=== design 1 ===
Figure 1. The metal 2 layer (design 1).
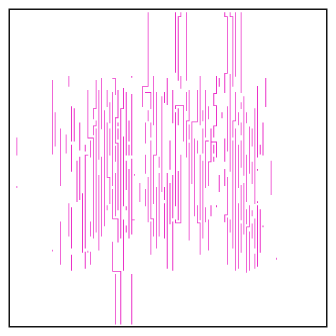
Figure 2. Met1 routing (design 1).
Cells faint in the background.
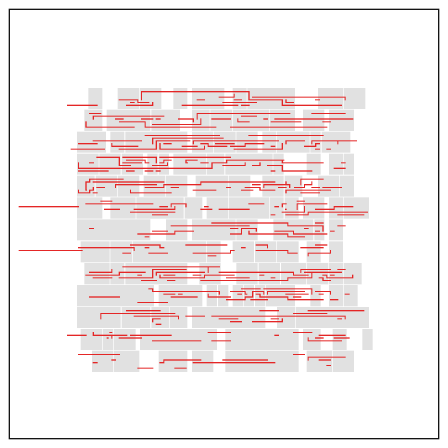
**src/rtl/control_sequencer.sv**
```systemverilog
// Microcoded T-state sequencer for the 8-bit bus computer: step counter, halt latch, strobe decode.
// Define CONDITIONAL_JUMP_EN to add the carry/zero flags register and the JC/JZ instructions.
module control_sequencer #(
  parameter int T_STATES = 5
) (
  input  logic       clock,
  input  logic       reset,
  input  logic       run,
  input  logic [3:0] opcode,
  input  logic       carry_in,
  input  logic       zero_in,
  output logic       co,
  output logic       ce,
  output logic       j,
  output logic       mi,
  output logic       ri,
  output logic       ro,
  output logic       ii,
  output logic       io,
  output logic       ai,
  output logic       ao,
  output logic       bi,
  output logic       eo,
  output logic       su,
  output logic       oi,
  output logic       fi,
  output logic       hlt,
  output logic [2:0] step
);

  localparam logic [2:0] T0 = 3'd0;
  localparam logic [2:0] T1 = 3'd1;
  localparam logic [2:0] T2 = 3'd2;
  localparam logic [2:0] T3 = 3'd3;
  localparam logic [2:0] T4 = 3'd4;
  localparam logic [2:0] T_LAST = 3'(T_STATES - 1);

  localparam logic [3:0] OP_LDA = 4'h1;
  localparam logic [3:0] OP_ADD = 4'h2;
  localparam logic [3:0] OP_SUB = 4'h3;
  localparam logic [3:0] OP_STA = 4'h4;
  localparam logic [3:0] OP_LDI = 4'h5;
  localparam logic [3:0] OP_JMP = 4'h6;
  localparam logic [3:0] OP_JC  = 4'h7;
  localparam logic [3:0] OP_JZ  = 4'h8;
  localparam logic [3:0] OP_OUT = 4'hE;
  localparam logic [3:0] OP_HLT = 4'hF;

  // Control word bit order matches the output concatenation below.
  localparam logic [14:0] CW_CO = 15'h4000;
  localparam logic [14:0] CW_CE = 15'h2000;
  localparam logic [14:0] CW_J  = 15'h1000;
  localparam logic [14:0] CW_MI = 15'h0800;
  localparam logic [14:0] CW_RI = 15'h0400;
  localparam logic [14:0] CW_RO = 15'h0200;
  localparam logic [14:0] CW_II = 15'h0100;
  localparam logic [14:0] CW_IO = 15'h0080;
  localparam logic [14:0] CW_AI = 15'h0040;
  localparam logic [14:0] CW_AO = 15'h0020;
  localparam logic [14:0] CW_BI = 15'h0010;
  localparam logic [14:0] CW_EO = 15'h0008;
  localparam logic [14:0] CW_SU = 15'h0004;
  localparam logic [14:0] CW_OI = 15'h0002;
`ifdef CONDITIONAL_JUMP_EN
  localparam logic [14:0] CW_FI = 15'h0001;
`else
  localparam logic [14:0] CW_FI = 15'h0000;
`endif

  logic [2:0]  step_q, step_d;
  logic        halted_q, halted_d;
  logic [14:0] cw;
  logic        cf_q, zf_q;
  logic        halt_now;

  assign halt_now = run && !halted_q && (step_q == T2) && (opcode == OP_HLT);

  always_comb begin
    cw = '0;
    if (!reset && !halted_q && run) begin
      case (step_q)
        T0: cw = CW_CO | CW_MI;
        T1: cw = CW_RO | CW_II | CW_CE;
        T2: begin
          case (opcode)
            OP_LDA, OP_ADD, OP_SUB, OP_STA: cw = CW_IO | CW_MI;
            OP_LDI: cw = CW_IO | CW_AI;
            OP_JMP: cw = CW_IO | CW_J;
`ifdef CONDITIONAL_JUMP_EN
            OP_JC:  cw = cf_q ? (CW_IO | CW_J) : '0;
            OP_JZ:  cw = zf_q ? (CW_IO | CW_J) : '0;
`endif
            OP_OUT: cw = CW_AO | CW_OI;
            default: cw = '0;
          endcase
        end
        T3: begin
          case (opcode)
            OP_LDA: cw = CW_RO | CW_AI;
            OP_ADD, OP_SUB: cw = CW_RO | CW_BI;
            OP_STA: cw = CW_AO | CW_RI;
            default: cw = '0;
          endcase
        end
        T4: begin
          case (opcode)
            OP_ADD: cw = CW_EO | CW_AI | CW_FI;
            OP_SUB: cw = CW_EO | CW_AI | CW_SU | CW_FI;
            default: cw = '0;
          endcase
        end
        default: cw = '0;
      endcase
    end
  end

  // HLT freezes the counter at T2 on the same edge the latch sets.
  always_comb begin
    step_d   = step_q;
    halted_d = halted_q | halt_now;
    if (halted_q || !run || halt_now) begin
      step_d = step_q;
    end else if (step_q == T_LAST) begin
      step_d = T0;
    end else begin
      step_d = step_q + 3'd1;
    end
  end

  always_ff @(posedge clock or posedge reset) begin
    if (reset) begin
      step_q   <= T0;
      halted_q <= 1'b0;
    end else begin
      step_q   <= step_d;
      halted_q <= halted_d;
    end
  end

`ifdef CONDITIONAL_JUMP_EN
  always_ff @(posedge clock or posedge reset) begin
    if (reset) begin
      cf_q <= 1'b0;
      zf_q <= 1'b0;
    end else if (cw[0]) begin
      cf_q <= carry_in;
      zf_q <= zero_in;
    end
  end
`else
  assign cf_q = 1'b0;
  assign zf_q = 1'b0;
  logic unused_flag_inputs;
  assign unused_flag_inputs = carry_in ^ zero_in ^ cf_q ^ zf_q;
`endif

  assign {co, ce, j, mi, ri, ro, ii, io, ai, ao, bi, eo, su, oi, fi} = cw;
  assign hlt  = halted_q;
  assign step = step_q;

endmodule

```
**config.mk**
```make
export PLATFORM = sky130hd
export DESIGN_NAME = control_sequencer
export DESIGN_NICKNAME = d
export VERILOG_FILES = /design/src/rtl/control_sequencer.sv
export SDC_FILE = /design/constraint.sdc
export NUM_CORES = 1
export LEC_CHECK = 0
export CORE_MARGIN = 8
export CORE_UTILIZATION = 37
export CTS_CLUSTER_SIZE = 25
export DETAILED_ROUTE_END_ITERATION = 6
export PLACE_DENSITY_LB_ADDON = 0.08
export SLEW_MARGIN = 20
export SYNTH_ARGS = -nofsm -noshare
export SYNTH_HDL_FRONTEND = slang
export SYNTH_SLANG_ARGS = --single-unit
```
**constraint.sdc**
```tcl
create_clock -name clock -period 1.8 [get_ports clock]
set_clock_uncertainty 0.05 [all_clocks]
set_input_delay 0.36 -clock clock [delete_from_list [all_inputs] [get_ports clock]]
set_output_delay 0.36 -clock clock [all_outputs]
set_load 0.01 [all_outputs]
```
==> ds_physical_params.txt <==
Table: implementation figures

Parameter                              Value

Cells and area
  Register share of the cell area .................. 9.329%
  Layout Cells excl Fill .................. roughly 140
  Number of filler cells placed in the layout .................. 78
  Layout Utilization .................. ~85%
  Non-Clock Inverter Count .................. 4
  Clock tree buffer count of the final layout .................. 3

Synthesis
  Simple-Gate Fraction of Synth Area .................. between 30% and 40%
  Seq share, synth .................. about a fifth
  Area leader, netlist .................. sky130_fd_sc_hd__dfrtp_1

GRT
  Maximum number of pins on one net before global-route repair .................. 8

STA
  Slack of the critical path .................. -0.3235 ns
  Number of failing setup endpoints in the final timing report .................. 14

CTS
  Post-CTS Setup Repair Bufs .................. 5

Floorplanning
  Die Footprint .................. 2824 um2
  Core outline area .................. 1301 um2

Status
  Status .................. finished with violations
  Violations in the final reports .................. negative setup slack

Setup path
  Worst reg-to-reg path cell count .................. 8
  Crit-path most repeated cell .................. sky130_fd_sc_hd__buf_6

Routing
  Met3 WL post-DR .................. 154 um

Placed design
  Total instance count after detailed placement .................. ~130
Notes on Figure 1 above:
The wires run mostly vertical. The layer holds 52% of the routed length. The layer carries 1240 um of wire.
routed wire length: 2392 um
number of vias in the routed layout: 739
global-route track usage on met2: 23.24%

Notes on Figure 2 above:
The longest straight run is 16.6 um. The layer carries 913 um of wire. 119 nets have wire on it.


=== design 2 ===
Figure 3. Met1 routing (design 2).
Cells faint in the background.
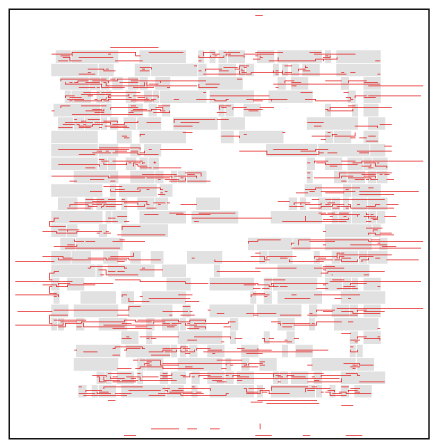
Figure 4. The metal 2 layer (design 2).
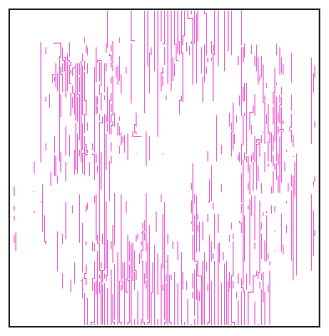
`config.mk`:
```
export PLATFORM = sky130hd
export DESIGN_NAME = reg_wb_arbiter
export DESIGN_NICKNAME = d
export VERILOG_FILES = /design/src/rtl/reg_wb_arbiter.sv
export SDC_FILE = /design/constraint.sdc
export NUM_CORES = 1
export LEC_CHECK = 0
export CAP_MARGIN = 5
export CORE_AREA = 8 8 77 79
export DETAILED_ROUTE_END_ITERATION = 16
export DIE_AREA = 0 0 85 87
export DONT_BUFFER_PORTS = 1
export GPL_TIMING_DRIVEN = 0
export PLACE_DENSITY = 0.74
export REMOVE_ABC_BUFFERS = 1
export SYNTH_ARGS = -nofsm -noshare
export SYNTH_HDL_FRONTEND = slang
export SYNTH_SLANG_ARGS = --single-unit
```
`constraint.sdc`:
```
create_clock -name clk -period 2.2 [get_ports clk]
set_clock_uncertainty 0.2 [all_clocks]
set_input_delay 0.44 -clock clk [delete_from_list [all_inputs] [get_ports clk]]
set_output_delay 0.44 -clock clk [all_outputs]
set_load 0.1 [all_outputs]
```
`src/rtl/reg_wb_arbiter.sv`:
```
// Writeback arbiter: shares the register-file write port between an execute (A) and a load (B) requester,
// registers the winning write, flags reads of the in-flight register, and counts arbitration conflicts.
module reg_wb_arbiter #(
  parameter int DATA_W     = 32,
  parameter int ADDR_W     = 5,
  parameter int FIXED_PRIO = 0,
  parameter int CNT_W      = 16
) (
  input  logic              clk,
  input  logic              rst,
  input  logic              a_valid,
  input  logic [ADDR_W-1:0] a_addr,
  input  logic [DATA_W-1:0] a_data,
  output logic              a_ready,
  input  logic              b_valid,
  input  logic [ADDR_W-1:0] b_addr,
  input  logic [DATA_W-1:0] b_data,
  output logic              b_ready,
  output logic              reg_we,
  output logic [ADDR_W-1:0] w_addr,
  output logic [DATA_W-1:0] w_data,
  input  logic [ADDR_W-1:0] rs1_addr,
  input  logic [ADDR_W-1:0] rs2_addr,
  output logic              rs1_pend,
  output logic              rs2_pend,
  output logic [CNT_W-1:0]  conflict_cnt
);

  localparam logic [CNT_W-1:0] CNT_ONE = 1;
  localparam logic [CNT_W-1:0] CNT_MAX = '1;

  logic              r_last;
  logic              r_we;
  logic [ADDR_W-1:0] r_addr;
  logic [DATA_W-1:0] r_data;
  logic [CNT_W-1:0]  r_cnt;

  logic w_conflict;
  logic w_grant_a;
  logic w_grant_b;

  // On a conflict A wins under fixed priority, or when B took the previous conflict.
  assign w_conflict = a_valid && b_valid;
  assign w_grant_a  = a_valid && (!b_valid || (FIXED_PRIO != 0) || r_last);
  assign w_grant_b  = b_valid && !w_grant_a;

  assign a_ready = w_grant_a;
  assign b_ready = w_grant_b;

  always_ff @(posedge clk or posedge rst) begin
    if (rst) begin
      r_last <= 1'b1;
      r_we   <= 1'b0;
      r_addr <= '0;
      r_data <= '0;
      r_cnt  <= '0;
    end else begin
      if (w_conflict) begin
        r_last <= w_grant_b;
        if (r_cnt != CNT_MAX) r_cnt <= r_cnt + CNT_ONE;
      end
      // Writes to x0 are accepted but never reach the register file.
      if (w_grant_a) begin
        r_we   <= (a_addr != '0);
        r_addr <= a_addr;
        r_data <= a_data;
      end else if (w_grant_b) begin
        r_we   <= (b_addr != '0);
        r_addr <= b_addr;
        r_data <= b_data;
      end else begin
        r_we   <= 1'b0;
      end
    end
  end

  assign reg_we       = r_we;
  assign w_addr       = r_addr;
  assign w_data       = r_data;
  assign conflict_cnt = r_cnt;

  assign rs1_pend = r_we && (r_addr == rs1_addr) && (rs1_addr != '0);
  assign rs2_pend = r_we && (r_addr == rs2_addr) && (rs2_addr != '0);

endmodule
```
==> ds_physical_params.txt <==
Table: implementation figures

Parameter                              Value

Status
  Status .................. finished with violations
  Violations in the final reports .................. negative setup slack

STA
  Setup repair after global routing missed its margin .................. yes
  Slack of the critical path .................. -0.4941 ns
  Achievable clock frequency .................. 371.2 MHz
  Number of failing setup endpoints in the final timing report .................. 2

Routing
  Top metal layer carrying routed signals .................. met4
  Iteration-0 DRC count of the detailed router .................. 61
  Number of remaining DRC errors .................. 0

Setup path
  Total stage count of the critical path .................. 4
  Startpoint class of the critical path .................. flip-flop
  Worst Setup EP .................. rs2_pend

Synthesis
  Leading cell types by count after synthesis .................. sky130_fd_sc_hd__dfrtp_1 (54), sky130_fd_sc_hd__nor2_1 (44), sky130_fd_sc_hd__a21oi_1 (42)
  Largest cells by area .................. sky130_fd_sc_hd__dfrtp_1 (49%), sky130_fd_sc_hd__mux2i_1 (14%), sky130_fd_sc_hd__a21oi_1 (7.7%)

Floorplanning
  Number of placed I/O pins .................. 146
## Picture notes: Figure 3
The longest straight run is 27.6 um. 321 nets have wire on it. The wires run mostly horizontal. The layer holds 37% of the routed length. The layer carries 2530 um of wire.
routed wire length: 6827 um
global-route met1 utilization: 19.50%
number of vias in the routed layout: 2003

## Picture notes: Figure 4
The longest straight run is 43.0 um. The layer holds 51% of the routed length. The wires run mostly vertical. The layer carries 3480 um of wire. 298 nets have wire on it.
global-route track usage on met2: 31.68%


=== design 3 ===
Figure 5. Met1 routing (design 3).
Cells faint in the background.
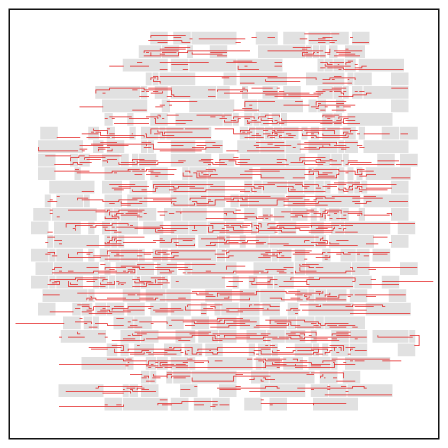
**config.mk**
```make
export PLATFORM = sky130hd
export DESIGN_NAME = slice_symbols
export DESIGN_NICKNAME = d
export VERILOG_FILES = /design/src/rtl/slice_symbols.sv
export SDC_FILE = /design/constraint.sdc
export NUM_CORES = 1
export LEC_CHECK = 0
export CORE_MARGIN = 4
export CORE_UTILIZATION = 56
export CTS_CLUSTER_DIAMETER = 40
export DETAILED_ROUTE_END_ITERATION = 12
export PLACE_DENSITY = 0.81
export SLEW_MARGIN = 10
export SYNTH_ARGS = -nofsm -noshare
export SYNTH_HDL_FRONTEND = slang
export SYNTH_SLANG_ARGS = --single-unit
```
**constraint.sdc**
```tcl
create_clock -name CLK -period 2.75 [get_ports CLK]
set_clock_uncertainty 0.05 [all_clocks]
set_input_delay 0.275 -clock CLK [delete_from_list [all_inputs] [get_ports CLK]]
set_output_delay 0.275 -clock CLK [all_outputs]
set_load 0.03 [all_outputs]
```
**src/rtl/slice_symbols.sv**
```systemverilog
// Symbol slicer: accepts DW-bit words over valid/ack and emits them LSB-first
// as 1-, 2- or 4-bit symbols, one per symbol strobe, with no gap between words.
module slice_symbols #(
    parameter int DW   = 32,
    parameter int MAXB = 4
) (
    input  logic            CLK,
    input  logic            RST,
    input  logic [1:0]      mode_i,
    input  logic            sym_en_i,
    input  logic            valid_i,
    input  logic [DW-1:0]   data_i,
    output logic            ack_i,
    output logic            valid_o,
    output logic [MAXB-1:0] data_o,
    output logic            last_o,
    output logic            busy_o
);

    localparam int CW = $clog2(DW);

    typedef enum logic [1:0] {
        S_IDLE   = 2'b01,
        S_ACTIVE = 2'b10
    } state_t;

    state_t          r_state, w_state_nx;
    logic [DW-1:0]   r_shift, w_shift_nx;
    logic [CW-1:0]   r_cnt, w_cnt_nx;
    logic [2:0]      r_bps, w_bps_nx;
    logic            r_ack, w_ack_nx;
    logic            r_valid, w_valid_nx;
    logic            r_last, w_last_nx;
    logic [MAXB-1:0] r_data, w_data_nx;
    logic [MAXB-1:0] w_sym;
    logic [CW-1:0]   w_last_idx;
    logic            w_at_last;

    function automatic logic [2:0] decode_bps(input logic [1:0] mode);
        case (mode)
            2'b00:   return 3'd1;
            2'b01:   return 3'd2;
            default: return 3'd4;
        endcase
    endfunction

    // Index of the final symbol and the current symbol, both for the latched bps
    always_comb begin
        case (r_bps)
            3'd2: begin
                w_last_idx = CW'(DW / 2 - 1);
                w_sym      = MAXB'(r_shift[1:0]);
            end
            3'd4: begin
                w_last_idx = CW'(DW / 4 - 1);
                w_sym      = MAXB'(r_shift[3:0]);
            end
            default: begin
                w_last_idx = CW'(DW - 1);
                w_sym      = MAXB'(r_shift[0]);
            end
        endcase
    end

    assign w_at_last = (r_cnt == w_last_idx);

    // Next-state and next-output logic
    always_comb begin
        w_state_nx = r_state;
        w_shift_nx = r_shift;
        w_cnt_nx   = r_cnt;
        w_bps_nx   = r_bps;
        w_ack_nx   = 1'b0;
        w_valid_nx = 1'b0;
        w_last_nx  = 1'b0;
        w_data_nx  = r_data;
        case (r_state)
            S_IDLE: begin
                if (valid_i) begin
                    w_shift_nx = data_i;
                    w_bps_nx   = decode_bps(mode_i);
                    w_cnt_nx   = {CW{1'b0}};
                    w_ack_nx   = 1'b1;
                    w_state_nx = S_ACTIVE;
                end else begin
                    w_state_nx = S_IDLE;
                end
            end
            S_ACTIVE: begin
                if (sym_en_i) begin
                    w_data_nx  = w_sym;
                    w_valid_nx = 1'b1;
                    w_last_nx  = w_at_last;
                    if (!w_at_last) begin
                        w_shift_nx = r_shift >> r_bps;
                        w_cnt_nx   = r_cnt + CW'(1);
                    end else if (valid_i) begin
                        // Back-to-back: reload on the final strobe so the next word has no gap
                        w_shift_nx = data_i;
                        w_bps_nx   = decode_bps(mode_i);
                        w_cnt_nx   = {CW{1'b0}};
                        w_ack_nx   = 1'b1;
                    end else begin
                        w_state_nx = S_IDLE;
                    end
                end else begin
                    w_shift_nx = r_shift;
                end
            end
            default: begin
                w_state_nx = S_IDLE;
            end
        endcase
    end

    // State and output registers
    always_ff @(posedge CLK or posedge RST) begin
        if (RST) begin
            r_state <= S_IDLE;
            r_shift <= {DW{1'b0}};
            r_cnt   <= {CW{1'b0}};
            r_bps   <= 3'd1;
            r_ack   <= 1'b0;
            r_valid <= 1'b0;
            r_last  <= 1'b0;
            r_data  <= {MAXB{1'b0}};
        end else begin
            r_state <= w_state_nx;
            r_shift <= w_shift_nx;
            r_cnt   <= w_cnt_nx;
            r_bps   <= w_bps_nx;
            r_ack   <= w_ack_nx;
            r_valid <= w_valid_nx;
            r_last  <= w_last_nx;
            r_data  <= w_data_nx;
        end
    end

    assign ack_i   = r_ack;
    assign valid_o = r_valid;
    assign data_o  = r_data;
    assign last_o  = r_last;
    assign busy_o  = (r_state == S_ACTIVE);

endmodule
```
==> ds_physical_params.txt <==
Table: implementation figures

Parameter                              Value

Routing
  DRT met1 WL .................. 3600 um

Setup path
  Worst Setup EP .................. r_shift[6]$_DFFE_PP0P_
  Path type of the worst setup path .................. reg2reg
  Biggest cell delay along the critical path .................. 0.54 ns

Status
  Status .................. finished clean

Placed design
  Post-placement worst setup slack .................. 0.4162 ns

Power
  Sequential group share of total power .................. 28.8%
  Switch share .................. 42.97%
  Switching Power .................. approximately 2000 uW
  Power dissipated in the clock network .................. 537 uW
  Cell leakage power .................. 0.001680 uW

Synthesis
  Tally of unique sky130hd cells used after synthesis .................. 46
  Mapped Nets .................. between 300 and 400
  Fraction of registers with async set or reset after synthesis .................. 100.0%
  Fraction of post-synthesis cell area in the top cell type by area .................. 34.62%
  Seq share, synth .................. 36.17%

Cells and area
  Cell area after layout .................. 4056 um2
  FFs & Latches .................. around 49
  Number of multi-input combinational cells .................. 250

Floorplanning
  Core outline area .................. 5921 um2

STA
  Final count of hold timing violations .................. 0
  Tmin final .................. 2.377 ns

CTS
  CTS Root Cell .................. sky130_fd_sc_hd__clkbuf_8
  Deepest level of the CTS H-tree .................. 2
About Figure 5:
The layer holds 45% of the routed length. The longest straight run is 29.4 um.


=== design 4 ===
Figure 6. Met1 routing (design 4).
Cells faint in the background.
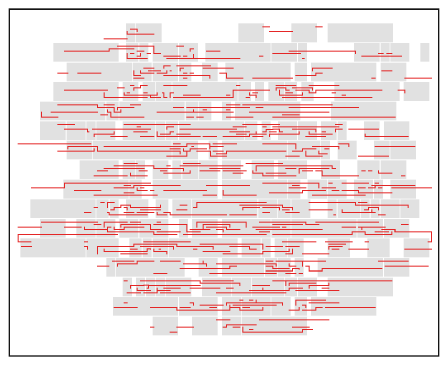
Figure 7. The metal 2 layer (design 4).
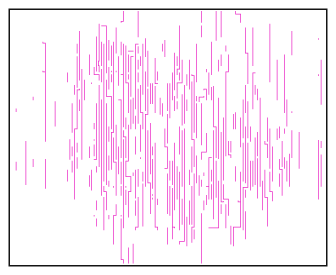
[src/rtl/split_bus_arbiter.sv]
// rtl/split_bus_arbiter.sv - two-master / three-slave bus arbiter with split-transaction parking
module split_bus_arbiter #(
  parameter int SLAVE_LEN  = 2,
  parameter int NUM_SLAVES = 3,
  parameter int TIMEOUT    = 255
) (
  input  logic                  clk,
  input  logic                  reset,
  input  logic                  m1_req,
  input  logic                  m2_req,
  input  logic [SLAVE_LEN-1:0]  m1_slave_sel,
  input  logic [SLAVE_LEN-1:0]  m2_slave_sel,
  input  logic                  tx_done,
  input  logic [NUM_SLAVES-1:0] split_en,
  output logic                  m1_grant,
  output logic                  m2_grant,
  output logic                  arb_busy,
  output logic                  bus_busy,
  output logic                  sel_master,
  output logic [SLAVE_LEN-1:0]  sel_slave,
  output logic [1:0]            split_hold,
  output logic                  sel_err,
  output logic                  timeout_err
);

  localparam logic [1:0] ST_IDLE    = 2'd0;
  localparam logic [1:0] ST_ARB     = 2'd1;
  localparam logic [1:0] ST_GRANT   = 2'd2;
  localparam logic [1:0] ST_RELEASE = 2'd3;

  logic [1:0]            state;
  logic [NUM_SLAVES-1:0] split_q;
  logic [NUM_SLAVES-1:0] split_valid;
  logic [NUM_SLAVES-1:0] split_owner;
  logic [NUM_SLAVES-1:0] resume;

  logic                  win_master;
  logic                  win_resume;
  logic [SLAVE_LEN-1:0]  win_slave;
  logic                  win_bad;

  logic [NUM_SLAVES-1:0] split_rise;
  logic [NUM_SLAVES-1:0] resume_set;
  logic [NUM_SLAVES-1:0] sel_mask;
  logic [NUM_SLAVES-1:0] win_mask;
  logic [NUM_SLAVES-1:0] m1_mask;
  logic [NUM_SLAVES-1:0] m2_mask;
  logic                  m1_elig;
  logic                  m2_elig;
  logic                  do_grant;
  logic                  res_clear;
  logic                  do_park;
  logic                  to_fire;

  logic                  pick_valid;
  logic                  pick_master;
  logic                  pick_resume;
  logic [SLAVE_LEN-1:0]  pick_slave;

  assign split_rise = split_en & ~split_q;
  assign resume_set = ~split_en & split_q & split_valid & ~resume;
  assign sel_mask   = NUM_SLAVES'(1) << sel_slave;
  assign win_mask   = NUM_SLAVES'(1) << win_slave;
  assign m1_mask    = NUM_SLAVES'(1) << m1_slave_sel;
  assign m2_mask    = NUM_SLAVES'(1) << m2_slave_sel;
  assign m1_elig    = m1_req && !split_hold[0] && !(|(split_valid & m1_mask));
  assign m2_elig    = m2_req && !split_hold[1] && !(|(split_valid & m2_mask));
  assign win_bad    = int'(win_slave) >= NUM_SLAVES;
  assign do_grant   = (state == ST_ARB) && !win_bad;
  assign res_clear  = do_grant && win_resume;
  assign do_park    = (state == ST_GRANT) && !tx_done && (|(split_rise & sel_mask));

  always_comb begin
    pick_valid  = 1'b0;
    pick_master = 1'b0;
    pick_resume = 1'b0;
    pick_slave  = '0;
    for (int k = NUM_SLAVES - 1; k >= 0; k--) begin
      if (resume[k]) begin
        pick_valid  = 1'b1;
        pick_resume = 1'b1;
        pick_master = split_owner[k];
        pick_slave  = SLAVE_LEN'(k);
      end
    end
    if (!pick_valid) begin
      if (m1_elig) begin
        pick_valid = 1'b1;
        pick_slave = m1_slave_sel;
      end else if (m2_elig) begin
        pick_valid  = 1'b1;
        pick_master = 1'b1;
        pick_slave  = m2_slave_sel;
      end
    end
  end

  always_ff @(posedge clk or posedge reset) begin
    if (reset) begin
      split_q     <= '0;
      split_valid <= '0;
      split_owner <= '0;
      resume      <= '0;
      split_hold  <= 2'b00;
    end else begin
      split_q <= split_en;
      resume  <= (resume & ~(res_clear ? win_mask : '0)) | resume_set;
      if (res_clear) begin
        split_valid            <= split_valid & ~win_mask;
        split_hold[win_master] <= 1'b0;
      end else if (do_park) begin
        split_valid            <= split_valid | sel_mask;
        split_owner            <= sel_master ? (split_owner | sel_mask) : (split_owner & ~sel_mask);
        split_hold[sel_master] <= 1'b1;
      end
    end
  end

  always_ff @(posedge clk or posedge reset) begin
    if (reset) begin
      state      <= ST_IDLE;
      arb_busy   <= 1'b0;
      m1_grant   <= 1'b0;
      m2_grant   <= 1'b0;
      bus_busy   <= 1'b0;
      sel_master <= 1'b0;
      sel_slave  <= '0;
      sel_err    <= 1'b0;
      win_master <= 1'b0;
      win_resume <= 1'b0;
      win_slave  <= '0;
    end else begin
      sel_err  <= 1'b0;
      arb_busy <= 1'b0;
      case (state)
        ST_IDLE, ST_RELEASE: begin
          state <= ST_IDLE;
          if (pick_valid) begin
            state      <= ST_ARB;
            arb_busy   <= 1'b1;
            win_master <= pick_master;
            win_resume <= pick_resume;
            win_slave  <= pick_slave;
          end
        end
        ST_ARB: begin
          if (win_bad) begin
            sel_err <= 1'b1;
            state   <= ST_IDLE;
          end else begin
            state      <= ST_GRANT;
            sel_master <= win_master;
            sel_slave  <= win_slave;
            m1_grant   <= !win_master;
            m2_grant   <= win_master;
            bus_busy   <= 1'b1;
          end
        end
        default: begin
          if (tx_done || do_park || to_fire) begin
            state    <= ST_RELEASE;
            m1_grant <= 1'b0;
            m2_grant <= 1'b0;
            bus_busy <= 1'b0;
          end
        end
      endcase
    end
  end

`ifdef ARB_TIMEOUT_EN
  localparam int CNT_W = $clog2(TIMEOUT + 1);

  logic [CNT_W-1:0] grant_cnt;

  assign to_fire = (state == ST_GRANT) && !tx_done && !do_park
                   && (grant_cnt == CNT_W'(TIMEOUT - 1));

  always_ff @(posedge clk or posedge reset) begin
    if (reset) begin
      grant_cnt   <= '0;
      timeout_err <= 1'b0;
    end else begin
      timeout_err <= to_fire;
      if (state != ST_GRANT) begin
        grant_cnt <= '0;
      end else if (grant_cnt != CNT_W'(TIMEOUT)) begin
        grant_cnt <= grant_cnt + 1'b1;
      end
    end
  end
`else
  assign to_fire     = 1'b0;
  assign timeout_err = 1'b0;
`endif

endmodule
[config.mk]
export PLATFORM = sky130hd
export DESIGN_NAME = split_bus_arbiter
export DESIGN_NICKNAME = d
export VERILOG_FILES = /design/src/rtl/split_bus_arbiter.sv
export SDC_FILE = /design/constraint.sdc
export NUM_CORES = 1
export LEC_CHECK = 0
export CAP_MARGIN = 20
export CORE_ASPECT_RATIO = 0.8
export CORE_MARGIN = 1
export CORE_UTILIZATION = 51
export CTS_CLUSTER_DIAMETER = 200
export DETAILED_ROUTE_END_ITERATION = 6
export HOLD_SLACK_MARGIN = 0.03
export PLACE_DENSITY = 0.8
export SYNTH_ARGS = -nofsm -noshare
export SYNTH_HDL_FRONTEND = slang
export SYNTH_SLANG_ARGS = --single-unit
[constraint.sdc]
create_clock -name clk -period 2.1 [get_ports clk]
set_input_delay 0.525 -clock clk [delete_from_list [all_inputs] [get_ports clk]]
set_output_delay 0.525 -clock clk [all_outputs]
set_load 0.02 [all_outputs]
==> ds_physical_params.txt <==
Table: implementation figures

Parameter                              Value

Routing
  Met3 WL post-DR .................. 231 um
  Pre-Repair DR Iteration Count .................. 4
  DR WL met2 .................. 1524 um

Cells and area
  Area of the multi-input gates .................. 645.6 um2
  Number of multi-input combinational cells .................. slightly above 90
  Clock-cell share of area .................. 2.937%
  Cell kind with the greatest summed area .................. flip-flops and latches
  Layout area overhead .................. 32.29%

CTS
  Clock transition at path regs .................. ~0.16 ns
  Cts bufs inserted .................. 3
  Post-CTS resize count .................. 0

Flow run
  Total tool warning count .................. 27

Synthesis
  Mapped Nets .................. 146
  Yosys chip area .................. 1353 um2
  Area leader, netlist .................. sky130_fd_sc_hd__dfrtp_1

Setup path
  Worst Path Required .................. 1.57 ns
  Startpoint class of the critical path .................. flip-flop
  Reg-to-reg slack, setup .................. 0.12 ns

Power
  Internal Dissipation .................. 1510 uW
  Switching Power .................. between 1000 and 1500 uW
  Worst IR drop on VDD .................. around 1.0 mV

STA
  Setup TNS .................. 0 ns

GRT
  First-pass GRT wire length .................. 4595 um

Status
  Status .................. finished clean
## Picture notes: Figure 6
The wires run mostly horizontal. 167 nets have wire on it. The longest straight run is 17.0 um. The layer carries 1450 um of wire. The layer holds 45% of the routed length.

## Picture notes: Figure 7
The layer holds 47% of the routed length. The longest straight run is 25.8 um. The layer carries 1520 um of wire. 155 nets have wire on it. The wires run mostly vertical.
global-route track usage on met2: 37.75%
routed wire length: 3235 um
number of vias in the routed layout: 1178


=== design 5 ===
Figure 8. Met1 routing (design 5).
Cells faint in the background.
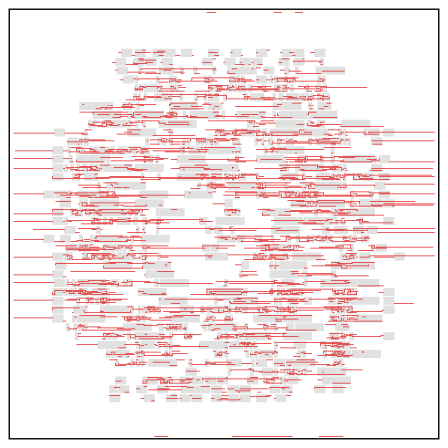
==> src/rtl/carry_resolver_pkg.sv <==
// rtl/carry_resolver_pkg.sv - shared state encoding and width defaults for carry_resolver
//
// Purpose:
//   Holds the FSM state encoding and the default data width used by the
//   carry_resolver block and by anything that instantiates or drives it.
// Contents:
//   CR_W_DEFAULT   default data width of sum/carry/result
//   cr_state_t     2-bit FSM state encoding (IDLE, RESOLVE, DONE)
//   cr_iter_width  width needed to count 0..w ripple steps

package carry_resolver_pkg;

   localparam int CR_W_DEFAULT = 32;

   typedef enum logic [1:0] {
      ST_IDLE    = 2'b00,
      ST_RESOLVE = 2'b01,
      ST_DONE    = 2'b10
   } cr_state_t;

   function automatic int cr_iter_width(input int w);
      return $clog2(w + 1);
   endfunction

endpackage

==> src/rtl/carry_resolver.sv <==
// rtl/carry_resolver.sv - iterative resolver of a (sum, carry) pair into sum + (carry<<1)
//
// Purpose:
//   Takes the bitwise half-add outputs (sum = a^b, carry = a&b) and ripples
//   the carries one step per clock until none remain, yielding a+b mod 2^W
//   plus the carry-out. No wide adder is used.
// Ports:
//   clk         in   1    clock, rising edge
//   rst_n       in   1    asynchronous active-low reset
//   in_valid    in   1    in_sum/in_carry valid
//   in_ready    out  1    high only in IDLE
//   in_sum      in   W    bitwise XOR vector
//   in_carry    in   W    bitwise AND vector, unshifted
//   out_valid   out  1    high only in DONE
//   out_ready   in   1    downstream accepts the result
//   out_result  out  W    (in_sum + (in_carry<<1)) mod 2^W
//   out_cout    out  1    bit W of the full sum
//   out_iters   out  ITW  ripple steps taken, 0..W

module carry_resolver
   import carry_resolver_pkg::*;
#(
   parameter  int W   = CR_W_DEFAULT,
   localparam int ITW = cr_iter_width(W)
) (
   input  logic           clk,
   input  logic           rst_n,
   input  logic           in_valid,
   output logic           in_ready,
   input  logic [W-1:0]   in_sum,
   input  logic [W-1:0]   in_carry,
   output logic           out_valid,
   input  logic           out_ready,
   output logic [W-1:0]   out_result,
   output logic           out_cout,
   output logic [ITW-1:0] out_iters
);

   cr_state_t      state;
   cr_state_t      state_nxt;
   logic [W-1:0]   s;
   logic [W-1:0]   s_nxt;
   logic [W-1:0]   c;
   logic [W-1:0]   c_nxt;
   logic           cout;
   logic           cout_nxt;
   logic [ITW-1:0] iters;
   logic [ITW-1:0] iters_nxt;

   // Carry vector aligned to the bit it feeds; c[W-1] falls off the top and
   // is accounted for only in cout.
   logic [W-1:0]   c_sh;
   assign c_sh = {c[W-2:0], 1'b0};

   always_ff @(posedge clk or negedge rst_n) begin
      if (!rst_n) begin
         state <= ST_IDLE;
         s     <= '0;
         c     <= '0;
         cout  <= 1'b0;
         iters <= '0;
      end else begin
         state <= state_nxt;
         s     <= s_nxt;
         c     <= c_nxt;
         cout  <= cout_nxt;
         iters <= iters_nxt;
      end
   end

   always_comb begin
      state_nxt = state;
      s_nxt     = s;
      c_nxt     = c;
      cout_nxt  = cout;
      iters_nxt = iters;
      case (state)
         ST_IDLE: begin
            if (in_valid) begin
               s_nxt     = in_sum;
               c_nxt     = in_carry;
               cout_nxt  = 1'b0;
               iters_nxt = '0;
               state_nxt = ST_RESOLVE;
            end
         end
         ST_RESOLVE: begin
            // Finishing costs one extra edge even when the input had no
            // carries, so latency is always iters+1.
            if (c == '0) begin
               state_nxt = ST_DONE;
            end else begin
               cout_nxt  = cout | c[W-1];
               s_nxt     = s ^ c_sh;
               c_nxt     = s & c_sh;
               iters_nxt = iters + ITW'(1);
            end
         end
         ST_DONE: begin
            if (out_ready) begin
               state_nxt = ST_IDLE;
            end
         end
         default: begin
            state_nxt = ST_IDLE;
         end
      endcase
   end

   assign in_ready   = (state == ST_IDLE);
   assign out_valid  = (state == ST_DONE);
   assign out_result = s;
   assign out_cout   = cout;
   assign out_iters  = iters;

   // The lowest set carry bit moves up by at least one position per step,
   // so a live carry can never remain once W steps have been taken.
   a_iters_bound : assert property (@(posedge clk) disable iff (!rst_n)
      (state == ST_RESOLVE && c != '0) |-> (iters < ITW'(W)));

endmodule
==> config.mk <==
export PLATFORM = sky130hd
export DESIGN_NAME = carry_resolver
export DESIGN_NICKNAME = d
export VERILOG_FILES = /design/src/rtl/carry_resolver_pkg.sv /design/src/rtl/carry_resolver.sv
export SDC_FILE = /design/constraint.sdc
export NUM_CORES = 1
export LEC_CHECK = 0
export ABC_AREA = 1
export CAP_MARGIN = 20
export CORE_MARGIN = 10
export CORE_UTILIZATION = 34
export DETAILED_ROUTE_END_ITERATION = 8
export SYNTH_ARGS = -nofsm -noshare
export SYNTH_HDL_FRONTEND = slang
export SYNTH_SLANG_ARGS = --single-unit
==> constraint.sdc <==
create_clock -name clk -period 2.3 [get_ports clk]
set_clock_uncertainty 0.2 [all_clocks]
set_input_delay 0.345 -clock clk [delete_from_list [all_inputs] [get_ports clk]]
set_output_delay 0.345 -clock clk [all_outputs]
set_load 0.01 [all_outputs]
==> ds_physical_params.txt <==
Table: implementation figures

Parameter                              Value

Status
  Status .................. finished clean

STA
  Achievable clock frequency .................. 482.5 MHz
  Final count of hold timing violations .................. 0
  Tmin final .................. 2.073 ns
  Worst hold slack across all endpoints .................. 0.3107 ns

Synthesis
  Top comb family, area .................. simple AND/OR/NAND/NOR gates
  Leading cell types by count after synthesis .................. sky130_fd_sc_hd__nand2_1 (337), sky130_fd_sc_hd__nand3_1 (75), sky130_fd_sc_hd__dfrtp_1 (73)
  Area leader, netlist .................. sky130_fd_sc_hd__dfrtp_1
  Synth Area per Inst .................. 7.139 um2

Setup path
  Worst Setup EP .................. in_ready
  Count of buffering cells on the critical path with inverters included .................. 1
  Critical Path, Cell by Cell .................. nor2_1 > clkdlybuf4s50_1
  Worst path slowest cell .................. sky130_fd_sc_hd__clkdlybuf4s50_1
  Critical R2R Capture .................. c[20]$_DFFE_PN0P_
  Startpoint class of the critical path .................. flip-flop
  Reg-to-reg slack, setup .................. 0.38 ns
  Worst reg-to-reg path cell count .................. 8

Cells and area
  FFs & Latches .................. 73
  Area of the multi-input gates .................. 2235 um2
  Layout cell share with drive strength beyond 1 .................. 5.036%
  Layout Cells excl Fill .................. 863
  Proportion of cell area occupied by multi-input gates .................. 38.78%

Power
  Flop+latch power .................. 2320 uW
  Switching Power .................. 3312 uW
  Internal Dissipation .................. 4314 uW

Routing
  Remaining number of nets flagged by the antenna check after routing .................. 0
  DRT met1 WL .................. 5715 um
  Via density per instance .................. between 4 and 5
  Iteration-0 DRC count of the detailed router .................. about 240

GRT
  Antenna violations before repair .................. 0
## Picture notes: Figure 8
The layer carries 5720 um of wire. The layer holds 46% of the routed length. 709 nets have wire on it. The longest straight run is 43.2 um.
number of vias in the routed layout: 4051
global-route met1 utilization: 18.62%
routed wire length: 12310 um


=== design 6 ===
$ cat src/rtl/sys_arr_result_collector_if.sv
// Result-row output stream of the systolic-array result collector.
//   out_row   : aligned result row, column c at bits [16c+15:16c]
//   out_valid : out_row holds an unconsumed row
//   out_ready : consumer accepts the row when high together with out_valid
// master = collector side, slave = consumer side.
interface sys_arr_result_collector_if #(
  parameter int width_height = 2
) ();
  logic [16*width_height-1:0] out_row;
  logic                       out_valid;
  logic                       out_ready;

  modport master (output out_row, output out_valid, input out_ready);
  modport slave  (input out_row, input out_valid, output out_ready);
endinterface

$ cat src/rtl/sys_arr_result_collector.sv
// Re-assembles the skewed bottom-row sums of the systolic array into aligned
// result rows. Each column has its own FIFO lane, so the array skew is absorbed
// without per-column delay lines; a row is emitted once every lane holds a word.
//   clock, reset_n : sole clock (rising edge), asynchronous active-low reset
//   maccout        : bottom-row sums, column c at bits [16c+15:16c]
//   activeout      : bit c high = column c word valid this cycle
//   clear          : synchronous flush of lanes, output stage and overflow
//   out_if         : result-row valid/ready stream (master side)
//   overflow       : sticky, at least one word dropped on a full lane
//   rows_out       : rows transferred, wraps at 2^16
module sys_arr_result_collector #(
  parameter int width_height = 2,
  parameter int depth        = 4
) (
  input  logic                       clock,
  input  logic                       reset_n,
  input  logic [16*width_height-1:0] maccout,
  input  logic [width_height-1:0]    activeout,
  input  logic                       clear,
  sys_arr_result_collector_if.master out_if,
  output logic                       overflow,
  output logic [15:0]                rows_out
);

  localparam int unsigned aw = $clog2(depth);
  localparam int unsigned cw = aw + 1;

  typedef logic [aw-1:0] ptr_t;
  typedef logic [cw-1:0] cnt_t;

  logic [15:0] mem    [width_height][depth];
  ptr_t        wr_ptr [width_height];
  ptr_t        rd_ptr [width_height];
  cnt_t        count  [width_height];

  logic [width_height-1:0]    lane_nonempty;
  logic [width_height-1:0]    lane_full;
  logic [width_height-1:0]    push;
  logic [width_height-1:0]    drop;
  logic [16*width_height-1:0] head_row;
  logic                       rows_avail;
  logic                       load;
  logic                       xfer;

  always_comb begin
    lane_nonempty = '0;
    lane_full     = '0;
    push          = '0;
    drop          = '0;
    head_row      = '0;
    for (int unsigned c = 0; c < width_height; c++) begin
      lane_nonempty[c]    = (count[c] != '0);
      lane_full[c]        = (count[c] == cnt_t'(depth));
      head_row[16*c +: 16] = mem[c][rd_ptr[c]];
    end
    rows_avail = &lane_nonempty;
    // out_ready feeds the pop decision; it never reaches out_valid combinationally.
    load = rows_avail & (~out_if.out_valid | out_if.out_ready);
    xfer = out_if.out_valid & out_if.out_ready;
    // A full lane still accepts a write when it is popped in the same cycle.
    for (int unsigned c = 0; c < width_height; c++) begin
      push[c] = activeout[c] & (~lane_full[c] | load);
      drop[c] = activeout[c] & lane_full[c] & ~load;
    end
  end

  // Lane storage carries no reset: occupancy alone decides what is valid.
  always_ff @(posedge clock) begin
    if (reset_n && !clear) begin
      for (int unsigned c = 0; c < width_height; c++) begin
        if (push[c]) begin
          mem[c][wr_ptr[c]] <= maccout[16*c +: 16];
        end
      end
    end
  end

  always_ff @(posedge clock or negedge reset_n) begin
    if (!reset_n) begin
      for (int unsigned c = 0; c < width_height; c++) begin
        wr_ptr[c] <= '0;
        rd_ptr[c] <= '0;
        count[c]  <= '0;
      end
    end else if (clear) begin
      for (int unsigned c = 0; c < width_height; c++) begin
        wr_ptr[c] <= '0;
        rd_ptr[c] <= '0;
        count[c]  <= '0;
      end
    end else begin
      for (int unsigned c = 0; c < width_height; c++) begin
        if (push[c]) begin
          wr_ptr[c] <= wr_ptr[c] + ptr_t'(1);
        end
        if (load) begin
          rd_ptr[c] <= rd_ptr[c] + ptr_t'(1);
        end
        case ({push[c], load})
          2'b10:   count[c] <= count[c] + cnt_t'(1);
          2'b01:   count[c] <= count[c] - cnt_t'(1);
          default: count[c] <= count[c];
        endcase
      end
    end
  end

  always_ff @(posedge clock or negedge reset_n) begin
    if (!reset_n) begin
      out_if.out_row   <= '0;
      out_if.out_valid <= 1'b0;
      overflow         <= 1'b0;
      rows_out         <= '0;
    end else if (clear) begin
      // out_row keeps its last value; rows_out is a lifetime count.
      out_if.out_valid <= 1'b0;
      overflow         <= 1'b0;
    end else begin
      if (load) begin
        out_if.out_row   <= head_row;
        out_if.out_valid <= 1'b1;
      end else if (xfer) begin
        out_if.out_valid <= 1'b0;
      end
      if (xfer) begin
        rows_out <= rows_out + 16'd1;
      end
      if (|drop) begin
        overflow <= 1'b1;
      end
    end
  end

endmodule

$ cat src/flat_wrapper.sv
// flat-port wrapper written by rule: the top's interface ports become plain ports
module sys_arr_result_collector_flat 
#(
  parameter int width_height = 2,
  parameter int depth        = 4
)
  (clock, reset_n, maccout, activeout, clear, overflow, rows_out, out_if_out_row, out_if_out_valid, out_if_out_ready);
  sys_arr_result_collector_if #(.width_height(width_height)) out_if_i ();
  input  logic clock;
  input  logic reset_n;
  input  logic [16*width_height-1:0] maccout;
  input  logic [width_height-1:0] activeout;
  input  logic clear;
  output logic overflow;
  output logic [15:0] rows_out;
  output wire logic [$bits(out_if_i.out_row)-1:0] out_if_out_row;
  output wire logic [$bits(out_if_i.out_valid)-1:0] out_if_out_valid;
  input wire logic [$bits(out_if_i.out_ready)-1:0] out_if_out_ready;
  assign out_if_out_row = out_if_i.out_row;
  assign out_if_out_valid = out_if_i.out_valid;
  assign out_if_i.out_ready = out_if_out_ready;
  sys_arr_result_collector #(.width_height(width_height), .depth(depth)) u_core (.clock(clock), .reset_n(reset_n), .maccout(maccout), .activeout(activeout), .clear(clear), .out_if(out_if_i), .overflow(overflow), .rows_out(rows_out));
endmodule
$ cat config.mk
export PLATFORM = sky130hd
export DESIGN_NAME = sys_arr_result_collector_flat
export DESIGN_NICKNAME = d
export VERILOG_FILES = /design/src/rtl/sys_arr_result_collector_if.sv /design/src/rtl/sys_arr_result_collector.sv /design/src/flat_wrapper.sv
export SDC_FILE = /design/constraint.sdc
export NUM_CORES = 1
export LEC_CHECK = 0
export ABC_AREA = 1
export CORE_MARGIN = 8
export CORE_UTILIZATION = 56
export DETAILED_ROUTE_END_ITERATION = 6
export PLACE_DENSITY_LB_ADDON = 0.15
export SETUP_SLACK_MARGIN = 0.5
export SLEW_MARGIN = 20
export SYNTH_ARGS = -nofsm -noshare
export SYNTH_HDL_FRONTEND = slang
export SYNTH_SLANG_ARGS = --single-unit
$ cat constraint.sdc
create_clock -name clock -period 2.55 [get_ports clock]
set_input_delay 0.51 -clock clock [delete_from_list [all_inputs] [get_ports clock]]
set_output_delay 0.51 -clock clock [all_outputs]
set_load 0.05 [all_outputs]
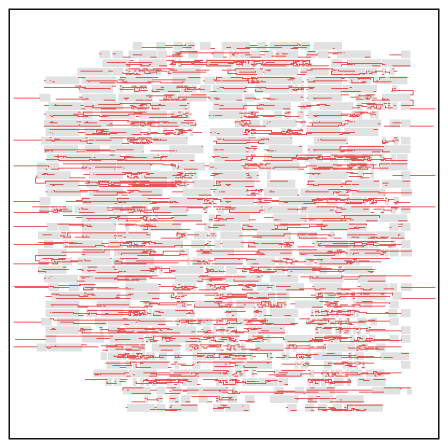
Figure 9: design 6, met1 routing.
Cells faint in the background.
The layer holds 44% of the routed length. The longest straight run is 39.1 um.
number of vias in the routed layout: 5111
routed wire length: 16180 um
global-route met1 utilization: 23.02%

==> ds_physical_params.txt <==
Table: implementation figures

Parameter                              Value

Placed design
  PortBufs .................. 87
  Post-placement worst setup slack .................. 0.1337 ns
  Final HPWL DP .................. 10900 um

Cells and area
  Top logic cells by instance count in the layout .................. sky130_fd_sc_hd__edfxtp_1 (128), sky130_fd_sc_hd__nor2_1 (114), sky130_fd_sc_hd__dfrtp_1 (64), sky130_fd_sc_hd__nand2_1 (51), sky130_fd_sc_hd__dlygate4sd2_1 (50)
  Clock-cell share of area .................. 6.110%

Setup path
  Startpoint of the most critical setup path .................. out_if_out_ready
  Worst reg2reg startpoint .................. u_core.count[3]$_DFFE_PN0P_
  Worst Path Required .................. around 2.7 ns

Routing
  Number of remaining DRC errors .................. 0

STA
  Worst-margin pin slew .................. 0.9263 ns

Synthesis
  Leading cell types by count after synthesis .................. sky130_fd_sc_hd__edfxtp_1 (128), sky130_fd_sc_hd__nor2_1 (123), sky130_fd_sc_hd__dfrtp_1 (64)
  Post-synthesis cell count .................. 649
  Post-synthesis instance area .................. 7939 um2

Power
  Combinational power share .................. 32.9%
  Total Power Consumption .................. 10030 uW
  Top pwr grp .................. sequential cells

CTS
  Clock transition at path regs .................. 0.07 ns

Status
  Status .................. finished clean

=== design 7 ===
Figure 10. Met1 routing (design 7).
Cells faint in the background.
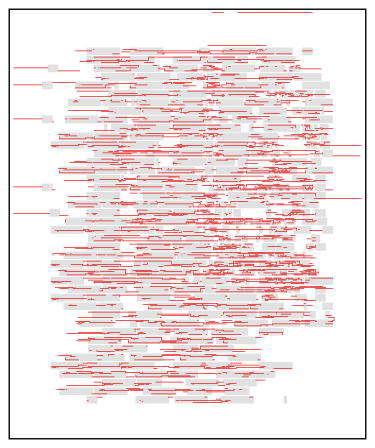
Figure 11. The metal 2 layer (design 7).
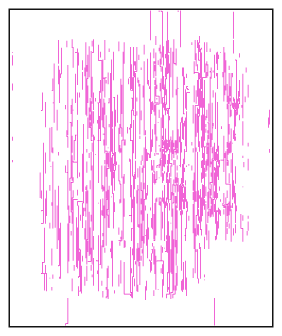
## config.mk

```make
export PLATFORM = sky130hd
export DESIGN_NAME = buffer_ring
export DESIGN_NICKNAME = d
export VERILOG_FILES = /design/src/rtl/buffer_ring.sv
export SDC_FILE = /design/constraint.sdc
export NUM_CORES = 1
export LEC_CHECK = 0
export ABC_CLOCK_PERIOD_IN_PS = 5600
export CAP_MARGIN = 25
export CORE_ASPECT_RATIO = 1.25
export CORE_MARGIN = 10
export CORE_UTILIZATION = 58
export DETAILED_ROUTE_END_ITERATION = 8
export PLACE_DENSITY = 0.77
export SLEW_MARGIN = 25
export SYNTH_ARGS = -nofsm -noshare
export SYNTH_HDL_FRONTEND = slang
export SYNTH_SLANG_ARGS = --single-unit
```

## constraint.sdc

```tcl
create_clock -name clk -period 5.6 [get_ports clk]
set_input_delay 1.4 -clock clk [delete_from_list [all_inputs] [get_ports clk]]
set_output_delay 1.4 -clock clk [all_outputs]
set_load 0.02 [all_outputs]
```

## src/rtl/buffer_ring.sv

```systemverilog
// buffer_ring: ring-buffer FIFO between a four-phase ready/done source and sink, optional line mode.
// Define BUFFER_RING_SYNC_EN to pass ready_in and done_out through 2-flop synchronisers.
module buffer_ring #(
  parameter int                       DATA_BITWIDTH = 8,
  parameter int                       DEPTH         = 16,
  parameter bit                       LINE_MODE     = 1'b0,
  parameter logic [DATA_BITWIDTH-1:0] TERM          = DATA_BITWIDTH'(8'h0A),
  parameter bit                       DROP_ON_FULL  = 1'b0
) (
  input  logic                     clk,
  input  logic                     rst_n,
  input  logic                     flush,
  input  logic [DATA_BITWIDTH-1:0] data_in,
  input  logic                     ready_in,
  output logic                     done_in,
  output logic [DATA_BITWIDTH-1:0] data_out,
  output logic                     ready_out,
  input  logic                     done_out,
  output logic [$clog2(DEPTH):0]   count,
  output logic                     overflow
);
  localparam int            AW       = $clog2(DEPTH);
  localparam int            PW       = AW + 1;
  localparam logic [PW-1:0] FULL_CNT = PW'(DEPTH);
  localparam logic [PW-1:0] PTR_ONE  = PW'(1);

  typedef enum logic       {I_IDLE, I_ACK} in_st_t;
  typedef enum logic [1:0] {O_IDLE, O_WAIT, O_REL} out_st_t;

  logic ready_in_s, done_out_s;

`ifdef BUFFER_RING_SYNC_EN
  logic [1:0] rin_sync_q, rin_sync_d, dout_sync_q, dout_sync_d;

  always_comb begin
    rin_sync_d  = {rin_sync_q[0], ready_in};
    dout_sync_d = {dout_sync_q[0], done_out};
  end

  always_ff @(posedge clk or negedge rst_n) begin
    if (!rst_n) begin
      rin_sync_q  <= '0;
      dout_sync_q <= '0;
    end else begin
      rin_sync_q  <= rin_sync_d;
      dout_sync_q <= dout_sync_d;
    end
  end

  assign ready_in_s = rin_sync_q[1];
  assign done_out_s = dout_sync_q[1];
`else
  assign ready_in_s = ready_in;
  assign done_out_s = done_out;
`endif

  logic [DATA_BITWIDTH-1:0] mem_q [DEPTH];
  in_st_t                   in_st_q, in_st_d;
  out_st_t                  out_st_q, out_st_d;
  logic [PW-1:0]            wr_ptr_q, wr_ptr_d, rd_ptr_q, rd_ptr_d, cm_ptr_q, cm_ptr_d;
  logic                     done_in_q, done_in_d, ready_out_q, ready_out_d;
  logic                     overflow_q, overflow_d;
  logic [DATA_BITWIDTH-1:0] data_out_q, data_out_d;
  logic                     wr_en, pop, full;

  assign count = wr_ptr_q - rd_ptr_q;
  assign full  = (count == FULL_CNT);
  assign pop   = (out_st_q == O_WAIT) && done_out_s;

  always_comb begin
    in_st_d     = in_st_q;
    out_st_d    = out_st_q;
    wr_ptr_d    = wr_ptr_q;
    rd_ptr_d    = rd_ptr_q;
    cm_ptr_d    = cm_ptr_q;
    done_in_d   = done_in_q;
    ready_out_d = ready_out_q;
    overflow_d  = overflow_q;
    data_out_d  = data_out_q;
    wr_en       = 1'b0;

    case (out_st_q)
      O_IDLE: if (cm_ptr_q != rd_ptr_q) begin
        data_out_d  = mem_q[rd_ptr_q[AW-1:0]];
        ready_out_d = 1'b1;
        out_st_d    = O_WAIT;
      end
      O_WAIT: if (done_out_s) begin
        rd_ptr_d    = rd_ptr_q + PTR_ONE;
        ready_out_d = 1'b0;
        out_st_d    = O_REL;
      end
      O_REL:   if (!done_out_s) out_st_d = O_IDLE;
      default: out_st_d = O_IDLE;
    endcase

    // A pop on this edge frees the head slot, so a full buffer can still take the write.
    case (in_st_q)
      I_IDLE: if (ready_in_s) begin
        if (!full || pop) begin
          wr_en     = 1'b1;
          wr_ptr_d  = wr_ptr_q + PTR_ONE;
          done_in_d = 1'b1;
          in_st_d   = I_ACK;
        end else if (DROP_ON_FULL) begin
          overflow_d = 1'b1;
          done_in_d  = 1'b1;
          in_st_d    = I_ACK;
        end
      end
      I_ACK: if (!ready_in_s) begin
        done_in_d = 1'b0;
        in_st_d   = I_IDLE;
      end
      default: in_st_d = I_IDLE;
    endcase

    if (!LINE_MODE) begin
      cm_ptr_d = wr_ptr_d;
    end else if (wr_en && (data_in == TERM || (wr_ptr_d - rd_ptr_d) == FULL_CNT)) begin
      cm_ptr_d = wr_ptr_d;
    end

    if (flush) begin
      in_st_d     = I_IDLE;
      out_st_d    = O_IDLE;
      wr_ptr_d    = '0;
      rd_ptr_d    = '0;
      cm_ptr_d    = '0;
      done_in_d   = 1'b0;
      ready_out_d = 1'b0;
      overflow_d  = 1'b0;
      data_out_d  = '0;
      wr_en       = 1'b0;
    end
  end

  always_ff @(posedge clk or negedge rst_n) begin
    if (!rst_n) begin
      in_st_q     <= I_IDLE;
      out_st_q    <= O_IDLE;
      wr_ptr_q    <= '0;
      rd_ptr_q    <= '0;
      cm_ptr_q    <= '0;
      done_in_q   <= 1'b0;
      ready_out_q <= 1'b0;
      overflow_q  <= 1'b0;
      data_out_q  <= '0;
    end else begin
      in_st_q     <= in_st_d;
      out_st_q    <= out_st_d;
      wr_ptr_q    <= wr_ptr_d;
      rd_ptr_q    <= rd_ptr_d;
      cm_ptr_q    <= cm_ptr_d;
      done_in_q   <= done_in_d;
      ready_out_q <= ready_out_d;
      overflow_q  <= overflow_d;
      data_out_q  <= data_out_d;
    end
  end

  always_ff @(posedge clk) begin
    if (wr_en) mem_q[wr_ptr_q[AW-1:0]] <= data_in;
  end

  assign done_in   = done_in_q;
  assign ready_out = ready_out_q;
  assign data_out  = data_out_q;
  assign overflow  = overflow_q;
endmodule
```

==> ds_physical_params.txt <==
Table: implementation figures

Parameter                              Value

GRT
  Met3 Use GR .................. roughly 4.7%

Routing
  Remaining number of nets flagged by the antenna check after routing .................. 0
  WL/cell .................. between 20 and 25 um
  Met3 WL post-DR .................. approximately 900 um

Synthesis
  Synth Flop Type .................. sky130_fd_sc_hd__edfxtp_1
  Largest cells by area .................. sky130_fd_sc_hd__edfxtp_1 (61%), sky130_fd_sc_hd__mux4_2 (11%), sky130_fd_sc_hd__dfrtp_1 (9.1%)

Cells and area
  Layout area overhead .................. 15.27%
  Layout Utilization .................. 68.61%
  Antenna fix cells .................. 0
  Most numerous logic cell after layout .................. sky130_fd_sc_hd__edfxtp_1

STA
  Achievable clock frequency .................. 215.1 MHz
  Tmin final .................. about 4.6 ns
  Worst relative slew slack .................. 48.07%
  Final count of hold timing violations .................. 0

Placed design
  Final HPWL DP .................. 8266 um

CTS
  Post-CTS Setup Repair Bufs .................. 0
  Buffers from clock root to sink, at most .................. 2

Power
  Switch share .................. 24.79%
  Combinational power share .................. 12.9%

Status
  Status .................. finished clean

Setup path
  Count of buffering cells on the critical path with inverters included .................. 3
  Reg-to-reg slack, setup .................. 2.12 ns
  Critical path arrival .................. 3.25 ns
  Biggest cell delay along the critical path .................. ~0.63 ns
  Critical path capture point type .................. output port
  Worst Path Required .................. around 4.2 ns

Floorplanning
  Die Footprint .................. 15560 um2
About Figure 10:
The wires run mostly horizontal. The layer holds 40% of the routed length.

About Figure 11:
The layer carries 6530 um of wire. 395 nets have wire on it. The wires run mostly vertical. The longest straight run is 45.6 um.


=== design 8 ===
Figure 12. Met1 routing (design 8).
Cells faint in the background.
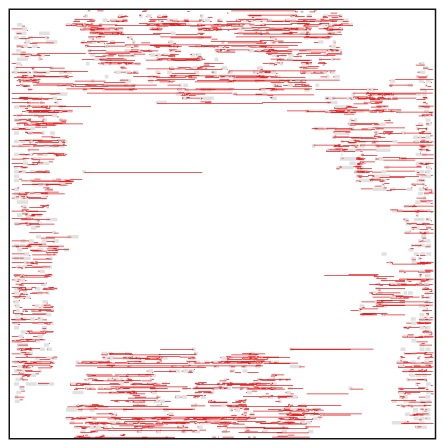
Figure 13. The metal 2 layer (design 8).
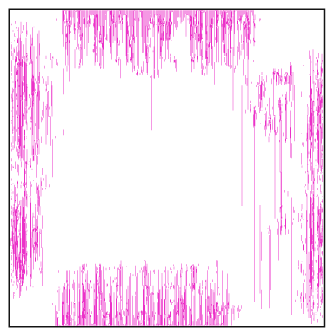
**src/rtl/mem_port_arb_pkg.sv**
```systemverilog
// Shared types and helpers for the round-robin memory-port arbiter.
// Requester count and bus widths are fixed here; the top-level and the
// order FIFO take their shapes from these constants.
package mem_port_arb_pkg;

  localparam int unsigned ArbNumReq    = 4;
  localparam int unsigned ArbAddrWidth = 32;
  localparam int unsigned ArbDataWidth = 64;
  localparam int unsigned ArbStrbWidth = ArbDataWidth / 8;
  localparam int unsigned ArbIdxWidth  = $clog2(ArbNumReq);

  typedef logic [ArbIdxWidth-1:0] idx_t;

  // Request payload of one requester
  typedef struct packed {
    logic [ArbAddrWidth-1:0] addr;
    logic [ArbDataWidth-1:0] wdata;
    logic [ArbStrbWidth-1:0] strb;
    logic                    we;
  } req_fields_t;

  // Arbitration result
  typedef struct packed {
    logic found;
    idx_t idx;
  } pick_t;

  // First valid requester at or above ptr, wrapping at ArbNumReq-1 -> 0
  function automatic pick_t rr_pick(input logic [ArbNumReq-1:0] valid, input idx_t ptr);
    pick_t res;
    idx_t  k;
    res = '0;
    for (int unsigned off = 0; off < ArbNumReq; off++) begin
      k = ArbIdxWidth'((32'(ptr) + off) % ArbNumReq);
      if (!res.found && valid[k]) begin
        res.found = 1'b1;
        res.idx   = k;
      end
    end
    return res;
  endfunction

endpackage

```
**src/rtl/mem_port_order_fifo.sv**
```systemverilog
// Order FIFO: remembers which requester owns each outstanding response.
// Ports: clk_i/rst_i; push_i/data_i write side; pop_i/data_o read side;
// full_o, empty_o and usage_o (fill level) status.
module mem_port_order_fifo
  import mem_port_arb_pkg::*;
#(
  parameter  int unsigned Depth    = 2,
  localparam int unsigned CntWidth = $clog2(Depth + 1),
  localparam int unsigned PtrWidth = (Depth > 1) ? $clog2(Depth) : 1
) (
  input  logic                clk_i,
  input  logic                rst_i,
  input  logic                push_i,
  input  idx_t                data_i,
  input  logic                pop_i,
  output idx_t                data_o,
  output logic                full_o,
  output logic                empty_o,
  output logic [CntWidth-1:0] usage_o
);

  idx_t                r_mem [Depth];
  logic [PtrWidth-1:0] r_wr;
  logic [PtrWidth-1:0] r_rd;
  logic [CntWidth-1:0] r_cnt;
  logic                w_push;
  logic                w_pop;

  function automatic logic [PtrWidth-1:0] ptr_inc(input logic [PtrWidth-1:0] p);
    return (p == PtrWidth'(Depth - 1)) ? '0 : p + PtrWidth'(1);
  endfunction

  assign full_o  = (r_cnt == CntWidth'(Depth));
  assign empty_o = (r_cnt == '0);
  assign usage_o = r_cnt;
  assign w_push  = push_i & ~full_o;
  assign w_pop   = pop_i & ~empty_o;
  assign data_o  = r_mem[r_rd];

  // Pointers and fill level; reset discards any contents
  always_ff @(posedge clk_i or posedge rst_i) begin
    if (rst_i) begin
      r_wr  <= '0;
      r_rd  <= '0;
      r_cnt <= '0;
    end else begin
      if (w_push) r_wr <= ptr_inc(r_wr);
      if (w_pop)  r_rd <= ptr_inc(r_rd);
      if (w_push && !w_pop)      r_cnt <= r_cnt + CntWidth'(1);
      else if (!w_push && w_pop) r_cnt <= r_cnt - CntWidth'(1);
    end
  end

  // Storage needs no reset: entries are only read while counted valid
  always_ff @(posedge clk_i) begin
    if (w_push) r_mem[r_wr] <= data_i;
  end

endmodule

```
**src/rtl/mem_port_rr_arbiter.sv**
```systemverilog
// Round-robin arbiter sharing one req/gnt/rvalid memory port among
// ArbNumReq requesters, with in-order response routing via an order FIFO.
// Ports: req_* per-requester request side (packed, requester i in slice i);
// req_gnt_o/rsp_* per-requester grant and broadcast response; mem_* the
// downstream port; outstanding_o, busy_o, proto_err_o status.
module mem_port_rr_arbiter
  import mem_port_arb_pkg::*;
#(
  parameter  int unsigned MaxOutstanding = 2,
  localparam int unsigned NumReq         = ArbNumReq,
  localparam int unsigned AddrWidth      = ArbAddrWidth,
  localparam int unsigned DataWidth      = ArbDataWidth,
  localparam int unsigned StrbWidth      = ArbStrbWidth,
  localparam int unsigned IdxWidth       = ArbIdxWidth,
  localparam int unsigned CntWidth       = $clog2(MaxOutstanding + 1)
) (
  input  logic                        clk_i,
  input  logic                        rst_i,
  input  logic [NumReq-1:0]           req_valid_i,
  input  logic [NumReq*AddrWidth-1:0] req_addr_i,
  input  logic [NumReq*DataWidth-1:0] req_wdata_i,
  input  logic [NumReq*StrbWidth-1:0] req_strb_i,
  input  logic [NumReq-1:0]           req_we_i,
  output logic [NumReq-1:0]           req_gnt_o,
  output logic [NumReq-1:0]           rsp_valid_o,
  output logic [DataWidth-1:0]        rsp_rdata_o,
  output logic                        rsp_err_o,
  output logic                        mem_req_o,
  input  logic                        mem_gnt_i,
  output logic [AddrWidth-1:0]        mem_addr_o,
  output logic [DataWidth-1:0]        mem_wdata_o,
  output logic [StrbWidth-1:0]        mem_strb_o,
  output logic                        mem_we_o,
  input  logic                        mem_rvalid_i,
  input  logic [DataWidth-1:0]        mem_rdata_i,
  input  logic                        mem_err_i,
  output logic [CntWidth-1:0]         outstanding_o,
  output logic                        busy_o,
  output logic                        proto_err_o
);

  idx_t        r_ptr;
  logic        r_proto_err;
  pick_t       w_pick;
  req_fields_t w_fields [NumReq];
  req_fields_t w_sel;
  logic        w_full;
  logic        w_empty;
  logic        w_hs;
  logic        w_pop;
  idx_t        w_head;

  // Unpack the per-requester request slices
  always_comb begin
    for (int unsigned i = 0; i < NumReq; i++) begin
      w_fields[i].addr  = req_addr_i[i*AddrWidth +: AddrWidth];
      w_fields[i].wdata = req_wdata_i[i*DataWidth +: DataWidth];
      w_fields[i].strb  = req_strb_i[i*StrbWidth +: StrbWidth];
      w_fields[i].we    = req_we_i[i];
    end
  end

  assign w_pick = rr_pick(req_valid_i, r_ptr);
  // A full FIFO blocks issue even if a response pops this cycle
  assign mem_req_o = (|req_valid_i) & ~w_full;
  assign w_hs      = mem_req_o & mem_gnt_i;
  assign w_pop     = mem_rvalid_i & ~w_empty;

  // Downstream field mux; zeros when nobody is requesting
  assign w_sel       = w_pick.found ? w_fields[w_pick.idx] : '0;
  assign mem_addr_o  = w_sel.addr;
  assign mem_wdata_o = w_sel.wdata;
  assign mem_strb_o  = w_sel.strb;
  assign mem_we_o    = w_sel.we;

  // One-hot grant and response demux
  always_comb begin
    req_gnt_o   = '0;
    rsp_valid_o = '0;
    if (w_hs)  req_gnt_o[w_pick.idx] = 1'b1;
    if (w_pop) rsp_valid_o[w_head]   = 1'b1;
  end

  assign rsp_rdata_o = w_pop ? mem_rdata_i : '0;
  assign rsp_err_o   = w_pop & mem_err_i;
  assign proto_err_o = r_proto_err;
  assign busy_o      = (|req_valid_i) | (outstanding_o != '0);

  // Priority pointer advances past the winner on each handshake
  always_ff @(posedge clk_i or posedge rst_i) begin
    if (rst_i) begin
      r_ptr <= '0;
    end else if (w_hs) begin
      r_ptr <= (w_pick.idx == IdxWidth'(NumReq - 1)) ? '0 : w_pick.idx + IdxWidth'(1);
    end
  end

  // Sticky flag for a response arriving with nothing outstanding
  always_ff @(posedge clk_i or posedge rst_i) begin
    if (rst_i) begin
      r_proto_err <= 1'b0;
    end else if (mem_rvalid_i && w_empty) begin
      r_proto_err <= 1'b1;
    end
  end

  mem_port_order_fifo #(
    .Depth (MaxOutstanding)
  ) u_order_fifo (
    .clk_i   (clk_i),
    .rst_i   (rst_i),
    .push_i  (w_hs),
    .data_i  (w_pick.idx),
    .pop_i   (w_pop),
    .data_o  (w_head),
    .full_o  (w_full),
    .empty_o (w_empty),
    .usage_o (outstanding_o)
  );

endmodule

```
**config.mk**
```make
export PLATFORM = sky130hd
export DESIGN_NAME = mem_port_rr_arbiter
export DESIGN_NICKNAME = d
export VERILOG_FILES = /design/src/rtl/mem_port_arb_pkg.sv /design/src/rtl/mem_port_order_fifo.sv /design/src/rtl/mem_port_rr_arbiter.sv
export SDC_FILE = /design/constraint.sdc
export NUM_CORES = 1
export LEC_CHECK = 0
export ABC_CLOCK_PERIOD_IN_PS = 4200
export CORE_AREA = 2 2 265 267
export CTS_BUF_LIST = sky130_fd_sc_hd__clkbuf_8
export DETAILED_ROUTE_END_ITERATION = 10
export DIE_AREA = 0 0 267 269
export PLACE_DENSITY = 0.31
export SYNTH_ARGS = -nofsm -noshare
export SYNTH_HDL_FRONTEND = slang
export SYNTH_SLANG_ARGS = --single-unit
```
**constraint.sdc**
```tcl
create_clock -name clk_i -period 4.2 [get_ports clk_i]
set_clock_uncertainty 0.2 [all_clocks]
set_input_delay 0.84 -clock clk_i [delete_from_list [all_inputs] [get_ports clk_i]]
set_output_delay 0.84 -clock clk_i [all_outputs]
set_load 0.03 [all_outputs]
```
==> ds_physical_params.txt <==
Table: implementation figures

Parameter                              Value

Cells and area
  Register share of the cell area .................. 2.453%
  Max FFs per register .................. 4
  Layout Cells excl Fill .................. 2131
  Cell kind with the greatest summed area .................. buffers
  Proportion of cell area occupied by multi-input gates .................. 27.19%

STA
  Setup repair after global routing missed its margin .................. no

GRT
  Global router's overall resource usage .................. 9.369%

Synthesis
  Area leader, netlist .................. sky130_fd_sc_hd__mux2i_1
  XOR/XNOR Fraction of Synth Area .................. 1.321%
  Yosys adder share .................. 0.3145%
  Leading cell types by count after synthesis .................. sky130_fd_sc_hd__o21ai_1 (108), sky130_fd_sc_hd__a32oi_1 (106), sky130_fd_sc_hd__mux2i_1 (105)
  Synth Flop Type .................. sky130_fd_sc_hd__dfrtp_1

Routing
  DR WL met2 .................. 20520 um
  Number of remaining DRC errors .................. 0
  DRT met1 WL .................. around 13000 um

CTS
  Post-CTS resize count .................. 0
  Cts bufs inserted .................. 3

Hold path
  Hold Crit Start .................. proto_err_o$_DFFE_PP0P_
  Cells on Worst Hold Path .................. 1

Status
  Status .................. finished clean

Setup path
  Total stage count of the critical path .................. 8
  Biggest cell delay along the critical path .................. 0.56 ns
  Crit-path most repeated cell .................. sky130_fd_sc_hd__buf_12

Floorplanning
  Core Density at Floorplan .................. 5.741%

Placed design
  Gp weighted congestion .................. 0.8339
## Picture notes: Figure 12
The wires run mostly horizontal. The layer carries 13300 um of wire. 1433 nets have wire on it. The longest straight run is 118 um.

## Picture notes: Figure 13
The wires run mostly vertical. The longest straight run is 166 um.
number of vias in the routed layout: 7106
global-route track usage on met2: 19.00%
routed wire length: 37340 um


=== design 9 ===
Figure 14. Met1 routing (design 9).
Cells faint in the background.
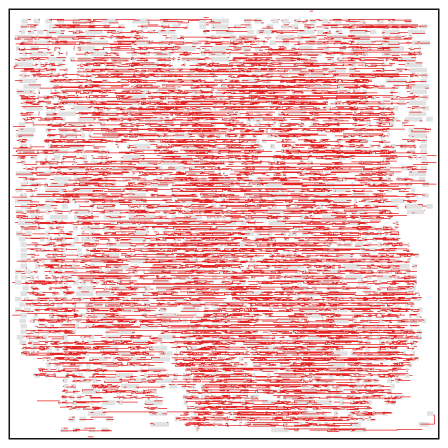
Figure 15. The metal 2 layer (design 9).
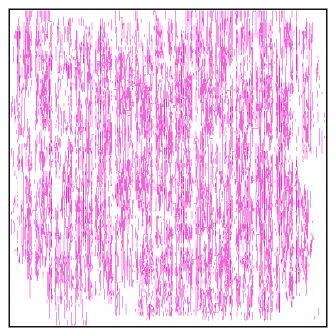
[config.mk]
export PLATFORM = sky130hd
export DESIGN_NAME = unidad_mult_div_flat
export DESIGN_NICKNAME = d
export VERILOG_FILES = /design/src/rtl/unidad_mult_div_pkg.sv /design/src/rtl/unidad_mult_div_if.sv /design/src/rtl/unidad_mult_div_sign_fix.sv /design/src/rtl/unidad_mult_div.sv /design/src/flat_wrapper.sv
export SDC_FILE = /design/constraint.sdc
export NUM_CORES = 1
export LEC_CHECK = 0
export CELL_PAD_IN_SITES_DETAIL_PLACEMENT = 1
export CELL_PAD_IN_SITES_GLOBAL_PLACEMENT = 1
export CORE_MARGIN = 2
export CORE_UTILIZATION = 38
export DETAILED_ROUTE_END_ITERATION = 6
export MAX_ROUTING_LAYER = met4
export PLACE_DENSITY_LB_ADDON = 0.1
export SKIP_CTS_REPAIR_TIMING = 1
export SYNTH_ARGS = -nofsm -noshare
export SYNTH_HDL_FRONTEND = slang
export SYNTH_HIERARCHICAL = 1
export SYNTH_SLANG_ARGS = --single-unit
[constraint.sdc]
create_clock -name clk -period 2.85 [get_ports clk]
set_input_delay 0.57 -clock clk [delete_from_list [all_inputs] [get_ports clk]]
set_output_delay 0.57 -clock clk [all_outputs]
set_load 0.02 [all_outputs]
[src/rtl/unidad_mult_div_pkg.sv]
// ---------------------------------------------------------------------------
// unidad_md_pkg
// Shared types and constants for the iterative multiply/divide unit.
//   op_e      : operation code carried from the control unit
//   state_e   : sequencing FSM states
//   DEF_WIDTH : default operand/result width
//   ITER      : number of one-bit iterations per operation
// Optional feature macro used by this unit: UNIDAD_MD_EARLY_TERM_EN
// ---------------------------------------------------------------------------
package unidad_md_pkg;

  localparam int DEF_WIDTH = 32;
  localparam int ITER      = 32;

  typedef enum logic [1:0] {
    OP_MULT  = 2'b00,
    OP_MULTU = 2'b01,
    OP_DIV   = 2'b10,
    OP_DIVU  = 2'b11
  } op_e;

  typedef enum logic [1:0] {
    ST_IDLE = 2'b00,
    ST_CALC = 2'b01,
    ST_FIX  = 2'b10,
    ST_DONE = 2'b11
  } state_e;

  function automatic logic op_is_div(op_e op);
    return (op == OP_DIV) || (op == OP_DIVU);
  endfunction

  function automatic logic op_is_signed(op_e op);
    return (op == OP_MULT) || (op == OP_DIV);
  endfunction

endpackage

[src/rtl/unidad_mult_div_if.sv]
// ---------------------------------------------------------------------------
// unidad_mult_div_if
// Control/operand/result bundle between the control unit (master) and the
// multiply/divide unit (slave).
//   start, op, rs_data, rt_data : request side (master -> slave)
//   busy, done, div_by_zero     : status (slave -> master)
//   hi, lo                      : result registers (slave -> master)
// Optional feature macro used by this unit: UNIDAD_MD_EARLY_TERM_EN (no effect here)
// ---------------------------------------------------------------------------
interface unidad_mult_div_if
  import unidad_md_pkg::*;
#(
  parameter int WIDTH = DEF_WIDTH
) ();

  logic             start;
  op_e              op;
  logic [WIDTH-1:0] rs_data;
  logic [WIDTH-1:0] rt_data;
  logic             busy;
  logic             done;
  logic             div_by_zero;
  logic [WIDTH-1:0] hi;
  logic [WIDTH-1:0] lo;

  modport master (
    output start, op, rs_data, rt_data,
    input  busy, done, div_by_zero, hi, lo
  );

  modport slave (
    input  start, op, rs_data, rt_data,
    output busy, done, div_by_zero, hi, lo
  );

endinterface

[src/rtl/unidad_mult_div_sign_fix.sv]
// ---------------------------------------------------------------------------
// md_sign_fix
// Combinational sign handling for the multiply/divide unit.
//   signed_i, a_i, b_i       : raw operands; sign_*_o / mag_*_o give the sign
//                              bits and magnitudes latched at acceptance
//   is_mult_i, neg_a_i,
//   neg_b_i, res_i           : unsigned {hi,lo} result and latched signs
//   res_o                    : sign-corrected {hi,lo}
// Optional feature macro used by this unit: UNIDAD_MD_EARLY_TERM_EN (no effect here)
// ---------------------------------------------------------------------------
module md_sign_fix
  import unidad_md_pkg::*;
#(
  parameter int WIDTH = DEF_WIDTH
) (
  input  logic               signed_i,
  input  logic [WIDTH-1:0]   a_i,
  input  logic [WIDTH-1:0]   b_i,
  output logic               sign_a_o,
  output logic               sign_b_o,
  output logic [WIDTH-1:0]   mag_a_o,
  output logic [WIDTH-1:0]   mag_b_o,
  input  logic               is_mult_i,
  input  logic               neg_a_i,
  input  logic               neg_b_i,
  input  logic [2*WIDTH-1:0] res_i,
  output logic [2*WIDTH-1:0] res_o
);

  logic [2*WIDTH-1:0] res_neg;
  logic [WIDTH-1:0]   hi_neg;
  logic [WIDTH-1:0]   lo_neg;

  assign sign_a_o = signed_i & a_i[WIDTH-1];
  assign sign_b_o = signed_i & b_i[WIDTH-1];
  // The most negative value maps to itself, which is its correct unsigned magnitude.
  assign mag_a_o  = sign_a_o ? -a_i : a_i;
  assign mag_b_o  = sign_b_o ? -b_i : b_i;

  assign res_neg = -res_i;
  assign hi_neg  = -res_i[2*WIDTH-1:WIDTH];
  assign lo_neg  = -res_i[WIDTH-1:0];

  always_comb begin
    if (is_mult_i) begin
      res_o = (neg_a_i ^ neg_b_i) ? res_neg : res_i;
    end else begin
      // Quotient sign follows the operand signs; remainder follows the dividend.
      res_o = {(neg_a_i ? hi_neg : res_i[2*WIDTH-1:WIDTH]),
               ((neg_a_i ^ neg_b_i) ? lo_neg : res_i[WIDTH-1:0])};
    end
  end

endmodule

[src/rtl/unidad_mult_div.sv]
// ---------------------------------------------------------------------------
// unidad_mult_div
// Iterative shift-add multiplier / restoring divider, one bit per clock,
// feeding the HI/LO registers.
//   clk   : system clock, rising edge
//   rst_n : asynchronous active-low reset
//   md    : slave side of unidad_mult_div_if (start/op/rs_data/rt_data in,
//           busy/done/div_by_zero/hi/lo out)
// Optional feature: define UNIDAD_MD_EARLY_TERM_EN to let multiplies leave
// CALC as soon as the remaining multiplier bits are zero.
// ---------------------------------------------------------------------------
module unidad_mult_div
  import unidad_md_pkg::*;
#(
  parameter int WIDTH = DEF_WIDTH,
  parameter int CNT_W = 6
) (
  input  logic              clk,
  input  logic              rst_n,
  unidad_mult_div_if.slave  md
);

  state_e             state_q, state_d;
  op_e                op_q, op_d;
  logic               sa_q, sa_d, sb_q, sb_d;
  logic [WIDTH-1:0]   b_q, b_d;          // multiplicand or divisor magnitude
  logic [WIDTH-1:0]   mplier_q, mplier_d;
  logic [2*WIDTH-1:0] acc_q, acc_d;      // product, or {remainder, quotient}
  logic [CNT_W-1:0]   cnt_q, cnt_d;
  logic [WIDTH-1:0]   hi_q, hi_d, lo_q, lo_d;
  logic               dbz_q, dbz_d;
  logic               busy, done;

  logic               in_sa, in_sb, div_zero;
  logic [WIDTH-1:0]   in_ma, in_mb;
  logic [2*WIDTH-1:0] fixed_res;

  md_sign_fix #(.WIDTH(WIDTH)) u_sign_fix (
    .signed_i  (op_is_signed(md.op)),
    .a_i       (md.rs_data),
    .b_i       (md.rt_data),
    .sign_a_o  (in_sa),
    .sign_b_o  (in_sb),
    .mag_a_o   (in_ma),
    .mag_b_o   (in_mb),
    .is_mult_i (!op_is_div(op_q)),
    .neg_a_i   (sa_q),
    .neg_b_i   (sb_q),
    .res_i     (acc_q),
    .res_o     (fixed_res)
  );

  assign div_zero = (md.rt_data == '0);

  // One iteration of each algorithm.
  logic [WIDTH:0]     add_sum;
  logic [2*WIDTH-1:0] mul_step, div_step;
  logic               div_ge;
  logic [WIDTH-1:0]   div_rem;

  assign add_sum  = {1'b0, acc_q[2*WIDTH-1:WIDTH]} + {1'b0, b_q};
  assign mul_step = mplier_q[0] ? {add_sum, acc_q[WIDTH-1:1]}
                                : {1'b0, acc_q[2*WIDTH-1:1]};
  // The shifted remainder needs WIDTH+1 bits for the compare, but the
  // difference always fits in WIDTH bits because it is below the divisor.
  assign div_ge   = {acc_q[2*WIDTH-1:WIDTH], acc_q[WIDTH-1]} >= {1'b0, b_q};
  assign div_rem  = {acc_q[2*WIDTH-2:WIDTH], acc_q[WIDTH-1]} - b_q;
  assign div_step = div_ge ? {div_rem, acc_q[WIDTH-2:0], 1'b1}
                           : {acc_q[2*WIDTH-2:0], 1'b0};

  localparam logic [CNT_W-1:0] LAST_CNT = CNT_W'(ITER - 1);

`ifdef UNIDAD_MD_EARLY_TERM_EN
  localparam logic [CNT_W:0] ITER_C = (CNT_W+1)'(ITER);
  logic [CNT_W:0] shamt;
  // Skipped iterations would only shift right, so do them all at once.
  assign shamt = ITER_C - {1'b0, cnt_q};
`endif

  // State register and datapath registers.
  always_ff @(posedge clk or negedge rst_n) begin
    if (!rst_n) begin
      state_q  <= ST_IDLE;
      op_q     <= OP_MULT;
      sa_q     <= 1'b0;
      sb_q     <= 1'b0;
      b_q      <= '0;
      mplier_q <= '0;
      acc_q    <= '0;
      cnt_q    <= '0;
      hi_q     <= '0;
      lo_q     <= '0;
      dbz_q    <= 1'b0;
    end else begin
      state_q  <= state_d;
      op_q     <= op_d;
      sa_q     <= sa_d;
      sb_q     <= sb_d;
      b_q      <= b_d;
      mplier_q <= mplier_d;
      acc_q    <= acc_d;
      cnt_q    <= cnt_d;
      hi_q     <= hi_d;
      lo_q     <= lo_d;
      dbz_q    <= dbz_d;
    end
  end

  // Next-state logic.
  always_comb begin
    state_d = state_q;
    case (state_q)
      ST_IDLE: begin
        if (md.start) begin
          state_d = (op_is_div(md.op) && div_zero) ? ST_DONE : ST_CALC;
        end
      end
      ST_CALC: begin
        if (cnt_q == LAST_CNT) state_d = ST_FIX;
`ifdef UNIDAD_MD_EARLY_TERM_EN
        if (!op_is_div(op_q) && (mplier_q == '0)) state_d = ST_FIX;
`endif
      end
      ST_FIX:  state_d = ST_DONE;
      default: state_d = ST_IDLE;
    endcase
  end

  // Datapath next values.
  always_comb begin
    op_d     = op_q;
    sa_d     = sa_q;
    sb_d     = sb_q;
    b_d      = b_q;
    mplier_d = mplier_q;
    acc_d    = acc_q;
    cnt_d    = cnt_q;
    hi_d     = hi_q;
    lo_d     = lo_q;
    dbz_d    = dbz_q;
    case (state_q)
      ST_IDLE: begin
        if (md.start) begin
          op_d  = md.op;
          sa_d  = in_sa;
          sb_d  = in_sb;
          cnt_d = '0;
          dbz_d = 1'b0;
          if (op_is_div(md.op)) begin
            b_d      = in_mb;
            mplier_d = '0;
            acc_d    = {{WIDTH{1'b0}}, in_ma};
            if (div_zero) begin
              hi_d  = md.rs_data;
              lo_d  = '1;
              dbz_d = 1'b1;
            end
          end else begin
            b_d      = in_ma;
            mplier_d = in_mb;
            acc_d    = '0;
          end
        end
      end
      ST_CALC: begin
        cnt_d = cnt_q + CNT_W'(1);
        if (op_is_div(op_q)) begin
          acc_d = div_step;
        end else begin
          acc_d    = mul_step;
          mplier_d = mplier_q >> 1;
`ifdef UNIDAD_MD_EARLY_TERM_EN
          if (mplier_q == '0) acc_d = acc_q >> shamt;
`endif
        end
      end
      ST_FIX: begin
        hi_d = fixed_res[2*WIDTH-1:WIDTH];
        lo_d = fixed_res[WIDTH-1:0];
      end
      default: ;
    endcase
  end

  // Output decode.
  always_comb begin
    busy = 1'b0;
    done = 1'b0;
    case (state_q)
      ST_CALC, ST_FIX: busy = 1'b1;
      ST_DONE:         done = 1'b1;
      default: ;
    endcase
  end

  assign md.busy        = busy;
  assign md.done        = done;
  assign md.div_by_zero = dbz_q;
  assign md.hi          = hi_q;
  assign md.lo          = lo_q;

endmodule

[src/flat_wrapper.sv]
// flat-port wrapper written by rule: the top's interface ports become plain ports
module unidad_mult_div_flat import unidad_md_pkg::*;
#(
  parameter int WIDTH = DEF_WIDTH,
  parameter int CNT_W = 6
)
  (clk, rst_n, md_start, md_op, md_rs_data, md_rt_data, md_busy, md_done, md_div_by_zero, md_hi, md_lo);
  unidad_mult_div_if #(.WIDTH(WIDTH)) md_i ();
  input  logic clk;
  input  logic rst_n;
  input wire logic [$bits(md_i.start)-1:0] md_start;
  input wire logic [$bits(md_i.op)-1:0] md_op;
  input wire logic [$bits(md_i.rs_data)-1:0] md_rs_data;
  input wire logic [$bits(md_i.rt_data)-1:0] md_rt_data;
  output wire logic [$bits(md_i.busy)-1:0] md_busy;
  output wire logic [$bits(md_i.done)-1:0] md_done;
  output wire logic [$bits(md_i.div_by_zero)-1:0] md_div_by_zero;
  output wire logic [$bits(md_i.hi)-1:0] md_hi;
  output wire logic [$bits(md_i.lo)-1:0] md_lo;
  assign md_i.start = md_start;
  assign md_i.op = md_op;
  assign md_i.rs_data = md_rs_data;
  assign md_i.rt_data = md_rt_data;
  assign md_busy = md_i.busy;
  assign md_done = md_i.done;
  assign md_div_by_zero = md_i.div_by_zero;
  assign md_hi = md_i.hi;
  assign md_lo = md_i.lo;
  unidad_mult_div #(.WIDTH(WIDTH), .CNT_W(CNT_W)) u_core (.clk(clk), .rst_n(rst_n), .md(md_i));
endmodule
==> ds_physical_params.txt <==
Table: implementation figures

Parameter                              Value

Status
  Status .................. finished with violations
  Violations in the final reports .................. negative setup slack

Floorplanning
  Die height .................. 213.6 um
  Num rows .................. about 76

Synthesis
  Post-synthesis instance area .................. 16700 um2
  Simple-Gate Fraction of Synth Area .................. around 18%
  Number of enable-type register cells in the synthesized netlist .................. 0
  Synth Flop Type .................. sky130_fd_sc_hd__dfrtp_1
  Yosys warning tally .................. 6

GRT
  Global-route met1 utilization .................. 46.26%
  Total gr overflow .................. 0

Setup path
  Worst Path Required .................. approximately 3.3 ns
  Startpoint of the most critical setup path .................. u_core/acc_q[31]$_DFFE_PN0P_
  Worst reg-to-reg path cell count .................. 15
  Critical path capture point type .................. flip-flop

STA
  Worst clock skew on the final layout .................. 0.01451 ns
  Slack of the critical path .................. -0.4909 ns
  Number of failing setup endpoints in the final timing report .................. 33

Routing
  Met3 WL post-DR .................. 4302 um
  Iteration-0 DRC count of the detailed router .................. approximately 1.6k

Cells and area
  Most numerous logic cell after layout .................. sky130_fd_sc_hd__buf_4
  Register share of the cell area .................. approximately 22%
About Figure 14:
2578 nets have wire on it. The longest straight run is 88.5 um. The wires run mostly horizontal.

About Figure 15:
The layer holds 45% of the routed length. 2445 nets have wire on it. The wires run mostly vertical. The longest straight run is 79.9 um.


=== design 10 ===
$ cat config.mk
export PLATFORM = sky130hd
export DESIGN_NAME = uart_tx_arbiter
export DESIGN_NICKNAME = d
export VERILOG_FILES = /design/src/rtl/uart_tx_arbiter.sv
export SDC_FILE = /design/constraint.sdc
export NUM_CORES = 1
export LEC_CHECK = 0
export CORE_ASPECT_RATIO = 0.8
export CORE_MARGIN = 5
export CORE_UTILIZATION = 40
export CTS_BUF_LIST = sky130_fd_sc_hd__clkbuf_4
export DETAILED_ROUTE_END_ITERATION = 8
export PLACE_DENSITY = 0.85
export SYNTH_ARGS = -nofsm -noshare
export SYNTH_HDL_FRONTEND = slang
export SYNTH_SLANG_ARGS = --single-unit
$ cat constraint.sdc
create_clock -name clk -period 2.2 [get_ports clk]
set_clock_uncertainty 0.05 [all_clocks]
set_input_delay 0.33 -clock clk [delete_from_list [all_inputs] [get_ports clk]]
set_output_delay 0.33 -clock clk [all_outputs]
set_load 0.01 [all_outputs]
$ cat src/rtl/uart_tx_arbiter.sv
// Round-robin arbiter sharing one UART transmitter among NUM_REQ requesters.
// Define UART_TX_ARB_TIMEOUT_EN to build the WAIT-state watchdog (aborts after TIMEOUT_CYCLES).
module uart_tx_arbiter #(
  parameter int DATA_BITS      = 8,
  parameter int NUM_REQ        = 4,
  parameter int TIMEOUT_CYCLES = 200000
) (
  input  logic                         clk,
  input  logic                         reset,
  input  logic [NUM_REQ-1:0]           req,
  input  logic [NUM_REQ*DATA_BITS-1:0] req_data,
  output logic [NUM_REQ-1:0]           req_ack,
  output logic [NUM_REQ-1:0]           grant,
  output logic                         tx_start,
  output logic [DATA_BITS-1:0]         tx_data,
  input  logic                         tx_done_tick,
  output logic                         busy,
  output logic                         timeout_err
);

  localparam int              PTR_W     = $clog2(NUM_REQ);
  localparam logic [PTR_W-1:0] LAST_IDX  = PTR_W'(NUM_REQ - 1);
  localparam logic [PTR_W:0]   NUM_REQ_W = (PTR_W + 1)'(NUM_REQ);

  if (NUM_REQ < 2 || NUM_REQ > 8 || TIMEOUT_CYCLES < 2) begin : g_bad_params
    $error("uart_tx_arbiter: NUM_REQ must be 2..8 and TIMEOUT_CYCLES at least 2");
  end

  typedef enum logic [1:0] {IDLE, START, WAIT} state_e;

  state_e                 state_q, state_d;
  logic [PTR_W-1:0]       ptr_q, winner_q, win_idx;
  logic [NUM_REQ-1:0]     grant_q;
  logic [DATA_BITS-1:0]   tx_data_q;
  logic [DATA_BITS-1:0]   req_words [NUM_REQ];
  logic                   win_found;
  logic                   leave_wait;
  logic                   timeout_hit;

  always_comb begin
    for (int i = 0; i < NUM_REQ; i++) begin
      req_words[i] = req_data[i*DATA_BITS +: DATA_BITS];
    end
  end

  // Search from ptr upward with wrap; the first pending requester wins.
  // NOTE: cand is a blocking temporary and every comb output is defaulted first, so no latch is inferred.
  always_comb begin
    logic [PTR_W:0] cand;
    win_found = 1'b0;
    win_idx   = '0;
    for (int i = 0; i < NUM_REQ; i++) begin
      cand = {1'b0, ptr_q} + (PTR_W + 1)'(i);
      if (cand >= NUM_REQ_W) cand = cand - NUM_REQ_W;
      if (!win_found && req[cand[PTR_W-1:0]]) begin
        win_found = 1'b1;
        win_idx   = cand[PTR_W-1:0];
      end
    end
  end

`ifdef UART_TX_ARB_TIMEOUT_EN
  localparam int              CNT_W    = $clog2(TIMEOUT_CYCLES);
  localparam logic [CNT_W-1:0] CNT_LAST = CNT_W'(TIMEOUT_CYCLES - 1);

  logic [CNT_W-1:0] wd_cnt_q;

  // Cleared during START so the first WAIT cycle sees zero.
  always_ff @(posedge clk or posedge reset) begin
    if (reset) begin
      wd_cnt_q <= '0;
    end else if (state_q == START) begin
      wd_cnt_q <= '0;
    end else if (state_q == WAIT) begin
      wd_cnt_q <= wd_cnt_q + 1'b1;
    end
  end

  // A completion tick in the expiry cycle wins over the abort.
  assign timeout_hit = (state_q == WAIT) && (wd_cnt_q == CNT_LAST) && !tx_done_tick;
`else
  assign timeout_hit = 1'b0;
`endif

  assign leave_wait = (state_q == WAIT) && (tx_done_tick || timeout_hit);

  // NOTE: sequential state uses non-blocking assignments only.
  always_ff @(posedge clk or posedge reset) begin
    if (reset) state_q <= IDLE;
    else       state_q <= state_d;
  end

  always_comb begin
    state_d = state_q;
    case (state_q)
      IDLE:    if (win_found) state_d = START;
      START:   state_d = WAIT;
      WAIT:    if (leave_wait) state_d = IDLE;
      default: state_d = IDLE;
    endcase
  end

  always_comb begin
    tx_start = 1'b0;
    req_ack  = '0;
    busy     = 1'b0;
    case (state_q)
      START: begin
        tx_start = 1'b1;
        req_ack  = grant_q;
        busy     = 1'b1;
      end
      WAIT:    busy = 1'b1;
      default: ;
    endcase
  end

  // Word and owner are captured on the IDLE->START edge and frozen until WAIT ends.
  always_ff @(posedge clk or posedge reset) begin
    if (reset) begin
      ptr_q     <= '0;
      winner_q  <= '0;
      grant_q   <= '0;
      tx_data_q <= '0;
    end else begin
      if (state_q == IDLE && win_found) begin
        winner_q  <= win_idx;
        grant_q   <= NUM_REQ'(1) << win_idx;
        tx_data_q <= req_words[win_idx];
      end
      if (leave_wait) begin
        grant_q <= '0;
        ptr_q   <= (winner_q == LAST_IDX) ? '0 : winner_q + 1'b1;
      end
    end
  end

  assign grant       = grant_q;
  assign tx_data     = tx_data_q;
  assign timeout_err = timeout_hit;

endmodule

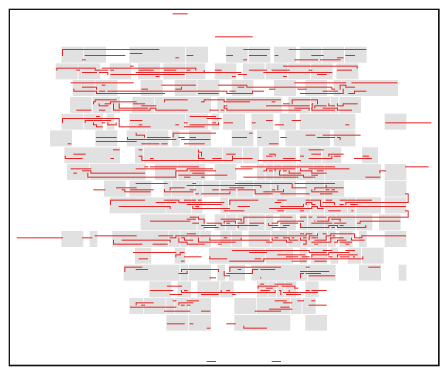
Figure 16: design 10, met1 routing.
Cells faint in the background.
The layer holds 39% of the routed length. The longest straight run is 21.2 um. 199 nets have wire on it. The wires run mostly horizontal. The layer carries 1380 um of wire.
number of vias in the routed layout: 1161
routed wire length: 3537 um
global-route met1 utilization: 19.89%

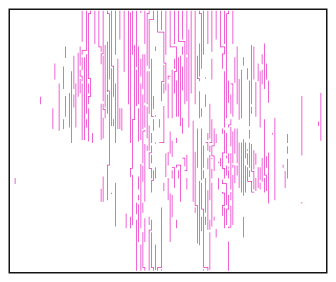
Figure 17: design 10, the metal 2 layer.
The longest straight run is 28.6 um. The layer holds 55% of the routed length. The wires run mostly vertical.
global-route track usage on met2: 32.74%

==> ds_physical_params.txt <==
Table: implementation figures

Parameter                              Value

Cells and area
  Cell area after layout .................. 1817 um2
  Layout area overhead .................. 60.62%
  Cell kind with the greatest summed area .................. buffers

Synthesis
  Yosys adder share .................. 4.425%
  Area leader, netlist .................. sky130_fd_sc_hd__dfrtp_1

STA
  Number of failing setup endpoints in the final timing report .................. 0
  Slack of the critical path .................. 0.1306 ns
  Achievable clock frequency .................. approximately 480 MHz

Setup path
  Critical path capture point type .................. output port

CTS
  Clock transition at path regs .................. 0.11 ns
  Post-CTS resize count .................. 0

GRT
  Maximum number of pins on one net before global-route repair .................. 19

Placed design
  Post-placement worst setup slack .................. -0.03290 ns

Power
  Switch share .................. roughly 40%
  Total Power Consumption .................. between 2000 and 2500 uW

Floorplanning
  Die height .................. 57.56 um

Status
  Status .................. finished clean

=== design 11 ===
Figure 18. Met1 routing (design 11).
Cells faint in the background.
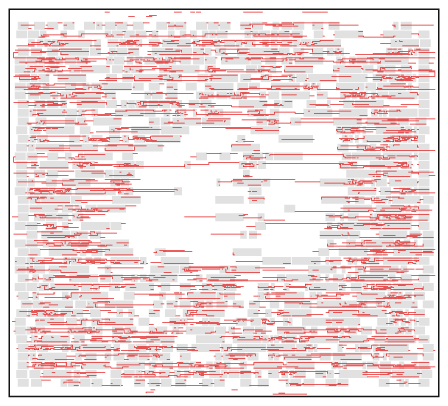
`src/rtl/data_ram_arbiter.sv`:
```
// data_ram_arbiter: two-requester round-robin arbiter sequencing RAM accesses IDLE->ACCESS->DONE
// clk/rst: clock, async active-high reset
// m0_*/m1_*: requester command (req, we, addr, sel, wdata) and response (gnt, rvalid, rdata); m0_stall to pipeline
// ram_*: registered RAM command (ce, we, addr, sel, wdata) and combinational ram_rdata
module data_ram_arbiter #(
  parameter int ADDR_W = 32,
  parameter int DATA_W = 32
) (
  input  logic              clk,
  input  logic              rst,
  input  logic              m0_req,
  input  logic              m0_we,
  input  logic [ADDR_W-1:0] m0_addr,
  input  logic [3:0]        m0_sel,
  input  logic [DATA_W-1:0] m0_wdata,
  output logic              m0_gnt,
  output logic              m0_rvalid,
  output logic [DATA_W-1:0] m0_rdata,
  output logic              m0_stall,
  input  logic              m1_req,
  input  logic              m1_we,
  input  logic [ADDR_W-1:0] m1_addr,
  input  logic [3:0]        m1_sel,
  input  logic [DATA_W-1:0] m1_wdata,
  output logic              m1_gnt,
  output logic              m1_rvalid,
  output logic [DATA_W-1:0] m1_rdata,
  output logic              ram_ce,
  output logic              ram_we,
  output logic [ADDR_W-1:0] ram_addr,
  output logic [3:0]        ram_sel,
  output logic [DATA_W-1:0] ram_wdata,
  input  logic [DATA_W-1:0] ram_rdata
);
  typedef enum logic [1:0] {IDLE, ACCESS, DONE} state_t;
  state_t state, state_nx;
  logic owner, ptr, c_we, win1, acc, done, start;
  logic [ADDR_W-1:0] c_addr;
  logic [3:0] c_sel;
  logic [DATA_W-1:0] c_wdata;
  // m1 wins when alone, or when both ask and the pointer names it
  assign win1 = m1_req & (~m0_req | ptr);
  assign start = (state == IDLE) & (m0_req | m1_req);
  assign acc = state == ACCESS;
  assign done = state == DONE;
  always_ff @(posedge clk or posedge rst) begin
    if (rst) state <= IDLE;
    else state <= state_nx;
  end
  always_comb begin
    state_nx = IDLE;
    state_nx = start ? ACCESS : acc ? DONE : IDLE;
  end
  always_ff @(posedge clk or posedge rst) begin
    if (rst) begin
      owner <= 1'b0;
      ptr <= 1'b0;
      c_we <= 1'b0;
      c_addr <= '0;
      c_sel <= '0;
      c_wdata <= '0;
      m0_rdata <= '0;
      m1_rdata <= '0;
    end else begin
      if (start) begin
        owner <= win1;
        ptr <= ~win1;
        c_we <= win1 ? m1_we : m0_we;
        c_addr <= win1 ? m1_addr : m0_addr;
        c_sel <= win1 ? m1_sel : m0_sel;
        c_wdata <= win1 ? m1_wdata : m0_wdata;
      end
      // writes complete with zero read data
      if (acc && !owner) m0_rdata <= c_we ? '0 : ram_rdata;
      if (acc && owner) m1_rdata <= c_we ? '0 : ram_rdata;
    end
  end
  assign ram_ce = acc;
  assign ram_we = acc & c_we & (|c_sel);
  assign ram_addr = acc ? c_addr : '0;
  assign ram_sel = acc ? c_sel : '0;
  assign ram_wdata = acc ? c_wdata : '0;
  assign m0_gnt = acc & ~owner;
  assign m1_gnt = acc & owner;
  assign m0_rvalid = done & ~owner;
  assign m1_rvalid = done & owner;
  assign m0_stall = m0_req & ~m0_rvalid;
endmodule

```
`config.mk`:
```
export PLATFORM = sky130hd
export DESIGN_NAME = data_ram_arbiter
export DESIGN_NICKNAME = d
export VERILOG_FILES = /design/src/rtl/data_ram_arbiter.sv
export SDC_FILE = /design/constraint.sdc
export NUM_CORES = 1
export LEC_CHECK = 0
export CAP_MARGIN = 20
export CORE_ASPECT_RATIO = 0.9
export CORE_UTILIZATION = 40
export DETAILED_ROUTE_END_ITERATION = 8
export PLACE_DENSITY = 0.85
export SYNTH_ARGS = -nofsm -noshare
export SYNTH_HDL_FRONTEND = slang
export SYNTH_SLANG_ARGS = --single-unit
export TNS_END_PERCENT = 5
```
`constraint.sdc`:
```
create_clock -name clk -period 10.1 [get_ports clk]
set_input_delay 1.01 -clock clk [delete_from_list [all_inputs] [get_ports clk]]
set_output_delay 1.01 -clock clk [all_outputs]
set_load 0.005 [all_outputs]
```
==> ds_physical_params.txt <==
Table: implementation figures

Parameter                              Value

Setup path
  Startpoint class of the critical path .................. flip-flop
  Critical R2R Capture .................. c_wdata[30]$_DFFE_PP0P_

Routing
  Top metal layer carrying routed signals .................. met4
  Number of remaining DRC errors .................. 0
  Via density per instance .................. 5.169
  Routed wire length .................. roughly 19000 um

GRT
  Total gr overflow .................. 0
  Antenna violations before repair .................. 0
  Number of global-route vias before repair .................. 5409
  Maximum number of pins on one net before global-route repair .................. 75

Synthesis
  Fraction of post-synthesis cell area in the top cell type by area .................. around 55%
  Top comb family, area .................. simple AND/OR/NAND/NOR gates

STA
  Achievable clock frequency .................. roughly 280 MHz
  Tmin final .................. 3.618 ns
  Worst-margin pin slew .................. 0.9057 ns
  Worst relative slew slack .................. between 30% and 40%

CTS
  Number of clock sinks .................. 137
  CTS tree .................. yes
  Post-CTS resize count .................. 0
  Hold-fix buffers at CTS .................. 0

Status
  Status .................. finished clean
## Picture notes: Figure 18
The longest straight run is 41.9 um. The wires run mostly horizontal.


=== design 12 ===
`config.mk`:
```
export PLATFORM = sky130hd
export DESIGN_NAME = mesi_bus_arbiter
export DESIGN_NICKNAME = d
export VERILOG_FILES = /design/src/rtl/mesi_bus_pkg.sv /design/src/rtl/mesi_bus_arbiter_rr_pick2.sv /design/src/rtl/mesi_bus_arbiter.sv
export SDC_FILE = /design/constraint.sdc
export NUM_CORES = 1
export LEC_CHECK = 0
export CORE_UTILIZATION = 48
export DETAILED_ROUTE_END_ITERATION = 12
export MAX_ROUTING_LAYER = met4
export PLACE_DENSITY_LB_ADDON = 0.12
export SLEW_MARGIN = 20
export SYNTH_ARGS = -nofsm -noshare
export SYNTH_HDL_FRONTEND = slang
export SYNTH_SLANG_ARGS = --single-unit
```
`constraint.sdc`:
```
create_clock -name clk -period 5.98 [get_ports clk]
set_input_delay 1.196 -clock clk [delete_from_list [all_inputs] [get_ports clk]]
set_output_delay 1.196 -clock clk [all_outputs]
set_load 0.05 [all_outputs]
```
`src/rtl/mesi_bus_pkg.sv`:
```
// Shared types for the two-core MESI coherence bus arbiter.
package mesi_bus_pkg;

  typedef enum logic [1:0] {
    BUS_RD   = 2'b00,
    BUS_RDX  = 2'b01,
    BUS_UPGR = 2'b10,
    BUS_WB   = 2'b11
  } bus_cmd_t;

  typedef enum logic [1:0] {
    ST_IDLE  = 2'b00,
    ST_SNOOP = 2'b01,
    ST_MEM   = 2'b10,
    ST_DONE  = 2'b11
  } arb_state_t;

  localparam logic [1:0] GNT_NONE  = 2'b00;
  localparam logic [1:0] GNT_CORE0 = 2'b01;
  localparam logic [1:0] GNT_CORE1 = 2'b10;

  function automatic logic [1:0] owner_onehot(input logic owner);
    return owner ? GNT_CORE1 : GNT_CORE0;
  endfunction

endpackage

```
`src/rtl/mesi_bus_arbiter_rr_pick2.sv`:
```
// Two-requester round-robin picker: a lone request wins outright, a tie goes to ptr.
module rr_pick2
  import mesi_bus_pkg::*;
(
  input  logic [1:0] req,
  input  logic       ptr,
  output logic [1:0] win
);

  always_comb begin
    win = req;
    if (req == 2'b11) win = owner_onehot(ptr);
  end

endmodule

```
`src/rtl/mesi_bus_arbiter.sv`:
```
// Coherence bus arbiter for two L1 controllers: grant, snoop window, memory access,
// completion pulse. Exposes the FSM state on dbg_state.
module mesi_bus_arbiter
  import mesi_bus_pkg::*;
#(
  parameter int ADDR_W    = 15,
  parameter int DATA_W    = 32,
  parameter int SNOOP_LAT = 1,
  parameter int TIMEOUT   = 255
) (
  input  logic              clk,
  input  logic              reset,
  input  logic [1:0]        req,
  input  bus_cmd_t          cmd0,
  input  bus_cmd_t          cmd1,
  input  logic [ADDR_W-1:0] addr0,
  input  logic [ADDR_W-1:0] addr1,
  input  logic [DATA_W-1:0] wdata0,
  input  logic [DATA_W-1:0] wdata1,
  output logic [1:0]        gnt,
  output logic [1:0]        done,
  output logic [DATA_W-1:0] rdata,
  output logic              err,
  output logic              bus_valid,
  output bus_cmd_t          bus_cmd,
  output logic [ADDR_W-1:0] bus_addr,
  output logic              bus_owner,
  input  logic              snoop_flush,
  input  logic [DATA_W-1:0] snoop_data,
  output logic              mem_req,
  output logic              mem_we,
  output logic [ADDR_W-1:0] mem_addr,
  output logic [DATA_W-1:0] mem_wdata,
  input  logic              mem_ready,
  input  logic [DATA_W-1:0] mem_rdata,
  output arb_state_t        dbg_state
);

  // Handshakes: req[i] is held until done[i] pulses for one cycle (rdata valid with it);
  // mem_req holds mem_we/mem_addr/mem_wdata constant until mem_ready, which completes
  // the access in that same cycle. A timeout abort drops mem_req without mem_ready.

  localparam int SC_W = (SNOOP_LAT > 1) ? $clog2(SNOOP_LAT) : 1;
  localparam int TC_W = (TIMEOUT > 1) ? $clog2(TIMEOUT) : 1;

  arb_state_t        state, state_nxt;
  logic [1:0]        win;
  logic              rr_ptr;
  logic              owner_q;
  logic [1:0]        gnt_q;
  bus_cmd_t          cmd_q;
  logic [ADDR_W-1:0] addr_q;
  logic [DATA_W-1:0] wdata_q;
  logic              mem_we_q;
  logic [DATA_W-1:0] mem_wdata_q;
  logic [DATA_W-1:0] rdata_q;
  logic              err_q;
  logic [SC_W-1:0]   scnt;
  logic [TC_W-1:0]   tcnt;
  logic              snoop_last;
  logic              mem_timeout;

  rr_pick2 u_pick (
    .req (req),
    .ptr (rr_ptr),
    .win (win)
  );

  assign snoop_last  = (state == ST_SNOOP) && (scnt == SC_W'(SNOOP_LAT - 1));
  assign mem_timeout = (state == ST_MEM) && !mem_ready && (tcnt == TC_W'(TIMEOUT - 1));

  always_ff @(posedge clk or negedge reset) begin
    if (!reset) state <= ST_IDLE;
    else        state <= state_nxt;
  end

  always_comb begin
    state_nxt = state;
    case (state)
      ST_IDLE:  if (|req) state_nxt = ST_SNOOP;
      ST_SNOOP: if (snoop_last) state_nxt = (cmd_q == BUS_UPGR) ? ST_DONE : ST_MEM;
      ST_MEM:   if (mem_ready || mem_timeout) state_nxt = ST_DONE;
      ST_DONE:  state_nxt = ST_IDLE;
      default:  state_nxt = ST_IDLE;
    endcase
  end

  always_ff @(posedge clk or negedge reset) begin
    if (!reset) begin
      rr_ptr      <= 1'b0;
      owner_q     <= 1'b0;
      gnt_q       <= GNT_NONE;
      cmd_q       <= BUS_RD;
      addr_q      <= '0;
      wdata_q     <= '0;
      mem_we_q    <= 1'b0;
      mem_wdata_q <= '0;
      rdata_q     <= '0;
      err_q       <= 1'b0;
      scnt        <= '0;
      tcnt        <= '0;
    end else begin
      case (state)
        ST_IDLE: if (|req) begin
          gnt_q   <= win;
          owner_q <= win[1];
          cmd_q   <= win[1] ? cmd1 : cmd0;
          addr_q  <= win[1] ? addr1 : addr0;
          wdata_q <= win[1] ? wdata1 : wdata0;
          rdata_q <= '0;
          scnt    <= '0;
          tcnt    <= '0;
        end
        ST_SNOOP: begin
          scnt <= scnt + 1'b1;
          if (snoop_last) begin
            case (cmd_q)
              BUS_RD, BUS_RDX: begin
                // A Modified copy elsewhere is both the answer and a line to write back.
                mem_we_q    <= snoop_flush;
                mem_wdata_q <= snoop_flush ? snoop_data : '0;
                if (snoop_flush) rdata_q <= snoop_data;
              end
              BUS_WB: begin
                mem_we_q    <= 1'b1;
                mem_wdata_q <= wdata_q;
              end
              default: ;
            endcase
          end
        end
        ST_MEM: begin
          if (mem_ready) begin
            if (!mem_we_q) rdata_q <= mem_rdata;
          end else if (mem_timeout) begin
            err_q   <= 1'b1;
            rdata_q <= '0;
          end else begin
            tcnt <= tcnt + 1'b1;
          end
        end
        ST_DONE: begin
          rr_ptr <= ~owner_q;
          gnt_q  <= GNT_NONE;
        end
        default: ;
      endcase
    end
  end

  assign gnt       = gnt_q;
  assign done      = (state == ST_DONE) ? owner_onehot(owner_q) : GNT_NONE;
  assign rdata     = rdata_q;
  assign err       = err_q;
  assign bus_valid = (state == ST_SNOOP);
  assign bus_cmd   = cmd_q;
  assign bus_addr  = addr_q;
  assign bus_owner = owner_q;
  assign mem_req   = (state == ST_MEM);
  assign mem_we    = mem_req & mem_we_q;
  assign mem_addr  = mem_req ? addr_q : '0;
  assign mem_wdata = mem_req ? mem_wdata_q : '0;
  assign dbg_state = state;

endmodule
```
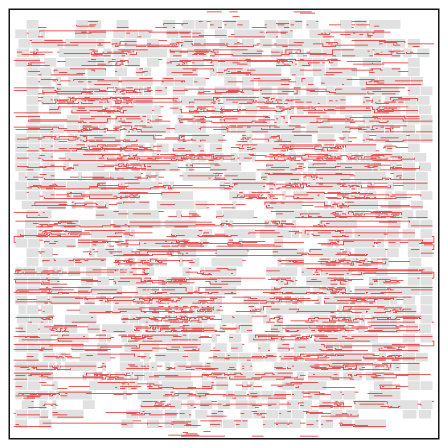
Figure 19: design 12, met1 routing.
Cells faint in the background.
948 nets have wire on it. The layer holds 40% of the routed length. The layer carries 8500 um of wire. The wires run mostly horizontal. The longest straight run is 45.5 um.

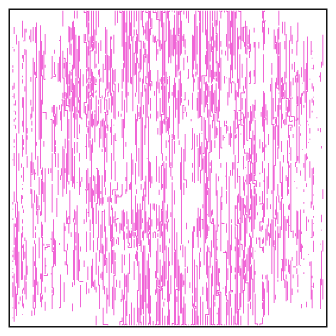
Figure 20: design 12, the metal 2 layer.
The layer holds 51% of the routed length. The wires run mostly vertical.

==> ds_physical_params.txt <==
Table: implementation figures

Parameter                              Value

GRT
  Maximum number of pins on one net before global-route repair .................. 73
  Number of global-route vias before repair .................. 6443

Synthesis
  Mapped Nets .................. 877
  Fraction of registers with async set or reset after synthesis .................. 100.0%
  Area fraction in mux cells .................. 14.29%
  Largest cells by area .................. sky130_fd_sc_hd__dfrtp_1 (47%), sky130_fd_sc_hd__mux2i_1 (7.3%), sky130_fd_sc_hd__o21ai_0 (6.5%)
  Post-synthesis cell count .................. 702
  Post-synthesis instance area .................. roughly 7000 um2

Routing
  Top metal layer carrying routed signals .................. met4
  WL/cell .................. roughly 19 um
  Met3 WL post-DR .................. 1401 um

Setup path
  Critical path fanouts, max .................. just under 60
  Biggest cell delay along the critical path .................. 0.85 ns
  Worst reg-to-reg path cell count .................. 7
  Crit-path leading delay family .................. buffers and inverters
  Path type of the worst setup path .................. reg2out

Power
  Switch share .................. between 40% and 50%
  Internal Dissipation .................. 3243 uW
  Sequential group share of total power .................. 25.8%

Hold path
  Kind of path behind the tightest hold check .................. reg2reg

STA
  Achievable clock frequency .................. between 200 and 250 MHz
  Number of failing setup endpoints in the final timing report .................. 0
  Setup repair after global routing missed its margin .................. no

Cells and area
  Proportion of cell area occupied by multi-input gates .................. 33.13%
  Layout Utilization .................. 74.32%
  Clock-cell share of area .................. 5.849%

Status
  Status .................. finished clean

=== design 13 ===
Figure 21. Met1 routing (design 13).
Cells faint in the background.
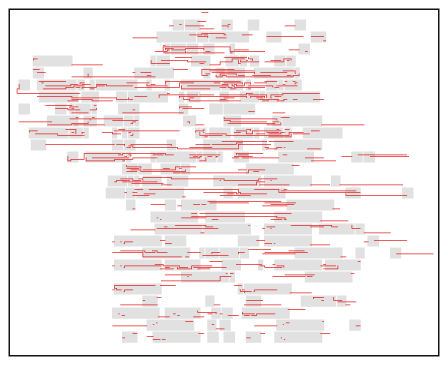
`src/rtl/alsu_result_buffer.sv`:
```
// Result buffer behind the ALSU reverser: a first-word-fall-through FIFO of {Sel, Zero, Parity, Data}
// entries. Writes that arrive while the FIFO is full are dropped and counted.
module alsu_result_buffer #(
  parameter int WIDTH      = 4,
  parameter int DEPTH      = 4,
  parameter int DROP_CNT_W = 8
) (
  input  logic                     Clk,
  input  logic                     Rst_n,
  input  logic                     In_Valid,
  input  logic [WIDTH-1:0]         In_Data,
  input  logic                     In_Sel,
  input  logic                     Clr,
  input  logic                     Out_Ready,
  output logic                     Out_Valid,
  output logic [WIDTH-1:0]         Out_Data,
  output logic                     Out_Sel,
  output logic                     Out_Zero,
  output logic                     Out_Parity,
  output logic [$clog2(DEPTH):0]   Level,
  output logic                     Full,
  output logic                     Empty,
  output logic                     Overflow,
  output logic [DROP_CNT_W-1:0]    Drop_Count
);

  localparam int AW = $clog2(DEPTH);
  localparam int LW = AW + 1;
  localparam int EW = WIDTH + 3;
  localparam logic [LW-1:0] DEPTH_L = LW'(DEPTH);

  logic [EW-1:0]         mem_q [DEPTH];
  logic [AW-1:0]         wr_ptr_q, wr_ptr_d;
  logic [AW-1:0]         rd_ptr_q, rd_ptr_d;
  logic [LW-1:0]         level_q, level_d;
  logic                  full_q, full_d;
  logic                  empty_q, empty_d;
  logic                  ovf_q, ovf_d;
  logic [DROP_CNT_W-1:0] drop_cnt_q, drop_cnt_d;

  logic          push, pop, drop;
  logic [EW-1:0] head;

  assign pop  = !empty_q && Out_Ready && !Clr;
  assign push = In_Valid && !Clr && (!full_q || pop);
  assign drop = In_Valid && !Clr && full_q && !pop;

  // Zero and parity are computed once at write time and travel with the entry.
  always_ff @(posedge Clk) begin
    if (push) mem_q[wr_ptr_q] <= {In_Sel, ~|In_Data, ^In_Data, In_Data};
  end

  always_comb begin
    wr_ptr_d   = wr_ptr_q;
    rd_ptr_d   = rd_ptr_q;
    level_d    = level_q;
    ovf_d      = ovf_q;
    drop_cnt_d = drop_cnt_q;
    if (Clr) begin
      wr_ptr_d   = '0;
      rd_ptr_d   = '0;
      level_d    = '0;
      ovf_d      = 1'b0;
      drop_cnt_d = '0;
    end else begin
      if (push) wr_ptr_d = wr_ptr_q + AW'(1);
      if (pop)  rd_ptr_d = rd_ptr_q + AW'(1);
      case ({push, pop})
        2'b10:   level_d = level_q + LW'(1);
        2'b01:   level_d = level_q - LW'(1);
        default: level_d = level_q;
      endcase
      if (drop) begin
        ovf_d = 1'b1;
        if (drop_cnt_q != '1) drop_cnt_d = drop_cnt_q + DROP_CNT_W'(1);
      end
    end
    full_d  = (level_d == DEPTH_L);
    empty_d = (level_d == '0);
  end

  always_ff @(posedge Clk or negedge Rst_n) begin
    if (!Rst_n) begin
      wr_ptr_q   <= '0;
      rd_ptr_q   <= '0;
      level_q    <= '0;
      full_q     <= 1'b0;
      empty_q    <= 1'b1;
      ovf_q      <= 1'b0;
      drop_cnt_q <= '0;
    end else begin
      wr_ptr_q   <= wr_ptr_d;
      rd_ptr_q   <= rd_ptr_d;
      level_q    <= level_d;
      full_q     <= full_d;
      empty_q    <= empty_d;
      ovf_q      <= ovf_d;
      drop_cnt_q <= drop_cnt_d;
    end
  end

  // Head is read straight from storage and forced to zero while empty.
  assign head = mem_q[rd_ptr_q];
  assign {Out_Sel, Out_Zero, Out_Parity, Out_Data} = empty_q ? '0 : head;

  assign Out_Valid  = !empty_q;
  assign Level      = level_q;
  assign Full       = full_q;
  assign Empty      = empty_q;
  assign Overflow   = ovf_q;
  assign Drop_Count = drop_cnt_q;

endmodule

```
`config.mk`:
```
export PLATFORM = sky130hd
export DESIGN_NAME = alsu_result_buffer
export DESIGN_NICKNAME = d
export VERILOG_FILES = /design/src/rtl/alsu_result_buffer.sv
export SDC_FILE = /design/constraint.sdc
export NUM_CORES = 1
export LEC_CHECK = 0
export CORE_ASPECT_RATIO = 0.8
export CORE_MARGIN = 1.5
export CORE_UTILIZATION = 30
export DETAILED_ROUTE_END_ITERATION = 10
export REMOVE_ABC_BUFFERS = 1
export SETUP_SLACK_MARGIN = 0.15
export SYNTH_ARGS = -nofsm -noshare
export SYNTH_HDL_FRONTEND = slang
export SYNTH_SLANG_ARGS = --single-unit
```
`constraint.sdc`:
```
create_clock -name Clk -period 3.2 [get_ports Clk]
set_input_delay 0.64 -clock Clk [delete_from_list [all_inputs] [get_ports Clk]]
set_output_delay 0.64 -clock Clk [all_outputs]
set_load 0.1 [all_outputs]
```
==> ds_physical_params.txt <==
Table: implementation figures

Parameter                              Value

Status
  Status .................. finished clean

Cells and area
  Layout area overhead .................. 21.83%
  Number of multi-input combinational cells .................. roughly 90
  Largest register by flop count .................. mem_q
  Number of filler cells placed in the layout .................. 652
  NumNets Final .................. approximately 210
  Max FFs per register .................. 28
  Non-clock buffer share of cell area .................. 10.75%
  Proportion of cell area occupied by multi-input gates .................. 30.27%

Setup path
  Crit-path leading delay family .................. adder cells
  Worst path slowest cell .................. sky130_fd_sc_hd__clkdlybuf4s50_1
  Critical path fanouts, max .................. 3
  Critical Path, Cell by Cell .................. clkdlybuf4s50_1 > nand2b_1 > a21boi_1 > nor2b_1 > inv_1 > ha_1 > fa_1 > xnor2_1 > nor2_1 > mux2_2 > nor3_1
  Count of buffering cells on the critical path with inverters included .................. 2
  Critical path arrival .................. 3.03 ns

Synthesis
  Yosys chip area .................. 2121 um2
  Top comb family, area .................. simple AND/OR/NAND/NOR gates
  Yosys warning tally .................. 0
  Post-synthesis instance area .................. 2121 um2

Routing
  WL/cell .................. 14.15 um

Power
  Flop+latch power .................. 690 uW
  Power dissipated in the clock network .................. ~360 uW
  Total Power Consumption .................. 1447 uW
  Worst IR drop on VDD .................. roughly 0.26 mV

Hold path
  Cells on Worst Hold Path .................. 2

STA
  Worst clock skew on the final layout .................. 0.006035 ns
## Picture notes: Figure 21
The layer carries 1800 um of wire. The longest straight run is 20.7 um. The wires run mostly horizontal.
global-route met1 utilization: 14.39%
number of vias in the routed layout: 1250
routed wire length: 3876 um


=== design 14 ===
$ cat src/rtl/ttt_pkg.sv
// Shared types and tables for the scripted tic-tac-toe human player.
// Squares are numbered 1..9; square n lives in board bit n-1.
package ttt_pkg;

   typedef enum logic [1:0] {
      IDLE       = 2'd0,
      HUMAN_TURN = 2'd1,
      WAIT_CPU   = 2'd2,
      GAME_OVER  = 2'd3
   } player_state_t;

   localparam logic [3:0] NO_MOVE     = 4'hF;
   localparam logic [3:0] LAST_SQUARE = 4'd9;

   // Element [0] is the most preferred square.
   localparam logic [8:0][3:0] PICK_ORDER = {
      4'd8, 4'd6, 4'd4, 4'd2, 4'd9, 4'd7, 4'd3, 4'd1, 4'd5
   };

   localparam logic [7:0][2:0][3:0] WIN_LINES = {
      {4'd7, 4'd5, 4'd3},
      {4'd9, 4'd5, 4'd1},
      {4'd9, 4'd6, 4'd3},
      {4'd8, 4'd5, 4'd2},
      {4'd7, 4'd4, 4'd1},
      {4'd9, 4'd8, 4'd7},
      {4'd6, 4'd5, 4'd4},
      {4'd3, 4'd2, 4'd1}
   };

   // One-hot board mask for a square; anything outside 1..9 gives an empty mask.
   function automatic logic [8:0] sq_mask(input logic [3:0] sq);
      sq_mask = (sq >= 4'd1 && sq <= LAST_SQUARE) ? (9'd1 << (sq - 4'd1)) : 9'd0;
   endfunction

endpackage

$ cat src/rtl/ttt_human_player_if.sv
// Game-level signals between the human player and whatever drives/observes it.
interface ttt_human_player_if;
   logic       start;
   logic [3:0] cMove;
   logic       win;
   logic [3:0] hMove;
   logic       done;
   logic       error;
   logic [3:0] moveCount;

   modport master (output start, cMove, win, input hMove, done, error, moveCount);
   modport slave  (input start, cMove, win, output hMove, done, error, moveCount);
endinterface

$ cat src/rtl/ttt_move_picker.sv
// Combinational square chooser. Define TTT_WIN_BLOCK_EN to try winning,
// then blocking, before falling back to the fixed preference order.
module ttt_move_picker
   import ttt_pkg::*;
(
   input  logic [8:0] hBoard,
   input  logic [8:0] cBoard,
   output logic [3:0] square
);

   logic [8:0] occupied;
   logic [3:0] order_pick;

   assign occupied = hBoard | cBoard;

   // Scan from least to most preferred so the most preferred free square wins.
   always_comb begin
      order_pick = NO_MOVE;
      for (int i = 8; i >= 0; i--) begin
         if ((occupied & sq_mask(PICK_ORDER[i])) == 9'd0) order_pick = PICK_ORDER[i];
      end
   end

`ifdef TTT_WIN_BLOCK_EN
   logic [8:0] win_sq, block_sq;
   logic [8:0] ms, m1, m2;
   logic [3:0] win_pick, block_pick;

   // A free square whose two line-mates belong to one side completes or blocks that line.
   always_comb begin
      win_sq   = 9'd0;
      block_sq = 9'd0;
      ms       = 9'd0;
      m1       = 9'd0;
      m2       = 9'd0;
      for (int l = 0; l < 8; l++) begin
         for (int k = 0; k < 3; k++) begin
            ms = sq_mask(WIN_LINES[l][k]);
            m1 = sq_mask(WIN_LINES[l][(k + 1) % 3]);
            m2 = sq_mask(WIN_LINES[l][(k + 2) % 3]);
            if ((occupied & ms) == 9'd0) begin
               if ((hBoard & (m1 | m2)) == (m1 | m2)) win_sq   = win_sq | ms;
               if ((cBoard & (m1 | m2)) == (m1 | m2)) block_sq = block_sq | ms;
            end
         end
      end
   end

   function automatic logic [3:0] lowest_sq(input logic [8:0] mask);
      lowest_sq = NO_MOVE;
      for (int i = 8; i >= 0; i--) begin
         if (mask[i]) lowest_sq = 4'(i + 1);
      end
   endfunction

   assign win_pick   = lowest_sq(win_sq);
   assign block_pick = lowest_sq(block_sq);
   assign square     = (win_pick != NO_MOVE)   ? win_pick   :
                       (block_pick != NO_MOVE) ? block_pick : order_pick;
`else
   assign square = order_pick;
`endif

endmodule

$ cat src/rtl/ttt_human_player.sv
// Scripted human opponent: plays a legal square each turn, polices the computer's
// moves and reports game completion. Optional smarter picking via TTT_WIN_BLOCK_EN.
module ttt_human_player
   import ttt_pkg::*;
#(
   parameter int TIMEOUT_CYCLES = 8
) (
   input  logic                clock,
   input  logic                reset,
   ttt_human_player_if.slave   bus
);

   player_state_t state, next_state;
   logic [8:0]    hBoard, cBoard;
   logic [3:0]    cPrev;
   logic [3:0]    move_count;
   logic          error_q;
   logic [3:0]    tmo;

   logic [3:0] pick;
   logic [3:0] cm;
   logic       new_move, in_range, sq_free, legal, bad, to_none, timeout, board_full_next;

   ttt_move_picker u_picker (
      .hBoard (hBoard),
      .cBoard (cBoard),
      .square (pick)
   );

   assign cm              = bus.cMove;
   assign new_move        = (cm != cPrev);
   assign in_range        = (cm >= 4'd1) && (cm <= LAST_SQUARE);
   assign sq_free         = ((hBoard | cBoard) & sq_mask(cm)) == 9'd0;
   assign legal           = new_move && in_range && sq_free;
   assign bad             = new_move && (cm != NO_MOVE) && !(in_range && sq_free);
   assign to_none         = new_move && (cm == NO_MOVE);
   // Fires on the TIMEOUT_CYCLES-th consecutive wait cycle without a new move.
   assign timeout         = (int'({1'b0, tmo}) + 1) >= TIMEOUT_CYCLES;
   assign board_full_next = (move_count + 4'd1) == LAST_SQUARE;

   always_ff @(posedge clock) begin
      if (!reset) state <= IDLE;
      else        state <= next_state;
   end

   always_comb begin
      next_state = state;
      unique case (state)
         IDLE, GAME_OVER: if (bus.start) next_state = HUMAN_TURN;
         HUMAN_TURN:      next_state = board_full_next ? GAME_OVER : WAIT_CPU;
         WAIT_CPU: begin
            if (bus.win)      next_state = GAME_OVER;
            else if (legal)   next_state = board_full_next ? GAME_OVER : HUMAN_TURN;
            else if (bad)     next_state = GAME_OVER;
            else if (to_none) next_state = WAIT_CPU;
            else if (timeout) next_state = GAME_OVER;
         end
         default:         next_state = IDLE;
      endcase
   end

   always_comb begin
      bus.hMove     = (state == HUMAN_TURN) ? pick : NO_MOVE;
      bus.done      = (state == GAME_OVER);
      bus.error     = error_q;
      bus.moveCount = move_count;
   end

   always_ff @(posedge clock) begin
      if (!reset) begin
         hBoard     <= 9'd0;
         cBoard     <= 9'd0;
         cPrev      <= NO_MOVE;
         move_count <= 4'd0;
         error_q    <= 1'b0;
         tmo        <= 4'd0;
      end else begin
         unique case (state)
            IDLE, GAME_OVER: begin
               if (bus.start) begin
                  hBoard     <= 9'd0;
                  cBoard     <= 9'd0;
                  move_count <= 4'd0;
                  error_q    <= 1'b0;
                  cPrev      <= cm;
               end
            end
            HUMAN_TURN: begin
               hBoard     <= hBoard | sq_mask(pick);
               move_count <= move_count + 4'd1;
               tmo        <= 4'd0;
            end
            WAIT_CPU: begin
               if (tmo != 4'hF) tmo <= tmo + 4'd1;
               // win pre-empts everything, including recording a simultaneous move.
               if (!bus.win) begin
                  if (legal) begin
                     cBoard     <= cBoard | sq_mask(cm);
                     move_count <= move_count + 4'd1;
                     cPrev      <= cm;
                  end else if (bad) begin
                     error_q <= 1'b1;
                  end else if (to_none) begin
                     cPrev <= cm;
                  end else if (timeout) begin
                     error_q <= 1'b1;
                  end
               end
            end
            default: ;
         endcase
      end
   end

endmodule
$ cat src/flat_wrapper.sv
// flat-port wrapper written by rule: the top's interface ports become plain ports
module ttt_human_player_flat import ttt_pkg::*;
#(
   parameter int TIMEOUT_CYCLES = 8
)
  (clock, reset, bus_start, bus_cMove, bus_win, bus_hMove, bus_done, bus_error, bus_moveCount);
  ttt_human_player_if bus_i ();
  input  logic clock;
  input  logic reset;
  input wire logic [$bits(bus_i.start)-1:0] bus_start;
  input wire logic [$bits(bus_i.cMove)-1:0] bus_cMove;
  input wire logic [$bits(bus_i.win)-1:0] bus_win;
  output wire logic [$bits(bus_i.hMove)-1:0] bus_hMove;
  output wire logic [$bits(bus_i.done)-1:0] bus_done;
  output wire logic [$bits(bus_i.error)-1:0] bus_error;
  output wire logic [$bits(bus_i.moveCount)-1:0] bus_moveCount;
  assign bus_i.start = bus_start;
  assign bus_i.cMove = bus_cMove;
  assign bus_i.win = bus_win;
  assign bus_hMove = bus_i.hMove;
  assign bus_done = bus_i.done;
  assign bus_error = bus_i.error;
  assign bus_moveCount = bus_i.moveCount;
  ttt_human_player #(.TIMEOUT_CYCLES(TIMEOUT_CYCLES)) u_core (.clock(clock), .reset(reset), .bus(bus_i));
endmodule
$ cat config.mk
export PLATFORM = sky130hd
export DESIGN_NAME = ttt_human_player_flat
export DESIGN_NICKNAME = d
export VERILOG_FILES = /design/src/rtl/ttt_pkg.sv /design/src/rtl/ttt_human_player_if.sv /design/src/rtl/ttt_move_picker.sv /design/src/rtl/ttt_human_player.sv /design/src/flat_wrapper.sv
export SDC_FILE = /design/constraint.sdc
export NUM_CORES = 1
export LEC_CHECK = 0
export CAP_MARGIN = 10
export CORE_MARGIN = 1.5
export CORE_UTILIZATION = 55
export CTS_CLUSTER_SIZE = 24
export DETAILED_ROUTE_END_ITERATION = 10
export PLACE_DENSITY = 0.87
export SYNTH_ARGS = -nofsm -noshare
export SYNTH_HDL_FRONTEND = slang
export SYNTH_SLANG_ARGS = --single-unit
$ cat constraint.sdc
create_clock -name clock -period 3 [get_ports clock]
set_input_delay 0.6 -clock clock [delete_from_list [all_inputs] [get_ports clock]]
set_output_delay 0.6 -clock clock [all_outputs]
set_load 0.005 [all_outputs]
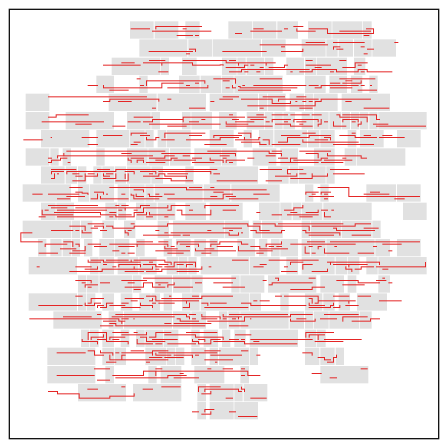
Figure 22: design 14, met1 routing.
Cells faint in the background.
The wires run mostly horizontal. 263 nets have wire on it.

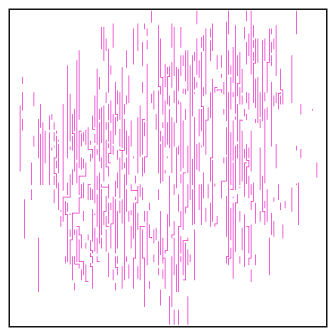
Figure 23: design 14, the metal 2 layer.
243 nets have wire on it. The layer carries 2260 um of wire. The layer holds 48% of the routed length. The longest straight run is 33.3 um. The wires run mostly vertical.

==> ds_physical_params.txt <==
Table: implementation figures

Parameter                              Value

Power
  Switch share .................. 31.98%
  Cell leakage power .................. approximately 0.00089 uW
  Fraction of power consumed by the clock network .................. 28.8%
  Total Power Consumption .................. 1114 uW
  Top pwr grp .................. sequential cells
  Switching Power .................. about 360 uW
  Combinational power .................. ~310 uW

Status
  Status .................. finished clean

Synthesis
  Leading cell types by count after synthesis .................. sky130_fd_sc_hd__nor2_1 (44), sky130_fd_sc_hd__dfxtp_1 (33), sky130_fd_sc_hd__nand2_1 (21)
  Area leader, netlist .................. sky130_fd_sc_hd__dfxtp_1
  Aoi/oai-family share of the synthesized area .................. roughly 22%
  Area fraction in mux cells .................. 4.860%
  Simple-Gate Fraction of Synth Area .................. between 20% and 30%
  Tally of unique sky130hd cells used after synthesis .................. roughly 55

Floorplanning
  Well-Tap Cells .................. 48
  Die X-Extent .................. about 64 um

GRT
  Number of global-route vias before repair .................. 1796
  Global-route met1 utilization .................. 29.69%

STA
  Fraction of the cycle the final worst path needs .................. 90.80%
  Max-slew violation count .................. 0

Cells and area
  Number of filler cells placed in the layout .................. 315
  Biggest registers after layout .................. u_core.cBoard: 9 flops, u_core.hBoard: 9 flops
  Non-Clock Inverter Count .................. 12
  Flip-flop and latch area .................. 660.6 um2

Flow run
  Total tool warning count .................. 32

CTS
  Hold-fix buffers at CTS .................. 0

Routing
  DR WL met2 .................. 2259 um

Setup path
  Critical Path, Cell by Cell .................. or2_2 > a311oi_1 > o21ai_0 > o21a_1 > nand2_1 > clkdlybuf4s50_1

=== design 15 ===
Figure 24. The metal 2 layer (design 15).
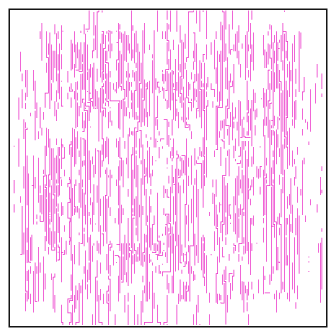
$ cat config.mk
export PLATFORM = sky130hd
export DESIGN_NAME = cpu_mu0_stall
export DESIGN_NICKNAME = d
export VERILOG_FILES = /design/src/rtl/mu0_pkg.sv /design/src/rtl/mu0_alu.sv /design/src/rtl/cpu_mu0_stall.sv
export SDC_FILE = /design/constraint.sdc
export NUM_CORES = 1
export LEC_CHECK = 0
export ABC_AREA = 0
export CAP_MARGIN = 5
export CORE_MARGIN = 2
export CORE_UTILIZATION = 59
export CTS_CLUSTER_DIAMETER = 80
export DETAILED_ROUTE_END_ITERATION = 8
export PLACE_DENSITY = 0.88
export SKIP_LAST_GASP = 1
export SLEW_MARGIN = 25
export SYNTH_ARGS = -nofsm -noshare
export SYNTH_HDL_FRONTEND = slang
export SYNTH_HIERARCHICAL = 1
export SYNTH_SLANG_ARGS = --single-unit
export TNS_END_PERCENT = 30
$ cat constraint.sdc
create_clock -name clk -period 10.2 [get_ports clk]
set_input_delay 3.06 -clock clk [delete_from_list [all_inputs] [get_ports clk]]
set_output_delay 3.06 -clock clk [all_outputs]
set_load 0.01 [all_outputs]
$ cat src/rtl/mu0_pkg.sv
// Shared types for the MU0 CPU with a waitrequest memory bus.
//   opcode_t : 4-bit instruction opcodes (0-8 defined, 9-15 fault)
//   state_t  : CPU control states
package mu0_pkg;

    localparam int unsigned OPCODE_W = 4;

    typedef enum logic [OPCODE_W-1:0] {
        OpLda = 4'd0,
        OpSto = 4'd1,
        OpAdd = 4'd2,
        OpSub = 4'd3,
        OpJmp = 4'd4,
        OpJge = 4'd5,
        OpJne = 4'd6,
        OpStp = 4'd7,
        OpOut = 4'd8
    } opcode_t;

    // Halted is the all-zeros encoding so a zero-initialised state register powers up halted.
    typedef enum logic [2:0] {
        StHalted   = 3'd0,
        StFetch    = 3'd1,
        StDecode   = 3'd2,
        StExecRd   = 3'd3,
        StExecData = 3'd4,
        StExecWr   = 3'd5
    } state_t;

endpackage

$ cat src/rtl/mu0_alu.sv
// Combinational MU0 datapath.
//   op         : opcode being executed
//   acc        : current accumulator
//   operand    : memory operand (readdata)
//   acc_next   : accumulator result for LDA/ADD/SUB, else acc unchanged
//   jump_taken : branch decision for JMP/JGE/JNE
module mu0_alu
    import mu0_pkg::*;
#(
    parameter int unsigned DATA_W = 16
) (
    input  opcode_t           op,
    input  logic [DATA_W-1:0] acc,
    input  logic [DATA_W-1:0] operand,
    output logic [DATA_W-1:0] acc_next,
    output logic              jump_taken
);

    always_comb begin
        acc_next   = acc;
        jump_taken = 1'b0;
        case (op)
            OpLda:   acc_next   = operand;
            OpAdd:   acc_next   = acc + operand;
            OpSub:   acc_next   = acc - operand;
            OpJmp:   jump_taken = 1'b1;
            OpJge:   jump_taken = ~acc[DATA_W-1];
            OpJne:   jump_taken = |acc;
            default: ;
        endcase
    end

endmodule

$ cat src/rtl/cpu_mu0_stall.sv
// MU0 CPU on a shared instruction/data bus with waitrequest stalls.
//   clk, rst    : clock, synchronous active-high reset
//   running     : high unless halted
//   fault       : sticky, set by an undefined opcode
//   address/read/write/writedata : bus request, held while waitrequest is high
//   waitrequest : memory stall
//   readdata    : read data, valid the cycle after a read is accepted
//   out_valid   : one-cycle pulse per OUT instruction
//   out_data    : ACC captured by the last OUT
module cpu_mu0_stall
    import mu0_pkg::*;
#(
    parameter int unsigned DATA_W   = 16, // must be >= 8
    parameter int unsigned RESET_PC = 0
) (
    input  logic                       clk,
    input  logic                       rst,
    output logic                       running,
    output logic                       fault,
    output logic [DATA_W-OPCODE_W-1:0] address,
    output logic                       read,
    output logic                       write,
    output logic [DATA_W-1:0]          writedata,
    input  logic                       waitrequest,
    input  logic [DATA_W-1:0]          readdata,
    output logic                       out_valid,
    output logic [DATA_W-1:0]          out_data
);

    localparam int unsigned ADDR_W = DATA_W - OPCODE_W;
    localparam logic [ADDR_W-1:0] ResetPc = ADDR_W'(RESET_PC);

    state_t              state_q, state_d;
    logic [ADDR_W-1:0]   pc_q, pc_d;
    logic [DATA_W-1:0]   acc_q, acc_d;
    logic [DATA_W-1:0]   ir_q, ir_d;
    logic                fault_q, fault_d;
    logic                out_valid_q, out_valid_d;
    logic [DATA_W-1:0]   out_data_q, out_data_d;

    logic [OPCODE_W-1:0] dec_op;
    logic [ADDR_W-1:0]   dec_s;
    logic [ADDR_W-1:0]   pc_inc;
    logic                accepted;
    opcode_t             alu_op;
    logic [DATA_W-1:0]   alu_acc;
    logic                alu_jump;

    assign dec_op = readdata[DATA_W-1 -: OPCODE_W];
    assign dec_s  = readdata[ADDR_W-1:0];
    assign pc_inc = pc_q + 1'b1;

    // In DECODE the instruction is still on readdata; later states use the latched IR.
    assign alu_op = opcode_t'((state_q == StDecode) ? dec_op : ir_q[DATA_W-1 -: OPCODE_W]);

    mu0_alu #(
        .DATA_W (DATA_W)
    ) u_alu (
        .op         (alu_op),
        .acc        (acc_q),
        .operand    (readdata),
        .acc_next   (alu_acc),
        .jump_taken (alu_jump)
    );

    // Bus outputs decode from the state register only, so they hold through stalls.
    always_comb begin
        read      = (state_q == StFetch) || (state_q == StExecRd);
        write     = (state_q == StExecWr);
        address   = (state_q == StFetch) ? pc_q : ir_q[ADDR_W-1:0];
        writedata = acc_q;
    end

    assign accepted = (read || write) && !waitrequest;

    always_comb begin
        state_d     = state_q;
        pc_d        = pc_q;
        acc_d       = acc_q;
        ir_d        = ir_q;
        fault_d     = fault_q;
        out_valid_d = 1'b0;
        out_data_d  = out_data_q;
        case (state_q)
            StFetch: begin
                if (accepted) state_d = StDecode;
            end
            StDecode: begin
                ir_d = readdata;
                case (dec_op)
                    OpLda, OpAdd, OpSub: begin
                        pc_d    = pc_inc;
                        state_d = StExecRd;
                    end
                    OpSto: begin
                        pc_d    = pc_inc;
                        state_d = StExecWr;
                    end
                    OpJmp, OpJge, OpJne: begin
                        pc_d    = alu_jump ? dec_s : pc_inc;
                        state_d = StFetch;
                    end
                    OpStp: state_d = StHalted;
                    OpOut: begin
                        out_data_d  = acc_q;
                        out_valid_d = 1'b1;
                        pc_d        = pc_inc;
                        state_d     = StFetch;
                    end
                    default: begin
                        fault_d = 1'b1;
                        state_d = StHalted;
                    end
                endcase
            end
            StExecRd: begin
                if (accepted) state_d = StExecData;
            end
            StExecData: begin
                acc_d   = alu_acc;
                state_d = StFetch;
            end
            StExecWr: begin
                if (accepted) state_d = StFetch;
            end
            default: state_d = StHalted;
        endcase
    end

    always_ff @(posedge clk) begin
        if (rst) begin
            state_q     <= StFetch;
            pc_q        <= ResetPc;
            acc_q       <= '0;
            ir_q        <= '0;
            fault_q     <= 1'b0;
            out_valid_q <= 1'b0;
            out_data_q  <= '0;
        end else begin
            state_q     <= state_d;
            pc_q        <= pc_d;
            acc_q       <= acc_d;
            ir_q        <= ir_d;
            fault_q     <= fault_d;
            out_valid_q <= out_valid_d;
            out_data_q  <= out_data_d;
        end
    end

    assign running   = (state_q != StHalted);
    assign fault     = fault_q;
    assign out_valid = out_valid_q;
    assign out_data  = out_data_q;

endmodule
==> ds_physical_params.txt <==
Table: implementation figures

Parameter                              Value

Status
  Status .................. finished clean

Routing
  Top metal layer carrying routed signals .................. met4
  Met3 WL post-DR .................. ~930 um

Placed design
  Post-placement worst setup slack .................. 3.123 ns

STA
  Worst clock skew on the final layout .................. between 0.006 and 0.007 ns
  Max-slew violation count .................. 0
  Fraction of the cycle the final worst path needs .................. 66.82%

Synthesis
  Tally of unique sky130hd cells used after synthesis .................. 60
  FF+latch count, synth .................. 65
  Synth Flop Type .................. sky130_fd_sc_hd__dfxtp_1

Cells and area
  Non-Clock Inverter Count .................. 16
  Clock tree buffer count of the final layout .................. 12
  Most numerous logic cell after layout .................. sky130_fd_sc_hd__nand2_1
  Layout cell share with drive strength beyond 1 .................. between 7 and 8%

GRT
  Total gr overflow .................. 0
  Maximum number of pins on one net before global-route repair .................. ~70
  Global router's overall resource usage .................. 32.66%
  Met3 Use GR .................. 6.925%

Power
  Combinational power share .................. approximately 17%
  Switch share .................. between 20 and 30%

Setup path
  Worst path slowest cell .................. sky130_fd_sc_hd__clkdlybuf4s50_1
## Picture notes: Figure 24
The longest straight run is 45.6 um. 550 nets have wire on it. The layer carries 5930 um of wire.
routed wire length: 12880 um
number of vias in the routed layout: 4475
global-route track usage on met2: 50.17%


=== design 16 ===
Figure 25. Met1 routing (design 16).
Cells faint in the background.
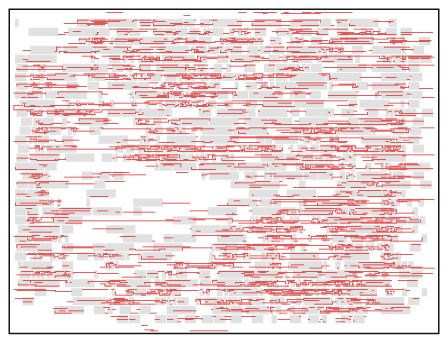
**config.mk**
```make
export PLATFORM = sky130hd
export DESIGN_NAME = dmem_access_ctrl_flat
export DESIGN_NICKNAME = d
export VERILOG_FILES = /design/src/rtl/dmem_access_ctrl_if.sv /design/src/rtl/dmem_access_ctrl.sv /design/src/flat_wrapper.sv
export SDC_FILE = /design/constraint.sdc
export NUM_CORES = 1
export LEC_CHECK = 0
export ABC_AREA = 1
export ABC_CLOCK_PERIOD_IN_PS = 2100
export CAP_MARGIN = 20
export CORE_ASPECT_RATIO = 0.75
export CORE_UTILIZATION = 43
export DETAILED_ROUTE_END_ITERATION = 12
export PLACE_DENSITY = 0.81
export SLEW_MARGIN = 10
export SYNTH_ARGS = -nofsm -noshare
export SYNTH_HDL_FRONTEND = slang
export SYNTH_SLANG_ARGS = --single-unit
export TNS_END_PERCENT = 20
```
**constraint.sdc**
```tcl
create_clock -name clk -period 2.1 [get_ports clk]
set_input_delay 0.63 -clock clk [delete_from_list [all_inputs] [get_ports clk]]
set_output_delay 0.63 -clock clk [all_outputs]
set_load 0.01 [all_outputs]
```
**src/rtl/dmem_access_ctrl_if.sv**
```systemverilog
// Bundle of MEM-stage request, pipeline-stall, data-memory port and load-result
// signals for the data-memory access controller.
interface dmem_access_ctrl_if;
  logic        req_valid;
  logic        req_read;
  logic        req_write;
  logic [31:0] req_addr;
  logic [2:0]  req_ld_op;
  logic [2:0]  req_st_op;
  logic [31:0] req_wdata;
  logic        flush;
  logic        stall_mem;
  logic        dmem_read;
  logic        dmem_write;
  logic [31:0] dmem_addr;
  logic [31:0] dmem_wdata;
  logic [3:0]  dmem_mbe;
  logic        dmem_resp;
  logic [31:0] dmem_rdata;
  logic        ld_valid;
  logic [31:0] ld_rdata;
  logic [1:0]  ld_offset;
  logic [2:0]  ld_op;
  logic        misalign_fault;

  // Handshake: a request is offered while req_valid is high and is held until
  // stall_mem drops; a memory strobe stays high until a dmem_resp pulse.
  modport slave (
    input  req_valid, req_read, req_write, req_addr, req_ld_op, req_st_op,
           req_wdata, flush, dmem_resp, dmem_rdata,
    output stall_mem, dmem_read, dmem_write, dmem_addr, dmem_wdata, dmem_mbe,
           ld_valid, ld_rdata, ld_offset, ld_op, misalign_fault
  );

  modport master (
    output req_valid, req_read, req_write, req_addr, req_ld_op, req_st_op,
           req_wdata, flush, dmem_resp, dmem_rdata,
    input  stall_mem, dmem_read, dmem_write, dmem_addr, dmem_wdata, dmem_mbe,
           ld_valid, ld_rdata, ld_offset, ld_op, misalign_fault
  );
endinterface

```
**src/rtl/dmem_access_ctrl.sv**
```systemverilog
// MEM-stage data-memory access controller: alignment check, one word-aligned
// memory transaction per load/store, pipeline stall until the response returns.
module dmem_access_ctrl (
  input  logic                clk,
  input  logic                rst_n,
  dmem_access_ctrl_if.slave   bus,
  output logic [1:0]          state_dbg_o
);

  typedef enum logic [1:0] {
    IDLE   = 2'd0,
    ACCESS = 2'd1,
    DONE   = 2'd2
  } state_e;

  state_e      state_q, state_d;
  logic [31:0] addr_q, addr_d;
  logic [31:0] wdata_q, wdata_d;
  logic [2:0]  op_q, op_d;
  logic        write_q, write_d;
  logic        fault_q, fault_d;
  logic        squash_q, squash_d;
  logic [31:0] ld_rdata_q, ld_rdata_d;
  logic [1:0]  ld_offset_q, ld_offset_d;
  logic [2:0]  ld_op_q, ld_op_d;

  logic        access_req;
  logic [2:0]  req_op;
  logic        misaligned;

  assign access_req = bus.req_valid & (bus.req_read | bus.req_write) & ~bus.flush;
  assign req_op     = bus.req_write ? bus.req_st_op : bus.req_ld_op;

  // Halfword codes share 001 for loads and stores; 101 is only lhu.
  always_comb begin
    misaligned = 1'b0;
    case (req_op)
      3'b001:  misaligned = bus.req_addr[0];
      3'b101:  misaligned = bus.req_read & bus.req_addr[0];
      3'b010:  misaligned = |bus.req_addr[1:0];
      default: misaligned = 1'b0;
    endcase
  end

  always_ff @(posedge clk or negedge rst_n) begin
    if (!rst_n) begin
      state_q     <= IDLE;
      addr_q      <= '0;
      wdata_q     <= '0;
      op_q        <= '0;
      write_q     <= 1'b0;
      fault_q     <= 1'b0;
      squash_q    <= 1'b0;
      ld_rdata_q  <= '0;
      ld_offset_q <= '0;
      ld_op_q     <= '0;
    end else begin
      state_q     <= state_d;
      addr_q      <= addr_d;
      wdata_q     <= wdata_d;
      op_q        <= op_d;
      write_q     <= write_d;
      fault_q     <= fault_d;
      squash_q    <= squash_d;
      ld_rdata_q  <= ld_rdata_d;
      ld_offset_q <= ld_offset_d;
      ld_op_q     <= ld_op_d;
    end
  end

  always_comb begin
    state_d     = state_q;
    addr_d      = addr_q;
    wdata_d     = wdata_q;
    op_d        = op_q;
    write_d     = write_q;
    fault_d     = fault_q;
    squash_d    = squash_q;
    ld_rdata_d  = ld_rdata_q;
    ld_offset_d = ld_offset_q;
    ld_op_d     = ld_op_q;
    case (state_q)
      IDLE: begin
        if (access_req && misaligned) begin
          fault_d = 1'b1;
          state_d = DONE;
        end else if (access_req) begin
          addr_d   = bus.req_addr;
          wdata_d  = bus.req_wdata;
          op_d     = req_op;
          write_d  = bus.req_write;
          fault_d  = 1'b0;
          squash_d = 1'b0;
          state_d  = ACCESS;
        end
      end
      ACCESS: begin
        // A flush cannot abandon the bus transaction; it only hides the result.
        if (bus.flush) squash_d = 1'b1;
        if (bus.dmem_resp) begin
          if (!write_q) begin
            ld_rdata_d  = bus.dmem_rdata;
            ld_offset_d = addr_q[1:0];
            ld_op_d     = op_q;
          end
          state_d = DONE;
        end
      end
      DONE:    state_d = IDLE;
      default: state_d = IDLE;
    endcase
  end

  logic in_access;
  logic in_done;

  assign in_access = (state_q == ACCESS);
  assign in_done   = (state_q == DONE);

  always_comb begin
    bus.dmem_mbe   = 4'b0000;
    bus.dmem_wdata = wdata_q;
    if (write_q) begin
      case (op_q)
        3'b000: begin
          bus.dmem_wdata = {4{wdata_q[7:0]}};
          if (in_access) bus.dmem_mbe = 4'b0001 << addr_q[1:0];
        end
        3'b001: begin
          bus.dmem_wdata = {2{wdata_q[15:0]}};
          if (in_access) bus.dmem_mbe = 4'b0011 << addr_q[1:0];
        end
        3'b010: begin
          bus.dmem_wdata = wdata_q;
          if (in_access) bus.dmem_mbe = 4'b1111;
        end
        default: bus.dmem_mbe = 4'b0000;
      endcase
    end else if (in_access) begin
      bus.dmem_mbe = 4'b1111;
    end
  end

  assign bus.stall_mem      = ((state_q == IDLE) & access_req) | in_access;
  assign bus.dmem_read      = in_access & ~write_q;
  assign bus.dmem_write     = in_access & write_q;
  assign bus.dmem_addr      = {addr_q[31:2], 2'b00};
  assign bus.ld_valid       = in_done & ~write_q & ~fault_q & ~squash_q & ~bus.flush;
  assign bus.misalign_fault = in_done & fault_q & ~bus.flush;
  assign bus.ld_rdata       = ld_rdata_q;
  assign bus.ld_offset      = ld_offset_q;
  assign bus.ld_op          = ld_op_q;
  assign state_dbg_o        = state_q;

endmodule

```
**src/flat_wrapper.sv**
```systemverilog
// flat-port wrapper written by rule: the top's interface ports become plain ports
module dmem_access_ctrl_flat 
  (clk, rst_n, state_dbg_o, bus_req_valid, bus_req_read, bus_req_write, bus_req_addr, bus_req_ld_op, bus_req_st_op, bus_req_wdata, bus_flush, bus_dmem_resp, bus_dmem_rdata, bus_stall_mem, bus_dmem_read, bus_dmem_write, bus_dmem_addr, bus_dmem_wdata, bus_dmem_mbe, bus_ld_valid, bus_ld_rdata, bus_ld_offset, bus_ld_op, bus_misalign_fault);
  dmem_access_ctrl_if bus_i ();
  input  logic clk;
  input  logic rst_n;
  output logic [1:0] state_dbg_o;
  input wire logic [$bits(bus_i.req_valid)-1:0] bus_req_valid;
  input wire logic [$bits(bus_i.req_read)-1:0] bus_req_read;
  input wire logic [$bits(bus_i.req_write)-1:0] bus_req_write;
  input wire logic [$bits(bus_i.req_addr)-1:0] bus_req_addr;
  input wire logic [$bits(bus_i.req_ld_op)-1:0] bus_req_ld_op;
  input wire logic [$bits(bus_i.req_st_op)-1:0] bus_req_st_op;
  input wire logic [$bits(bus_i.req_wdata)-1:0] bus_req_wdata;
  input wire logic [$bits(bus_i.flush)-1:0] bus_flush;
  input wire logic [$bits(bus_i.dmem_resp)-1:0] bus_dmem_resp;
  input wire logic [$bits(bus_i.dmem_rdata)-1:0] bus_dmem_rdata;
  output wire logic [$bits(bus_i.stall_mem)-1:0] bus_stall_mem;
  output wire logic [$bits(bus_i.dmem_read)-1:0] bus_dmem_read;
  output wire logic [$bits(bus_i.dmem_write)-1:0] bus_dmem_write;
  output wire logic [$bits(bus_i.dmem_addr)-1:0] bus_dmem_addr;
  output wire logic [$bits(bus_i.dmem_wdata)-1:0] bus_dmem_wdata;
  output wire logic [$bits(bus_i.dmem_mbe)-1:0] bus_dmem_mbe;
  output wire logic [$bits(bus_i.ld_valid)-1:0] bus_ld_valid;
  output wire logic [$bits(bus_i.ld_rdata)-1:0] bus_ld_rdata;
  output wire logic [$bits(bus_i.ld_offset)-1:0] bus_ld_offset;
  output wire logic [$bits(bus_i.ld_op)-1:0] bus_ld_op;
  output wire logic [$bits(bus_i.misalign_fault)-1:0] bus_misalign_fault;
  assign bus_i.req_valid = bus_req_valid;
  assign bus_i.req_read = bus_req_read;
  assign bus_i.req_write = bus_req_write;
  assign bus_i.req_addr = bus_req_addr;
  assign bus_i.req_ld_op = bus_req_ld_op;
  assign bus_i.req_st_op = bus_req_st_op;
  assign bus_i.req_wdata = bus_req_wdata;
  assign bus_i.flush = bus_flush;
  assign bus_i.dmem_resp = bus_dmem_resp;
  assign bus_i.dmem_rdata = bus_dmem_rdata;
  assign bus_stall_mem = bus_i.stall_mem;
  assign bus_dmem_read = bus_i.dmem_read;
  assign bus_dmem_write = bus_i.dmem_write;
  assign bus_dmem_addr = bus_i.dmem_addr;
  assign bus_dmem_wdata = bus_i.dmem_wdata;
  assign bus_dmem_mbe = bus_i.dmem_mbe;
  assign bus_ld_valid = bus_i.ld_valid;
  assign bus_ld_rdata = bus_i.ld_rdata;
  assign bus_ld_offset = bus_i.ld_offset;
  assign bus_ld_op = bus_i.ld_op;
  assign bus_misalign_fault = bus_i.misalign_fault;
  dmem_access_ctrl u_core (.clk(clk), .rst_n(rst_n), .bus(bus_i), .state_dbg_o(state_dbg_o));
endmodule
```
==> ds_physical_params.txt <==
Table: implementation figures

Parameter                              Value

Status
  Status .................. finished with violations
  Violations in the final reports .................. negative setup slack

Power
  Combinational power share .................. 42.7%
  Cell leakage power .................. ~0.004 uW
  Sequential group share of total power .................. 37.7%
  Flop+latch power .................. roughly 3200 uW
  Switch share .................. approximately 34%

Synthesis
  Seq share, synth .................. 51.88%
  Fraction of registers with async set or reset after synthesis .................. 100.0%

Setup path
  Startpoint of the most critical setup path .................. u_core.op_q[1]$_DFFE_PN0P_
  Worst reg2reg startpoint .................. u_core.state_dbg_o[0]$_DFFE_PN0P_
  Total stage count of the critical path .................. 8

GRT
  Antenna violations before repair .................. 1
  Total gr overflow .................. 0
  Number of global-route vias before repair .................. ~5.1k
  Met3 Use GR .................. 7.068%
  Global-route track usage on met2 .................. 40.93%

STA
  Number of failing setup endpoints in the final timing report .................. 29
  Slack of the critical path .................. -0.2492 ns
  Setup TNS .................. -5.748 ns

Cells and area
  Register share of the cell area .................. roughly 35%
  Layout Cells excl Fill .................. slightly above 1k
  Non-Clock Inverter Count .................. 37

Routing
  Iteration-0 DRC count of the detailed router .................. around 280
  WL/cell .................. 15.28 um
  Top metal layer carrying routed signals .................. met4

CTS
  Number of clock sinks .................. between 100 and 150
  Buffers from clock root to sink, at most .................. 2
About Figure 25:
The layer carries 6690 um of wire. The layer holds 43% of the routed length. 819 nets have wire on it. The longest straight run is 35.0 um.


=== design 17 ===
File: src/rtl/pipe_ctrl_pkg.sv
// Shared types and constants for the pipeline stall/flush controller.
// Stage indices double as bit positions in the per-stage freeze vector.
package pipe_ctrl_pkg;

  localparam int STALL_W = 5;
  localparam int PC_W    = 32;

  localparam int ST_PC  = 0;
  localparam int ST_IF  = 1;
  localparam int ST_ID  = 2;
  localparam int ST_EX  = 3;
  localparam int ST_MEM = 4;

  typedef enum logic {
    PEND_RUN  = 1'b0,
    PEND_HOLD = 1'b1
  } pend_state_e;

  typedef logic [STALL_W-1:0] stall_vec_t;

  // Freezing a stage also freezes every older stage, so each bit is the OR of itself and all younger requests.
  function automatic stall_vec_t freeze_upto_highest(input stall_vec_t req);
    logic acc;
    freeze_upto_highest = '0;
    acc = 1'b0;
    for (int k = STALL_W - 1; k >= 0; k--) begin
      acc = acc | req[k];
      freeze_upto_highest[k] = acc;
    end
  endfunction

endpackage

File: src/rtl/pipe_ctrl_if.sv
// Stall/flush bus between the pipeline stages and the controller.
// master = controller side, slave = pipeline side.
interface pipe_ctrl_if;
  import pipe_ctrl_pkg::*;

  logic            rdy;
  logic            if_req;
  logic            id_req;
  logic            ex_req;
  logic            mem_req;
  logic            jump_req;
  logic [PC_W-1:0] jump_target;
  stall_vec_t      stall_signal;
  logic            jump_flag;
  logic [PC_W-1:0] jump_pc;

  modport master (
    input  rdy, if_req, id_req, ex_req, mem_req, jump_req, jump_target,
    output stall_signal, jump_flag, jump_pc
  );

  modport slave (
    output rdy, if_req, id_req, ex_req, mem_req, jump_req, jump_target,
    input  stall_signal, jump_flag, jump_pc
  );

endinterface

File: src/rtl/pipe_perf_cnt.sv
// Saturating performance counter: counts i_inc cycles, sticks at all-ones.
module pipe_perf_cnt #(
  parameter int CNT_W = 32
) (
  input  logic             clk,
  input  logic             rst,
  input  logic             i_inc,
  output logic [CNT_W-1:0] o_count
);

  logic [CNT_W-1:0] r_count;

  // NOTE: sequential state uses non-blocking assignments so every flop samples pre-edge values.
  always_ff @(posedge clk) begin
    if (rst) begin
      r_count <= '0;
    end else if (i_inc && (r_count != '1)) begin
      r_count <= r_count + 1'b1;
    end
  end

  assign o_count = r_count;

endmodule

File: src/rtl/pipe_ctrl.sv
// Pipeline stall/flush producer: stall priority encoder, deferred-jump FSM and perf counters.
// Outputs are combinational from the requests and the pending-jump register (zero latency).
module pipe_ctrl
  import pipe_ctrl_pkg::*;
#(
  parameter int CNT_W = 32
) (
  input  logic             clk,
  input  logic             rst,
  pipe_ctrl_if.master      io_pipe,
  output logic [CNT_W-1:0] o_stall_cycles,
  output logic [CNT_W-1:0] o_flush_count
);

  pend_state_e     r_state;
  pend_state_e     w_next_state;
  logic [PC_W-1:0] r_pend_tgt;
  logic [PC_W-1:0] w_next_tgt;
  logic [PC_W-1:0] w_eff_tgt;
  logic            w_eff_jump;
  logic            w_jump_flag;
  stall_vec_t      w_req;
  stall_vec_t      w_stall;
  logic            w_stall_inc;

  always_ff @(posedge clk) begin
    if (rst) begin
      r_state    <= PEND_RUN;
      r_pend_tgt <= '0;
    end else begin
      r_state    <= w_next_state;
      r_pend_tgt <= w_next_tgt;
    end
  end

  // The flush only depends on EX/MEM holds, so masking IF/ID by it creates no loop.
  always_comb begin
    // NOTE: every output gets a default first so no path can infer a latch.
    w_eff_jump   = io_pipe.jump_req | (r_state == PEND_HOLD);
    w_eff_tgt    = io_pipe.jump_req ? io_pipe.jump_target : r_pend_tgt;
    w_jump_flag  = w_eff_jump & io_pipe.rdy & ~(io_pipe.ex_req | io_pipe.mem_req);
    w_next_state = r_state;
    w_next_tgt   = r_pend_tgt;
    if (w_eff_jump && !w_jump_flag) begin
      w_next_state = PEND_HOLD;
      w_next_tgt   = w_eff_tgt;
    end else if (w_jump_flag) begin
      w_next_state = PEND_RUN;
    end
  end

  always_comb begin
    w_req         = '0;
    w_req[ST_PC]  = 1'b0;
    w_req[ST_IF]  = io_pipe.if_req & ~w_jump_flag;
    w_req[ST_ID]  = io_pipe.id_req & ~w_jump_flag;
    w_req[ST_EX]  = io_pipe.ex_req;
    w_req[ST_MEM] = io_pipe.mem_req;
    w_stall       = freeze_upto_highest(w_req);
  end

  always_comb begin
    io_pipe.stall_signal = '0;
    io_pipe.jump_flag    = 1'b0;
    io_pipe.jump_pc      = '0;
    if (!rst) begin
      io_pipe.stall_signal = io_pipe.rdy ? w_stall : '1;
      io_pipe.jump_flag    = w_jump_flag;
      io_pipe.jump_pc      = w_eff_tgt;
    end
  end

  assign w_stall_inc = io_pipe.rdy & (|io_pipe.stall_signal);

  pipe_perf_cnt #(.CNT_W(CNT_W)) u_stall_cnt (
    .clk     (clk),
    .rst     (rst),
    .i_inc   (w_stall_inc),
    .o_count (o_stall_cycles)
  );

  pipe_perf_cnt #(.CNT_W(CNT_W)) u_flush_cnt (
    .clk     (clk),
    .rst     (rst),
    .i_inc   (io_pipe.jump_flag),
    .o_count (o_flush_count)
  );

endmodule

File: src/flat_wrapper.sv
// flat-port wrapper written by rule: the top's interface ports become plain ports
module pipe_ctrl_flat import pipe_ctrl_pkg::*;
#(
  parameter int CNT_W = 32
)
  (clk, rst, o_stall_cycles, o_flush_count, io_pipe_rdy, io_pipe_if_req, io_pipe_id_req, io_pipe_ex_req, io_pipe_mem_req, io_pipe_jump_req, io_pipe_jump_target, io_pipe_stall_signal, io_pipe_jump_flag, io_pipe_jump_pc);
  pipe_ctrl_if io_pipe_i ();
  input  logic clk;
  input  logic rst;
  output logic [CNT_W-1:0] o_stall_cycles;
  output logic [CNT_W-1:0] o_flush_count;
  input wire logic [$bits(io_pipe_i.rdy)-1:0] io_pipe_rdy;
  input wire logic [$bits(io_pipe_i.if_req)-1:0] io_pipe_if_req;
  input wire logic [$bits(io_pipe_i.id_req)-1:0] io_pipe_id_req;
  input wire logic [$bits(io_pipe_i.ex_req)-1:0] io_pipe_ex_req;
  input wire logic [$bits(io_pipe_i.mem_req)-1:0] io_pipe_mem_req;
  input wire logic [$bits(io_pipe_i.jump_req)-1:0] io_pipe_jump_req;
  input wire logic [$bits(io_pipe_i.jump_target)-1:0] io_pipe_jump_target;
  output wire logic [$bits(io_pipe_i.stall_signal)-1:0] io_pipe_stall_signal;
  output wire logic [$bits(io_pipe_i.jump_flag)-1:0] io_pipe_jump_flag;
  output wire logic [$bits(io_pipe_i.jump_pc)-1:0] io_pipe_jump_pc;
  assign io_pipe_i.rdy = io_pipe_rdy;
  assign io_pipe_i.if_req = io_pipe_if_req;
  assign io_pipe_i.id_req = io_pipe_id_req;
  assign io_pipe_i.ex_req = io_pipe_ex_req;
  assign io_pipe_i.mem_req = io_pipe_mem_req;
  assign io_pipe_i.jump_req = io_pipe_jump_req;
  assign io_pipe_i.jump_target = io_pipe_jump_target;
  assign io_pipe_stall_signal = io_pipe_i.stall_signal;
  assign io_pipe_jump_flag = io_pipe_i.jump_flag;
  assign io_pipe_jump_pc = io_pipe_i.jump_pc;
  pipe_ctrl #(.CNT_W(CNT_W)) u_core (.clk(clk), .rst(rst), .io_pipe(io_pipe_i), .o_stall_cycles(o_stall_cycles), .o_flush_count(o_flush_count));
endmodule
File: config.mk
export PLATFORM = sky130hd
export DESIGN_NAME = pipe_ctrl_flat
export DESIGN_NICKNAME = d
export VERILOG_FILES = /design/src/rtl/pipe_ctrl_pkg.sv /design/src/rtl/pipe_ctrl_if.sv /design/src/rtl/pipe_perf_cnt.sv /design/src/rtl/pipe_ctrl.sv /design/src/flat_wrapper.sv
export SDC_FILE = /design/constraint.sdc
export NUM_CORES = 1
export LEC_CHECK = 0
export ABC_AREA = 0
export CAP_MARGIN = 10
export CORE_MARGIN = 2
export CORE_UTILIZATION = 48
export CTS_CLUSTER_SIZE = 25
export DETAILED_ROUTE_END_ITERATION = 10
export PLACE_DENSITY = 0.8
export SETUP_SLACK_MARGIN = 0.15
export SLEW_MARGIN = 20
export SYNTH_ARGS = -nofsm -noshare
export SYNTH_HDL_FRONTEND = slang
export SYNTH_SLANG_ARGS = --single-unit
File: constraint.sdc
create_clock -name clk -period 2.4 [get_ports clk]
set_input_delay 0.24 -clock clk [delete_from_list [all_inputs] [get_ports clk]]
set_output_delay 0.24 -clock clk [all_outputs]
set_load 0.05 [all_outputs]
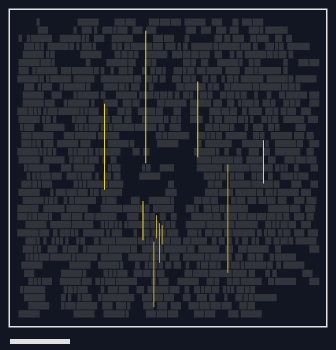
Figure 26: design 17, M4 wires.
Scale bar: 20 um. Cells faint in the background.
The wires run mostly vertical. The layer carries 209 um of wire.
number of vias in the routed layout: 5233
routed wire length: 14040 um

==> ds_physical_params.txt <==
Table: implementation figures

Parameter                              Value

Setup path
  Critical path fanouts, max .................. 7
  Reg-to-reg slack, setup .................. 0.23 ns
  Worst path slowest cell .................. sky130_fd_sc_hd__or4_1
  Path type of the worst setup path .................. reg2reg

CTS
  Number of clock sinks .................. between 90 and 100
  CTS tree .................. yes
  Clock latency at the later pin of the worst-skew pair .................. 0.37 ns
  Cts bufs inserted .................. 9

Routing
  Number of remaining DRC errors .................. 0
  WL/cell .................. around 16 um

Cells and area
  Clock tree buffer count of the final layout .................. 12
  Top logic cells by instance count in the layout .................. sky130_fd_sc_hd__clkdlybuf4s50_1 (101), sky130_fd_sc_hd__nand2_1 (96), sky130_fd_sc_hd__dfxtp_1 (87), sky130_fd_sc_hd__a21oi_1 (72), sky130_fd_sc_hd__nor2_1 (51)
  Antenna fix cells .................. 1

Power
  Switching Power .................. roughly 930 uW
  Cell leakage power .................. around 0.0027 uW

Synthesis
  Mapped Nets .................. 660
  Largest cells by area .................. sky130_fd_sc_hd__dfxtp_1 (39%), sky130_fd_sc_hd__a21oi_1 (7.2%), sky130_fd_sc_hd__nand2_1 (7.2%)
  Simple-Gate Fraction of Synth Area .................. 30.98%

Status
  Status .................. finished clean

Placed design
  PortBufs .................. approximately 140

GRT
  Global-route track usage on met2 .................. 40.83%
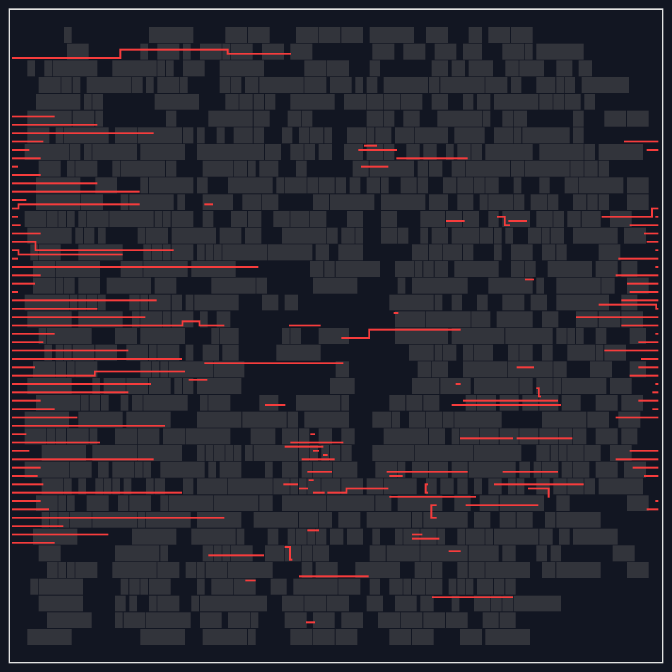
Figure 27: design 17, the metal 3 layer.
Cells faint in the background.
The layer carries 1130 um of wire. 122 nets have wire on it. The wires run mostly horizontal. The layer holds 8.0% of the routed length. The longest straight run is 39.8 um.
met3 Use GR: 7.664%


=== design 18 ===
$ cat config.mk
export PLATFORM = sky130hd
export DESIGN_NAME = hicore_flush_queue
export DESIGN_NICKNAME = d
export VERILOG_FILES = /design/src/rtl/hicore_flush_queue.sv
export SDC_FILE = /design/constraint.sdc
export NUM_CORES = 1
export LEC_CHECK = 0
export ABC_AREA = 1
export CORE_MARGIN = 3
export CORE_UTILIZATION = 60
export CTS_BUF_LIST = sky130_fd_sc_hd__clkbuf_2 sky130_fd_sc_hd__clkbuf_4 sky130_fd_sc_hd__clkbuf_8
export CTS_CLUSTER_SIZE = 12
export DETAILED_ROUTE_END_ITERATION = 12
export PLACE_DENSITY = 0.89
export SYNTH_ARGS = -nofsm -noshare
export SYNTH_HDL_FRONTEND = slang
export SYNTH_SLANG_ARGS = --single-unit
$ cat constraint.sdc
create_clock -name clk -period 4.3 [get_ports clk]
set_input_delay 1.075 -clock clk [delete_from_list [all_inputs] [get_ports clk]]
set_output_delay 1.075 -clock clk [all_outputs]
set_load 0.01 [all_outputs]
$ cat src/rtl/hicore_flush_queue.sv
// Valid/ready decoupling queue. Each entry carries a cancel flag, and the queue can be
// flushed by marking every entry cancelled or by dropping all entries. Optional empty-queue bypass.
`ifndef HiCore_ISSUE2ALU_SIZE
`define HiCore_ISSUE2ALU_SIZE 32
`endif

module hicore_flush_queue #(
  parameter int DW         = `HiCore_ISSUE2ALU_SIZE,
  parameter int DP         = 4,
  parameter int LOGDP      = 2,
  parameter int AFULL_TH   = 3,
  parameter int FLUSH_DROP = 0,
  parameter int BYPASS     = 0
) (
  input  logic            clk,
  input  logic            rst_n,
  input  logic            i_valid,
  output logic            i_ready,
  input  logic            i_cancel,
  input  logic [DW-1:0]   i_info,
  output logic            o_valid,
  input  logic            o_ready,
  output logic            o_cancel,
  output logic [DW-1:0]   o_info,
  input  logic            flush,
  output logic [LOGDP:0]  count,
  output logic            almost_full
);

  localparam logic [LOGDP:0] DP_CNT    = (LOGDP+1)'(DP);
  localparam logic [LOGDP:0] AF_CNT    = (LOGDP+1)'(AFULL_TH);
  localparam logic [LOGDP:0] PTR_ONE   = (LOGDP+1)'(1);
  localparam logic           DROP_MODE = (FLUSH_DROP != 0);
  localparam logic           BYP_MODE  = (BYPASS != 0);

  logic [LOGDP:0]  wr_ptr_q, wr_ptr_d;
  logic [LOGDP:0]  rd_ptr_q, rd_ptr_d;
  logic [DP-1:0]   cancel_q, cancel_d;
  logic [DW-1:0]   mem_q [DP];
  logic [DW-1:0]   mem_d [DP];

  logic [LOGDP-1:0] wr_idx, rd_idx;
  logic             empty, full;
  logic             drop_flush, mark_flush, byp_act;
  logic             wen, ren, wr_en, rd_en;

  assign wr_idx      = wr_ptr_q[LOGDP-1:0];
  assign rd_idx      = rd_ptr_q[LOGDP-1:0];
  assign count       = wr_ptr_q - rd_ptr_q;
  assign empty       = (count == '0);
  assign full        = (count == DP_CNT);
  assign almost_full = (count >= AF_CNT);

  assign drop_flush  = DROP_MODE & flush;
  assign mark_flush  = ~DROP_MODE & flush;
  assign byp_act     = BYP_MODE & empty & ~drop_flush;

  always_comb begin
    i_ready  = ~full & ~drop_flush;
    o_valid  = ~empty & ~drop_flush;
    o_info   = mem_q[rd_idx];
    o_cancel = cancel_q[rd_idx];
    if (byp_act) begin
      o_valid  = i_valid;
      o_info   = i_info;
      o_cancel = i_cancel | mark_flush;
    end
  end

  assign wen   = i_valid & i_ready;
  assign ren   = o_valid & o_ready;
  // A bypassed entry consumed this cycle never touches storage or pointers.
  assign wr_en = wen & ~(byp_act & o_ready);
  assign rd_en = ren & ~byp_act;

  always_comb begin
    wr_ptr_d = wr_ptr_q;
    rd_ptr_d = rd_ptr_q;
    if (drop_flush) begin
      wr_ptr_d = '0;
      rd_ptr_d = '0;
    end else begin
      if (wr_en) wr_ptr_d = wr_ptr_q + PTR_ONE;
      if (rd_en) rd_ptr_d = rd_ptr_q + PTR_ONE;
    end
  end

  always_comb begin
    cancel_d = cancel_q;
    if (wr_en)      cancel_d[wr_idx] = i_cancel;
    if (mark_flush) cancel_d = '1;
    if (drop_flush) cancel_d = '0;
  end

  always_comb begin
    mem_d = mem_q;
    if (wr_en) mem_d[wr_idx] = i_info;
  end

  always_ff @(posedge clk or negedge rst_n) begin
    if (!rst_n) begin
      wr_ptr_q <= '0;
      rd_ptr_q <= '0;
      cancel_q <= '0;
    end else begin
      wr_ptr_q <= wr_ptr_d;
      rd_ptr_q <= rd_ptr_d;
      cancel_q <= cancel_d;
    end
  end

  // Payload storage is deliberately left without reset.
  always_ff @(posedge clk) begin
    mem_q <= mem_d;
  end

endmodule

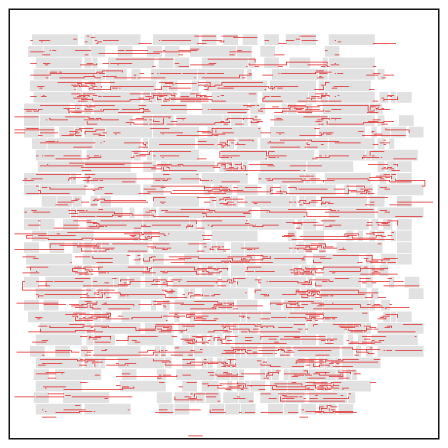
Figure 28: design 18, met1 routing.
Cells faint in the background.
The longest straight run is 28.5 um. The layer holds 38% of the routed length.

==> ds_physical_params.txt <==
Table: implementation figures

Parameter                              Value

Power
  Cell Pwr Density .................. 779.0 nW/um2
  Flop+latch power .................. 1970 uW

CTS
  CTS Root Cell .................. sky130_fd_sc_hd__clkbuf_8
  Clock latency at the later pin of the worst-skew pair .................. about 0.42 ns
  Post-CTS resize count .................. 0
  Hold-fix buffers at CTS .................. 0
  Deepest level of the CTS H-tree .................. 4

Cells and area
  Layout Cells excl Fill .................. about 600
  Non-Clock Inverter Count .................. 16
  Proportion of cell area occupied by multi-input gates .................. 17.12%

Status
  Status .................. finished clean

Setup path
  Startpoint of the most critical setup path .................. rd_ptr_q[0]$_DFFE_PN0P_
  Total stage count of the critical path .................. 6

GRT
  Global router's overall resource usage .................. 23.57%

STA
  Setup TNS .................. 0 ns
  Setup repair after global routing missed its margin .................. no
  Max-slew violation count .................. 0

Routing
  DRT met1 WL .................. 4329 um
  Number of remaining DRC errors .................. 0
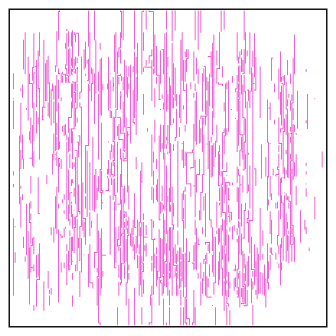
Figure 29: design 18, the metal 2 layer.
447 nets have wire on it. The longest straight run is 47.1 um.


=== design 19 ===
Figure 30. Met1 routing (design 19).
Cells faint in the background.
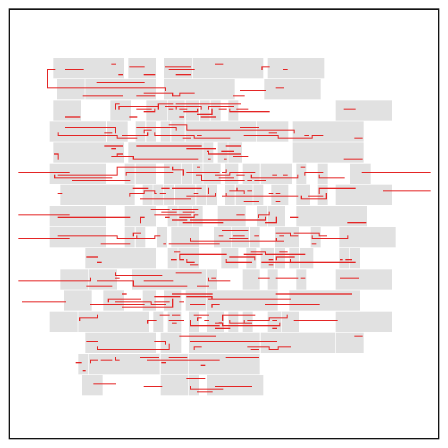
Figure 31. The metal 2 layer (design 19).
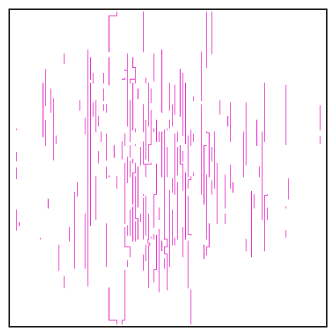
**src/rtl/pending_encoder_8to3_if.sv**
```systemverilog
// pending_encoder_8to3_if: request/event handshake bundle between event sources,
// the encoder and its consumer.
interface pending_encoder_8to3_if;
    logic [7:0] req;
    logic       en;
    logic [2:0] code;
    logic       valid;
    logic       ready;
    logic [7:0] pending;
    logic       overrun;

    modport master (
        output req, en, ready,
        input  code, valid, pending, overrun
    );

    modport slave (
        input  req, en, ready,
        output code, valid, pending, overrun
    );
endinterface

```
**src/rtl/pending_encoder_8to3.sv**
```systemverilog
// pending_encoder_8to3: latches rising edges on eight request lines and presents
// them one at a time as a 3-bit priority-encoded index on a valid/ready handshake.
module pending_encoder_8to3 #(
    parameter bit MSB_FIRST = 1'b0
) (
    input logic                    clk,
    input logic                    rst,
    pending_encoder_8to3_if.slave  bus
);
    typedef enum logic {IDLE, PRESENT} state_t;

    state_t     state_q, state_d;
    logic [7:0] req_q, req_d;
    logic [7:0] pending_q, pending_d;
    logic [2:0] code_q, code_d;
    logic       overrun_q, overrun_d;
    logic [7:0] rise, clear;
    logic [2:0] win;
    logic       load;

    // Later iterations overwrite earlier ones, so the last set bit visited wins.
    always_comb begin
        win = 3'd0;
        if (MSB_FIRST) begin
            for (int i = 0; i < 8; i++)
                if (pending_q[i]) win = 3'(i);
        end else begin
            for (int i = 7; i >= 0; i--)
                if (pending_q[i]) win = 3'(i);
        end
    end

    always_comb begin
        req_d     = bus.req;
        rise      = bus.en ? (bus.req & ~req_q) : 8'h00;
        state_d   = state_q;
        code_d    = code_q;
        clear     = 8'h00;
        load      = (|pending_q) && (state_q == IDLE || bus.ready);
        if (load) begin
            code_d  = win;
            clear   = 8'h01 << win;
            state_d = PRESENT;
        end else if (state_q == PRESENT && bus.ready) begin
            state_d = IDLE;
        end
        pending_d = (pending_q & ~clear) | rise;
        overrun_d = |(rise & pending_q);
    end

    always_ff @(posedge clk or posedge rst) begin
        if (rst) begin
            state_q   <= IDLE;
            req_q     <= 8'h00;
            pending_q <= 8'h00;
            code_q    <= 3'd0;
            overrun_q <= 1'b0;
        end else begin
            state_q   <= state_d;
            req_q     <= req_d;
            pending_q <= pending_d;
            code_q    <= code_d;
            overrun_q <= overrun_d;
        end
    end

    assign bus.code    = code_q;
    assign bus.valid   = (state_q == PRESENT);
    assign bus.pending = pending_q;
    assign bus.overrun = overrun_q;
endmodule

```
**src/flat_wrapper.sv**
```systemverilog
// flat-port wrapper written by rule: the top's interface ports become plain ports
module pending_encoder_8to3_flat 
#(
    parameter bit MSB_FIRST = 1'b0
)
  (clk, rst, bus_req, bus_en, bus_ready, bus_code, bus_valid, bus_pending, bus_overrun);
  pending_encoder_8to3_if bus_i ();
  input logic clk;
  input logic rst;
  input wire logic [$bits(bus_i.req)-1:0] bus_req;
  input wire logic [$bits(bus_i.en)-1:0] bus_en;
  input wire logic [$bits(bus_i.ready)-1:0] bus_ready;
  output wire logic [$bits(bus_i.code)-1:0] bus_code;
  output wire logic [$bits(bus_i.valid)-1:0] bus_valid;
  output wire logic [$bits(bus_i.pending)-1:0] bus_pending;
  output wire logic [$bits(bus_i.overrun)-1:0] bus_overrun;
  assign bus_i.req = bus_req;
  assign bus_i.en = bus_en;
  assign bus_i.ready = bus_ready;
  assign bus_code = bus_i.code;
  assign bus_valid = bus_i.valid;
  assign bus_pending = bus_i.pending;
  assign bus_overrun = bus_i.overrun;
  pending_encoder_8to3 #(.MSB_FIRST(MSB_FIRST)) u_core (.clk(clk), .rst(rst), .bus(bus_i));
endmodule
```
**config.mk**
```make
export PLATFORM = sky130hd
export DESIGN_NAME = pending_encoder_8to3_flat
export DESIGN_NICKNAME = d
export VERILOG_FILES = /design/src/rtl/pending_encoder_8to3_if.sv /design/src/rtl/pending_encoder_8to3.sv /design/src/flat_wrapper.sv
export SDC_FILE = /design/constraint.sdc
export NUM_CORES = 1
export LEC_CHECK = 0
export ABC_AREA = 1
export CORE_MARGIN = 5
export CORE_UTILIZATION = 46
export DETAILED_ROUTE_END_ITERATION = 12
export GPL_TIMING_DRIVEN = 1
export PLACE_DENSITY = 0.77
export SLEW_MARGIN = 10
export SYNTH_ARGS = -nofsm -noshare
export SYNTH_HDL_FRONTEND = slang
export SYNTH_SLANG_ARGS = --single-unit
```
**constraint.sdc**
```tcl
create_clock -name clk -period 1.4 [get_ports clk]
set_input_delay 0.14 -clock clk [delete_from_list [all_inputs] [get_ports clk]]
set_output_delay 0.14 -clock clk [all_outputs]
set_load 0.05 [all_outputs]
```
==> ds_physical_params.txt <==
Table: implementation figures

Parameter                              Value

Setup path
  Worst reg2reg startpoint .................. u_core.bus.pending[3]$_DFF_PP0_
  Critical R2R Capture .................. u_core.bus.pending[4]$_DFF_PP0_

Synthesis
  Number of cells in the yosys synthesis report .................. just over 100
  Leading cell types by count after synthesis .................. sky130_fd_sc_hd__nand2_1 (25), sky130_fd_sc_hd__dfrtp_1 (21), sky130_fd_sc_hd__inv_1 (9)
  XOR/XNOR Fraction of Synth Area .................. 0%
  Tally of unique sky130hd cells used after synthesis .................. 19
  Yosys warning tally .................. 0

STA
  Setup TNS .................. 0 ns
  Worst clock skew on the final layout .................. 0.001902 ns
  Fraction of the cycle the final worst path needs .................. 92.10%

Cells and area
  Non-Clock Inverter Count .................. 16
  Layout area overhead .................. 46.32%
  Most numerous logic cell after layout .................. sky130_fd_sc_hd__nand2_1

CTS
  Clock latency at the later pin of the worst-skew pair .................. 0.29 ns
  Number of clock sinks .................. 21
  Cts bufs inserted .................. 3

Power
  Cell Pwr Density .................. about 2200 nW/um2

GRT
  Maximum number of pins on one net before global-route repair .................. 22

Status
  Status .................. finished clean

Routing
  Met3 WL post-DR .................. between 100 and 150 um
  Via density per instance .................. slightly below 5
Notes on Figure 30 above:
The longest straight run is 15.2 um. The layer holds 43% of the routed length. The wires run mostly horizontal.
global-route met1 utilization: 18.00%
routed wire length: 1874 um
number of vias in the routed layout: 770

Notes on Figure 31 above:
127 nets have wire on it. The layer holds 49% of the routed length. The wires run mostly vertical. The longest straight run is 41.1 um.


=== design 20 ===
Figure 32. Met1 routing (design 20).
Cells faint in the background.
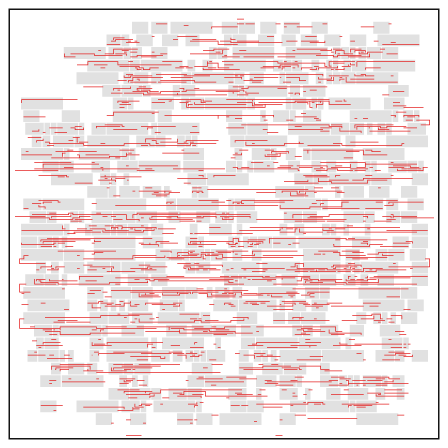
Figure 33. The metal 2 layer (design 20).
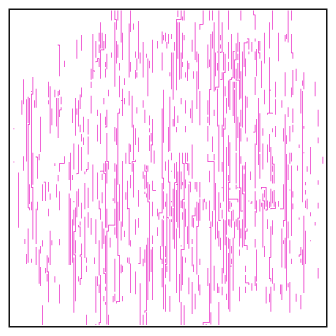
[src/rtl/reg_scoreboard_if.sv]
// ID-stage <-> scoreboard handshake: decoded instruction fields in, stall/issue back.
interface reg_scoreboard_if #(
    parameter int NREG = 16
) ();
    localparam int IW = $clog2(NREG);

    logic          id_valid;
    logic          id_write;
    logic [IW-1:0] id_writeReg;
    logic [IW-1:0] id_readReg0;
    logic [IW-1:0] id_readReg1;
    logic          id_immediate;
    logic          id_ReadMem;
    logic          flush;
    logic          stall;
    logic          issue;

    modport master (
        output id_valid, id_write, id_writeReg, id_readReg0, id_readReg1,
               id_immediate, id_ReadMem, flush,
        input  stall, issue
    );

    modport slave (
        input  id_valid, id_write, id_writeReg, id_readReg0, id_readReg1,
               id_immediate, id_ReadMem, flush,
        output stall, issue
    );
endinterface

[src/rtl/reg_scoreboard.sv]
// Register scoreboard: per-register writeback countdowns; holds ID on RAW/WAW hazards.
module reg_scoreboard #(
    parameter int NREG     = 16,
    parameter int ALU_LAT  = 3,
    parameter int LOAD_LAT = 4,
    parameter int CNT_W    = 3,
    parameter int SCNT_W   = 16
) (
    input  logic              clk,
    input  logic              rst_n,
    reg_scoreboard_if.slave   id,
    output logic [NREG-1:0]   busy_mask,
    output logic [SCNT_W-1:0] stall_count
);
    localparam int IW = $clog2(NREG);

    // Counter holds remaining stall cycles, so a write issued in cycle N frees its
    // register for a dependent issue in cycle N+LAT.
    localparam logic [CNT_W-1:0] ALU_LOAD = CNT_W'(ALU_LAT - 1);
    localparam logic [CNT_W-1:0] MEM_LOAD = CNT_W'(LOAD_LAT - 1);

    logic [CNT_W-1:0] cnt [NREG];
    logic             hazard;

    always_comb begin
        busy_mask = '0;
        for (int unsigned r = 0; r < NREG; r++) begin
            busy_mask[r] = (cnt[r] != '0);
        end
    end

    always_comb begin
        hazard = busy_mask[id.id_readReg0]
               | (!id.id_immediate & busy_mask[id.id_readReg1])
               | (id.id_write & busy_mask[id.id_writeReg]);
        id.stall = rst_n & id.id_valid & !id.flush & hazard;
        id.issue = rst_n & id.id_valid & !id.flush & !hazard;
    end

    always_ff @(posedge clk or negedge rst_n) begin
        if (!rst_n) begin
            for (int unsigned r = 0; r < NREG; r++) begin
                cnt[r] <= '0;
            end
        end else begin
            for (int unsigned r = 0; r < NREG; r++) begin
                if (id.issue && id.id_write && id.id_writeReg == IW'(r)) begin
                    cnt[r] <= id.id_ReadMem ? MEM_LOAD : ALU_LOAD;
                end else if (cnt[r] != '0) begin
                    cnt[r] <= cnt[r] - 1'b1;
                end
            end
        end
    end

    always_ff @(posedge clk or negedge rst_n) begin
        if (!rst_n) begin
            stall_count <= '0;
        end else if (id.stall && stall_count != '1) begin
            stall_count <= stall_count + 1'b1;
        end
    end
endmodule

[src/flat_wrapper.sv]
// flat-port wrapper written by rule: the top's interface ports become plain ports
module reg_scoreboard_flat 
#(
    parameter int NREG     = 16,
    parameter int ALU_LAT  = 3,
    parameter int LOAD_LAT = 4,
    parameter int CNT_W    = 3,
    parameter int SCNT_W   = 16
)
  (clk, rst_n, busy_mask, stall_count, id_id_valid, id_id_write, id_id_writeReg, id_id_readReg0, id_id_readReg1, id_id_immediate, id_id_ReadMem, id_flush, id_stall, id_issue);
  reg_scoreboard_if #(.NREG(NREG)) id_i ();
  input  logic clk;
  input  logic rst_n;
  output logic [NREG-1:0] busy_mask;
  output logic [SCNT_W-1:0] stall_count;
  input wire logic [$bits(id_i.id_valid)-1:0] id_id_valid;
  input wire logic [$bits(id_i.id_write)-1:0] id_id_write;
  input wire logic [$bits(id_i.id_writeReg)-1:0] id_id_writeReg;
  input wire logic [$bits(id_i.id_readReg0)-1:0] id_id_readReg0;
  input wire logic [$bits(id_i.id_readReg1)-1:0] id_id_readReg1;
  input wire logic [$bits(id_i.id_immediate)-1:0] id_id_immediate;
  input wire logic [$bits(id_i.id_ReadMem)-1:0] id_id_ReadMem;
  input wire logic [$bits(id_i.flush)-1:0] id_flush;
  output wire logic [$bits(id_i.stall)-1:0] id_stall;
  output wire logic [$bits(id_i.issue)-1:0] id_issue;
  assign id_i.id_valid = id_id_valid;
  assign id_i.id_write = id_id_write;
  assign id_i.id_writeReg = id_id_writeReg;
  assign id_i.id_readReg0 = id_id_readReg0;
  assign id_i.id_readReg1 = id_id_readReg1;
  assign id_i.id_immediate = id_id_immediate;
  assign id_i.id_ReadMem = id_id_ReadMem;
  assign id_i.flush = id_flush;
  assign id_stall = id_i.stall;
  assign id_issue = id_i.issue;
  reg_scoreboard #(.NREG(NREG), .ALU_LAT(ALU_LAT), .LOAD_LAT(LOAD_LAT), .CNT_W(CNT_W), .SCNT_W(SCNT_W)) u_core (.clk(clk), .rst_n(rst_n), .id(id_i), .busy_mask(busy_mask), .stall_count(stall_count));
endmodule
[config.mk]
export PLATFORM = sky130hd
export DESIGN_NAME = reg_scoreboard_flat
export DESIGN_NICKNAME = d
export VERILOG_FILES = /design/src/rtl/reg_scoreboard_if.sv /design/src/rtl/reg_scoreboard.sv /design/src/flat_wrapper.sv
export SDC_FILE = /design/constraint.sdc
export NUM_CORES = 1
export LEC_CHECK = 0
export ABC_CLOCK_PERIOD_IN_PS = 8200
export CORE_MARGIN = 2
export CORE_UTILIZATION = 55
export CTS_BUF_LIST = sky130_fd_sc_hd__clkbuf_8 sky130_fd_sc_hd__clkbuf_16
export DETAILED_ROUTE_END_ITERATION = 6
export PLACE_DENSITY_LB_ADDON = 0.1
export SLEW_MARGIN = 20
export SYNTH_ARGS = -nofsm -noshare
export SYNTH_HDL_FRONTEND = slang
export SYNTH_SLANG_ARGS = --single-unit
[constraint.sdc]
create_clock -name clk -period 8.2 [get_ports clk]
set_input_delay 2.05 -clock clk [delete_from_list [all_inputs] [get_ports clk]]
set_output_delay 2.05 -clock clk [all_outputs]
set_load 0.05 [all_outputs]
==> ds_physical_params.txt <==
Table: implementation figures

Parameter                              Value

GRT
  Antenna violations before repair .................. 0
  Met3 Use GR .................. 4.601%

Power
  Internal Dissipation .................. 1042 uW
  Worst IR drop on VDD .................. 0.2522 mV
  Combinational power .................. 957 uW
  Combinational power share .................. a little over half

Cells and area
  Cell kind with the greatest summed area .................. logic gates
  Largest register by flop count .................. u_core.cnt
  Antenna fix cells .................. 0
  Non-clock buffer share of cell area .................. 10.62%
  Cell area after layout .................. around 5000 um2

STA
  Worst-margin pin slew .................. 0.9830 ns
  Achievable clock frequency .................. 143.0 MHz
  Setup TNS .................. 0 ns

CTS
  Post-CTS Setup Repair Bufs .................. 0
  Deepest level of the CTS H-tree .................. 3

Floorplanning
  Die X-Extent .................. 92.22 um

Synthesis
  Fraction of post-synthesis cell area in the top cell type by area .................. 37.42%
  FF+latch count, synth .................. 64
  Simple-Gate Fraction of Synth Area .................. between 20% and 30%
  Tally of unique sky130hd cells used after synthesis .................. slightly above 40

Status
  Status .................. finished clean

Routing
  Via density per instance .................. roughly 5.3
## Picture notes: Figure 32
The layer holds 48% of the routed length. The longest straight run is 35.0 um. The wires run mostly horizontal. The layer carries 4080 um of wire. 454 nets have wire on it.
global-route met1 utilization: 30.67%
number of vias in the routed layout: 2990
routed wire length: 8468 um

## Picture notes: Figure 33
The wires run mostly vertical. The layer carries 3960 um of wire.
global-route track usage on met2: 34.74%


=== design 21 ===
Figure 34. Met1 routing (design 21).
Cells faint in the background.
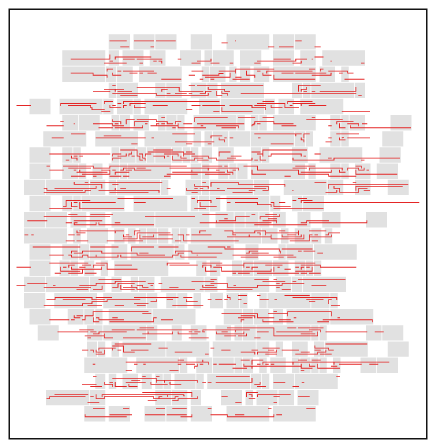
Figure 35. The metal 2 layer (design 21).
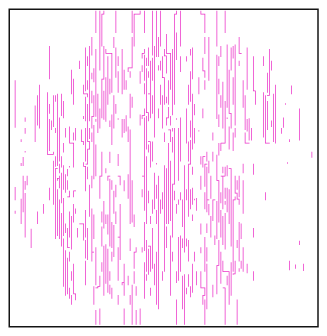
**src/rtl/crc_serial_gen.sv**
```systemverilog
// crc_serial_gen -- bit-serial CRC generator.
//
// A start request captures the message and shifts it through a CRC register
// one bit per cycle, MSB first. The remainder is presented on CRC and held
// until the next start; done pulses for one cycle when it becomes valid.
//
// Optional build macro CRC_SERIAL_GEN_CHECK_EN adds an expected-CRC input
// (crc_i, captured alongside data_i) and a match flag set when the
// computation finishes.
//
// state    | meaning
// ---------+------------------------------------------------------------
// ST_IDLE  | waiting for Enable; CRC holds the last result
// ST_SHIFT | one message bit folded into the CRC register per cycle
// ST_DONE  | CRC valid, done high for this single cycle
module crc_serial_gen #(
  parameter int               DATA_W = 40,
  parameter int               CRC_W  = 7,
  parameter logic [CRC_W-1:0] POLY   = CRC_W'('h09),
  parameter logic [CRC_W-1:0] INIT   = '0
) (
  input  logic              CLK,
  input  logic              RST,
  input  logic              Enable,
  input  logic [DATA_W-1:0] data_i,
`ifdef CRC_SERIAL_GEN_CHECK_EN
  input  logic [CRC_W-1:0]  crc_i,
  output logic              match,
`endif
  output logic [CRC_W-1:0]  CRC,
  output logic              busy,
  output logic              done
);

  localparam int CNT_W = $clog2(DATA_W + 1);
  // Count value seen while the final message bit is being processed.
  localparam logic [CNT_W-1:0] CNT_LAST = CNT_W'(DATA_W - 1);

  typedef enum logic [1:0] {
    ST_IDLE  = 2'd0,
    ST_SHIFT = 2'd1,
    ST_DONE  = 2'd2
  } state_t;

  state_t             state_q;
  state_t             state_d;
  logic               start;
  logic               last_bit;

  logic [DATA_W-1:0]  msg_q;
  logic [CRC_W-1:0]   crc_q;
  logic [CNT_W-1:0]   cnt_q;

  logic               fb;
  logic [CRC_W-1:0]   crc_step;

  assign last_bit = (cnt_q == CNT_LAST);

  // One CRC step: feedback is the outgoing message bit against the CRC MSB.
  assign fb       = msg_q[DATA_W-1] ^ crc_q[CRC_W-1];
  assign crc_step = {crc_q[CRC_W-2:0], 1'b0} ^ (fb ? POLY : '0);

  // State register.
  always_ff @(posedge CLK) begin
    if (RST) begin
      state_q <= ST_IDLE;
    end else begin
      state_q <= state_d;
    end
  end

  // Next-state and status outputs; Enable only matters in IDLE.
  always_comb begin
    state_d = state_q;
    start   = 1'b0;
    busy    = 1'b0;
    done    = 1'b0;
    case (state_q)
      ST_IDLE: begin
        if (Enable) begin
          state_d = ST_SHIFT;
          start   = 1'b1;
        end
      end
      ST_SHIFT: begin
        busy = 1'b1;
        if (last_bit) begin
          state_d = ST_DONE;
        end
      end
      ST_DONE: begin
        done    = 1'b1;
        state_d = ST_IDLE;
      end
      default: begin
        state_d = ST_IDLE;
      end
    endcase
  end

  // Message/CRC/counter datapath: load on start, advance one bit per SHIFT cycle.
  always_ff @(posedge CLK) begin
    if (RST) begin
      msg_q <= '0;
      crc_q <= '0;
      cnt_q <= '0;
    end else if (start) begin
      msg_q <= data_i;
      crc_q <= INIT;
      cnt_q <= '0;
    end else if (busy) begin
      msg_q <= msg_q << 1;
      crc_q <= crc_step;
      cnt_q <= cnt_q + CNT_W'(1);
    end
  end

  assign CRC = crc_q;

`ifdef CRC_SERIAL_GEN_CHECK_EN
  logic [CRC_W-1:0] crc_cap_q;
  logic             match_q;

  // Expected CRC is captured with the message; the compare uses the final
  // step value so match is already valid while done is high.
  always_ff @(posedge CLK) begin
    if (RST) begin
      crc_cap_q <= '0;
      match_q   <= 1'b0;
    end else if (start) begin
      crc_cap_q <= crc_i;
      match_q   <= 1'b0;
    end else if (busy && last_bit) begin
      match_q   <= (crc_step == crc_cap_q);
    end
  end

  assign match = match_q;
`endif

endmodule

```
**config.mk**
```make
export PLATFORM = sky130hd
export DESIGN_NAME = crc_serial_gen
export DESIGN_NICKNAME = d
export VERILOG_FILES = /design/src/rtl/crc_serial_gen.sv
export SDC_FILE = /design/constraint.sdc
export NUM_CORES = 1
export LEC_CHECK = 0
export ABC_CLOCK_PERIOD_IN_PS = 2000
export CORE_AREA = 2 2 68 70
export CTS_BUF_LIST = sky130_fd_sc_hd__clkbuf_16
export DETAILED_ROUTE_END_ITERATION = 8
export DIE_AREA = 0 0 70 72
export GPL_TIMING_DRIVEN = 0
export PLACE_DENSITY = 0.91
export SLEW_MARGIN = 20
export SYNTH_ARGS = -nofsm -noshare
export SYNTH_HDL_FRONTEND = slang
export SYNTH_SLANG_ARGS = --single-unit
```
**constraint.sdc**
```tcl
create_clock -name CLK -period 2 [get_ports CLK]
set_input_delay 0.3 -clock CLK [delete_from_list [all_inputs] [get_ports CLK]]
set_output_delay 0.3 -clock CLK [all_outputs]
set_load 0.005 [all_outputs]
```
==> ds_physical_params.txt <==
Table: implementation figures

Parameter                              Value

Floorplanning
  Die X-Extent .................. 70 um

GRT
  Number of global-route vias before repair .................. 1850
  Met3 Use GR .................. 3.611%

Synthesis
  Aoi/oai-family share of the synthesized area .................. between 20% and 30%
  FF+latch count, synth .................. around 55
  Area fraction in mux cells .................. 0%
  Post-synthesis cell count .................. 255
  Fraction of post-synthesis cell area in the top cell type by area .................. 50.37%

Cells and area
  Antenna fix cells .................. 0
  Non-clock buffer share of cell area .................. approximately 22%
  Number of multi-input combinational cells .................. 173

CTS
  Number of clock sinks .................. between 50 and 60

Setup path
  Worst reg-to-reg path cell count .................. 4
  Worst Path Required .................. about 1.7 ns

STA
  Worst relative slew slack .................. 69.14%
  Setup TNS .................. 0 ns
  Max-slew violation count .................. 0

Status
  Status .................. finished clean

Routing
  Met3 WL post-DR .................. 198 um
About Figure 34:
The layer holds 45% of the routed length. The wires run mostly horizontal. 315 nets have wire on it.

About Figure 35:
The longest straight run is 30.3 um. 285 nets have wire on it. The wires run mostly vertical.


=== design 22 ===
### src/rtl/data_mem_pkg.sv
// Shared definitions for the CPU data memory: controller state encoding and
// the default geometry used by both this block and the CPU top.
package data_mem_pkg;

  localparam int DEF_DATA_W = 4;
  localparam int DEF_ADDR_W = 8;
  localparam int DEF_DEPTH  = 256;

  typedef enum logic {
    ST_CLEAR = 1'b0,
    ST_IDLE  = 1'b1
  } state_t;

endpackage

### src/rtl/data_mem_ctrl_mem_array.sv
// Raw DEPTH x DATA_W storage: one synchronous write port and one
// combinational read port. Range checking is the controller's job.
module mem_array #(
  parameter int DATA_W = 4,
  parameter int ADDR_W = 8,
  parameter int DEPTH  = 256
) (
  input  logic              clk,
  input  logic              i_we,
  input  logic [ADDR_W-1:0] i_waddr,
  input  logic [DATA_W-1:0] i_wdata,
  input  logic [ADDR_W-1:0] i_raddr,
  output logic [DATA_W-1:0] o_rdata
);

  logic [DATA_W-1:0] r_mem [DEPTH];

  // Synchronous write port.
  // NOTE: the array has no reset; it must map onto plain RAM, and the
  // controller's clear sweep zeroes it after reset instead.
  always_ff @(posedge clk) begin
    if (i_we) begin
      r_mem[i_waddr] <= i_wdata;
    end
  end

  assign o_rdata = r_mem[i_raddr];

endmodule

### src/rtl/data_mem_ctrl.sv
// Data memory controller for the 4-bit CPU: valid/ready handshake,
// registered read data, out-of-range flagging and a hardware clear sweep
// that runs after reset and on request.
module data_mem_ctrl
  import data_mem_pkg::*;
#(
  parameter int DATA_W = DEF_DATA_W,
  parameter int ADDR_W = DEF_ADDR_W,
  parameter int DEPTH  = DEF_DEPTH
) (
  input  logic              clk,
  input  logic              rst_n,
  input  logic              clr,
  input  logic              req,
  input  logic              we,
  input  logic [ADDR_W-1:0] addr,
  input  logic [DATA_W-1:0] wdata,
  output logic              ready,
  output logic              busy,
  output logic [DATA_W-1:0] rdata,
  output logic              rvalid,
  output logic              err
);

  // One extra bit so DEPTH == 2**ADDR_W is representable in the compare.
  localparam logic [ADDR_W:0]   DEPTH_W   = (ADDR_W+1)'(DEPTH);
  localparam logic [ADDR_W-1:0] LAST_ADDR = ADDR_W'(DEPTH - 1);

  state_t              r_state;
  state_t              w_state_nxt;
  logic [ADDR_W-1:0]   r_cnt;
  logic [ADDR_W-1:0]   w_cnt_nxt;
  logic [DATA_W-1:0]   r_rdata;
  logic                r_rvalid;
  logic                r_err;

  logic                w_accept;
  logic                w_in_range;
  logic                w_mem_we;
  logic [ADDR_W-1:0]   w_mem_waddr;
  logic [DATA_W-1:0]   w_mem_wdata;
  logic [DATA_W-1:0]   w_mem_rdata;

  assign ready      = (r_state == ST_IDLE);
  assign busy       = (r_state == ST_CLEAR);
  assign w_accept   = req && ready;
  assign w_in_range = ({1'b0, addr} < DEPTH_W);

  // State and sweep-counter register; reset restarts the sweep at location 0.
  // NOTE: sequential state uses non-blocking assignments so every register
  // samples pre-edge values regardless of process ordering.
  always_ff @(posedge clk or negedge rst_n) begin
    if (!rst_n) begin
      r_state <= ST_CLEAR;
      r_cnt   <= '0;
    end else begin
      r_state <= w_state_nxt;
      r_cnt   <= w_cnt_nxt;
    end
  end

  // Next state, sweep counter and write-port mux (sweep owns the port in CLEAR).
  // NOTE: every output of this block is defaulted first so no path infers a latch.
  always_comb begin
    w_state_nxt = r_state;
    w_cnt_nxt   = r_cnt;
    w_mem_we    = 1'b0;
    w_mem_waddr = addr;
    w_mem_wdata = wdata;
    unique case (r_state)
      ST_CLEAR: begin
        w_mem_we    = 1'b1;
        w_mem_waddr = r_cnt;
        w_mem_wdata = '0;
        if (r_cnt == LAST_ADDR) begin
          w_state_nxt = ST_IDLE;
          w_cnt_nxt   = '0;
        end else begin
          w_cnt_nxt = r_cnt + ADDR_W'(1);
        end
      end
      ST_IDLE: begin
        w_mem_we = w_accept && we && w_in_range;
        if (clr) begin
          w_state_nxt = ST_CLEAR;
        end
      end
    endcase
  end

  // Read result and status pulses; rdata holds until the next accepted read.
  always_ff @(posedge clk or negedge rst_n) begin
    if (!rst_n) begin
      r_rdata  <= '0;
      r_rvalid <= 1'b0;
      r_err    <= 1'b0;
    end else begin
      r_rvalid <= w_accept && !we;
      r_err    <= w_accept && !w_in_range;
      if (w_accept && !we) begin
        r_rdata <= w_in_range ? w_mem_rdata : '0;
      end
    end
  end

  assign rdata  = r_rdata;
  assign rvalid = r_rvalid;
  assign err    = r_err;

  mem_array #(
    .DATA_W (DATA_W),
    .ADDR_W (ADDR_W),
    .DEPTH  (DEPTH)
  ) u_mem (
    .clk     (clk),
    .i_we    (w_mem_we),
    .i_waddr (w_mem_waddr),
    .i_wdata (w_mem_wdata),
    .i_raddr (addr),
    .o_rdata (w_mem_rdata)
  );

endmodule

### config.mk
export PLATFORM = sky130hd
export DESIGN_NAME = data_mem_ctrl
export DESIGN_NICKNAME = d
export VERILOG_FILES = /design/src/rtl/data_mem_pkg.sv /design/src/rtl/data_mem_ctrl_mem_array.sv /design/src/rtl/data_mem_ctrl.sv
export SDC_FILE = /design/constraint.sdc
export NUM_CORES = 1
export LEC_CHECK = 0
export ABC_AREA = 1
export CAP_MARGIN = 20
export CORE_UTILIZATION = 40
export CTS_CLUSTER_DIAMETER = 30
export CTS_CLUSTER_SIZE = 40
export DETAILED_ROUTE_END_ITERATION = 8
export SETUP_SLACK_MARGIN = 0.15
export SYNTH_ARGS = -nofsm -noshare
export SYNTH_HDL_FRONTEND = slang
export SYNTH_HIERARCHICAL = 1
export SYNTH_SLANG_ARGS = --single-unit
export TNS_END_PERCENT = 50
### constraint.sdc
create_clock -name clk -period 4 [get_ports clk]
set_clock_uncertainty 0.05 [all_clocks]
set_input_delay 0.8 -clock clk [delete_from_list [all_inputs] [get_ports clk]]
set_output_delay 0.8 -clock clk [all_outputs]
set_load 0.01 [all_outputs]
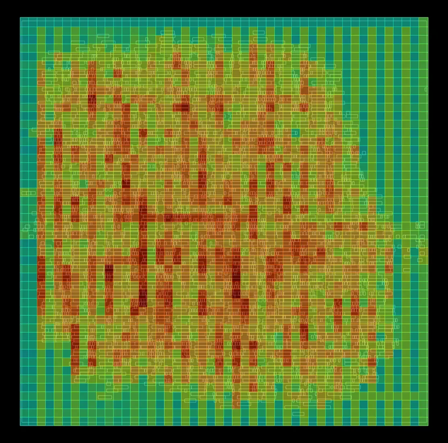
Figure 36: design 22, routing congestion.
WL/cell: 20.96 um
GRT Max-Usage Layer: met2
Layout Utilization: 48.39%

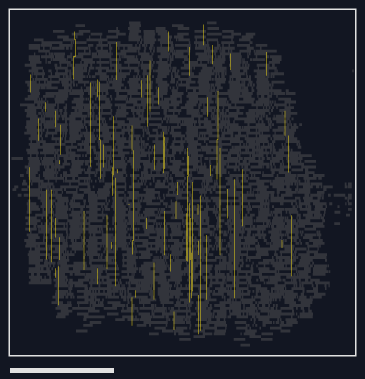
Figure 37: design 22, M4 wires.
Scale bar: 100 um. Cells faint in the background.
The wires run mostly vertical. The layer holds 2.5% of the routed length. 44 nets have wire on it. The layer carries 2900 um of wire. The longest straight run is 130 um.

==> ds_physical_params.txt <==
Table: implementation figures

Parameter                              Value

Placed design
  Gp weighted congestion .................. 0.8873

Hold path
  Hold Crit Start .................. r_cnt[4]$_DFFE_PN0N_

Power
  Cell leakage power .................. 0.01875 uW
  Worst IR drop on VDD .................. approximately 0.36 mV
  Switching Power .................. 7883 uW

Flow run
  Total tool warning count .................. 42

CTS
  Post-CTS Setup Repair Bufs .................. 0
  CTS Root Cell .................. sky130_fd_sc_hd__clkbuf_16
  Hold-fix buffers at CTS .................. 0

Floorplanning
  Die Footprint .................. between 100000 and 150000 um2

Setup path
  Worst Setup EP .................. busy
  Path type of the worst setup path .................. reg2out
  Critical path capture point type .................. output port
  Startpoint class of the critical path .................. flip-flop
  Biggest cell delay along the critical path .................. 0.60 ns

GRT
  Met3 Use GR .................. 3.766%

Synthesis
  Top comb family, area .................. simple AND/OR/NAND/NOR gates
  Leading cell types by count after synthesis .................. sky130_fd_sc_hd__nand2_1 (1177), sky130_fd_sc_hd__edfxtp_1 (1024), sky130_fd_sc_hd__nand3_1 (991)
  Yosys adder share .................. 0.02873%
  FF+latch count, synth .................. between 1k and 1.5k
  Largest cells by area .................. sky130_fd_sc_hd__edfxtp_1 (71%), sky130_fd_sc_hd__nand3_1 (11%), sky130_fd_sc_hd__nand2_1 (10%)

Cells and area
  Area of the multi-input gates .................. between 10000 and 15000 um2
  Non-clock buffer share of cell area .................. 2.376%
  Largest register by flop count .................. u_mem/r_mem
  Cell kind with the greatest summed area .................. flip-flops and latches

STA
  Worst relative slew slack .................. 35.35%
  Final count of hold timing violations .................. 0

Status
  Status .................. finished clean

Routing
  Iteration-0 DRC count of the detailed router .................. 2862
  DRT met1 WL .................. 49580 um

=== design 23 ===
$ cat src/rtl/stream_mux_rr.sv
// N:1 stream multiplexer with round-robin grant and a registered output stage.
// Define MUX_FIXED_PRIO_EN for a fixed lowest-index-first grant (no pointer state).
module stream_mux_rr #(
  parameter int WIDTH    = 4,
  parameter int CHANNELS = 4,
  localparam int SEL_W   = (CHANNELS > 2) ? $clog2(CHANNELS) : 1
) (
  input  logic                      clk,
  input  logic                      rst,
  input  logic [CHANNELS*WIDTH-1:0] in_data,
  input  logic [CHANNELS-1:0]       in_valid,
  output logic [CHANNELS-1:0]       in_ready,
  output logic [WIDTH-1:0]          out_data,
  output logic                      out_valid,
  input  logic                      out_ready,
  output logic [SEL_W-1:0]          out_sel
);

  logic [WIDTH-1:0] word [CHANNELS];
  logic [WIDTH-1:0] out_data_reg;
  logic             out_valid_reg;
  logic [SEL_W-1:0] out_sel_reg;
  logic [SEL_W-1:0] search_base;
  logic [SEL_W-1:0] grant_idx;
  logic             load_en;

  assign load_en = !rst && (!out_valid_reg || out_ready) && (|in_valid);

  generate
    for (genvar gi = 0; gi < CHANNELS; gi++) begin : g_chan
      assign word[gi]     = in_data[gi*WIDTH +: WIDTH];
      assign in_ready[gi] = load_en && (grant_idx == SEL_W'(gi));
    end
  endgenerate

`ifdef MUX_FIXED_PRIO_EN
  // A search that always starts just after the last index is plain lowest-first priority.
  assign search_base = SEL_W'(CHANNELS - 1);
`else
  logic [SEL_W-1:0] ptr_reg;

  always_ff @(posedge clk) begin
    if (rst) begin
      ptr_reg <= SEL_W'(CHANNELS - 1);
    end else if (load_en) begin
      ptr_reg <= grant_idx;
    end
  end

  assign search_base = ptr_reg;
`endif

  // Walk from the farthest candidate to the nearest so the nearest valid one wins.
  always_comb begin
    int               pos;
    logic [SEL_W-1:0] pos_idx;
    pos       = 0;
    pos_idx   = '0;
    grant_idx = '0;
    for (int k = CHANNELS; k >= 1; k--) begin
      pos = int'(search_base) + k;
      if (pos >= CHANNELS) begin
        pos = pos - CHANNELS;
      end
      pos_idx = SEL_W'(pos);
      if (in_valid[pos_idx]) begin
        grant_idx = pos_idx;
      end
    end
  end

  always_ff @(posedge clk) begin
    if (rst) begin
      out_valid_reg <= 1'b0;
      out_data_reg  <= '0;
      out_sel_reg   <= '0;
    end else if (load_en) begin
      out_valid_reg <= 1'b1;
      out_data_reg  <= word[grant_idx];
      out_sel_reg   <= grant_idx;
    end else if (out_ready) begin
      out_valid_reg <= 1'b0;
    end
  end

  assign out_data  = out_data_reg;
  assign out_valid = out_valid_reg;
  assign out_sel   = out_sel_reg;

endmodule

$ cat config.mk
export PLATFORM = sky130hd
export DESIGN_NAME = stream_mux_rr
export DESIGN_NICKNAME = d
export VERILOG_FILES = /design/src/rtl/stream_mux_rr.sv
export SDC_FILE = /design/constraint.sdc
export NUM_CORES = 1
export LEC_CHECK = 0
export ABC_AREA = 1
export ABC_CLOCK_PERIOD_IN_PS = 1500
export CORE_MARGIN = 4
export CORE_UTILIZATION = 39
export DETAILED_ROUTE_END_ITERATION = 7
export GPL_TIMING_DRIVEN = 1
export PLACE_DENSITY = 0.8
export SLEW_MARGIN = 20
export SYNTH_ARGS = -nofsm -noshare
export SYNTH_HDL_FRONTEND = slang
export SYNTH_SLANG_ARGS = --single-unit
$ cat constraint.sdc
create_clock -name clk -period 1.5 [get_ports clk]
set_input_delay 0.15 -clock clk [delete_from_list [all_inputs] [get_ports clk]]
set_output_delay 0.15 -clock clk [all_outputs]
set_load 0.02 [all_outputs]
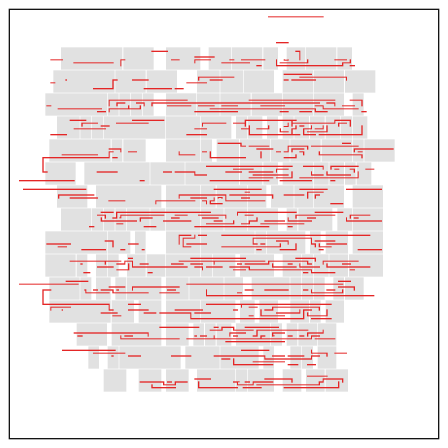
Figure 38: design 23, met1 routing.
Cells faint in the background.
The layer holds 37% of the routed length. The longest straight run is 19.8 um. 174 nets have wire on it. The wires run mostly horizontal. The layer carries 1030 um of wire.

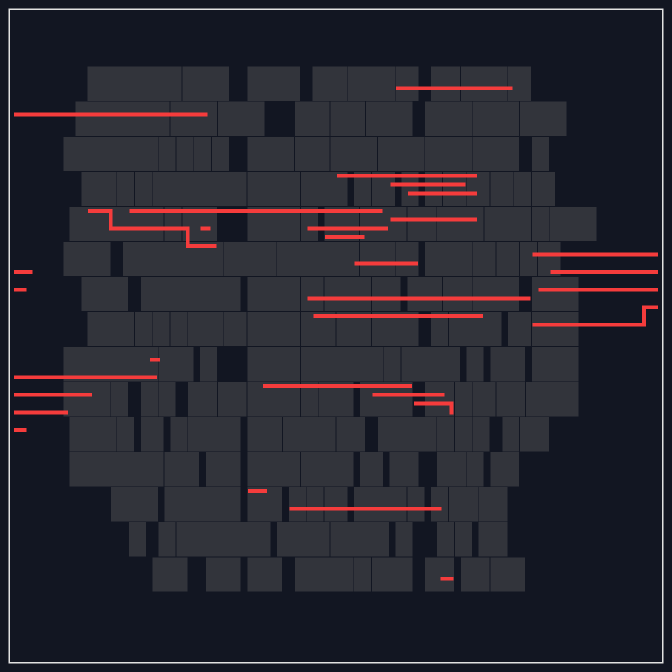
Figure 39: design 23, the metal 3 layer.
Cells faint in the background.
The wires run mostly horizontal. The longest straight run is 19.3 um. 26 nets have wire on it. The layer holds 7.9% of the routed length.
met3 Use GR: 6.528%
routed wire length: 2792 um
number of vias in the routed layout: 992

==> ds_physical_params.txt <==
Table: implementation figures

Parameter                              Value

Cells and area
  Proportion of cell area occupied by multi-input gates .................. 41.22%
  Antenna fix cells .................. 0
  Clock tree buffer count of the final layout .................. 4
  Cell area after layout .................. ~1400 um2
  Non-Clock Inverter Count .................. 15

Setup path
  Path type of the worst setup path .................. reg2out
  Critical R2R Capture .................. out_data[0]$_SDFFE_PP0P_
  Count of buffering cells on the critical path with inverters included .................. 4
  Critical Path, Cell by Cell .................. buf_12 > inv_8 > nand2_1 > nand3_1 > nand2_1 > inv_2 > nand2_4 > nand2_2 > nand2_4 > nand2_4 > nand2_4 > nor2_4 > buf_6
  Startpoint class of the critical path .................. flip-flop

CTS
  Clock latency at the later pin of the worst-skew pair .................. 0.26 ns
  CTS Root Cell .................. sky130_fd_sc_hd__clkbuf_4

STA
  Achievable clock frequency .................. approximately 520 MHz
  Number of failing setup endpoints in the final timing report .................. 11
  Slack of the critical path .................. -0.4066 ns
  Worst-margin pin slew .................. about 0.38 ns

Status
  Status .................. finished with violations
  Violations in the final reports .................. negative setup slack

GRT
  Antenna violations before repair .................. 0

Floorplanning
  Core outline area .................. 1727 um2
  Die X-Extent .................. around 51 um
  Num rows .................. 15

Placed design
  Total instance count after detailed placement .................. roughly 190

Synthesis
  Fraction of post-synthesis cell area in the top cell type by area .................. between 20% and 30%
  Tally of unique sky130hd cells used after synthesis .................. 20
  Top comb family, area .................. simple AND/OR/NAND/NOR gates

Power
  Top pwr grp .................. combinational cells
  Sequential group share of total power .................. between 10 and 15%

=== design 24 ===
===== src/rtl/chime_demultiplexer.sv =====
// chime_demultiplexer
//   Steers a single WIDTH-bit sound/colour word stream to one of two registered
//   output channels (a, b), each a one-word holding register with valid/ready.
//   Destination comes from the external sel line (manual) or from an internal
//   alternating pointer (auto). Feeds the a/b inputs of the chime selector.
//
// Ports
//   clk          system clock, rising edge
//   rst          asynchronous, active-high reset
//   in_data      incoming word
//   in_valid     in_data is valid this cycle
//   in_ready     block accepts a word this cycle
//   sel          manual destination: 0 = channel a, 1 = channel b
//   auto         1 = alternate destinations internally, ignoring sel
//   out_a        channel a word
//   out_a_valid  channel a holds an undelivered word
//   out_a_ready  consumer of channel a takes the word
//   out_b        channel b word
//   out_b_valid  channel b holds an undelivered word
//   out_b_ready  consumer of channel b takes the word
//   count        number of words accepted, modulo 2^CNT_W
module chime_demultiplexer #(
    parameter int unsigned WIDTH = 24,
    parameter int unsigned CNT_W = 8
) (
    input  logic             clk,
    input  logic             rst,
    input  logic [WIDTH-1:0] in_data,
    input  logic             in_valid,
    output logic             in_ready,
    input  logic             sel,
    input  logic             auto,
    output logic [WIDTH-1:0] out_a,
    output logic             out_a_valid,
    input  logic             out_a_ready,
    output logic [WIDTH-1:0] out_b,
    output logic             out_b_valid,
    input  logic             out_b_ready,
    output logic [CNT_W-1:0] count
);

    logic [WIDTH-1:0] a_data_q, a_data_d;
    logic [WIDTH-1:0] b_data_q, b_data_d;
    logic             a_valid_q, a_valid_d;
    logic             b_valid_q, b_valid_d;
    logic [CNT_W-1:0] count_q, count_d;
    logic             toggle_q, toggle_d;

    logic dest;
    logic dest_valid;
    logic dest_ready;
    logic accept;
    logic load_a;
    logic load_b;

    // Destination and acceptance. in_ready looks only at the addressed channel,
    // so a stalled channel never blocks words headed for the other one.
    always_comb begin
        dest       = auto ? toggle_q : sel;
        dest_valid = dest ? b_valid_q : a_valid_q;
        dest_ready = dest ? out_b_ready : out_a_ready;
        in_ready   = !dest_valid || dest_ready;
        accept     = in_valid && in_ready;
        load_a     = accept && !dest;
        load_b     = accept && dest;
    end

    // Next state. A load on the same edge as a drain wins, keeping valid high.
    always_comb begin
        a_data_d  = a_data_q;
        b_data_d  = b_data_q;
        a_valid_d = a_valid_q;
        b_valid_d = b_valid_q;
        count_d   = count_q;
        toggle_d  = toggle_q;

        if (a_valid_q && out_a_ready) begin
            a_valid_d = 1'b0;
        end
        if (b_valid_q && out_b_ready) begin
            b_valid_d = 1'b0;
        end
        if (load_a) begin
            a_data_d  = in_data;
            a_valid_d = 1'b1;
        end
        if (load_b) begin
            b_data_d  = in_data;
            b_valid_d = 1'b1;
        end
        if (accept) begin
            count_d = count_q + 1'b1;
            if (auto) begin
                toggle_d = ~toggle_q;
            end
        end
    end

    always_ff @(posedge clk or posedge rst) begin
        if (rst) begin
            a_data_q  <= '0;
            b_data_q  <= '0;
            a_valid_q <= 1'b0;
            b_valid_q <= 1'b0;
            count_q   <= '0;
            toggle_q  <= 1'b0;
        end else begin
            a_data_q  <= a_data_d;
            b_data_q  <= b_data_d;
            a_valid_q <= a_valid_d;
            b_valid_q <= b_valid_d;
            count_q   <= count_d;
            toggle_q  <= toggle_d;
        end
    end

    assign out_a       = a_data_q;
    assign out_b       = b_data_q;
    assign out_a_valid = a_valid_q;
    assign out_b_valid = b_valid_q;
    assign count       = count_q;

endmodule


===== config.mk =====
export PLATFORM = sky130hd
export DESIGN_NAME = chime_demultiplexer
export DESIGN_NICKNAME = d
export VERILOG_FILES = /design/src/rtl/chime_demultiplexer.sv
export SDC_FILE = /design/constraint.sdc
export NUM_CORES = 1
export LEC_CHECK = 0
export ABC_CLOCK_PERIOD_IN_PS = 2400
export CORE_MARGIN = 10
export CORE_UTILIZATION = 30
export CTS_CLUSTER_SIZE = 30
export DETAILED_ROUTE_END_ITERATION = 8
export PLACE_DENSITY = 0.65
export SLEW_MARGIN = 15
export SYNTH_ARGS = -nofsm -noshare
export SYNTH_HDL_FRONTEND = slang
export SYNTH_SLANG_ARGS = --single-unit

===== constraint.sdc =====
create_clock -name clk -period 2.4 [get_ports clk]
set_clock_uncertainty 0.2 [all_clocks]
set_input_delay 0.6 -clock clk [delete_from_list [all_inputs] [get_ports clk]]
set_output_delay 0.6 -clock clk [all_outputs]
set_load 0.03 [all_outputs]

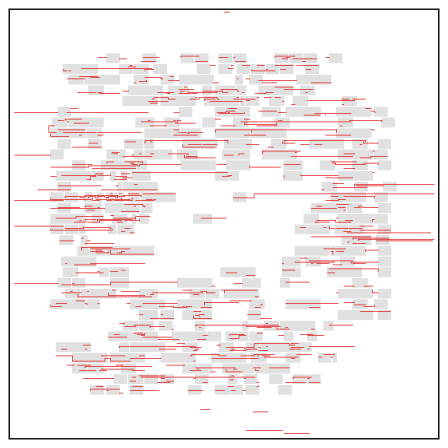
Figure 40: design 24, met1 routing.
Cells faint in the background.
The layer carries 2250 um of wire. 248 nets have wire on it. The longest straight run is 45.8 um.
number of vias in the routed layout: 1577
global-route met1 utilization: 11.04%
routed wire length: 5783 um

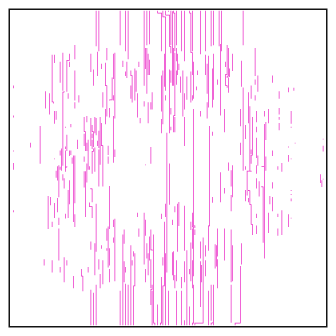
Figure 41: design 24, the metal 2 layer.
The layer carries 2990 um of wire. The wires run mostly vertical. The layer holds 52% of the routed length.

==> ds_physical_params.txt <==
Table: implementation figures

Parameter                              Value

Status
  Status .................. finished clean

Setup path
  Path type of the worst setup path .................. in2out
  Critical path arrival .................. between 1.5 and 2 ns
  Startpoint class of the critical path .................. primary input
  Worst reg2reg startpoint .................. toggle_q$_DFFE_PP0P_

Floorplanning
  Die X-Extent .................. 108.8 um

Synthesis
  Mapped Nets .................. 179
  Leading cell types by count after synthesis .................. sky130_fd_sc_hd__dfrtp_1 (59), sky130_fd_sc_hd__mux2_2 (48), sky130_fd_sc_hd__xor2_1 (8)
  Number of enable-type register cells in the synthesized netlist .................. 0
  Post-synthesis instance area .................. between 2000 and 2500 um2

Routing
  Pre-Repair DR Iteration Count .................. 4

GRT
  Global router's overall resource usage .................. 10.12%
  Antenna violations before repair .................. 0
  Global-route track usage on met2 .................. 16.77%

Power
  Cell Pwr Density .................. 1473 nW/um2
  Internal Dissipation .................. 3301 uW
  Cell leakage power .................. 0.001578 uW

STA
  Setup repair after global routing missed its margin .................. no
  Worst relative slew slack .................. 73.53%

Cells and area
  Layout Utilization .................. 47.97%
  Register share of the cell area .................. 40.04%

Flow run
  Total tool warning count .................. 26

=== design 25 ===
Figure 42. Met1 routing (design 25).
Cells faint in the background.
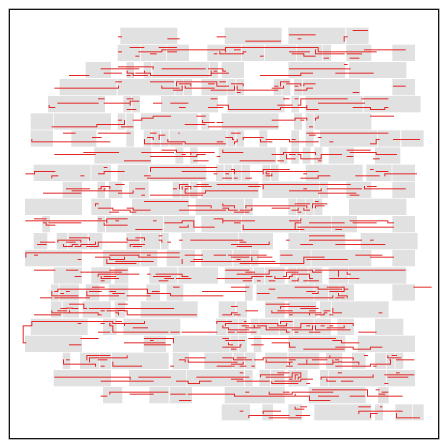
Figure 43. The metal 2 layer (design 25).
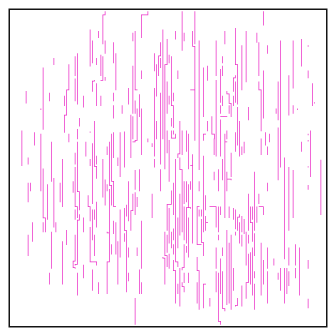
`src/rtl/mic_pkg.sv`:
```
// Shared constants and state encoding for the Pmod MIC3 (ADCS7476) reader.
package mic_pkg;

  localparam int unsigned ADC_FRAME_BITS = 16;
  localparam int unsigned ADC_LEAD_ZEROS = 4;
  localparam int unsigned ADC_DATA_BITS  = 12;

  typedef enum logic [1:0] {
    IDLE  = 2'd0,
    SHIFT = 2'd1,
    DONE  = 2'd2
  } mic_state_e;

endpackage

```
`src/rtl/sclk_gen.sv`:
```
// SPI serial clock divider: idles high while disabled, toggles every SCLK_HALF cycles when enabled,
// and flags the cycle in which each toggle is decided.
module sclk_gen #(
  parameter int unsigned SCLK_HALF = 5
) (
  input  logic Clk_100mhz,
  input  logic Rst_n,
  input  logic en,
  output logic sclk,
  output logic sclk_rise,
  output logic sclk_fall
);

  localparam int unsigned DivW = (SCLK_HALF > 1) ? $clog2(SCLK_HALF) : 1;

  logic [DivW-1:0] div_cnt_q, div_cnt_d;
  logic            sclk_q, sclk_d;
  logic            half_done;

  always_comb begin
    half_done = en && (div_cnt_q == DivW'(SCLK_HALF - 1));
    div_cnt_d = div_cnt_q;
    sclk_d    = sclk_q;
    if (!en) begin
      div_cnt_d = '0;
      sclk_d    = 1'b1;
    end else if (half_done) begin
      div_cnt_d = '0;
      sclk_d    = ~sclk_q;
    end else begin
      div_cnt_d = div_cnt_q + 1'b1;
    end
  end

  always_ff @(posedge Clk_100mhz or negedge Rst_n) begin
    if (!Rst_n) begin
      div_cnt_q <= '0;
      sclk_q    <= 1'b1;
    end else begin
      div_cnt_q <= div_cnt_d;
      sclk_q    <= sclk_d;
    end
  end

  // Strobes lead the visible sclk edge by one cycle, so data is taken just before sclk rises.
  assign sclk_rise = half_done && !sclk_q;
  assign sclk_fall = half_done && sclk_q;
  assign sclk      = sclk_q;

endmodule

```
`src/rtl/mic_adc_reader.sv`:
```
// SPI master for the ADCS7476 on the Pmod MIC3: one 16-bit frame per sample period, yielding a
// 12-bit sample with a valid pulse, or a frame_err pulse when the leading zeros are missing.
module mic_adc_reader
  import mic_pkg::*;
#(
  parameter int unsigned SAMPLE_PERIOD = 5000,
  parameter int unsigned SCLK_HALF     = 5
) (
  input  logic                     Clk_100mhz,
  input  logic                     Rst_n,
  input  logic                     sdata,
  output logic                     cs_n,
  output logic                     sclk,
  output logic [ADC_DATA_BITS-1:0] mic_in,
  output logic                     sample_valid,
  output logic                     frame_err,
  output logic                     overrun
);

  localparam int unsigned TimerW = $clog2(SAMPLE_PERIOD);

  mic_state_e                state_q, state_d;
  logic [TimerW-1:0]         timer_q, timer_d;
  logic [ADC_FRAME_BITS-1:0] shift_q, shift_d;
  logic [4:0]                bit_cnt_q, bit_cnt_d;
  logic [ADC_DATA_BITS-1:0]  mic_q, mic_d;
  logic                      valid_q, valid_d;
  logic                      err_q, err_d;
  logic                      overrun_q, overrun_d;
  logic                      cs_n_q, cs_n_d;
  logic                      tick;
  logic                      sclk_en;
  logic                      sclk_rise;
  logic                      sclk_fall;

  sclk_gen #(
    .SCLK_HALF(SCLK_HALF)
  ) u_sclk_gen (
    .Clk_100mhz(Clk_100mhz),
    .Rst_n     (Rst_n),
    .en        (sclk_en),
    .sclk      (sclk),
    .sclk_rise (sclk_rise),
    .sclk_fall (sclk_fall)
  );

  always_comb begin
    tick    = (timer_q == TimerW'(SAMPLE_PERIOD - 1));
    timer_d = tick ? '0 : timer_q + 1'b1;
  end

  always_comb begin
    state_d   = state_q;
    shift_d   = shift_q;
    bit_cnt_d = bit_cnt_q;
    mic_d     = mic_q;
    valid_d   = 1'b0;
    err_d     = 1'b0;
    overrun_d = overrun_q;
    sclk_en   = 1'b0;
    unique case (state_q)
      IDLE: begin
        if (tick) begin
          state_d   = SHIFT;
          bit_cnt_d = '0;
        end
      end
      SHIFT: begin
        sclk_en = 1'b1;
        if (tick) overrun_d = 1'b1;
        if (sclk_rise) begin
          shift_d   = {shift_q[ADC_FRAME_BITS-2:0], sdata};
          bit_cnt_d = bit_cnt_q + 1'b1;
          // Result is registered on the last rise so it appears together with DONE.
          if (bit_cnt_q == 5'(ADC_FRAME_BITS - 1)) begin
            state_d = DONE;
            if (shift_d[ADC_FRAME_BITS-1 -: ADC_LEAD_ZEROS] == '0) begin
              mic_d   = shift_d[ADC_DATA_BITS-1:0];
              valid_d = 1'b1;
            end else begin
              err_d = 1'b1;
            end
          end
        end
      end
      DONE: begin
        if (tick) overrun_d = 1'b1;
        state_d = IDLE;
      end
      default: state_d = IDLE;
    endcase
    cs_n_d = (state_d != SHIFT);
  end

  always_ff @(posedge Clk_100mhz or negedge Rst_n) begin
    if (!Rst_n) begin
      state_q   <= IDLE;
      timer_q   <= '0;
      shift_q   <= '0;
      bit_cnt_q <= '0;
      mic_q     <= '0;
      valid_q   <= 1'b0;
      err_q     <= 1'b0;
      overrun_q <= 1'b0;
      cs_n_q    <= 1'b1;
    end else begin
      state_q   <= state_d;
      timer_q   <= timer_d;
      shift_q   <= shift_d;
      bit_cnt_q <= bit_cnt_d;
      mic_q     <= mic_d;
      valid_q   <= valid_d;
      err_q     <= err_d;
      overrun_q <= overrun_d;
      cs_n_q    <= cs_n_d;
    end
  end

  assign cs_n         = cs_n_q;
  assign mic_in       = mic_q;
  assign sample_valid = valid_q;
  assign frame_err    = err_q;
  assign overrun      = overrun_q;

  assert property (@(posedge Clk_100mhz) disable iff (!Rst_n) !(sclk_rise && sclk_fall));
  assert property (@(posedge Clk_100mhz) disable iff (!Rst_n) !(valid_q && err_q));

endmodule

```
`config.mk`:
```
export PLATFORM = sky130hd
export DESIGN_NAME = mic_adc_reader
export DESIGN_NICKNAME = d
export VERILOG_FILES = /design/src/rtl/mic_pkg.sv /design/src/rtl/sclk_gen.sv /design/src/rtl/mic_adc_reader.sv
export SDC_FILE = /design/constraint.sdc
export NUM_CORES = 1
export LEC_CHECK = 0
export CAP_MARGIN = 5
export CORE_MARGIN = 2
export CORE_UTILIZATION = 60
export CTS_CLUSTER_SIZE = 8
export DETAILED_ROUTE_END_ITERATION = 10
export GPL_ROUTABILITY_DRIVEN = 0
export PLACE_DENSITY = 0.82
export SLEW_MARGIN = 20
export SYNTH_ARGS = -nofsm -noshare
export SYNTH_HDL_FRONTEND = slang
export SYNTH_SLANG_ARGS = --single-unit
```
`constraint.sdc`:
```
create_clock -name Clk_100mhz -period 5.3 [get_ports Clk_100mhz]
set_input_delay 1.06 -clock Clk_100mhz [delete_from_list [all_inputs] [get_ports Clk_100mhz]]
set_output_delay 1.06 -clock Clk_100mhz [all_outputs]
set_load 0.1 [all_outputs]
```
==> ds_physical_params.txt <==
Table: implementation figures

Parameter                              Value

Status
  Status .................. finished clean

GRT
  Met3 Use GR .................. 4.934%
  Antenna violations before repair .................. 0

Power
  Sequential group share of total power .................. 62.4%
  Fraction of power consumed by the clock network .................. 35.6%
  Worst IR drop on VDD .................. 0.1809 mV

Setup path
  Critical path arrival .................. 2.00 ns

STA
  Worst-margin pin slew .................. between 0.9 and 1 ns
  Setup TNS .................. 0 ns

Synthesis
  Yosys warning tally .................. 0
  Simple-Gate Fraction of Synth Area .................. 20.25%
  Tally of unique sky130hd cells used after synthesis .................. between 40 and 50
  Area fraction in mux cells .................. a little over 6%
  Area leader, netlist .................. sky130_fd_sc_hd__dfrtp_1
  Post-synthesis instance area .................. roughly 2500 um2
  FF+latch count, synth .................. 55

Routing
  WL/cell .................. about 14 um
  Remaining number of nets flagged by the antenna check after routing .................. 0

CTS
  Post-CTS resize count .................. 0
  CTS tree .................. yes

Cells and area
  Number of filler cells placed in the layout .................. between 300 and 400
  Max FFs per register .................. 15
## Picture notes: Figure 42
The wires run mostly horizontal. The longest straight run is 24.4 um. The layer holds 48% of the routed length. The layer carries 1880 um of wire. 214 nets have wire on it.
routed wire length: 3907 um
global-route met1 utilization: 24.56%
number of vias in the routed layout: 1572

## Picture notes: Figure 43
The layer holds 49% of the routed length. 208 nets have wire on it. The longest straight run is 27.7 um.


=== design 26 ===
Figure 44. Met1 routing (design 26).
Cells faint in the background.
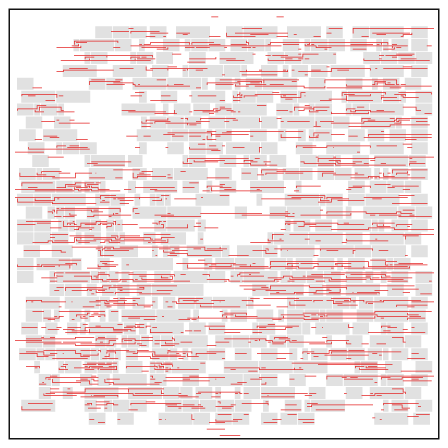
Figure 45. The metal 2 layer (design 26).
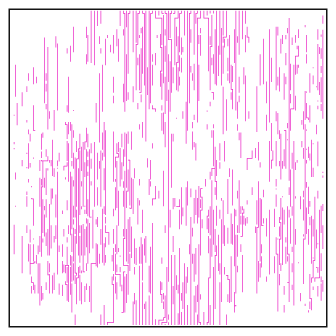
File: config.mk
export PLATFORM = sky130hd
export DESIGN_NAME = idex_hazard_stage
export DESIGN_NICKNAME = d
export VERILOG_FILES = /design/src/rtl/idex_hazard_stage.sv
export SDC_FILE = /design/constraint.sdc
export NUM_CORES = 1
export LEC_CHECK = 0
export ABC_CLOCK_PERIOD_IN_PS = 6500
export CORE_UTILIZATION = 46
export CTS_BUF_LIST = sky130_fd_sc_hd__clkbuf_2
export CTS_CLUSTER_SIZE = 40
export DETAILED_ROUTE_END_ITERATION = 8
export GPL_ROUTABILITY_DRIVEN = 0
export PLACE_DENSITY = 0.85
export SYNTH_ARGS = -nofsm -noshare
export SYNTH_HDL_FRONTEND = slang
export SYNTH_SLANG_ARGS = --single-unit
export TNS_END_PERCENT = 100
File: constraint.sdc
create_clock -name clk -period 6.5 [get_ports clk]
set_input_delay 1.95 -clock clk [delete_from_list [all_inputs] [get_ports clk]]
set_output_delay 1.95 -clock clk [all_outputs]
set_load 0.01 [all_outputs]
File: src/rtl/idex_hazard_stage.sv
// ID/EX pipeline register with load-use hazard detection and bubble insertion.
// Ports: clk/rst_n (sync active-low reset); id_* decoded fields from decode;
//   ex_flush kills the instruction entering EX; mem_hold freezes the stage;
//   pc_write/ifid_write gate upstream writes; idex_* registered ID/EX fields;
//   bubble_count saturating count of inserted load-use bubbles.
module idex_hazard_stage #(
    parameter int LOAD_USE_BUBBLES = 1,
    parameter int CNT_W            = 16
) (
    input  logic             clk,
    input  logic             rst_n,
    input  logic             id_valid,
    input  logic [3:0]       id_rs,
    input  logic [3:0]       id_rt,
    input  logic [3:0]       id_rd,
    input  logic             id_uses_rt,
    input  logic [15:0]      id_rs_data,
    input  logic [15:0]      id_rt_data,
    input  logic [15:0]      id_imm,
    input  logic [3:0]       id_alu_op,
    input  logic             id_alusrc,
    input  logic             id_regwrite,
    input  logic             id_memread,
    input  logic             id_memwrite,
    input  logic             id_memtoreg,
    input  logic             ex_flush,
    input  logic             mem_hold,
    output logic             pc_write,
    output logic             ifid_write,
    output logic             idex_valid,
    output logic [3:0]       idex_rs,
    output logic [3:0]       idex_rt,
    output logic [3:0]       idex_rd,
    output logic [15:0]      idex_rs_data,
    output logic [15:0]      idex_rt_data,
    output logic [15:0]      idex_imm,
    output logic [3:0]       idex_alu_op,
    output logic             idex_alusrc,
    output logic             idex_regwrite,
    output logic             idex_memread,
    output logic             idex_memwrite,
    output logic             idex_memtoreg,
    output logic [CNT_W-1:0] bubble_count
);

    typedef enum logic {
        RUN   = 1'b0,
        STALL = 1'b1
    } state_t;

    localparam logic [1:0] REM_INIT = 2'(LOAD_USE_BUBBLES - 1);

    state_t     state, state_n;
    logic [1:0] rem, rem_n;
    logic       hz;
    logic       load_id;
    logic       load_bubble;
    logic       count_bubble;

    // Producer in EX is a load whose result the decoding instruction needs.
    assign hz = id_valid & idex_valid & idex_memread & (idex_rd != 4'd0)
              & ((idex_rd == id_rs) | (id_uses_rt & (idex_rd == id_rt)));

    always_comb begin
        state_n      = state;
        rem_n        = rem;
        load_id      = 1'b0;
        load_bubble  = 1'b0;
        count_bubble = 1'b0;
        pc_write     = 1'b0;
        if (!rst_n) begin
            pc_write = 1'b0;
        end else if (mem_hold) begin
            pc_write = 1'b0;
        end else if (ex_flush) begin
            load_bubble = 1'b1;
            state_n     = RUN;
            rem_n       = 2'd0;
            pc_write    = 1'b1;
        end else if (state == STALL) begin
            // Remaining bubbles are inserted without re-checking the hazard.
            load_bubble  = 1'b1;
            count_bubble = 1'b1;
            rem_n        = rem - 2'd1;
            if (rem == 2'd1) begin
                state_n = RUN;
            end
        end else if (hz) begin
            load_bubble  = 1'b1;
            count_bubble = 1'b1;
            if (LOAD_USE_BUBBLES > 1) begin
                state_n = STALL;
                rem_n   = REM_INIT;
            end
        end else begin
            load_id  = 1'b1;
            pc_write = 1'b1;
        end
    end

    assign ifid_write = pc_write;

    always_ff @(posedge clk) begin
        if (!rst_n) begin
            state         <= RUN;
            rem           <= 2'd0;
            idex_valid    <= 1'b0;
            idex_rs       <= 4'd0;
            idex_rt       <= 4'd0;
            idex_rd       <= 4'd0;
            idex_rs_data  <= 16'd0;
            idex_rt_data  <= 16'd0;
            idex_imm      <= 16'd0;
            idex_alu_op   <= 4'd0;
            idex_alusrc   <= 1'b0;
            idex_regwrite <= 1'b0;
            idex_memread  <= 1'b0;
            idex_memwrite <= 1'b0;
            idex_memtoreg <= 1'b0;
            bubble_count  <= '0;
        end else begin
            state <= state_n;
            rem   <= rem_n;
            if (load_bubble || (load_id && !id_valid)) begin
                idex_valid    <= 1'b0;
                idex_rs       <= 4'd0;
                idex_rt       <= 4'd0;
                idex_rd       <= 4'd0;
                idex_rs_data  <= 16'd0;
                idex_rt_data  <= 16'd0;
                idex_imm      <= 16'd0;
                idex_alu_op   <= 4'd0;
                idex_alusrc   <= 1'b0;
                idex_regwrite <= 1'b0;
                idex_memread  <= 1'b0;
                idex_memwrite <= 1'b0;
                idex_memtoreg <= 1'b0;
            end else if (load_id) begin
                idex_valid    <= 1'b1;
                idex_rs       <= id_rs;
                idex_rt       <= id_rt;
                idex_rd       <= id_rd;
                idex_rs_data  <= id_rs_data;
                idex_rt_data  <= id_rt_data;
                idex_imm      <= id_imm;
                idex_alu_op   <= id_alu_op;
                idex_alusrc   <= id_alusrc;
                idex_regwrite <= id_regwrite;
                idex_memread  <= id_memread;
                idex_memwrite <= id_memwrite;
                idex_memtoreg <= id_memtoreg;
            end
            if (count_bubble && (bubble_count != '1)) begin
                bubble_count <= bubble_count + 1'b1;
            end
        end
    end

endmodule

==> ds_physical_params.txt <==
Table: implementation figures

Parameter                              Value

Synthesis
  Fraction of post-synthesis cell area in the top cell type by area .................. 49.58%
  Synth Flop Type .................. sky130_fd_sc_hd__dfxtp_1
  Fraction of registers with async set or reset after synthesis .................. 0%

CTS
  Deepest level of the CTS H-tree .................. 3
  Cts bufs inserted .................. 9

Cells and area
  Cell area after layout .................. 5411 um2
  Antenna fix cells .................. 0
  Proportion of cell area occupied by multi-input gates .................. a little under a third
  Flip-flop and latch area .................. 1782 um2
  Layout area overhead .................. 50.59%
  Top logic cells by instance count in the layout .................. sky130_fd_sc_hd__clkdlybuf4s50_1 (162), sky130_fd_sc_hd__dfxtp_1 (89), sky130_fd_sc_hd__nor2_1 (83), sky130_fd_sc_hd__mux2i_1 (71)

STA
  Worst relative slew slack .................. between 20% and 30%
  Worst hold slack across all endpoints .................. 0.4929 ns

Hold path
  Hold Crit Start .................. rem[0]$_SDFFE_PN0P_

Status
  Status .................. finished clean

Routing
  Via density per instance .................. 5.165

Placed design
  Total instance count after detailed placement .................. 604

Setup path
  Worst reg2reg startpoint .................. idex_rd[2]$_SDFFE_PP0P_
About Figure 44:
The wires run mostly horizontal. The layer holds 42% of the routed length.

About Figure 45:
The wires run mostly vertical. The layer holds 50% of the routed length. The layer carries 4820 um of wire.


=== design 27 ===
Figure 46. Met1 routing (design 27).
Cells faint in the background.
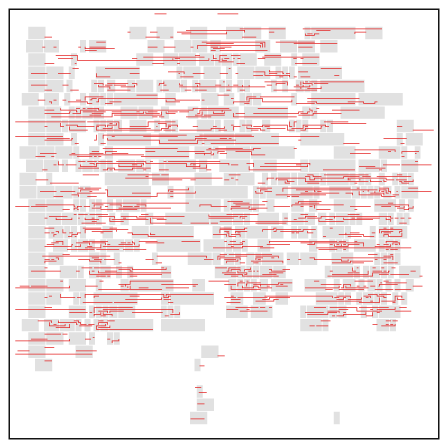
**config.mk**
```make
export PLATFORM = sky130hd
export DESIGN_NAME = regfile_wr_arbiter
export DESIGN_NICKNAME = d
export VERILOG_FILES = /design/src/rtl/regfile_wr_arbiter.sv
export SDC_FILE = /design/constraint.sdc
export NUM_CORES = 1
export LEC_CHECK = 0
export ABC_AREA = 1
export CAP_MARGIN = 20
export CORE_MARGIN = 1.5
export CORE_UTILIZATION = 35
export DETAILED_ROUTE_END_ITERATION = 10
export MAX_ROUTING_LAYER = met4
export PLACE_DENSITY = 0.73
export SYNTH_ARGS = -nofsm -noshare
export SYNTH_HDL_FRONTEND = slang
export SYNTH_SLANG_ARGS = --single-unit
```
**constraint.sdc**
```tcl
create_clock -name clk -period 6.7 [get_ports clk]
set_input_delay 1.675 -clock clk [delete_from_list [all_inputs] [get_ports clk]]
set_output_delay 1.675 -clock clk [all_outputs]
set_load 0.02 [all_outputs]
```
**src/rtl/regfile_wr_arbiter.sv**
```systemverilog
// Round-robin owner of the 8x16 register file write port, with registered ld_reg/dr/d_in.
// Define REGFILE_ARB_CLEAR_EN to zero every register in a sweep after reset release.
//
// state    | meaning
// ST_CLEAR | post-reset sweep: one register zeroed per cycle, requests held off
// ST_ARB   | round-robin arbitration among requesters (terminal until reset)

module regfile_wr_arbiter #(
  parameter int NREQ = 3,
  parameter int AW   = 3,
  parameter int DW   = 16,
  parameter int NREG = 8
) (
  input  logic              clk,
  input  logic              reset,
  input  logic [NREQ-1:0]   req,
  input  logic [NREQ*AW-1:0] req_dr,
  input  logic [NREQ*DW-1:0] req_data,
  output logic [NREQ-1:0]   gnt,
  output logic              ld_reg,
  output logic [AW-1:0]     dr,
  output logic [DW-1:0]     d_in,
  output logic              busy,
  output logic              clear_done
);

  localparam int PW = (NREQ > 1) ? $clog2(NREQ) : 1;
  localparam logic [PW-1:0] RR_INIT = PW'(NREQ - 1);

  if (NREG != (1 << AW)) begin : g_bad_nreg
    $error("regfile_wr_arbiter: NREG must equal 2**AW");
  end

  logic [PW-1:0]   rr_ptr, rr_ptr_nxt;
  logic [NREQ-1:0] gnt_nxt;
  logic            ld_reg_nxt;
  logic [AW-1:0]   dr_nxt;
  logic [DW-1:0]   d_in_nxt;
  logic            clear_done_nxt;

  logic [NREQ-1:0] eligible;
  logic            win_found;
  logic [PW-1:0]   win_idx;
  logic [NREQ-1:0] win_onehot;
  logic [AW-1:0]   win_dr;
  logic [DW-1:0]   win_data;
  int              win_dist;
  int              cand_dist;

  // A requester granted last cycle is masked: its req may still be stale this edge.
  always_comb begin
    eligible   = req & ~gnt;
    win_found  = 1'b0;
    win_idx    = '0;
    win_onehot = '0;
    win_dr     = '0;
    win_data   = '0;
    win_dist   = NREQ;
    cand_dist  = 0;
    for (int i = 0; i < NREQ; i++) begin
      cand_dist = (i + 2 * NREQ - 1 - int'(rr_ptr)) % NREQ;
      if (eligible[i] && (cand_dist < win_dist)) begin
        win_found     = 1'b1;
        win_dist      = cand_dist;
        win_idx       = PW'(i);
        win_onehot    = '0;
        win_onehot[i] = 1'b1;
        win_dr        = req_dr[i*AW +: AW];
        win_data      = req_data[i*DW +: DW];
      end
    end
  end

`ifdef REGFILE_ARB_CLEAR_EN
  typedef enum logic {ST_CLEAR, ST_ARB} state_t;

  state_t        state, state_nxt;
  logic [AW-1:0] cnt, cnt_nxt;
  logic          busy_nxt;

  always_ff @(posedge clk or posedge reset) begin
    if (reset) begin
      state <= ST_CLEAR;
      cnt   <= '0;
      busy  <= 1'b1;
    end else begin
      state <= state_nxt;
      cnt   <= cnt_nxt;
      busy  <= busy_nxt;
    end
  end

  // busy stays up through the cycle that commits the last swept register.
  always_comb begin
    state_nxt      = state;
    cnt_nxt        = cnt;
    busy_nxt       = busy;
    gnt_nxt        = '0;
    ld_reg_nxt     = 1'b0;
    dr_nxt         = dr;
    d_in_nxt       = d_in;
    rr_ptr_nxt     = rr_ptr;
    clear_done_nxt = clear_done;
    case (state)
      ST_CLEAR: begin
        ld_reg_nxt = 1'b1;
        dr_nxt     = cnt;
        d_in_nxt   = '0;
        cnt_nxt    = cnt + 1'b1;
        if (cnt == AW'(NREG - 1)) state_nxt = ST_ARB;
      end
      ST_ARB: begin
        clear_done_nxt = 1'b1;
        busy_nxt       = 1'b0;
        if (win_found) begin
          gnt_nxt    = win_onehot;
          ld_reg_nxt = 1'b1;
          dr_nxt     = win_dr;
          d_in_nxt   = win_data;
          rr_ptr_nxt = win_idx;
        end
      end
      default: state_nxt = ST_ARB;
    endcase
  end
`else
  assign busy = 1'b0;

  always_comb begin
    gnt_nxt        = '0;
    ld_reg_nxt     = 1'b0;
    dr_nxt         = dr;
    d_in_nxt       = d_in;
    rr_ptr_nxt     = rr_ptr;
    clear_done_nxt = 1'b1;
    if (win_found) begin
      gnt_nxt    = win_onehot;
      ld_reg_nxt = 1'b1;
      dr_nxt     = win_dr;
      d_in_nxt   = win_data;
      rr_ptr_nxt = win_idx;
    end
  end
`endif

  always_ff @(posedge clk or posedge reset) begin
    if (reset) begin
      gnt        <= '0;
      ld_reg     <= 1'b0;
      dr         <= '0;
      d_in       <= '0;
      rr_ptr     <= RR_INIT;
      clear_done <= 1'b0;
    end else begin
      gnt        <= gnt_nxt;
      ld_reg     <= ld_reg_nxt;
      dr         <= dr_nxt;
      d_in       <= d_in_nxt;
      rr_ptr     <= rr_ptr_nxt;
      clear_done <= clear_done_nxt;
    end
  end

endmodule

```
==> ds_physical_params.txt <==
Table: implementation figures

Parameter                              Value

Status
  Status .................. finished clean

Cells and area
  Flip-flop and latch area .................. approximately 650 um2
  Layout Utilization .................. 51.55%

CTS
  Hold-fix buffers at CTS .................. 0
  Clock latency at the later pin of the worst-skew pair .................. ~0.27 ns

Synthesis
  Post-synthesis instance area .................. 2509 um2
  Number of enable-type register cells in the synthesized netlist .................. 0
  Largest cells by area .................. sky130_fd_sc_hd__dfrtp_1 (25%), sky130_fd_sc_hd__nand2_1 (15%), sky130_fd_sc_hd__ha_1 (14%)
  Post-synthesis cell count .................. 360
  FF+latch count, synth .................. 26

Setup path
  Worst Path Required .................. around 6.9 ns
  Count of buffering cells on the critical path with inverters included .................. 5
  Crit-path leading delay family .................. simple AND/OR/NAND/NOR gates
  Critical path capture point type .................. flip-flop
  Crit-path most repeated cell .................. sky130_fd_sc_hd__nand2_1
  Total stage count of the critical path .................. 30

Flow run
  Max Cap Viol .................. 0

Routing
  Met3 WL post-DR .................. 407 um

Floorplanning
  Number of placed I/O pins .................. 87
  Core outline area .................. roughly 6900 um2

Power
  Cell Pwr Density .................. between 500 and 600 nW/um2

STA
  Slack of the critical path .................. 0.5210 ns
  Max-slew violation count .................. 0
  Fraction of the cycle the final worst path needs .................. 92.22%

GRT
  Maximum number of pins on one net before global-route repair .................. 45
Notes on Figure 46 above:
463 nets have wire on it. The wires run mostly horizontal. The layer holds 45% of the routed length. The layer carries 2940 um of wire.


=== design 28 ===
Figure 47. Met1 routing (design 28).
Cells faint in the background.
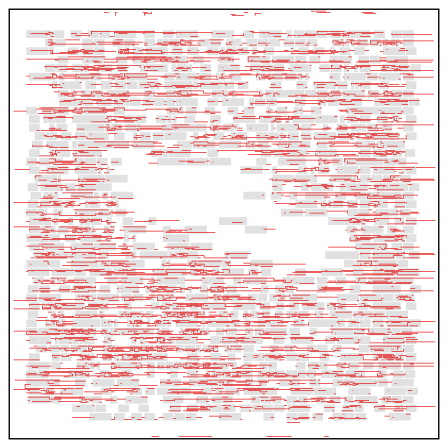
Figure 48. The metal 2 layer (design 28).
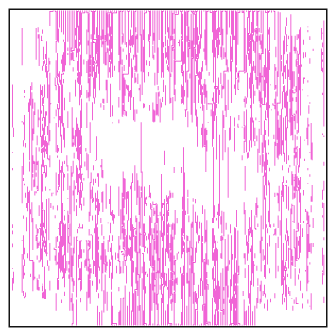
==> config.mk <==
export PLATFORM = sky130hd
export DESIGN_NAME = id_ex_stage
export DESIGN_NICKNAME = d
export VERILOG_FILES = /design/src/rtl/mips_pkg.sv /design/src/rtl/id_ctrl_dec.sv /design/src/rtl/id_ex_stage.sv
export SDC_FILE = /design/constraint.sdc
export NUM_CORES = 1
export LEC_CHECK = 0
export CAP_MARGIN = 0
export CORE_MARGIN = 5
export CORE_UTILIZATION = 39
export DETAILED_ROUTE_END_ITERATION = 12
export PLACE_DENSITY_LB_ADDON = 0.3
export SETUP_SLACK_MARGIN = 0.05
export SLEW_MARGIN = 15
export SYNTH_ARGS = -nofsm -noshare
export SYNTH_HDL_FRONTEND = slang
export SYNTH_SLANG_ARGS = --single-unit
==> constraint.sdc <==
create_clock -name clk -period 2.4 [get_ports clk]
set_clock_uncertainty 0.1 [all_clocks]
set_input_delay 0.36 -clock clk [delete_from_list [all_inputs] [get_ports clk]]
set_output_delay 0.36 -clock clk [all_outputs]
set_load 0.03 [all_outputs]
==> src/rtl/mips_pkg.sv <==
// mips_pkg: shared decode definitions for the MIPS pipeline.
//   - opcode / funct constants for the supported instruction subset
//   - ALU operation, writeback-select and immediate-mode enums
//   - ctrl_t control bundle carried down the pipeline, and its width CTRL_W
package mips_pkg;

  // Primary opcodes
  localparam logic [5:0] OP_RTYPE = 6'h00;
  localparam logic [5:0] OP_J     = 6'h02;
  localparam logic [5:0] OP_BEQ   = 6'h04;
  localparam logic [5:0] OP_BNE   = 6'h05;
  localparam logic [5:0] OP_ADDI  = 6'h08;
  localparam logic [5:0] OP_ADDIU = 6'h09;
  localparam logic [5:0] OP_SLTI  = 6'h0A;
  localparam logic [5:0] OP_ANDI  = 6'h0C;
  localparam logic [5:0] OP_ORI   = 6'h0D;
  localparam logic [5:0] OP_XORI  = 6'h0E;
  localparam logic [5:0] OP_LUI   = 6'h0F;
  localparam logic [5:0] OP_LW    = 6'h23;
  localparam logic [5:0] OP_SW    = 6'h2B;

  // R-type funct codes
  localparam logic [5:0] FN_SLL  = 6'h00;
  localparam logic [5:0] FN_SRL  = 6'h02;
  localparam logic [5:0] FN_SRA  = 6'h03;
  localparam logic [5:0] FN_ADD  = 6'h20;
  localparam logic [5:0] FN_ADDU = 6'h21;
  localparam logic [5:0] FN_SUB  = 6'h22;
  localparam logic [5:0] FN_SUBU = 6'h23;
  localparam logic [5:0] FN_AND  = 6'h24;
  localparam logic [5:0] FN_OR   = 6'h25;
  localparam logic [5:0] FN_XOR  = 6'h26;
  localparam logic [5:0] FN_NOR  = 6'h27;
  localparam logic [5:0] FN_SLT  = 6'h2A;
  localparam logic [5:0] FN_SLTU = 6'h2B;

  // AluAdd is zero so an all-zero ctrl bundle is a clean NOP.
  typedef enum logic [3:0] {
    AluAdd, AluAddu, AluSub, AluSubu, AluAnd, AluOr, AluXor, AluNor,
    AluSlt, AluSltu, AluSll, AluSrl, AluSra, AluLui
  } alu_op_e;

  typedef enum logic [1:0] {WselNone, WselRd, WselRt} wsel_e;

  typedef enum logic [1:0] {ImmSign, ImmZero, ImmLui} imm_mode_e;

  typedef struct packed {
    logic       regwrite;
    logic       memread;
    logic       memwrite;
    logic       alusrc;
    logic       branch;
    logic       branch_ne;
    logic       jump;
    logic [3:0] aluop;
  } ctrl_t;

  localparam int unsigned CTRL_W = $bits(ctrl_t);

  // ALU operation for the immediate-ALU opcodes.
  function automatic alu_op_e imm_alu_op(logic [5:0] op);
    alu_op_e r;
    case (op)
      OP_ADDIU: r = AluAddu;
      OP_SLTI:  r = AluSlt;
      OP_ANDI:  r = AluAnd;
      OP_ORI:   r = AluOr;
      OP_XORI:  r = AluXor;
      OP_LUI:   r = AluLui;
      default:  r = AluAdd;
    endcase
    return r;
  endfunction

endpackage

==> src/rtl/id_ctrl_dec.sv <==
// id_ctrl_dec: purely combinational control decoder.
// Ports:
//   opcode, funct  in   instruction opcode and R-type funct fields
//   ctrl           out  ctrl_t bundle (all zero for unsupported encodings)
//   waddrSel       out  destination select (wsel_e: none / rd / rt)
//   immMode        out  immediate extension mode (imm_mode_e)
//   usesRt         out  instruction reads rt as a source operand
module id_ctrl_dec
  import mips_pkg::*;
(
  input  logic [5:0]        opcode,
  input  logic [5:0]        funct,
  output logic [CTRL_W-1:0] ctrl,
  output logic [1:0]        waddrSel,
  output logic [1:0]        immMode,
  output logic              usesRt
);

  ctrl_t     c;
  wsel_e     ws;
  imm_mode_e im;
  alu_op_e   rOp;
  logic      rKnown;

  always_comb begin
    rKnown = 1'b1;
    rOp    = AluAdd;
    case (funct)
      FN_ADD:  rOp = AluAdd;
      FN_ADDU: rOp = AluAddu;
      FN_SUB:  rOp = AluSub;
      FN_SUBU: rOp = AluSubu;
      FN_AND:  rOp = AluAnd;
      FN_OR:   rOp = AluOr;
      FN_XOR:  rOp = AluXor;
      FN_NOR:  rOp = AluNor;
      FN_SLT:  rOp = AluSlt;
      FN_SLTU: rOp = AluSltu;
      FN_SLL:  rOp = AluSll;
      FN_SRL:  rOp = AluSrl;
      FN_SRA:  rOp = AluSra;
      default: rKnown = 1'b0;
    endcase
  end

  always_comb begin
    c      = '0;
    ws     = WselNone;
    im     = ImmSign;
    usesRt = 1'b0;
    case (opcode)
      OP_RTYPE: begin
        usesRt = 1'b1;
        // Unsupported funct values stay a NOP.
        if (rKnown) begin
          c.regwrite = 1'b1;
          c.aluop    = rOp;
          ws         = WselRd;
        end
      end
      OP_ADDI, OP_ADDIU, OP_SLTI, OP_ANDI, OP_ORI, OP_XORI, OP_LUI: begin
        c.regwrite = 1'b1;
        c.alusrc   = 1'b1;
        c.aluop    = imm_alu_op(opcode);
        ws         = WselRt;
        if (opcode == OP_LUI) begin
          im = ImmLui;
        end else if (opcode == OP_ANDI || opcode == OP_ORI || opcode == OP_XORI) begin
          im = ImmZero;
        end
      end
      OP_LW: begin
        c.regwrite = 1'b1;
        c.memread  = 1'b1;
        c.alusrc   = 1'b1;
        c.aluop    = AluAdd;
        ws         = WselRt;
      end
      OP_SW: begin
        c.memwrite = 1'b1;
        c.alusrc   = 1'b1;
        c.aluop    = AluAdd;
        usesRt     = 1'b1;
      end
      OP_BEQ, OP_BNE: begin
        c.branch    = 1'b1;
        c.branch_ne = (opcode == OP_BNE);
        c.aluop     = AluSub;
        usesRt      = 1'b1;
      end
      OP_J: begin
        c.jump = 1'b1;
      end
      default: ;
    endcase
  end

  assign ctrl     = c;
  assign waddrSel = ws;
  assign immMode  = im;

endmodule

==> src/rtl/id_ex_stage.sv <==
// id_ex_stage: decode/operand stage and ID/EX pipeline register.
// Ports:
//   clk, rst                  clock, synchronous active-high reset
//   id_valid, id_instr, id_pc IF/ID contents (id_pc is PC+4)
//   rf_raddr1/2, rf_rdata1/2  register file read ports (addresses combinational)
//   wb_regwrite/waddr/wdata   writeback port, bypassed into same-cycle operands
//   ex_hold, ex_flush         EX back-pressure and taken-branch squash
//   stall_out                 hold PC and IF/ID (combinational)
//   ex_*                      registered ID/EX contents
module id_ex_stage
  import mips_pkg::*;
#(
  parameter int unsigned     XLEN     = 32,
  parameter logic [XLEN-1:0] RESET_PC = '0
) (
  input  logic              clk,
  input  logic              rst,
  input  logic              id_valid,
  input  logic [31:0]       id_instr,
  input  logic [XLEN-1:0]   id_pc,
  output logic [4:0]        rf_raddr1,
  output logic [4:0]        rf_raddr2,
  input  logic [XLEN-1:0]   rf_rdata1,
  input  logic [XLEN-1:0]   rf_rdata2,
  input  logic              wb_regwrite,
  input  logic [4:0]        wb_waddr,
  input  logic [XLEN-1:0]   wb_wdata,
  input  logic              ex_hold,
  input  logic              ex_flush,
  output logic              stall_out,
  output logic              ex_valid,
  output logic [XLEN-1:0]   ex_pc,
  output logic [XLEN-1:0]   ex_rs_val,
  output logic [XLEN-1:0]   ex_rt_val,
  output logic [XLEN-1:0]   ex_imm,
  output logic [4:0]        ex_rs,
  output logic [4:0]        ex_rt,
  output logic [4:0]        ex_waddr,
  output logic [CTRL_W-1:0] ex_ctrl
);

  logic [4:0]  rs, rt, rd;
  logic [15:0] imm16;
  logic        unusedShamt;

  assign rs          = id_instr[25:21];
  assign rt          = id_instr[20:16];
  assign rd          = id_instr[15:11];
  assign imm16       = id_instr[15:0];
  assign unusedShamt = ^id_instr[10:6];

  assign rf_raddr1 = rs;
  assign rf_raddr2 = rt;

  logic [CTRL_W-1:0] decCtrlBits;
  logic [1:0]        waddrSel;
  logic [1:0]        immMode;
  logic              usesRt;
  ctrl_t             decCtrl;

  id_ctrl_dec u_dec (
    .opcode   (id_instr[31:26]),
    .funct    (id_instr[5:0]),
    .ctrl     (decCtrlBits),
    .waddrSel (waddrSel),
    .immMode  (immMode),
    .usesRt   (usesRt)
  );

  assign decCtrl = decCtrlBits;

  // Operands: $0 is hard zero; otherwise the writeback value wins over the
  // register file because the file only updates at the end of this cycle.
  logic [XLEN-1:0] rsVal, rtVal, immVal;
  logic [4:0]      waddr;

  always_comb begin
    rsVal = rf_rdata1;
    rtVal = rf_rdata2;
    if (rs == 5'd0) begin
      rsVal = '0;
    end else if (wb_regwrite && wb_waddr == rs) begin
      rsVal = wb_wdata;
    end
    if (rt == 5'd0) begin
      rtVal = '0;
    end else if (wb_regwrite && wb_waddr == rt) begin
      rtVal = wb_wdata;
    end
  end

  always_comb begin
    immVal = XLEN'($signed(imm16));
    if (immMode == ImmZero) begin
      immVal = XLEN'(imm16);
    end else if (immMode == ImmLui) begin
      immVal = XLEN'({imm16, 16'h0000});
    end
  end

  always_comb begin
    waddr = 5'd0;
    if (waddrSel == WselRd) begin
      waddr = rd;
    end else if (waddrSel == WselRt) begin
      waddr = rt;
    end
  end

  // ID/EX register
  logic            exValid_q, exValid_d;
  logic [XLEN-1:0] exPc_q, exPc_d;
  logic [XLEN-1:0] exRsVal_q, exRsVal_d;
  logic [XLEN-1:0] exRtVal_q, exRtVal_d;
  logic [XLEN-1:0] exImm_q, exImm_d;
  logic [4:0]      exRs_q, exRs_d;
  logic [4:0]      exRt_q, exRt_d;
  logic [4:0]      exWaddr_q, exWaddr_d;
  ctrl_t           exCtrl_q, exCtrl_d;

  logic loadUse;

  assign loadUse = id_valid && exValid_q && exCtrl_q.memread && (exWaddr_q != 5'd0) &&
                   ((exWaddr_q == rs) || (usesRt && exWaddr_q == rt));

  // A flush kills the dependent instruction, so there is nothing to wait for.
  assign stall_out = ex_hold || (loadUse && !ex_flush);

  always_comb begin
    exValid_d = exValid_q;
    exPc_d    = exPc_q;
    exRsVal_d = exRsVal_q;
    exRtVal_d = exRtVal_q;
    exImm_d   = exImm_q;
    exRs_d    = exRs_q;
    exRt_d    = exRt_q;
    exWaddr_d = exWaddr_q;
    exCtrl_d  = exCtrl_q;
    if (ex_hold) begin
      // Keep everything; a concurrent flush is re-issued by EX after the hold.
    end else if (ex_flush || loadUse) begin
      exValid_d = 1'b0;
      exPc_d    = '0;
      exRsVal_d = '0;
      exRtVal_d = '0;
      exImm_d   = '0;
      exRs_d    = 5'd0;
      exRt_d    = 5'd0;
      exWaddr_d = 5'd0;
      exCtrl_d  = '0;
    end else begin
      exValid_d = id_valid;
      exPc_d    = id_pc;
      exRsVal_d = rsVal;
      exRtVal_d = rtVal;
      exImm_d   = immVal;
      exRs_d    = rs;
      exRt_d    = rt;
      exWaddr_d = waddr;
      exCtrl_d  = id_valid ? decCtrl : '0;
    end
  end

  always_ff @(posedge clk) begin
    if (rst) begin
      exValid_q <= 1'b0;
      exPc_q    <= RESET_PC;
      exRsVal_q <= '0;
      exRtVal_q <= '0;
      exImm_q   <= '0;
      exRs_q    <= 5'd0;
      exRt_q    <= 5'd0;
      exWaddr_q <= 5'd0;
      exCtrl_q  <= '0;
    end else begin
      exValid_q <= exValid_d;
      exPc_q    <= exPc_d;
      exRsVal_q <= exRsVal_d;
      exRtVal_q <= exRtVal_d;
      exImm_q   <= exImm_d;
      exRs_q    <= exRs_d;
      exRt_q    <= exRt_d;
      exWaddr_q <= exWaddr_d;
      exCtrl_q  <= exCtrl_d;
    end
  end

  assign ex_valid  = exValid_q;
  assign ex_pc     = exPc_q;
  assign ex_rs_val = exRsVal_q;
  assign ex_rt_val = exRtVal_q;
  assign ex_imm    = exImm_q;
  assign ex_rs     = exRs_q;
  assign ex_rt     = exRt_q;
  assign ex_waddr  = exWaddr_q;
  assign ex_ctrl   = exCtrl_q;

endmodule

==> ds_physical_params.txt <==
Table: implementation figures

Parameter                              Value

STA
  Worst relative slew slack .................. 59.02%

Synthesis
  Number of enable-type register cells in the synthesized netlist .................. 0
  Largest cells by area .................. sky130_fd_sc_hd__dfxtp_1 (49%), sky130_fd_sc_hd__mux2i_1 (10%), sky130_fd_sc_hd__o21ai_0 (7.3%)
  Aoi/oai-family share of the synthesized area .................. 21.56%
  Yosys adder share .................. 0%

Cells and area
  Most numerous logic cell after layout .................. sky130_fd_sc_hd__clkdlybuf4s50_1
  Cell area after layout .................. 10860 um2
  Layout Cells excl Fill .................. 1236
  Non-clk bufs .................. 395
  Clock tree buffer count of the final layout .................. 19
  Register share of the cell area .................. 28.65%

Hold path
  Hold Crit Endpoint .................. ex_rt_val[11]$_SDFFE_PP0N_
  Hold Crit Start .................. ex_rt_val[11]$_SDFFE_PP0N_

GRT
  Global router's overall resource usage .................. 24.57%
  Antenna violations before repair .................. 1

CTS
  Clock latency at the later pin of the worst-skew pair .................. approximately 0.43 ns
  Deepest level of the CTS H-tree .................. 4

Setup path
  Worst reg-to-reg path cell count .................. 8

Status
  Status .................. finished clean
## Picture notes: Figure 47
The longest straight run is 31.3 um. 1048 nets have wire on it.
routed wire length: 23740 um
number of vias in the routed layout: 6323

## Picture notes: Figure 48
1043 nets have wire on it. The wires run mostly vertical. The longest straight run is 54.2 um. The layer holds 50% of the routed length.



## Gallery

M4 wires.
shot_01.png
Scale bar: 50 um. Cells faint in the background.
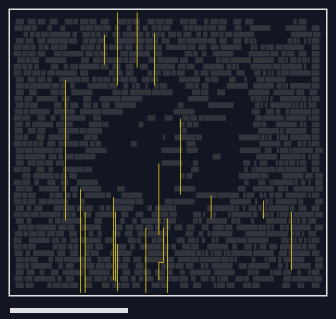
shot_02.png
Scale bar: 20 um. Cells faint in the background.
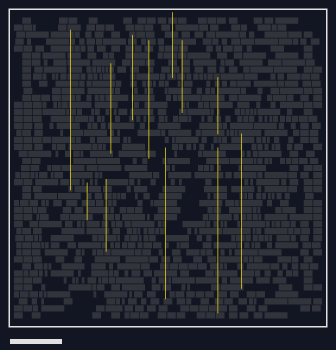
shot_03.png
Scale bar: 20 um. Cells faint in the background.
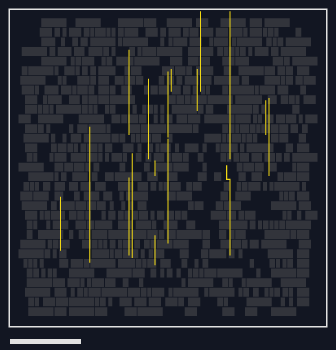
shot_04.png
Scale bar: 50 um. Cells faint in the background.
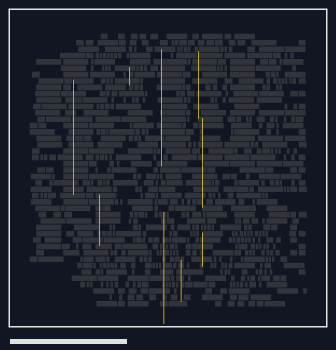
shot_05.png
Scale bar: 100 um. Cells faint in the background.
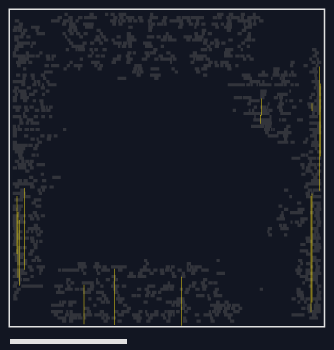
shot_06.png
Scale bar: 20 um. Cells faint in the background.
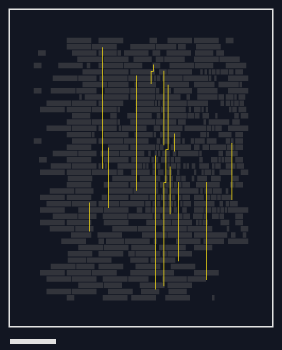
- shot_01.png = design 11
- shot_04.png = design 6
- shot_05.png = design 8
- shot_02.png = design 12
- shot_03.png = design 15
- shot_06.png = design 7


==> notes/layouts.md <==
Pictures saved along the way, in no particular order.

Sequential cells grouped by signal name.
Plate I
Scale bar: 20 um.
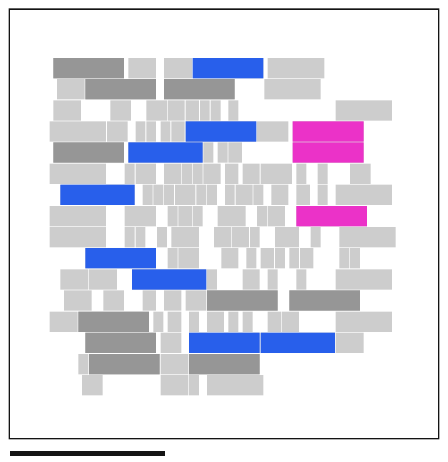
Plate II
Scale bar: 20 um.
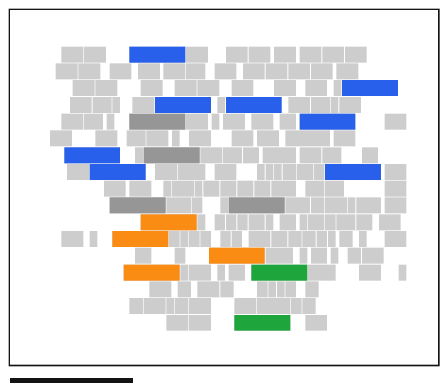
Plate III
Scale bar: 20 um.
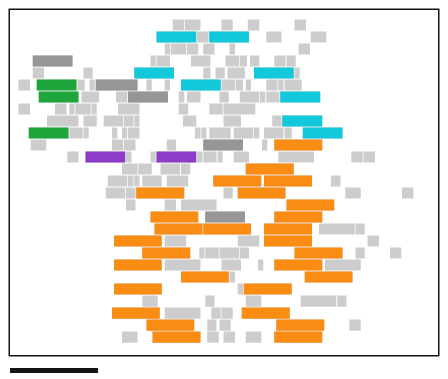
Plate IV
Scale bar: 20 um.
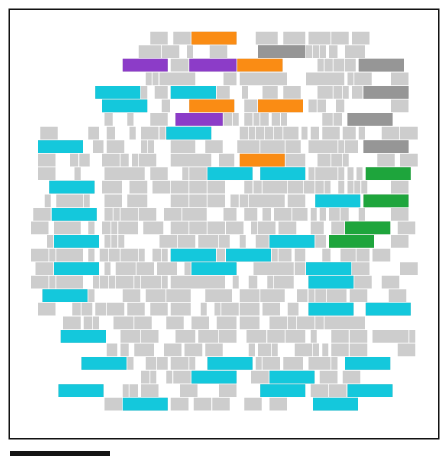
Plate V
Scale bar: 20 um.
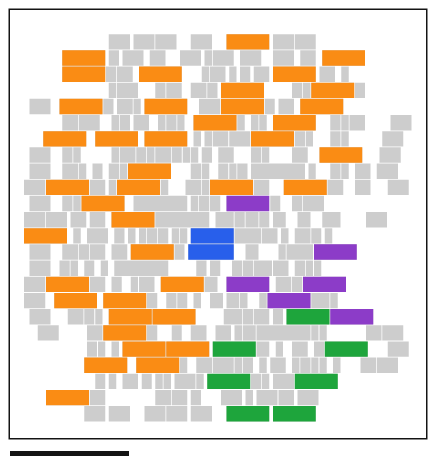
Plate VI
Scale bar: 50 um.
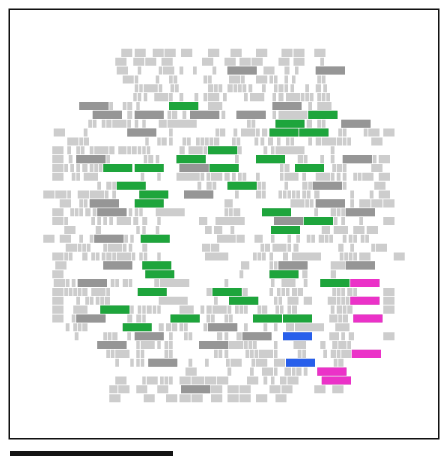
Plate V is design 21.
Plate II is design 10.
Plate I is design 19.
Plate IV is design 3.
Plate VI is design 5.
Plate III is design 13.

Key to Plate IV:
Cyan shows r_shift, flops 32. Purple shows r_bps, flops 3. Green shows data_o, flops 4, where right middle. Orange shows r_cnt, flops 5, where top middle.
Another 5 sequential cells are not colored.

Power and IR drop assume default switching activity.
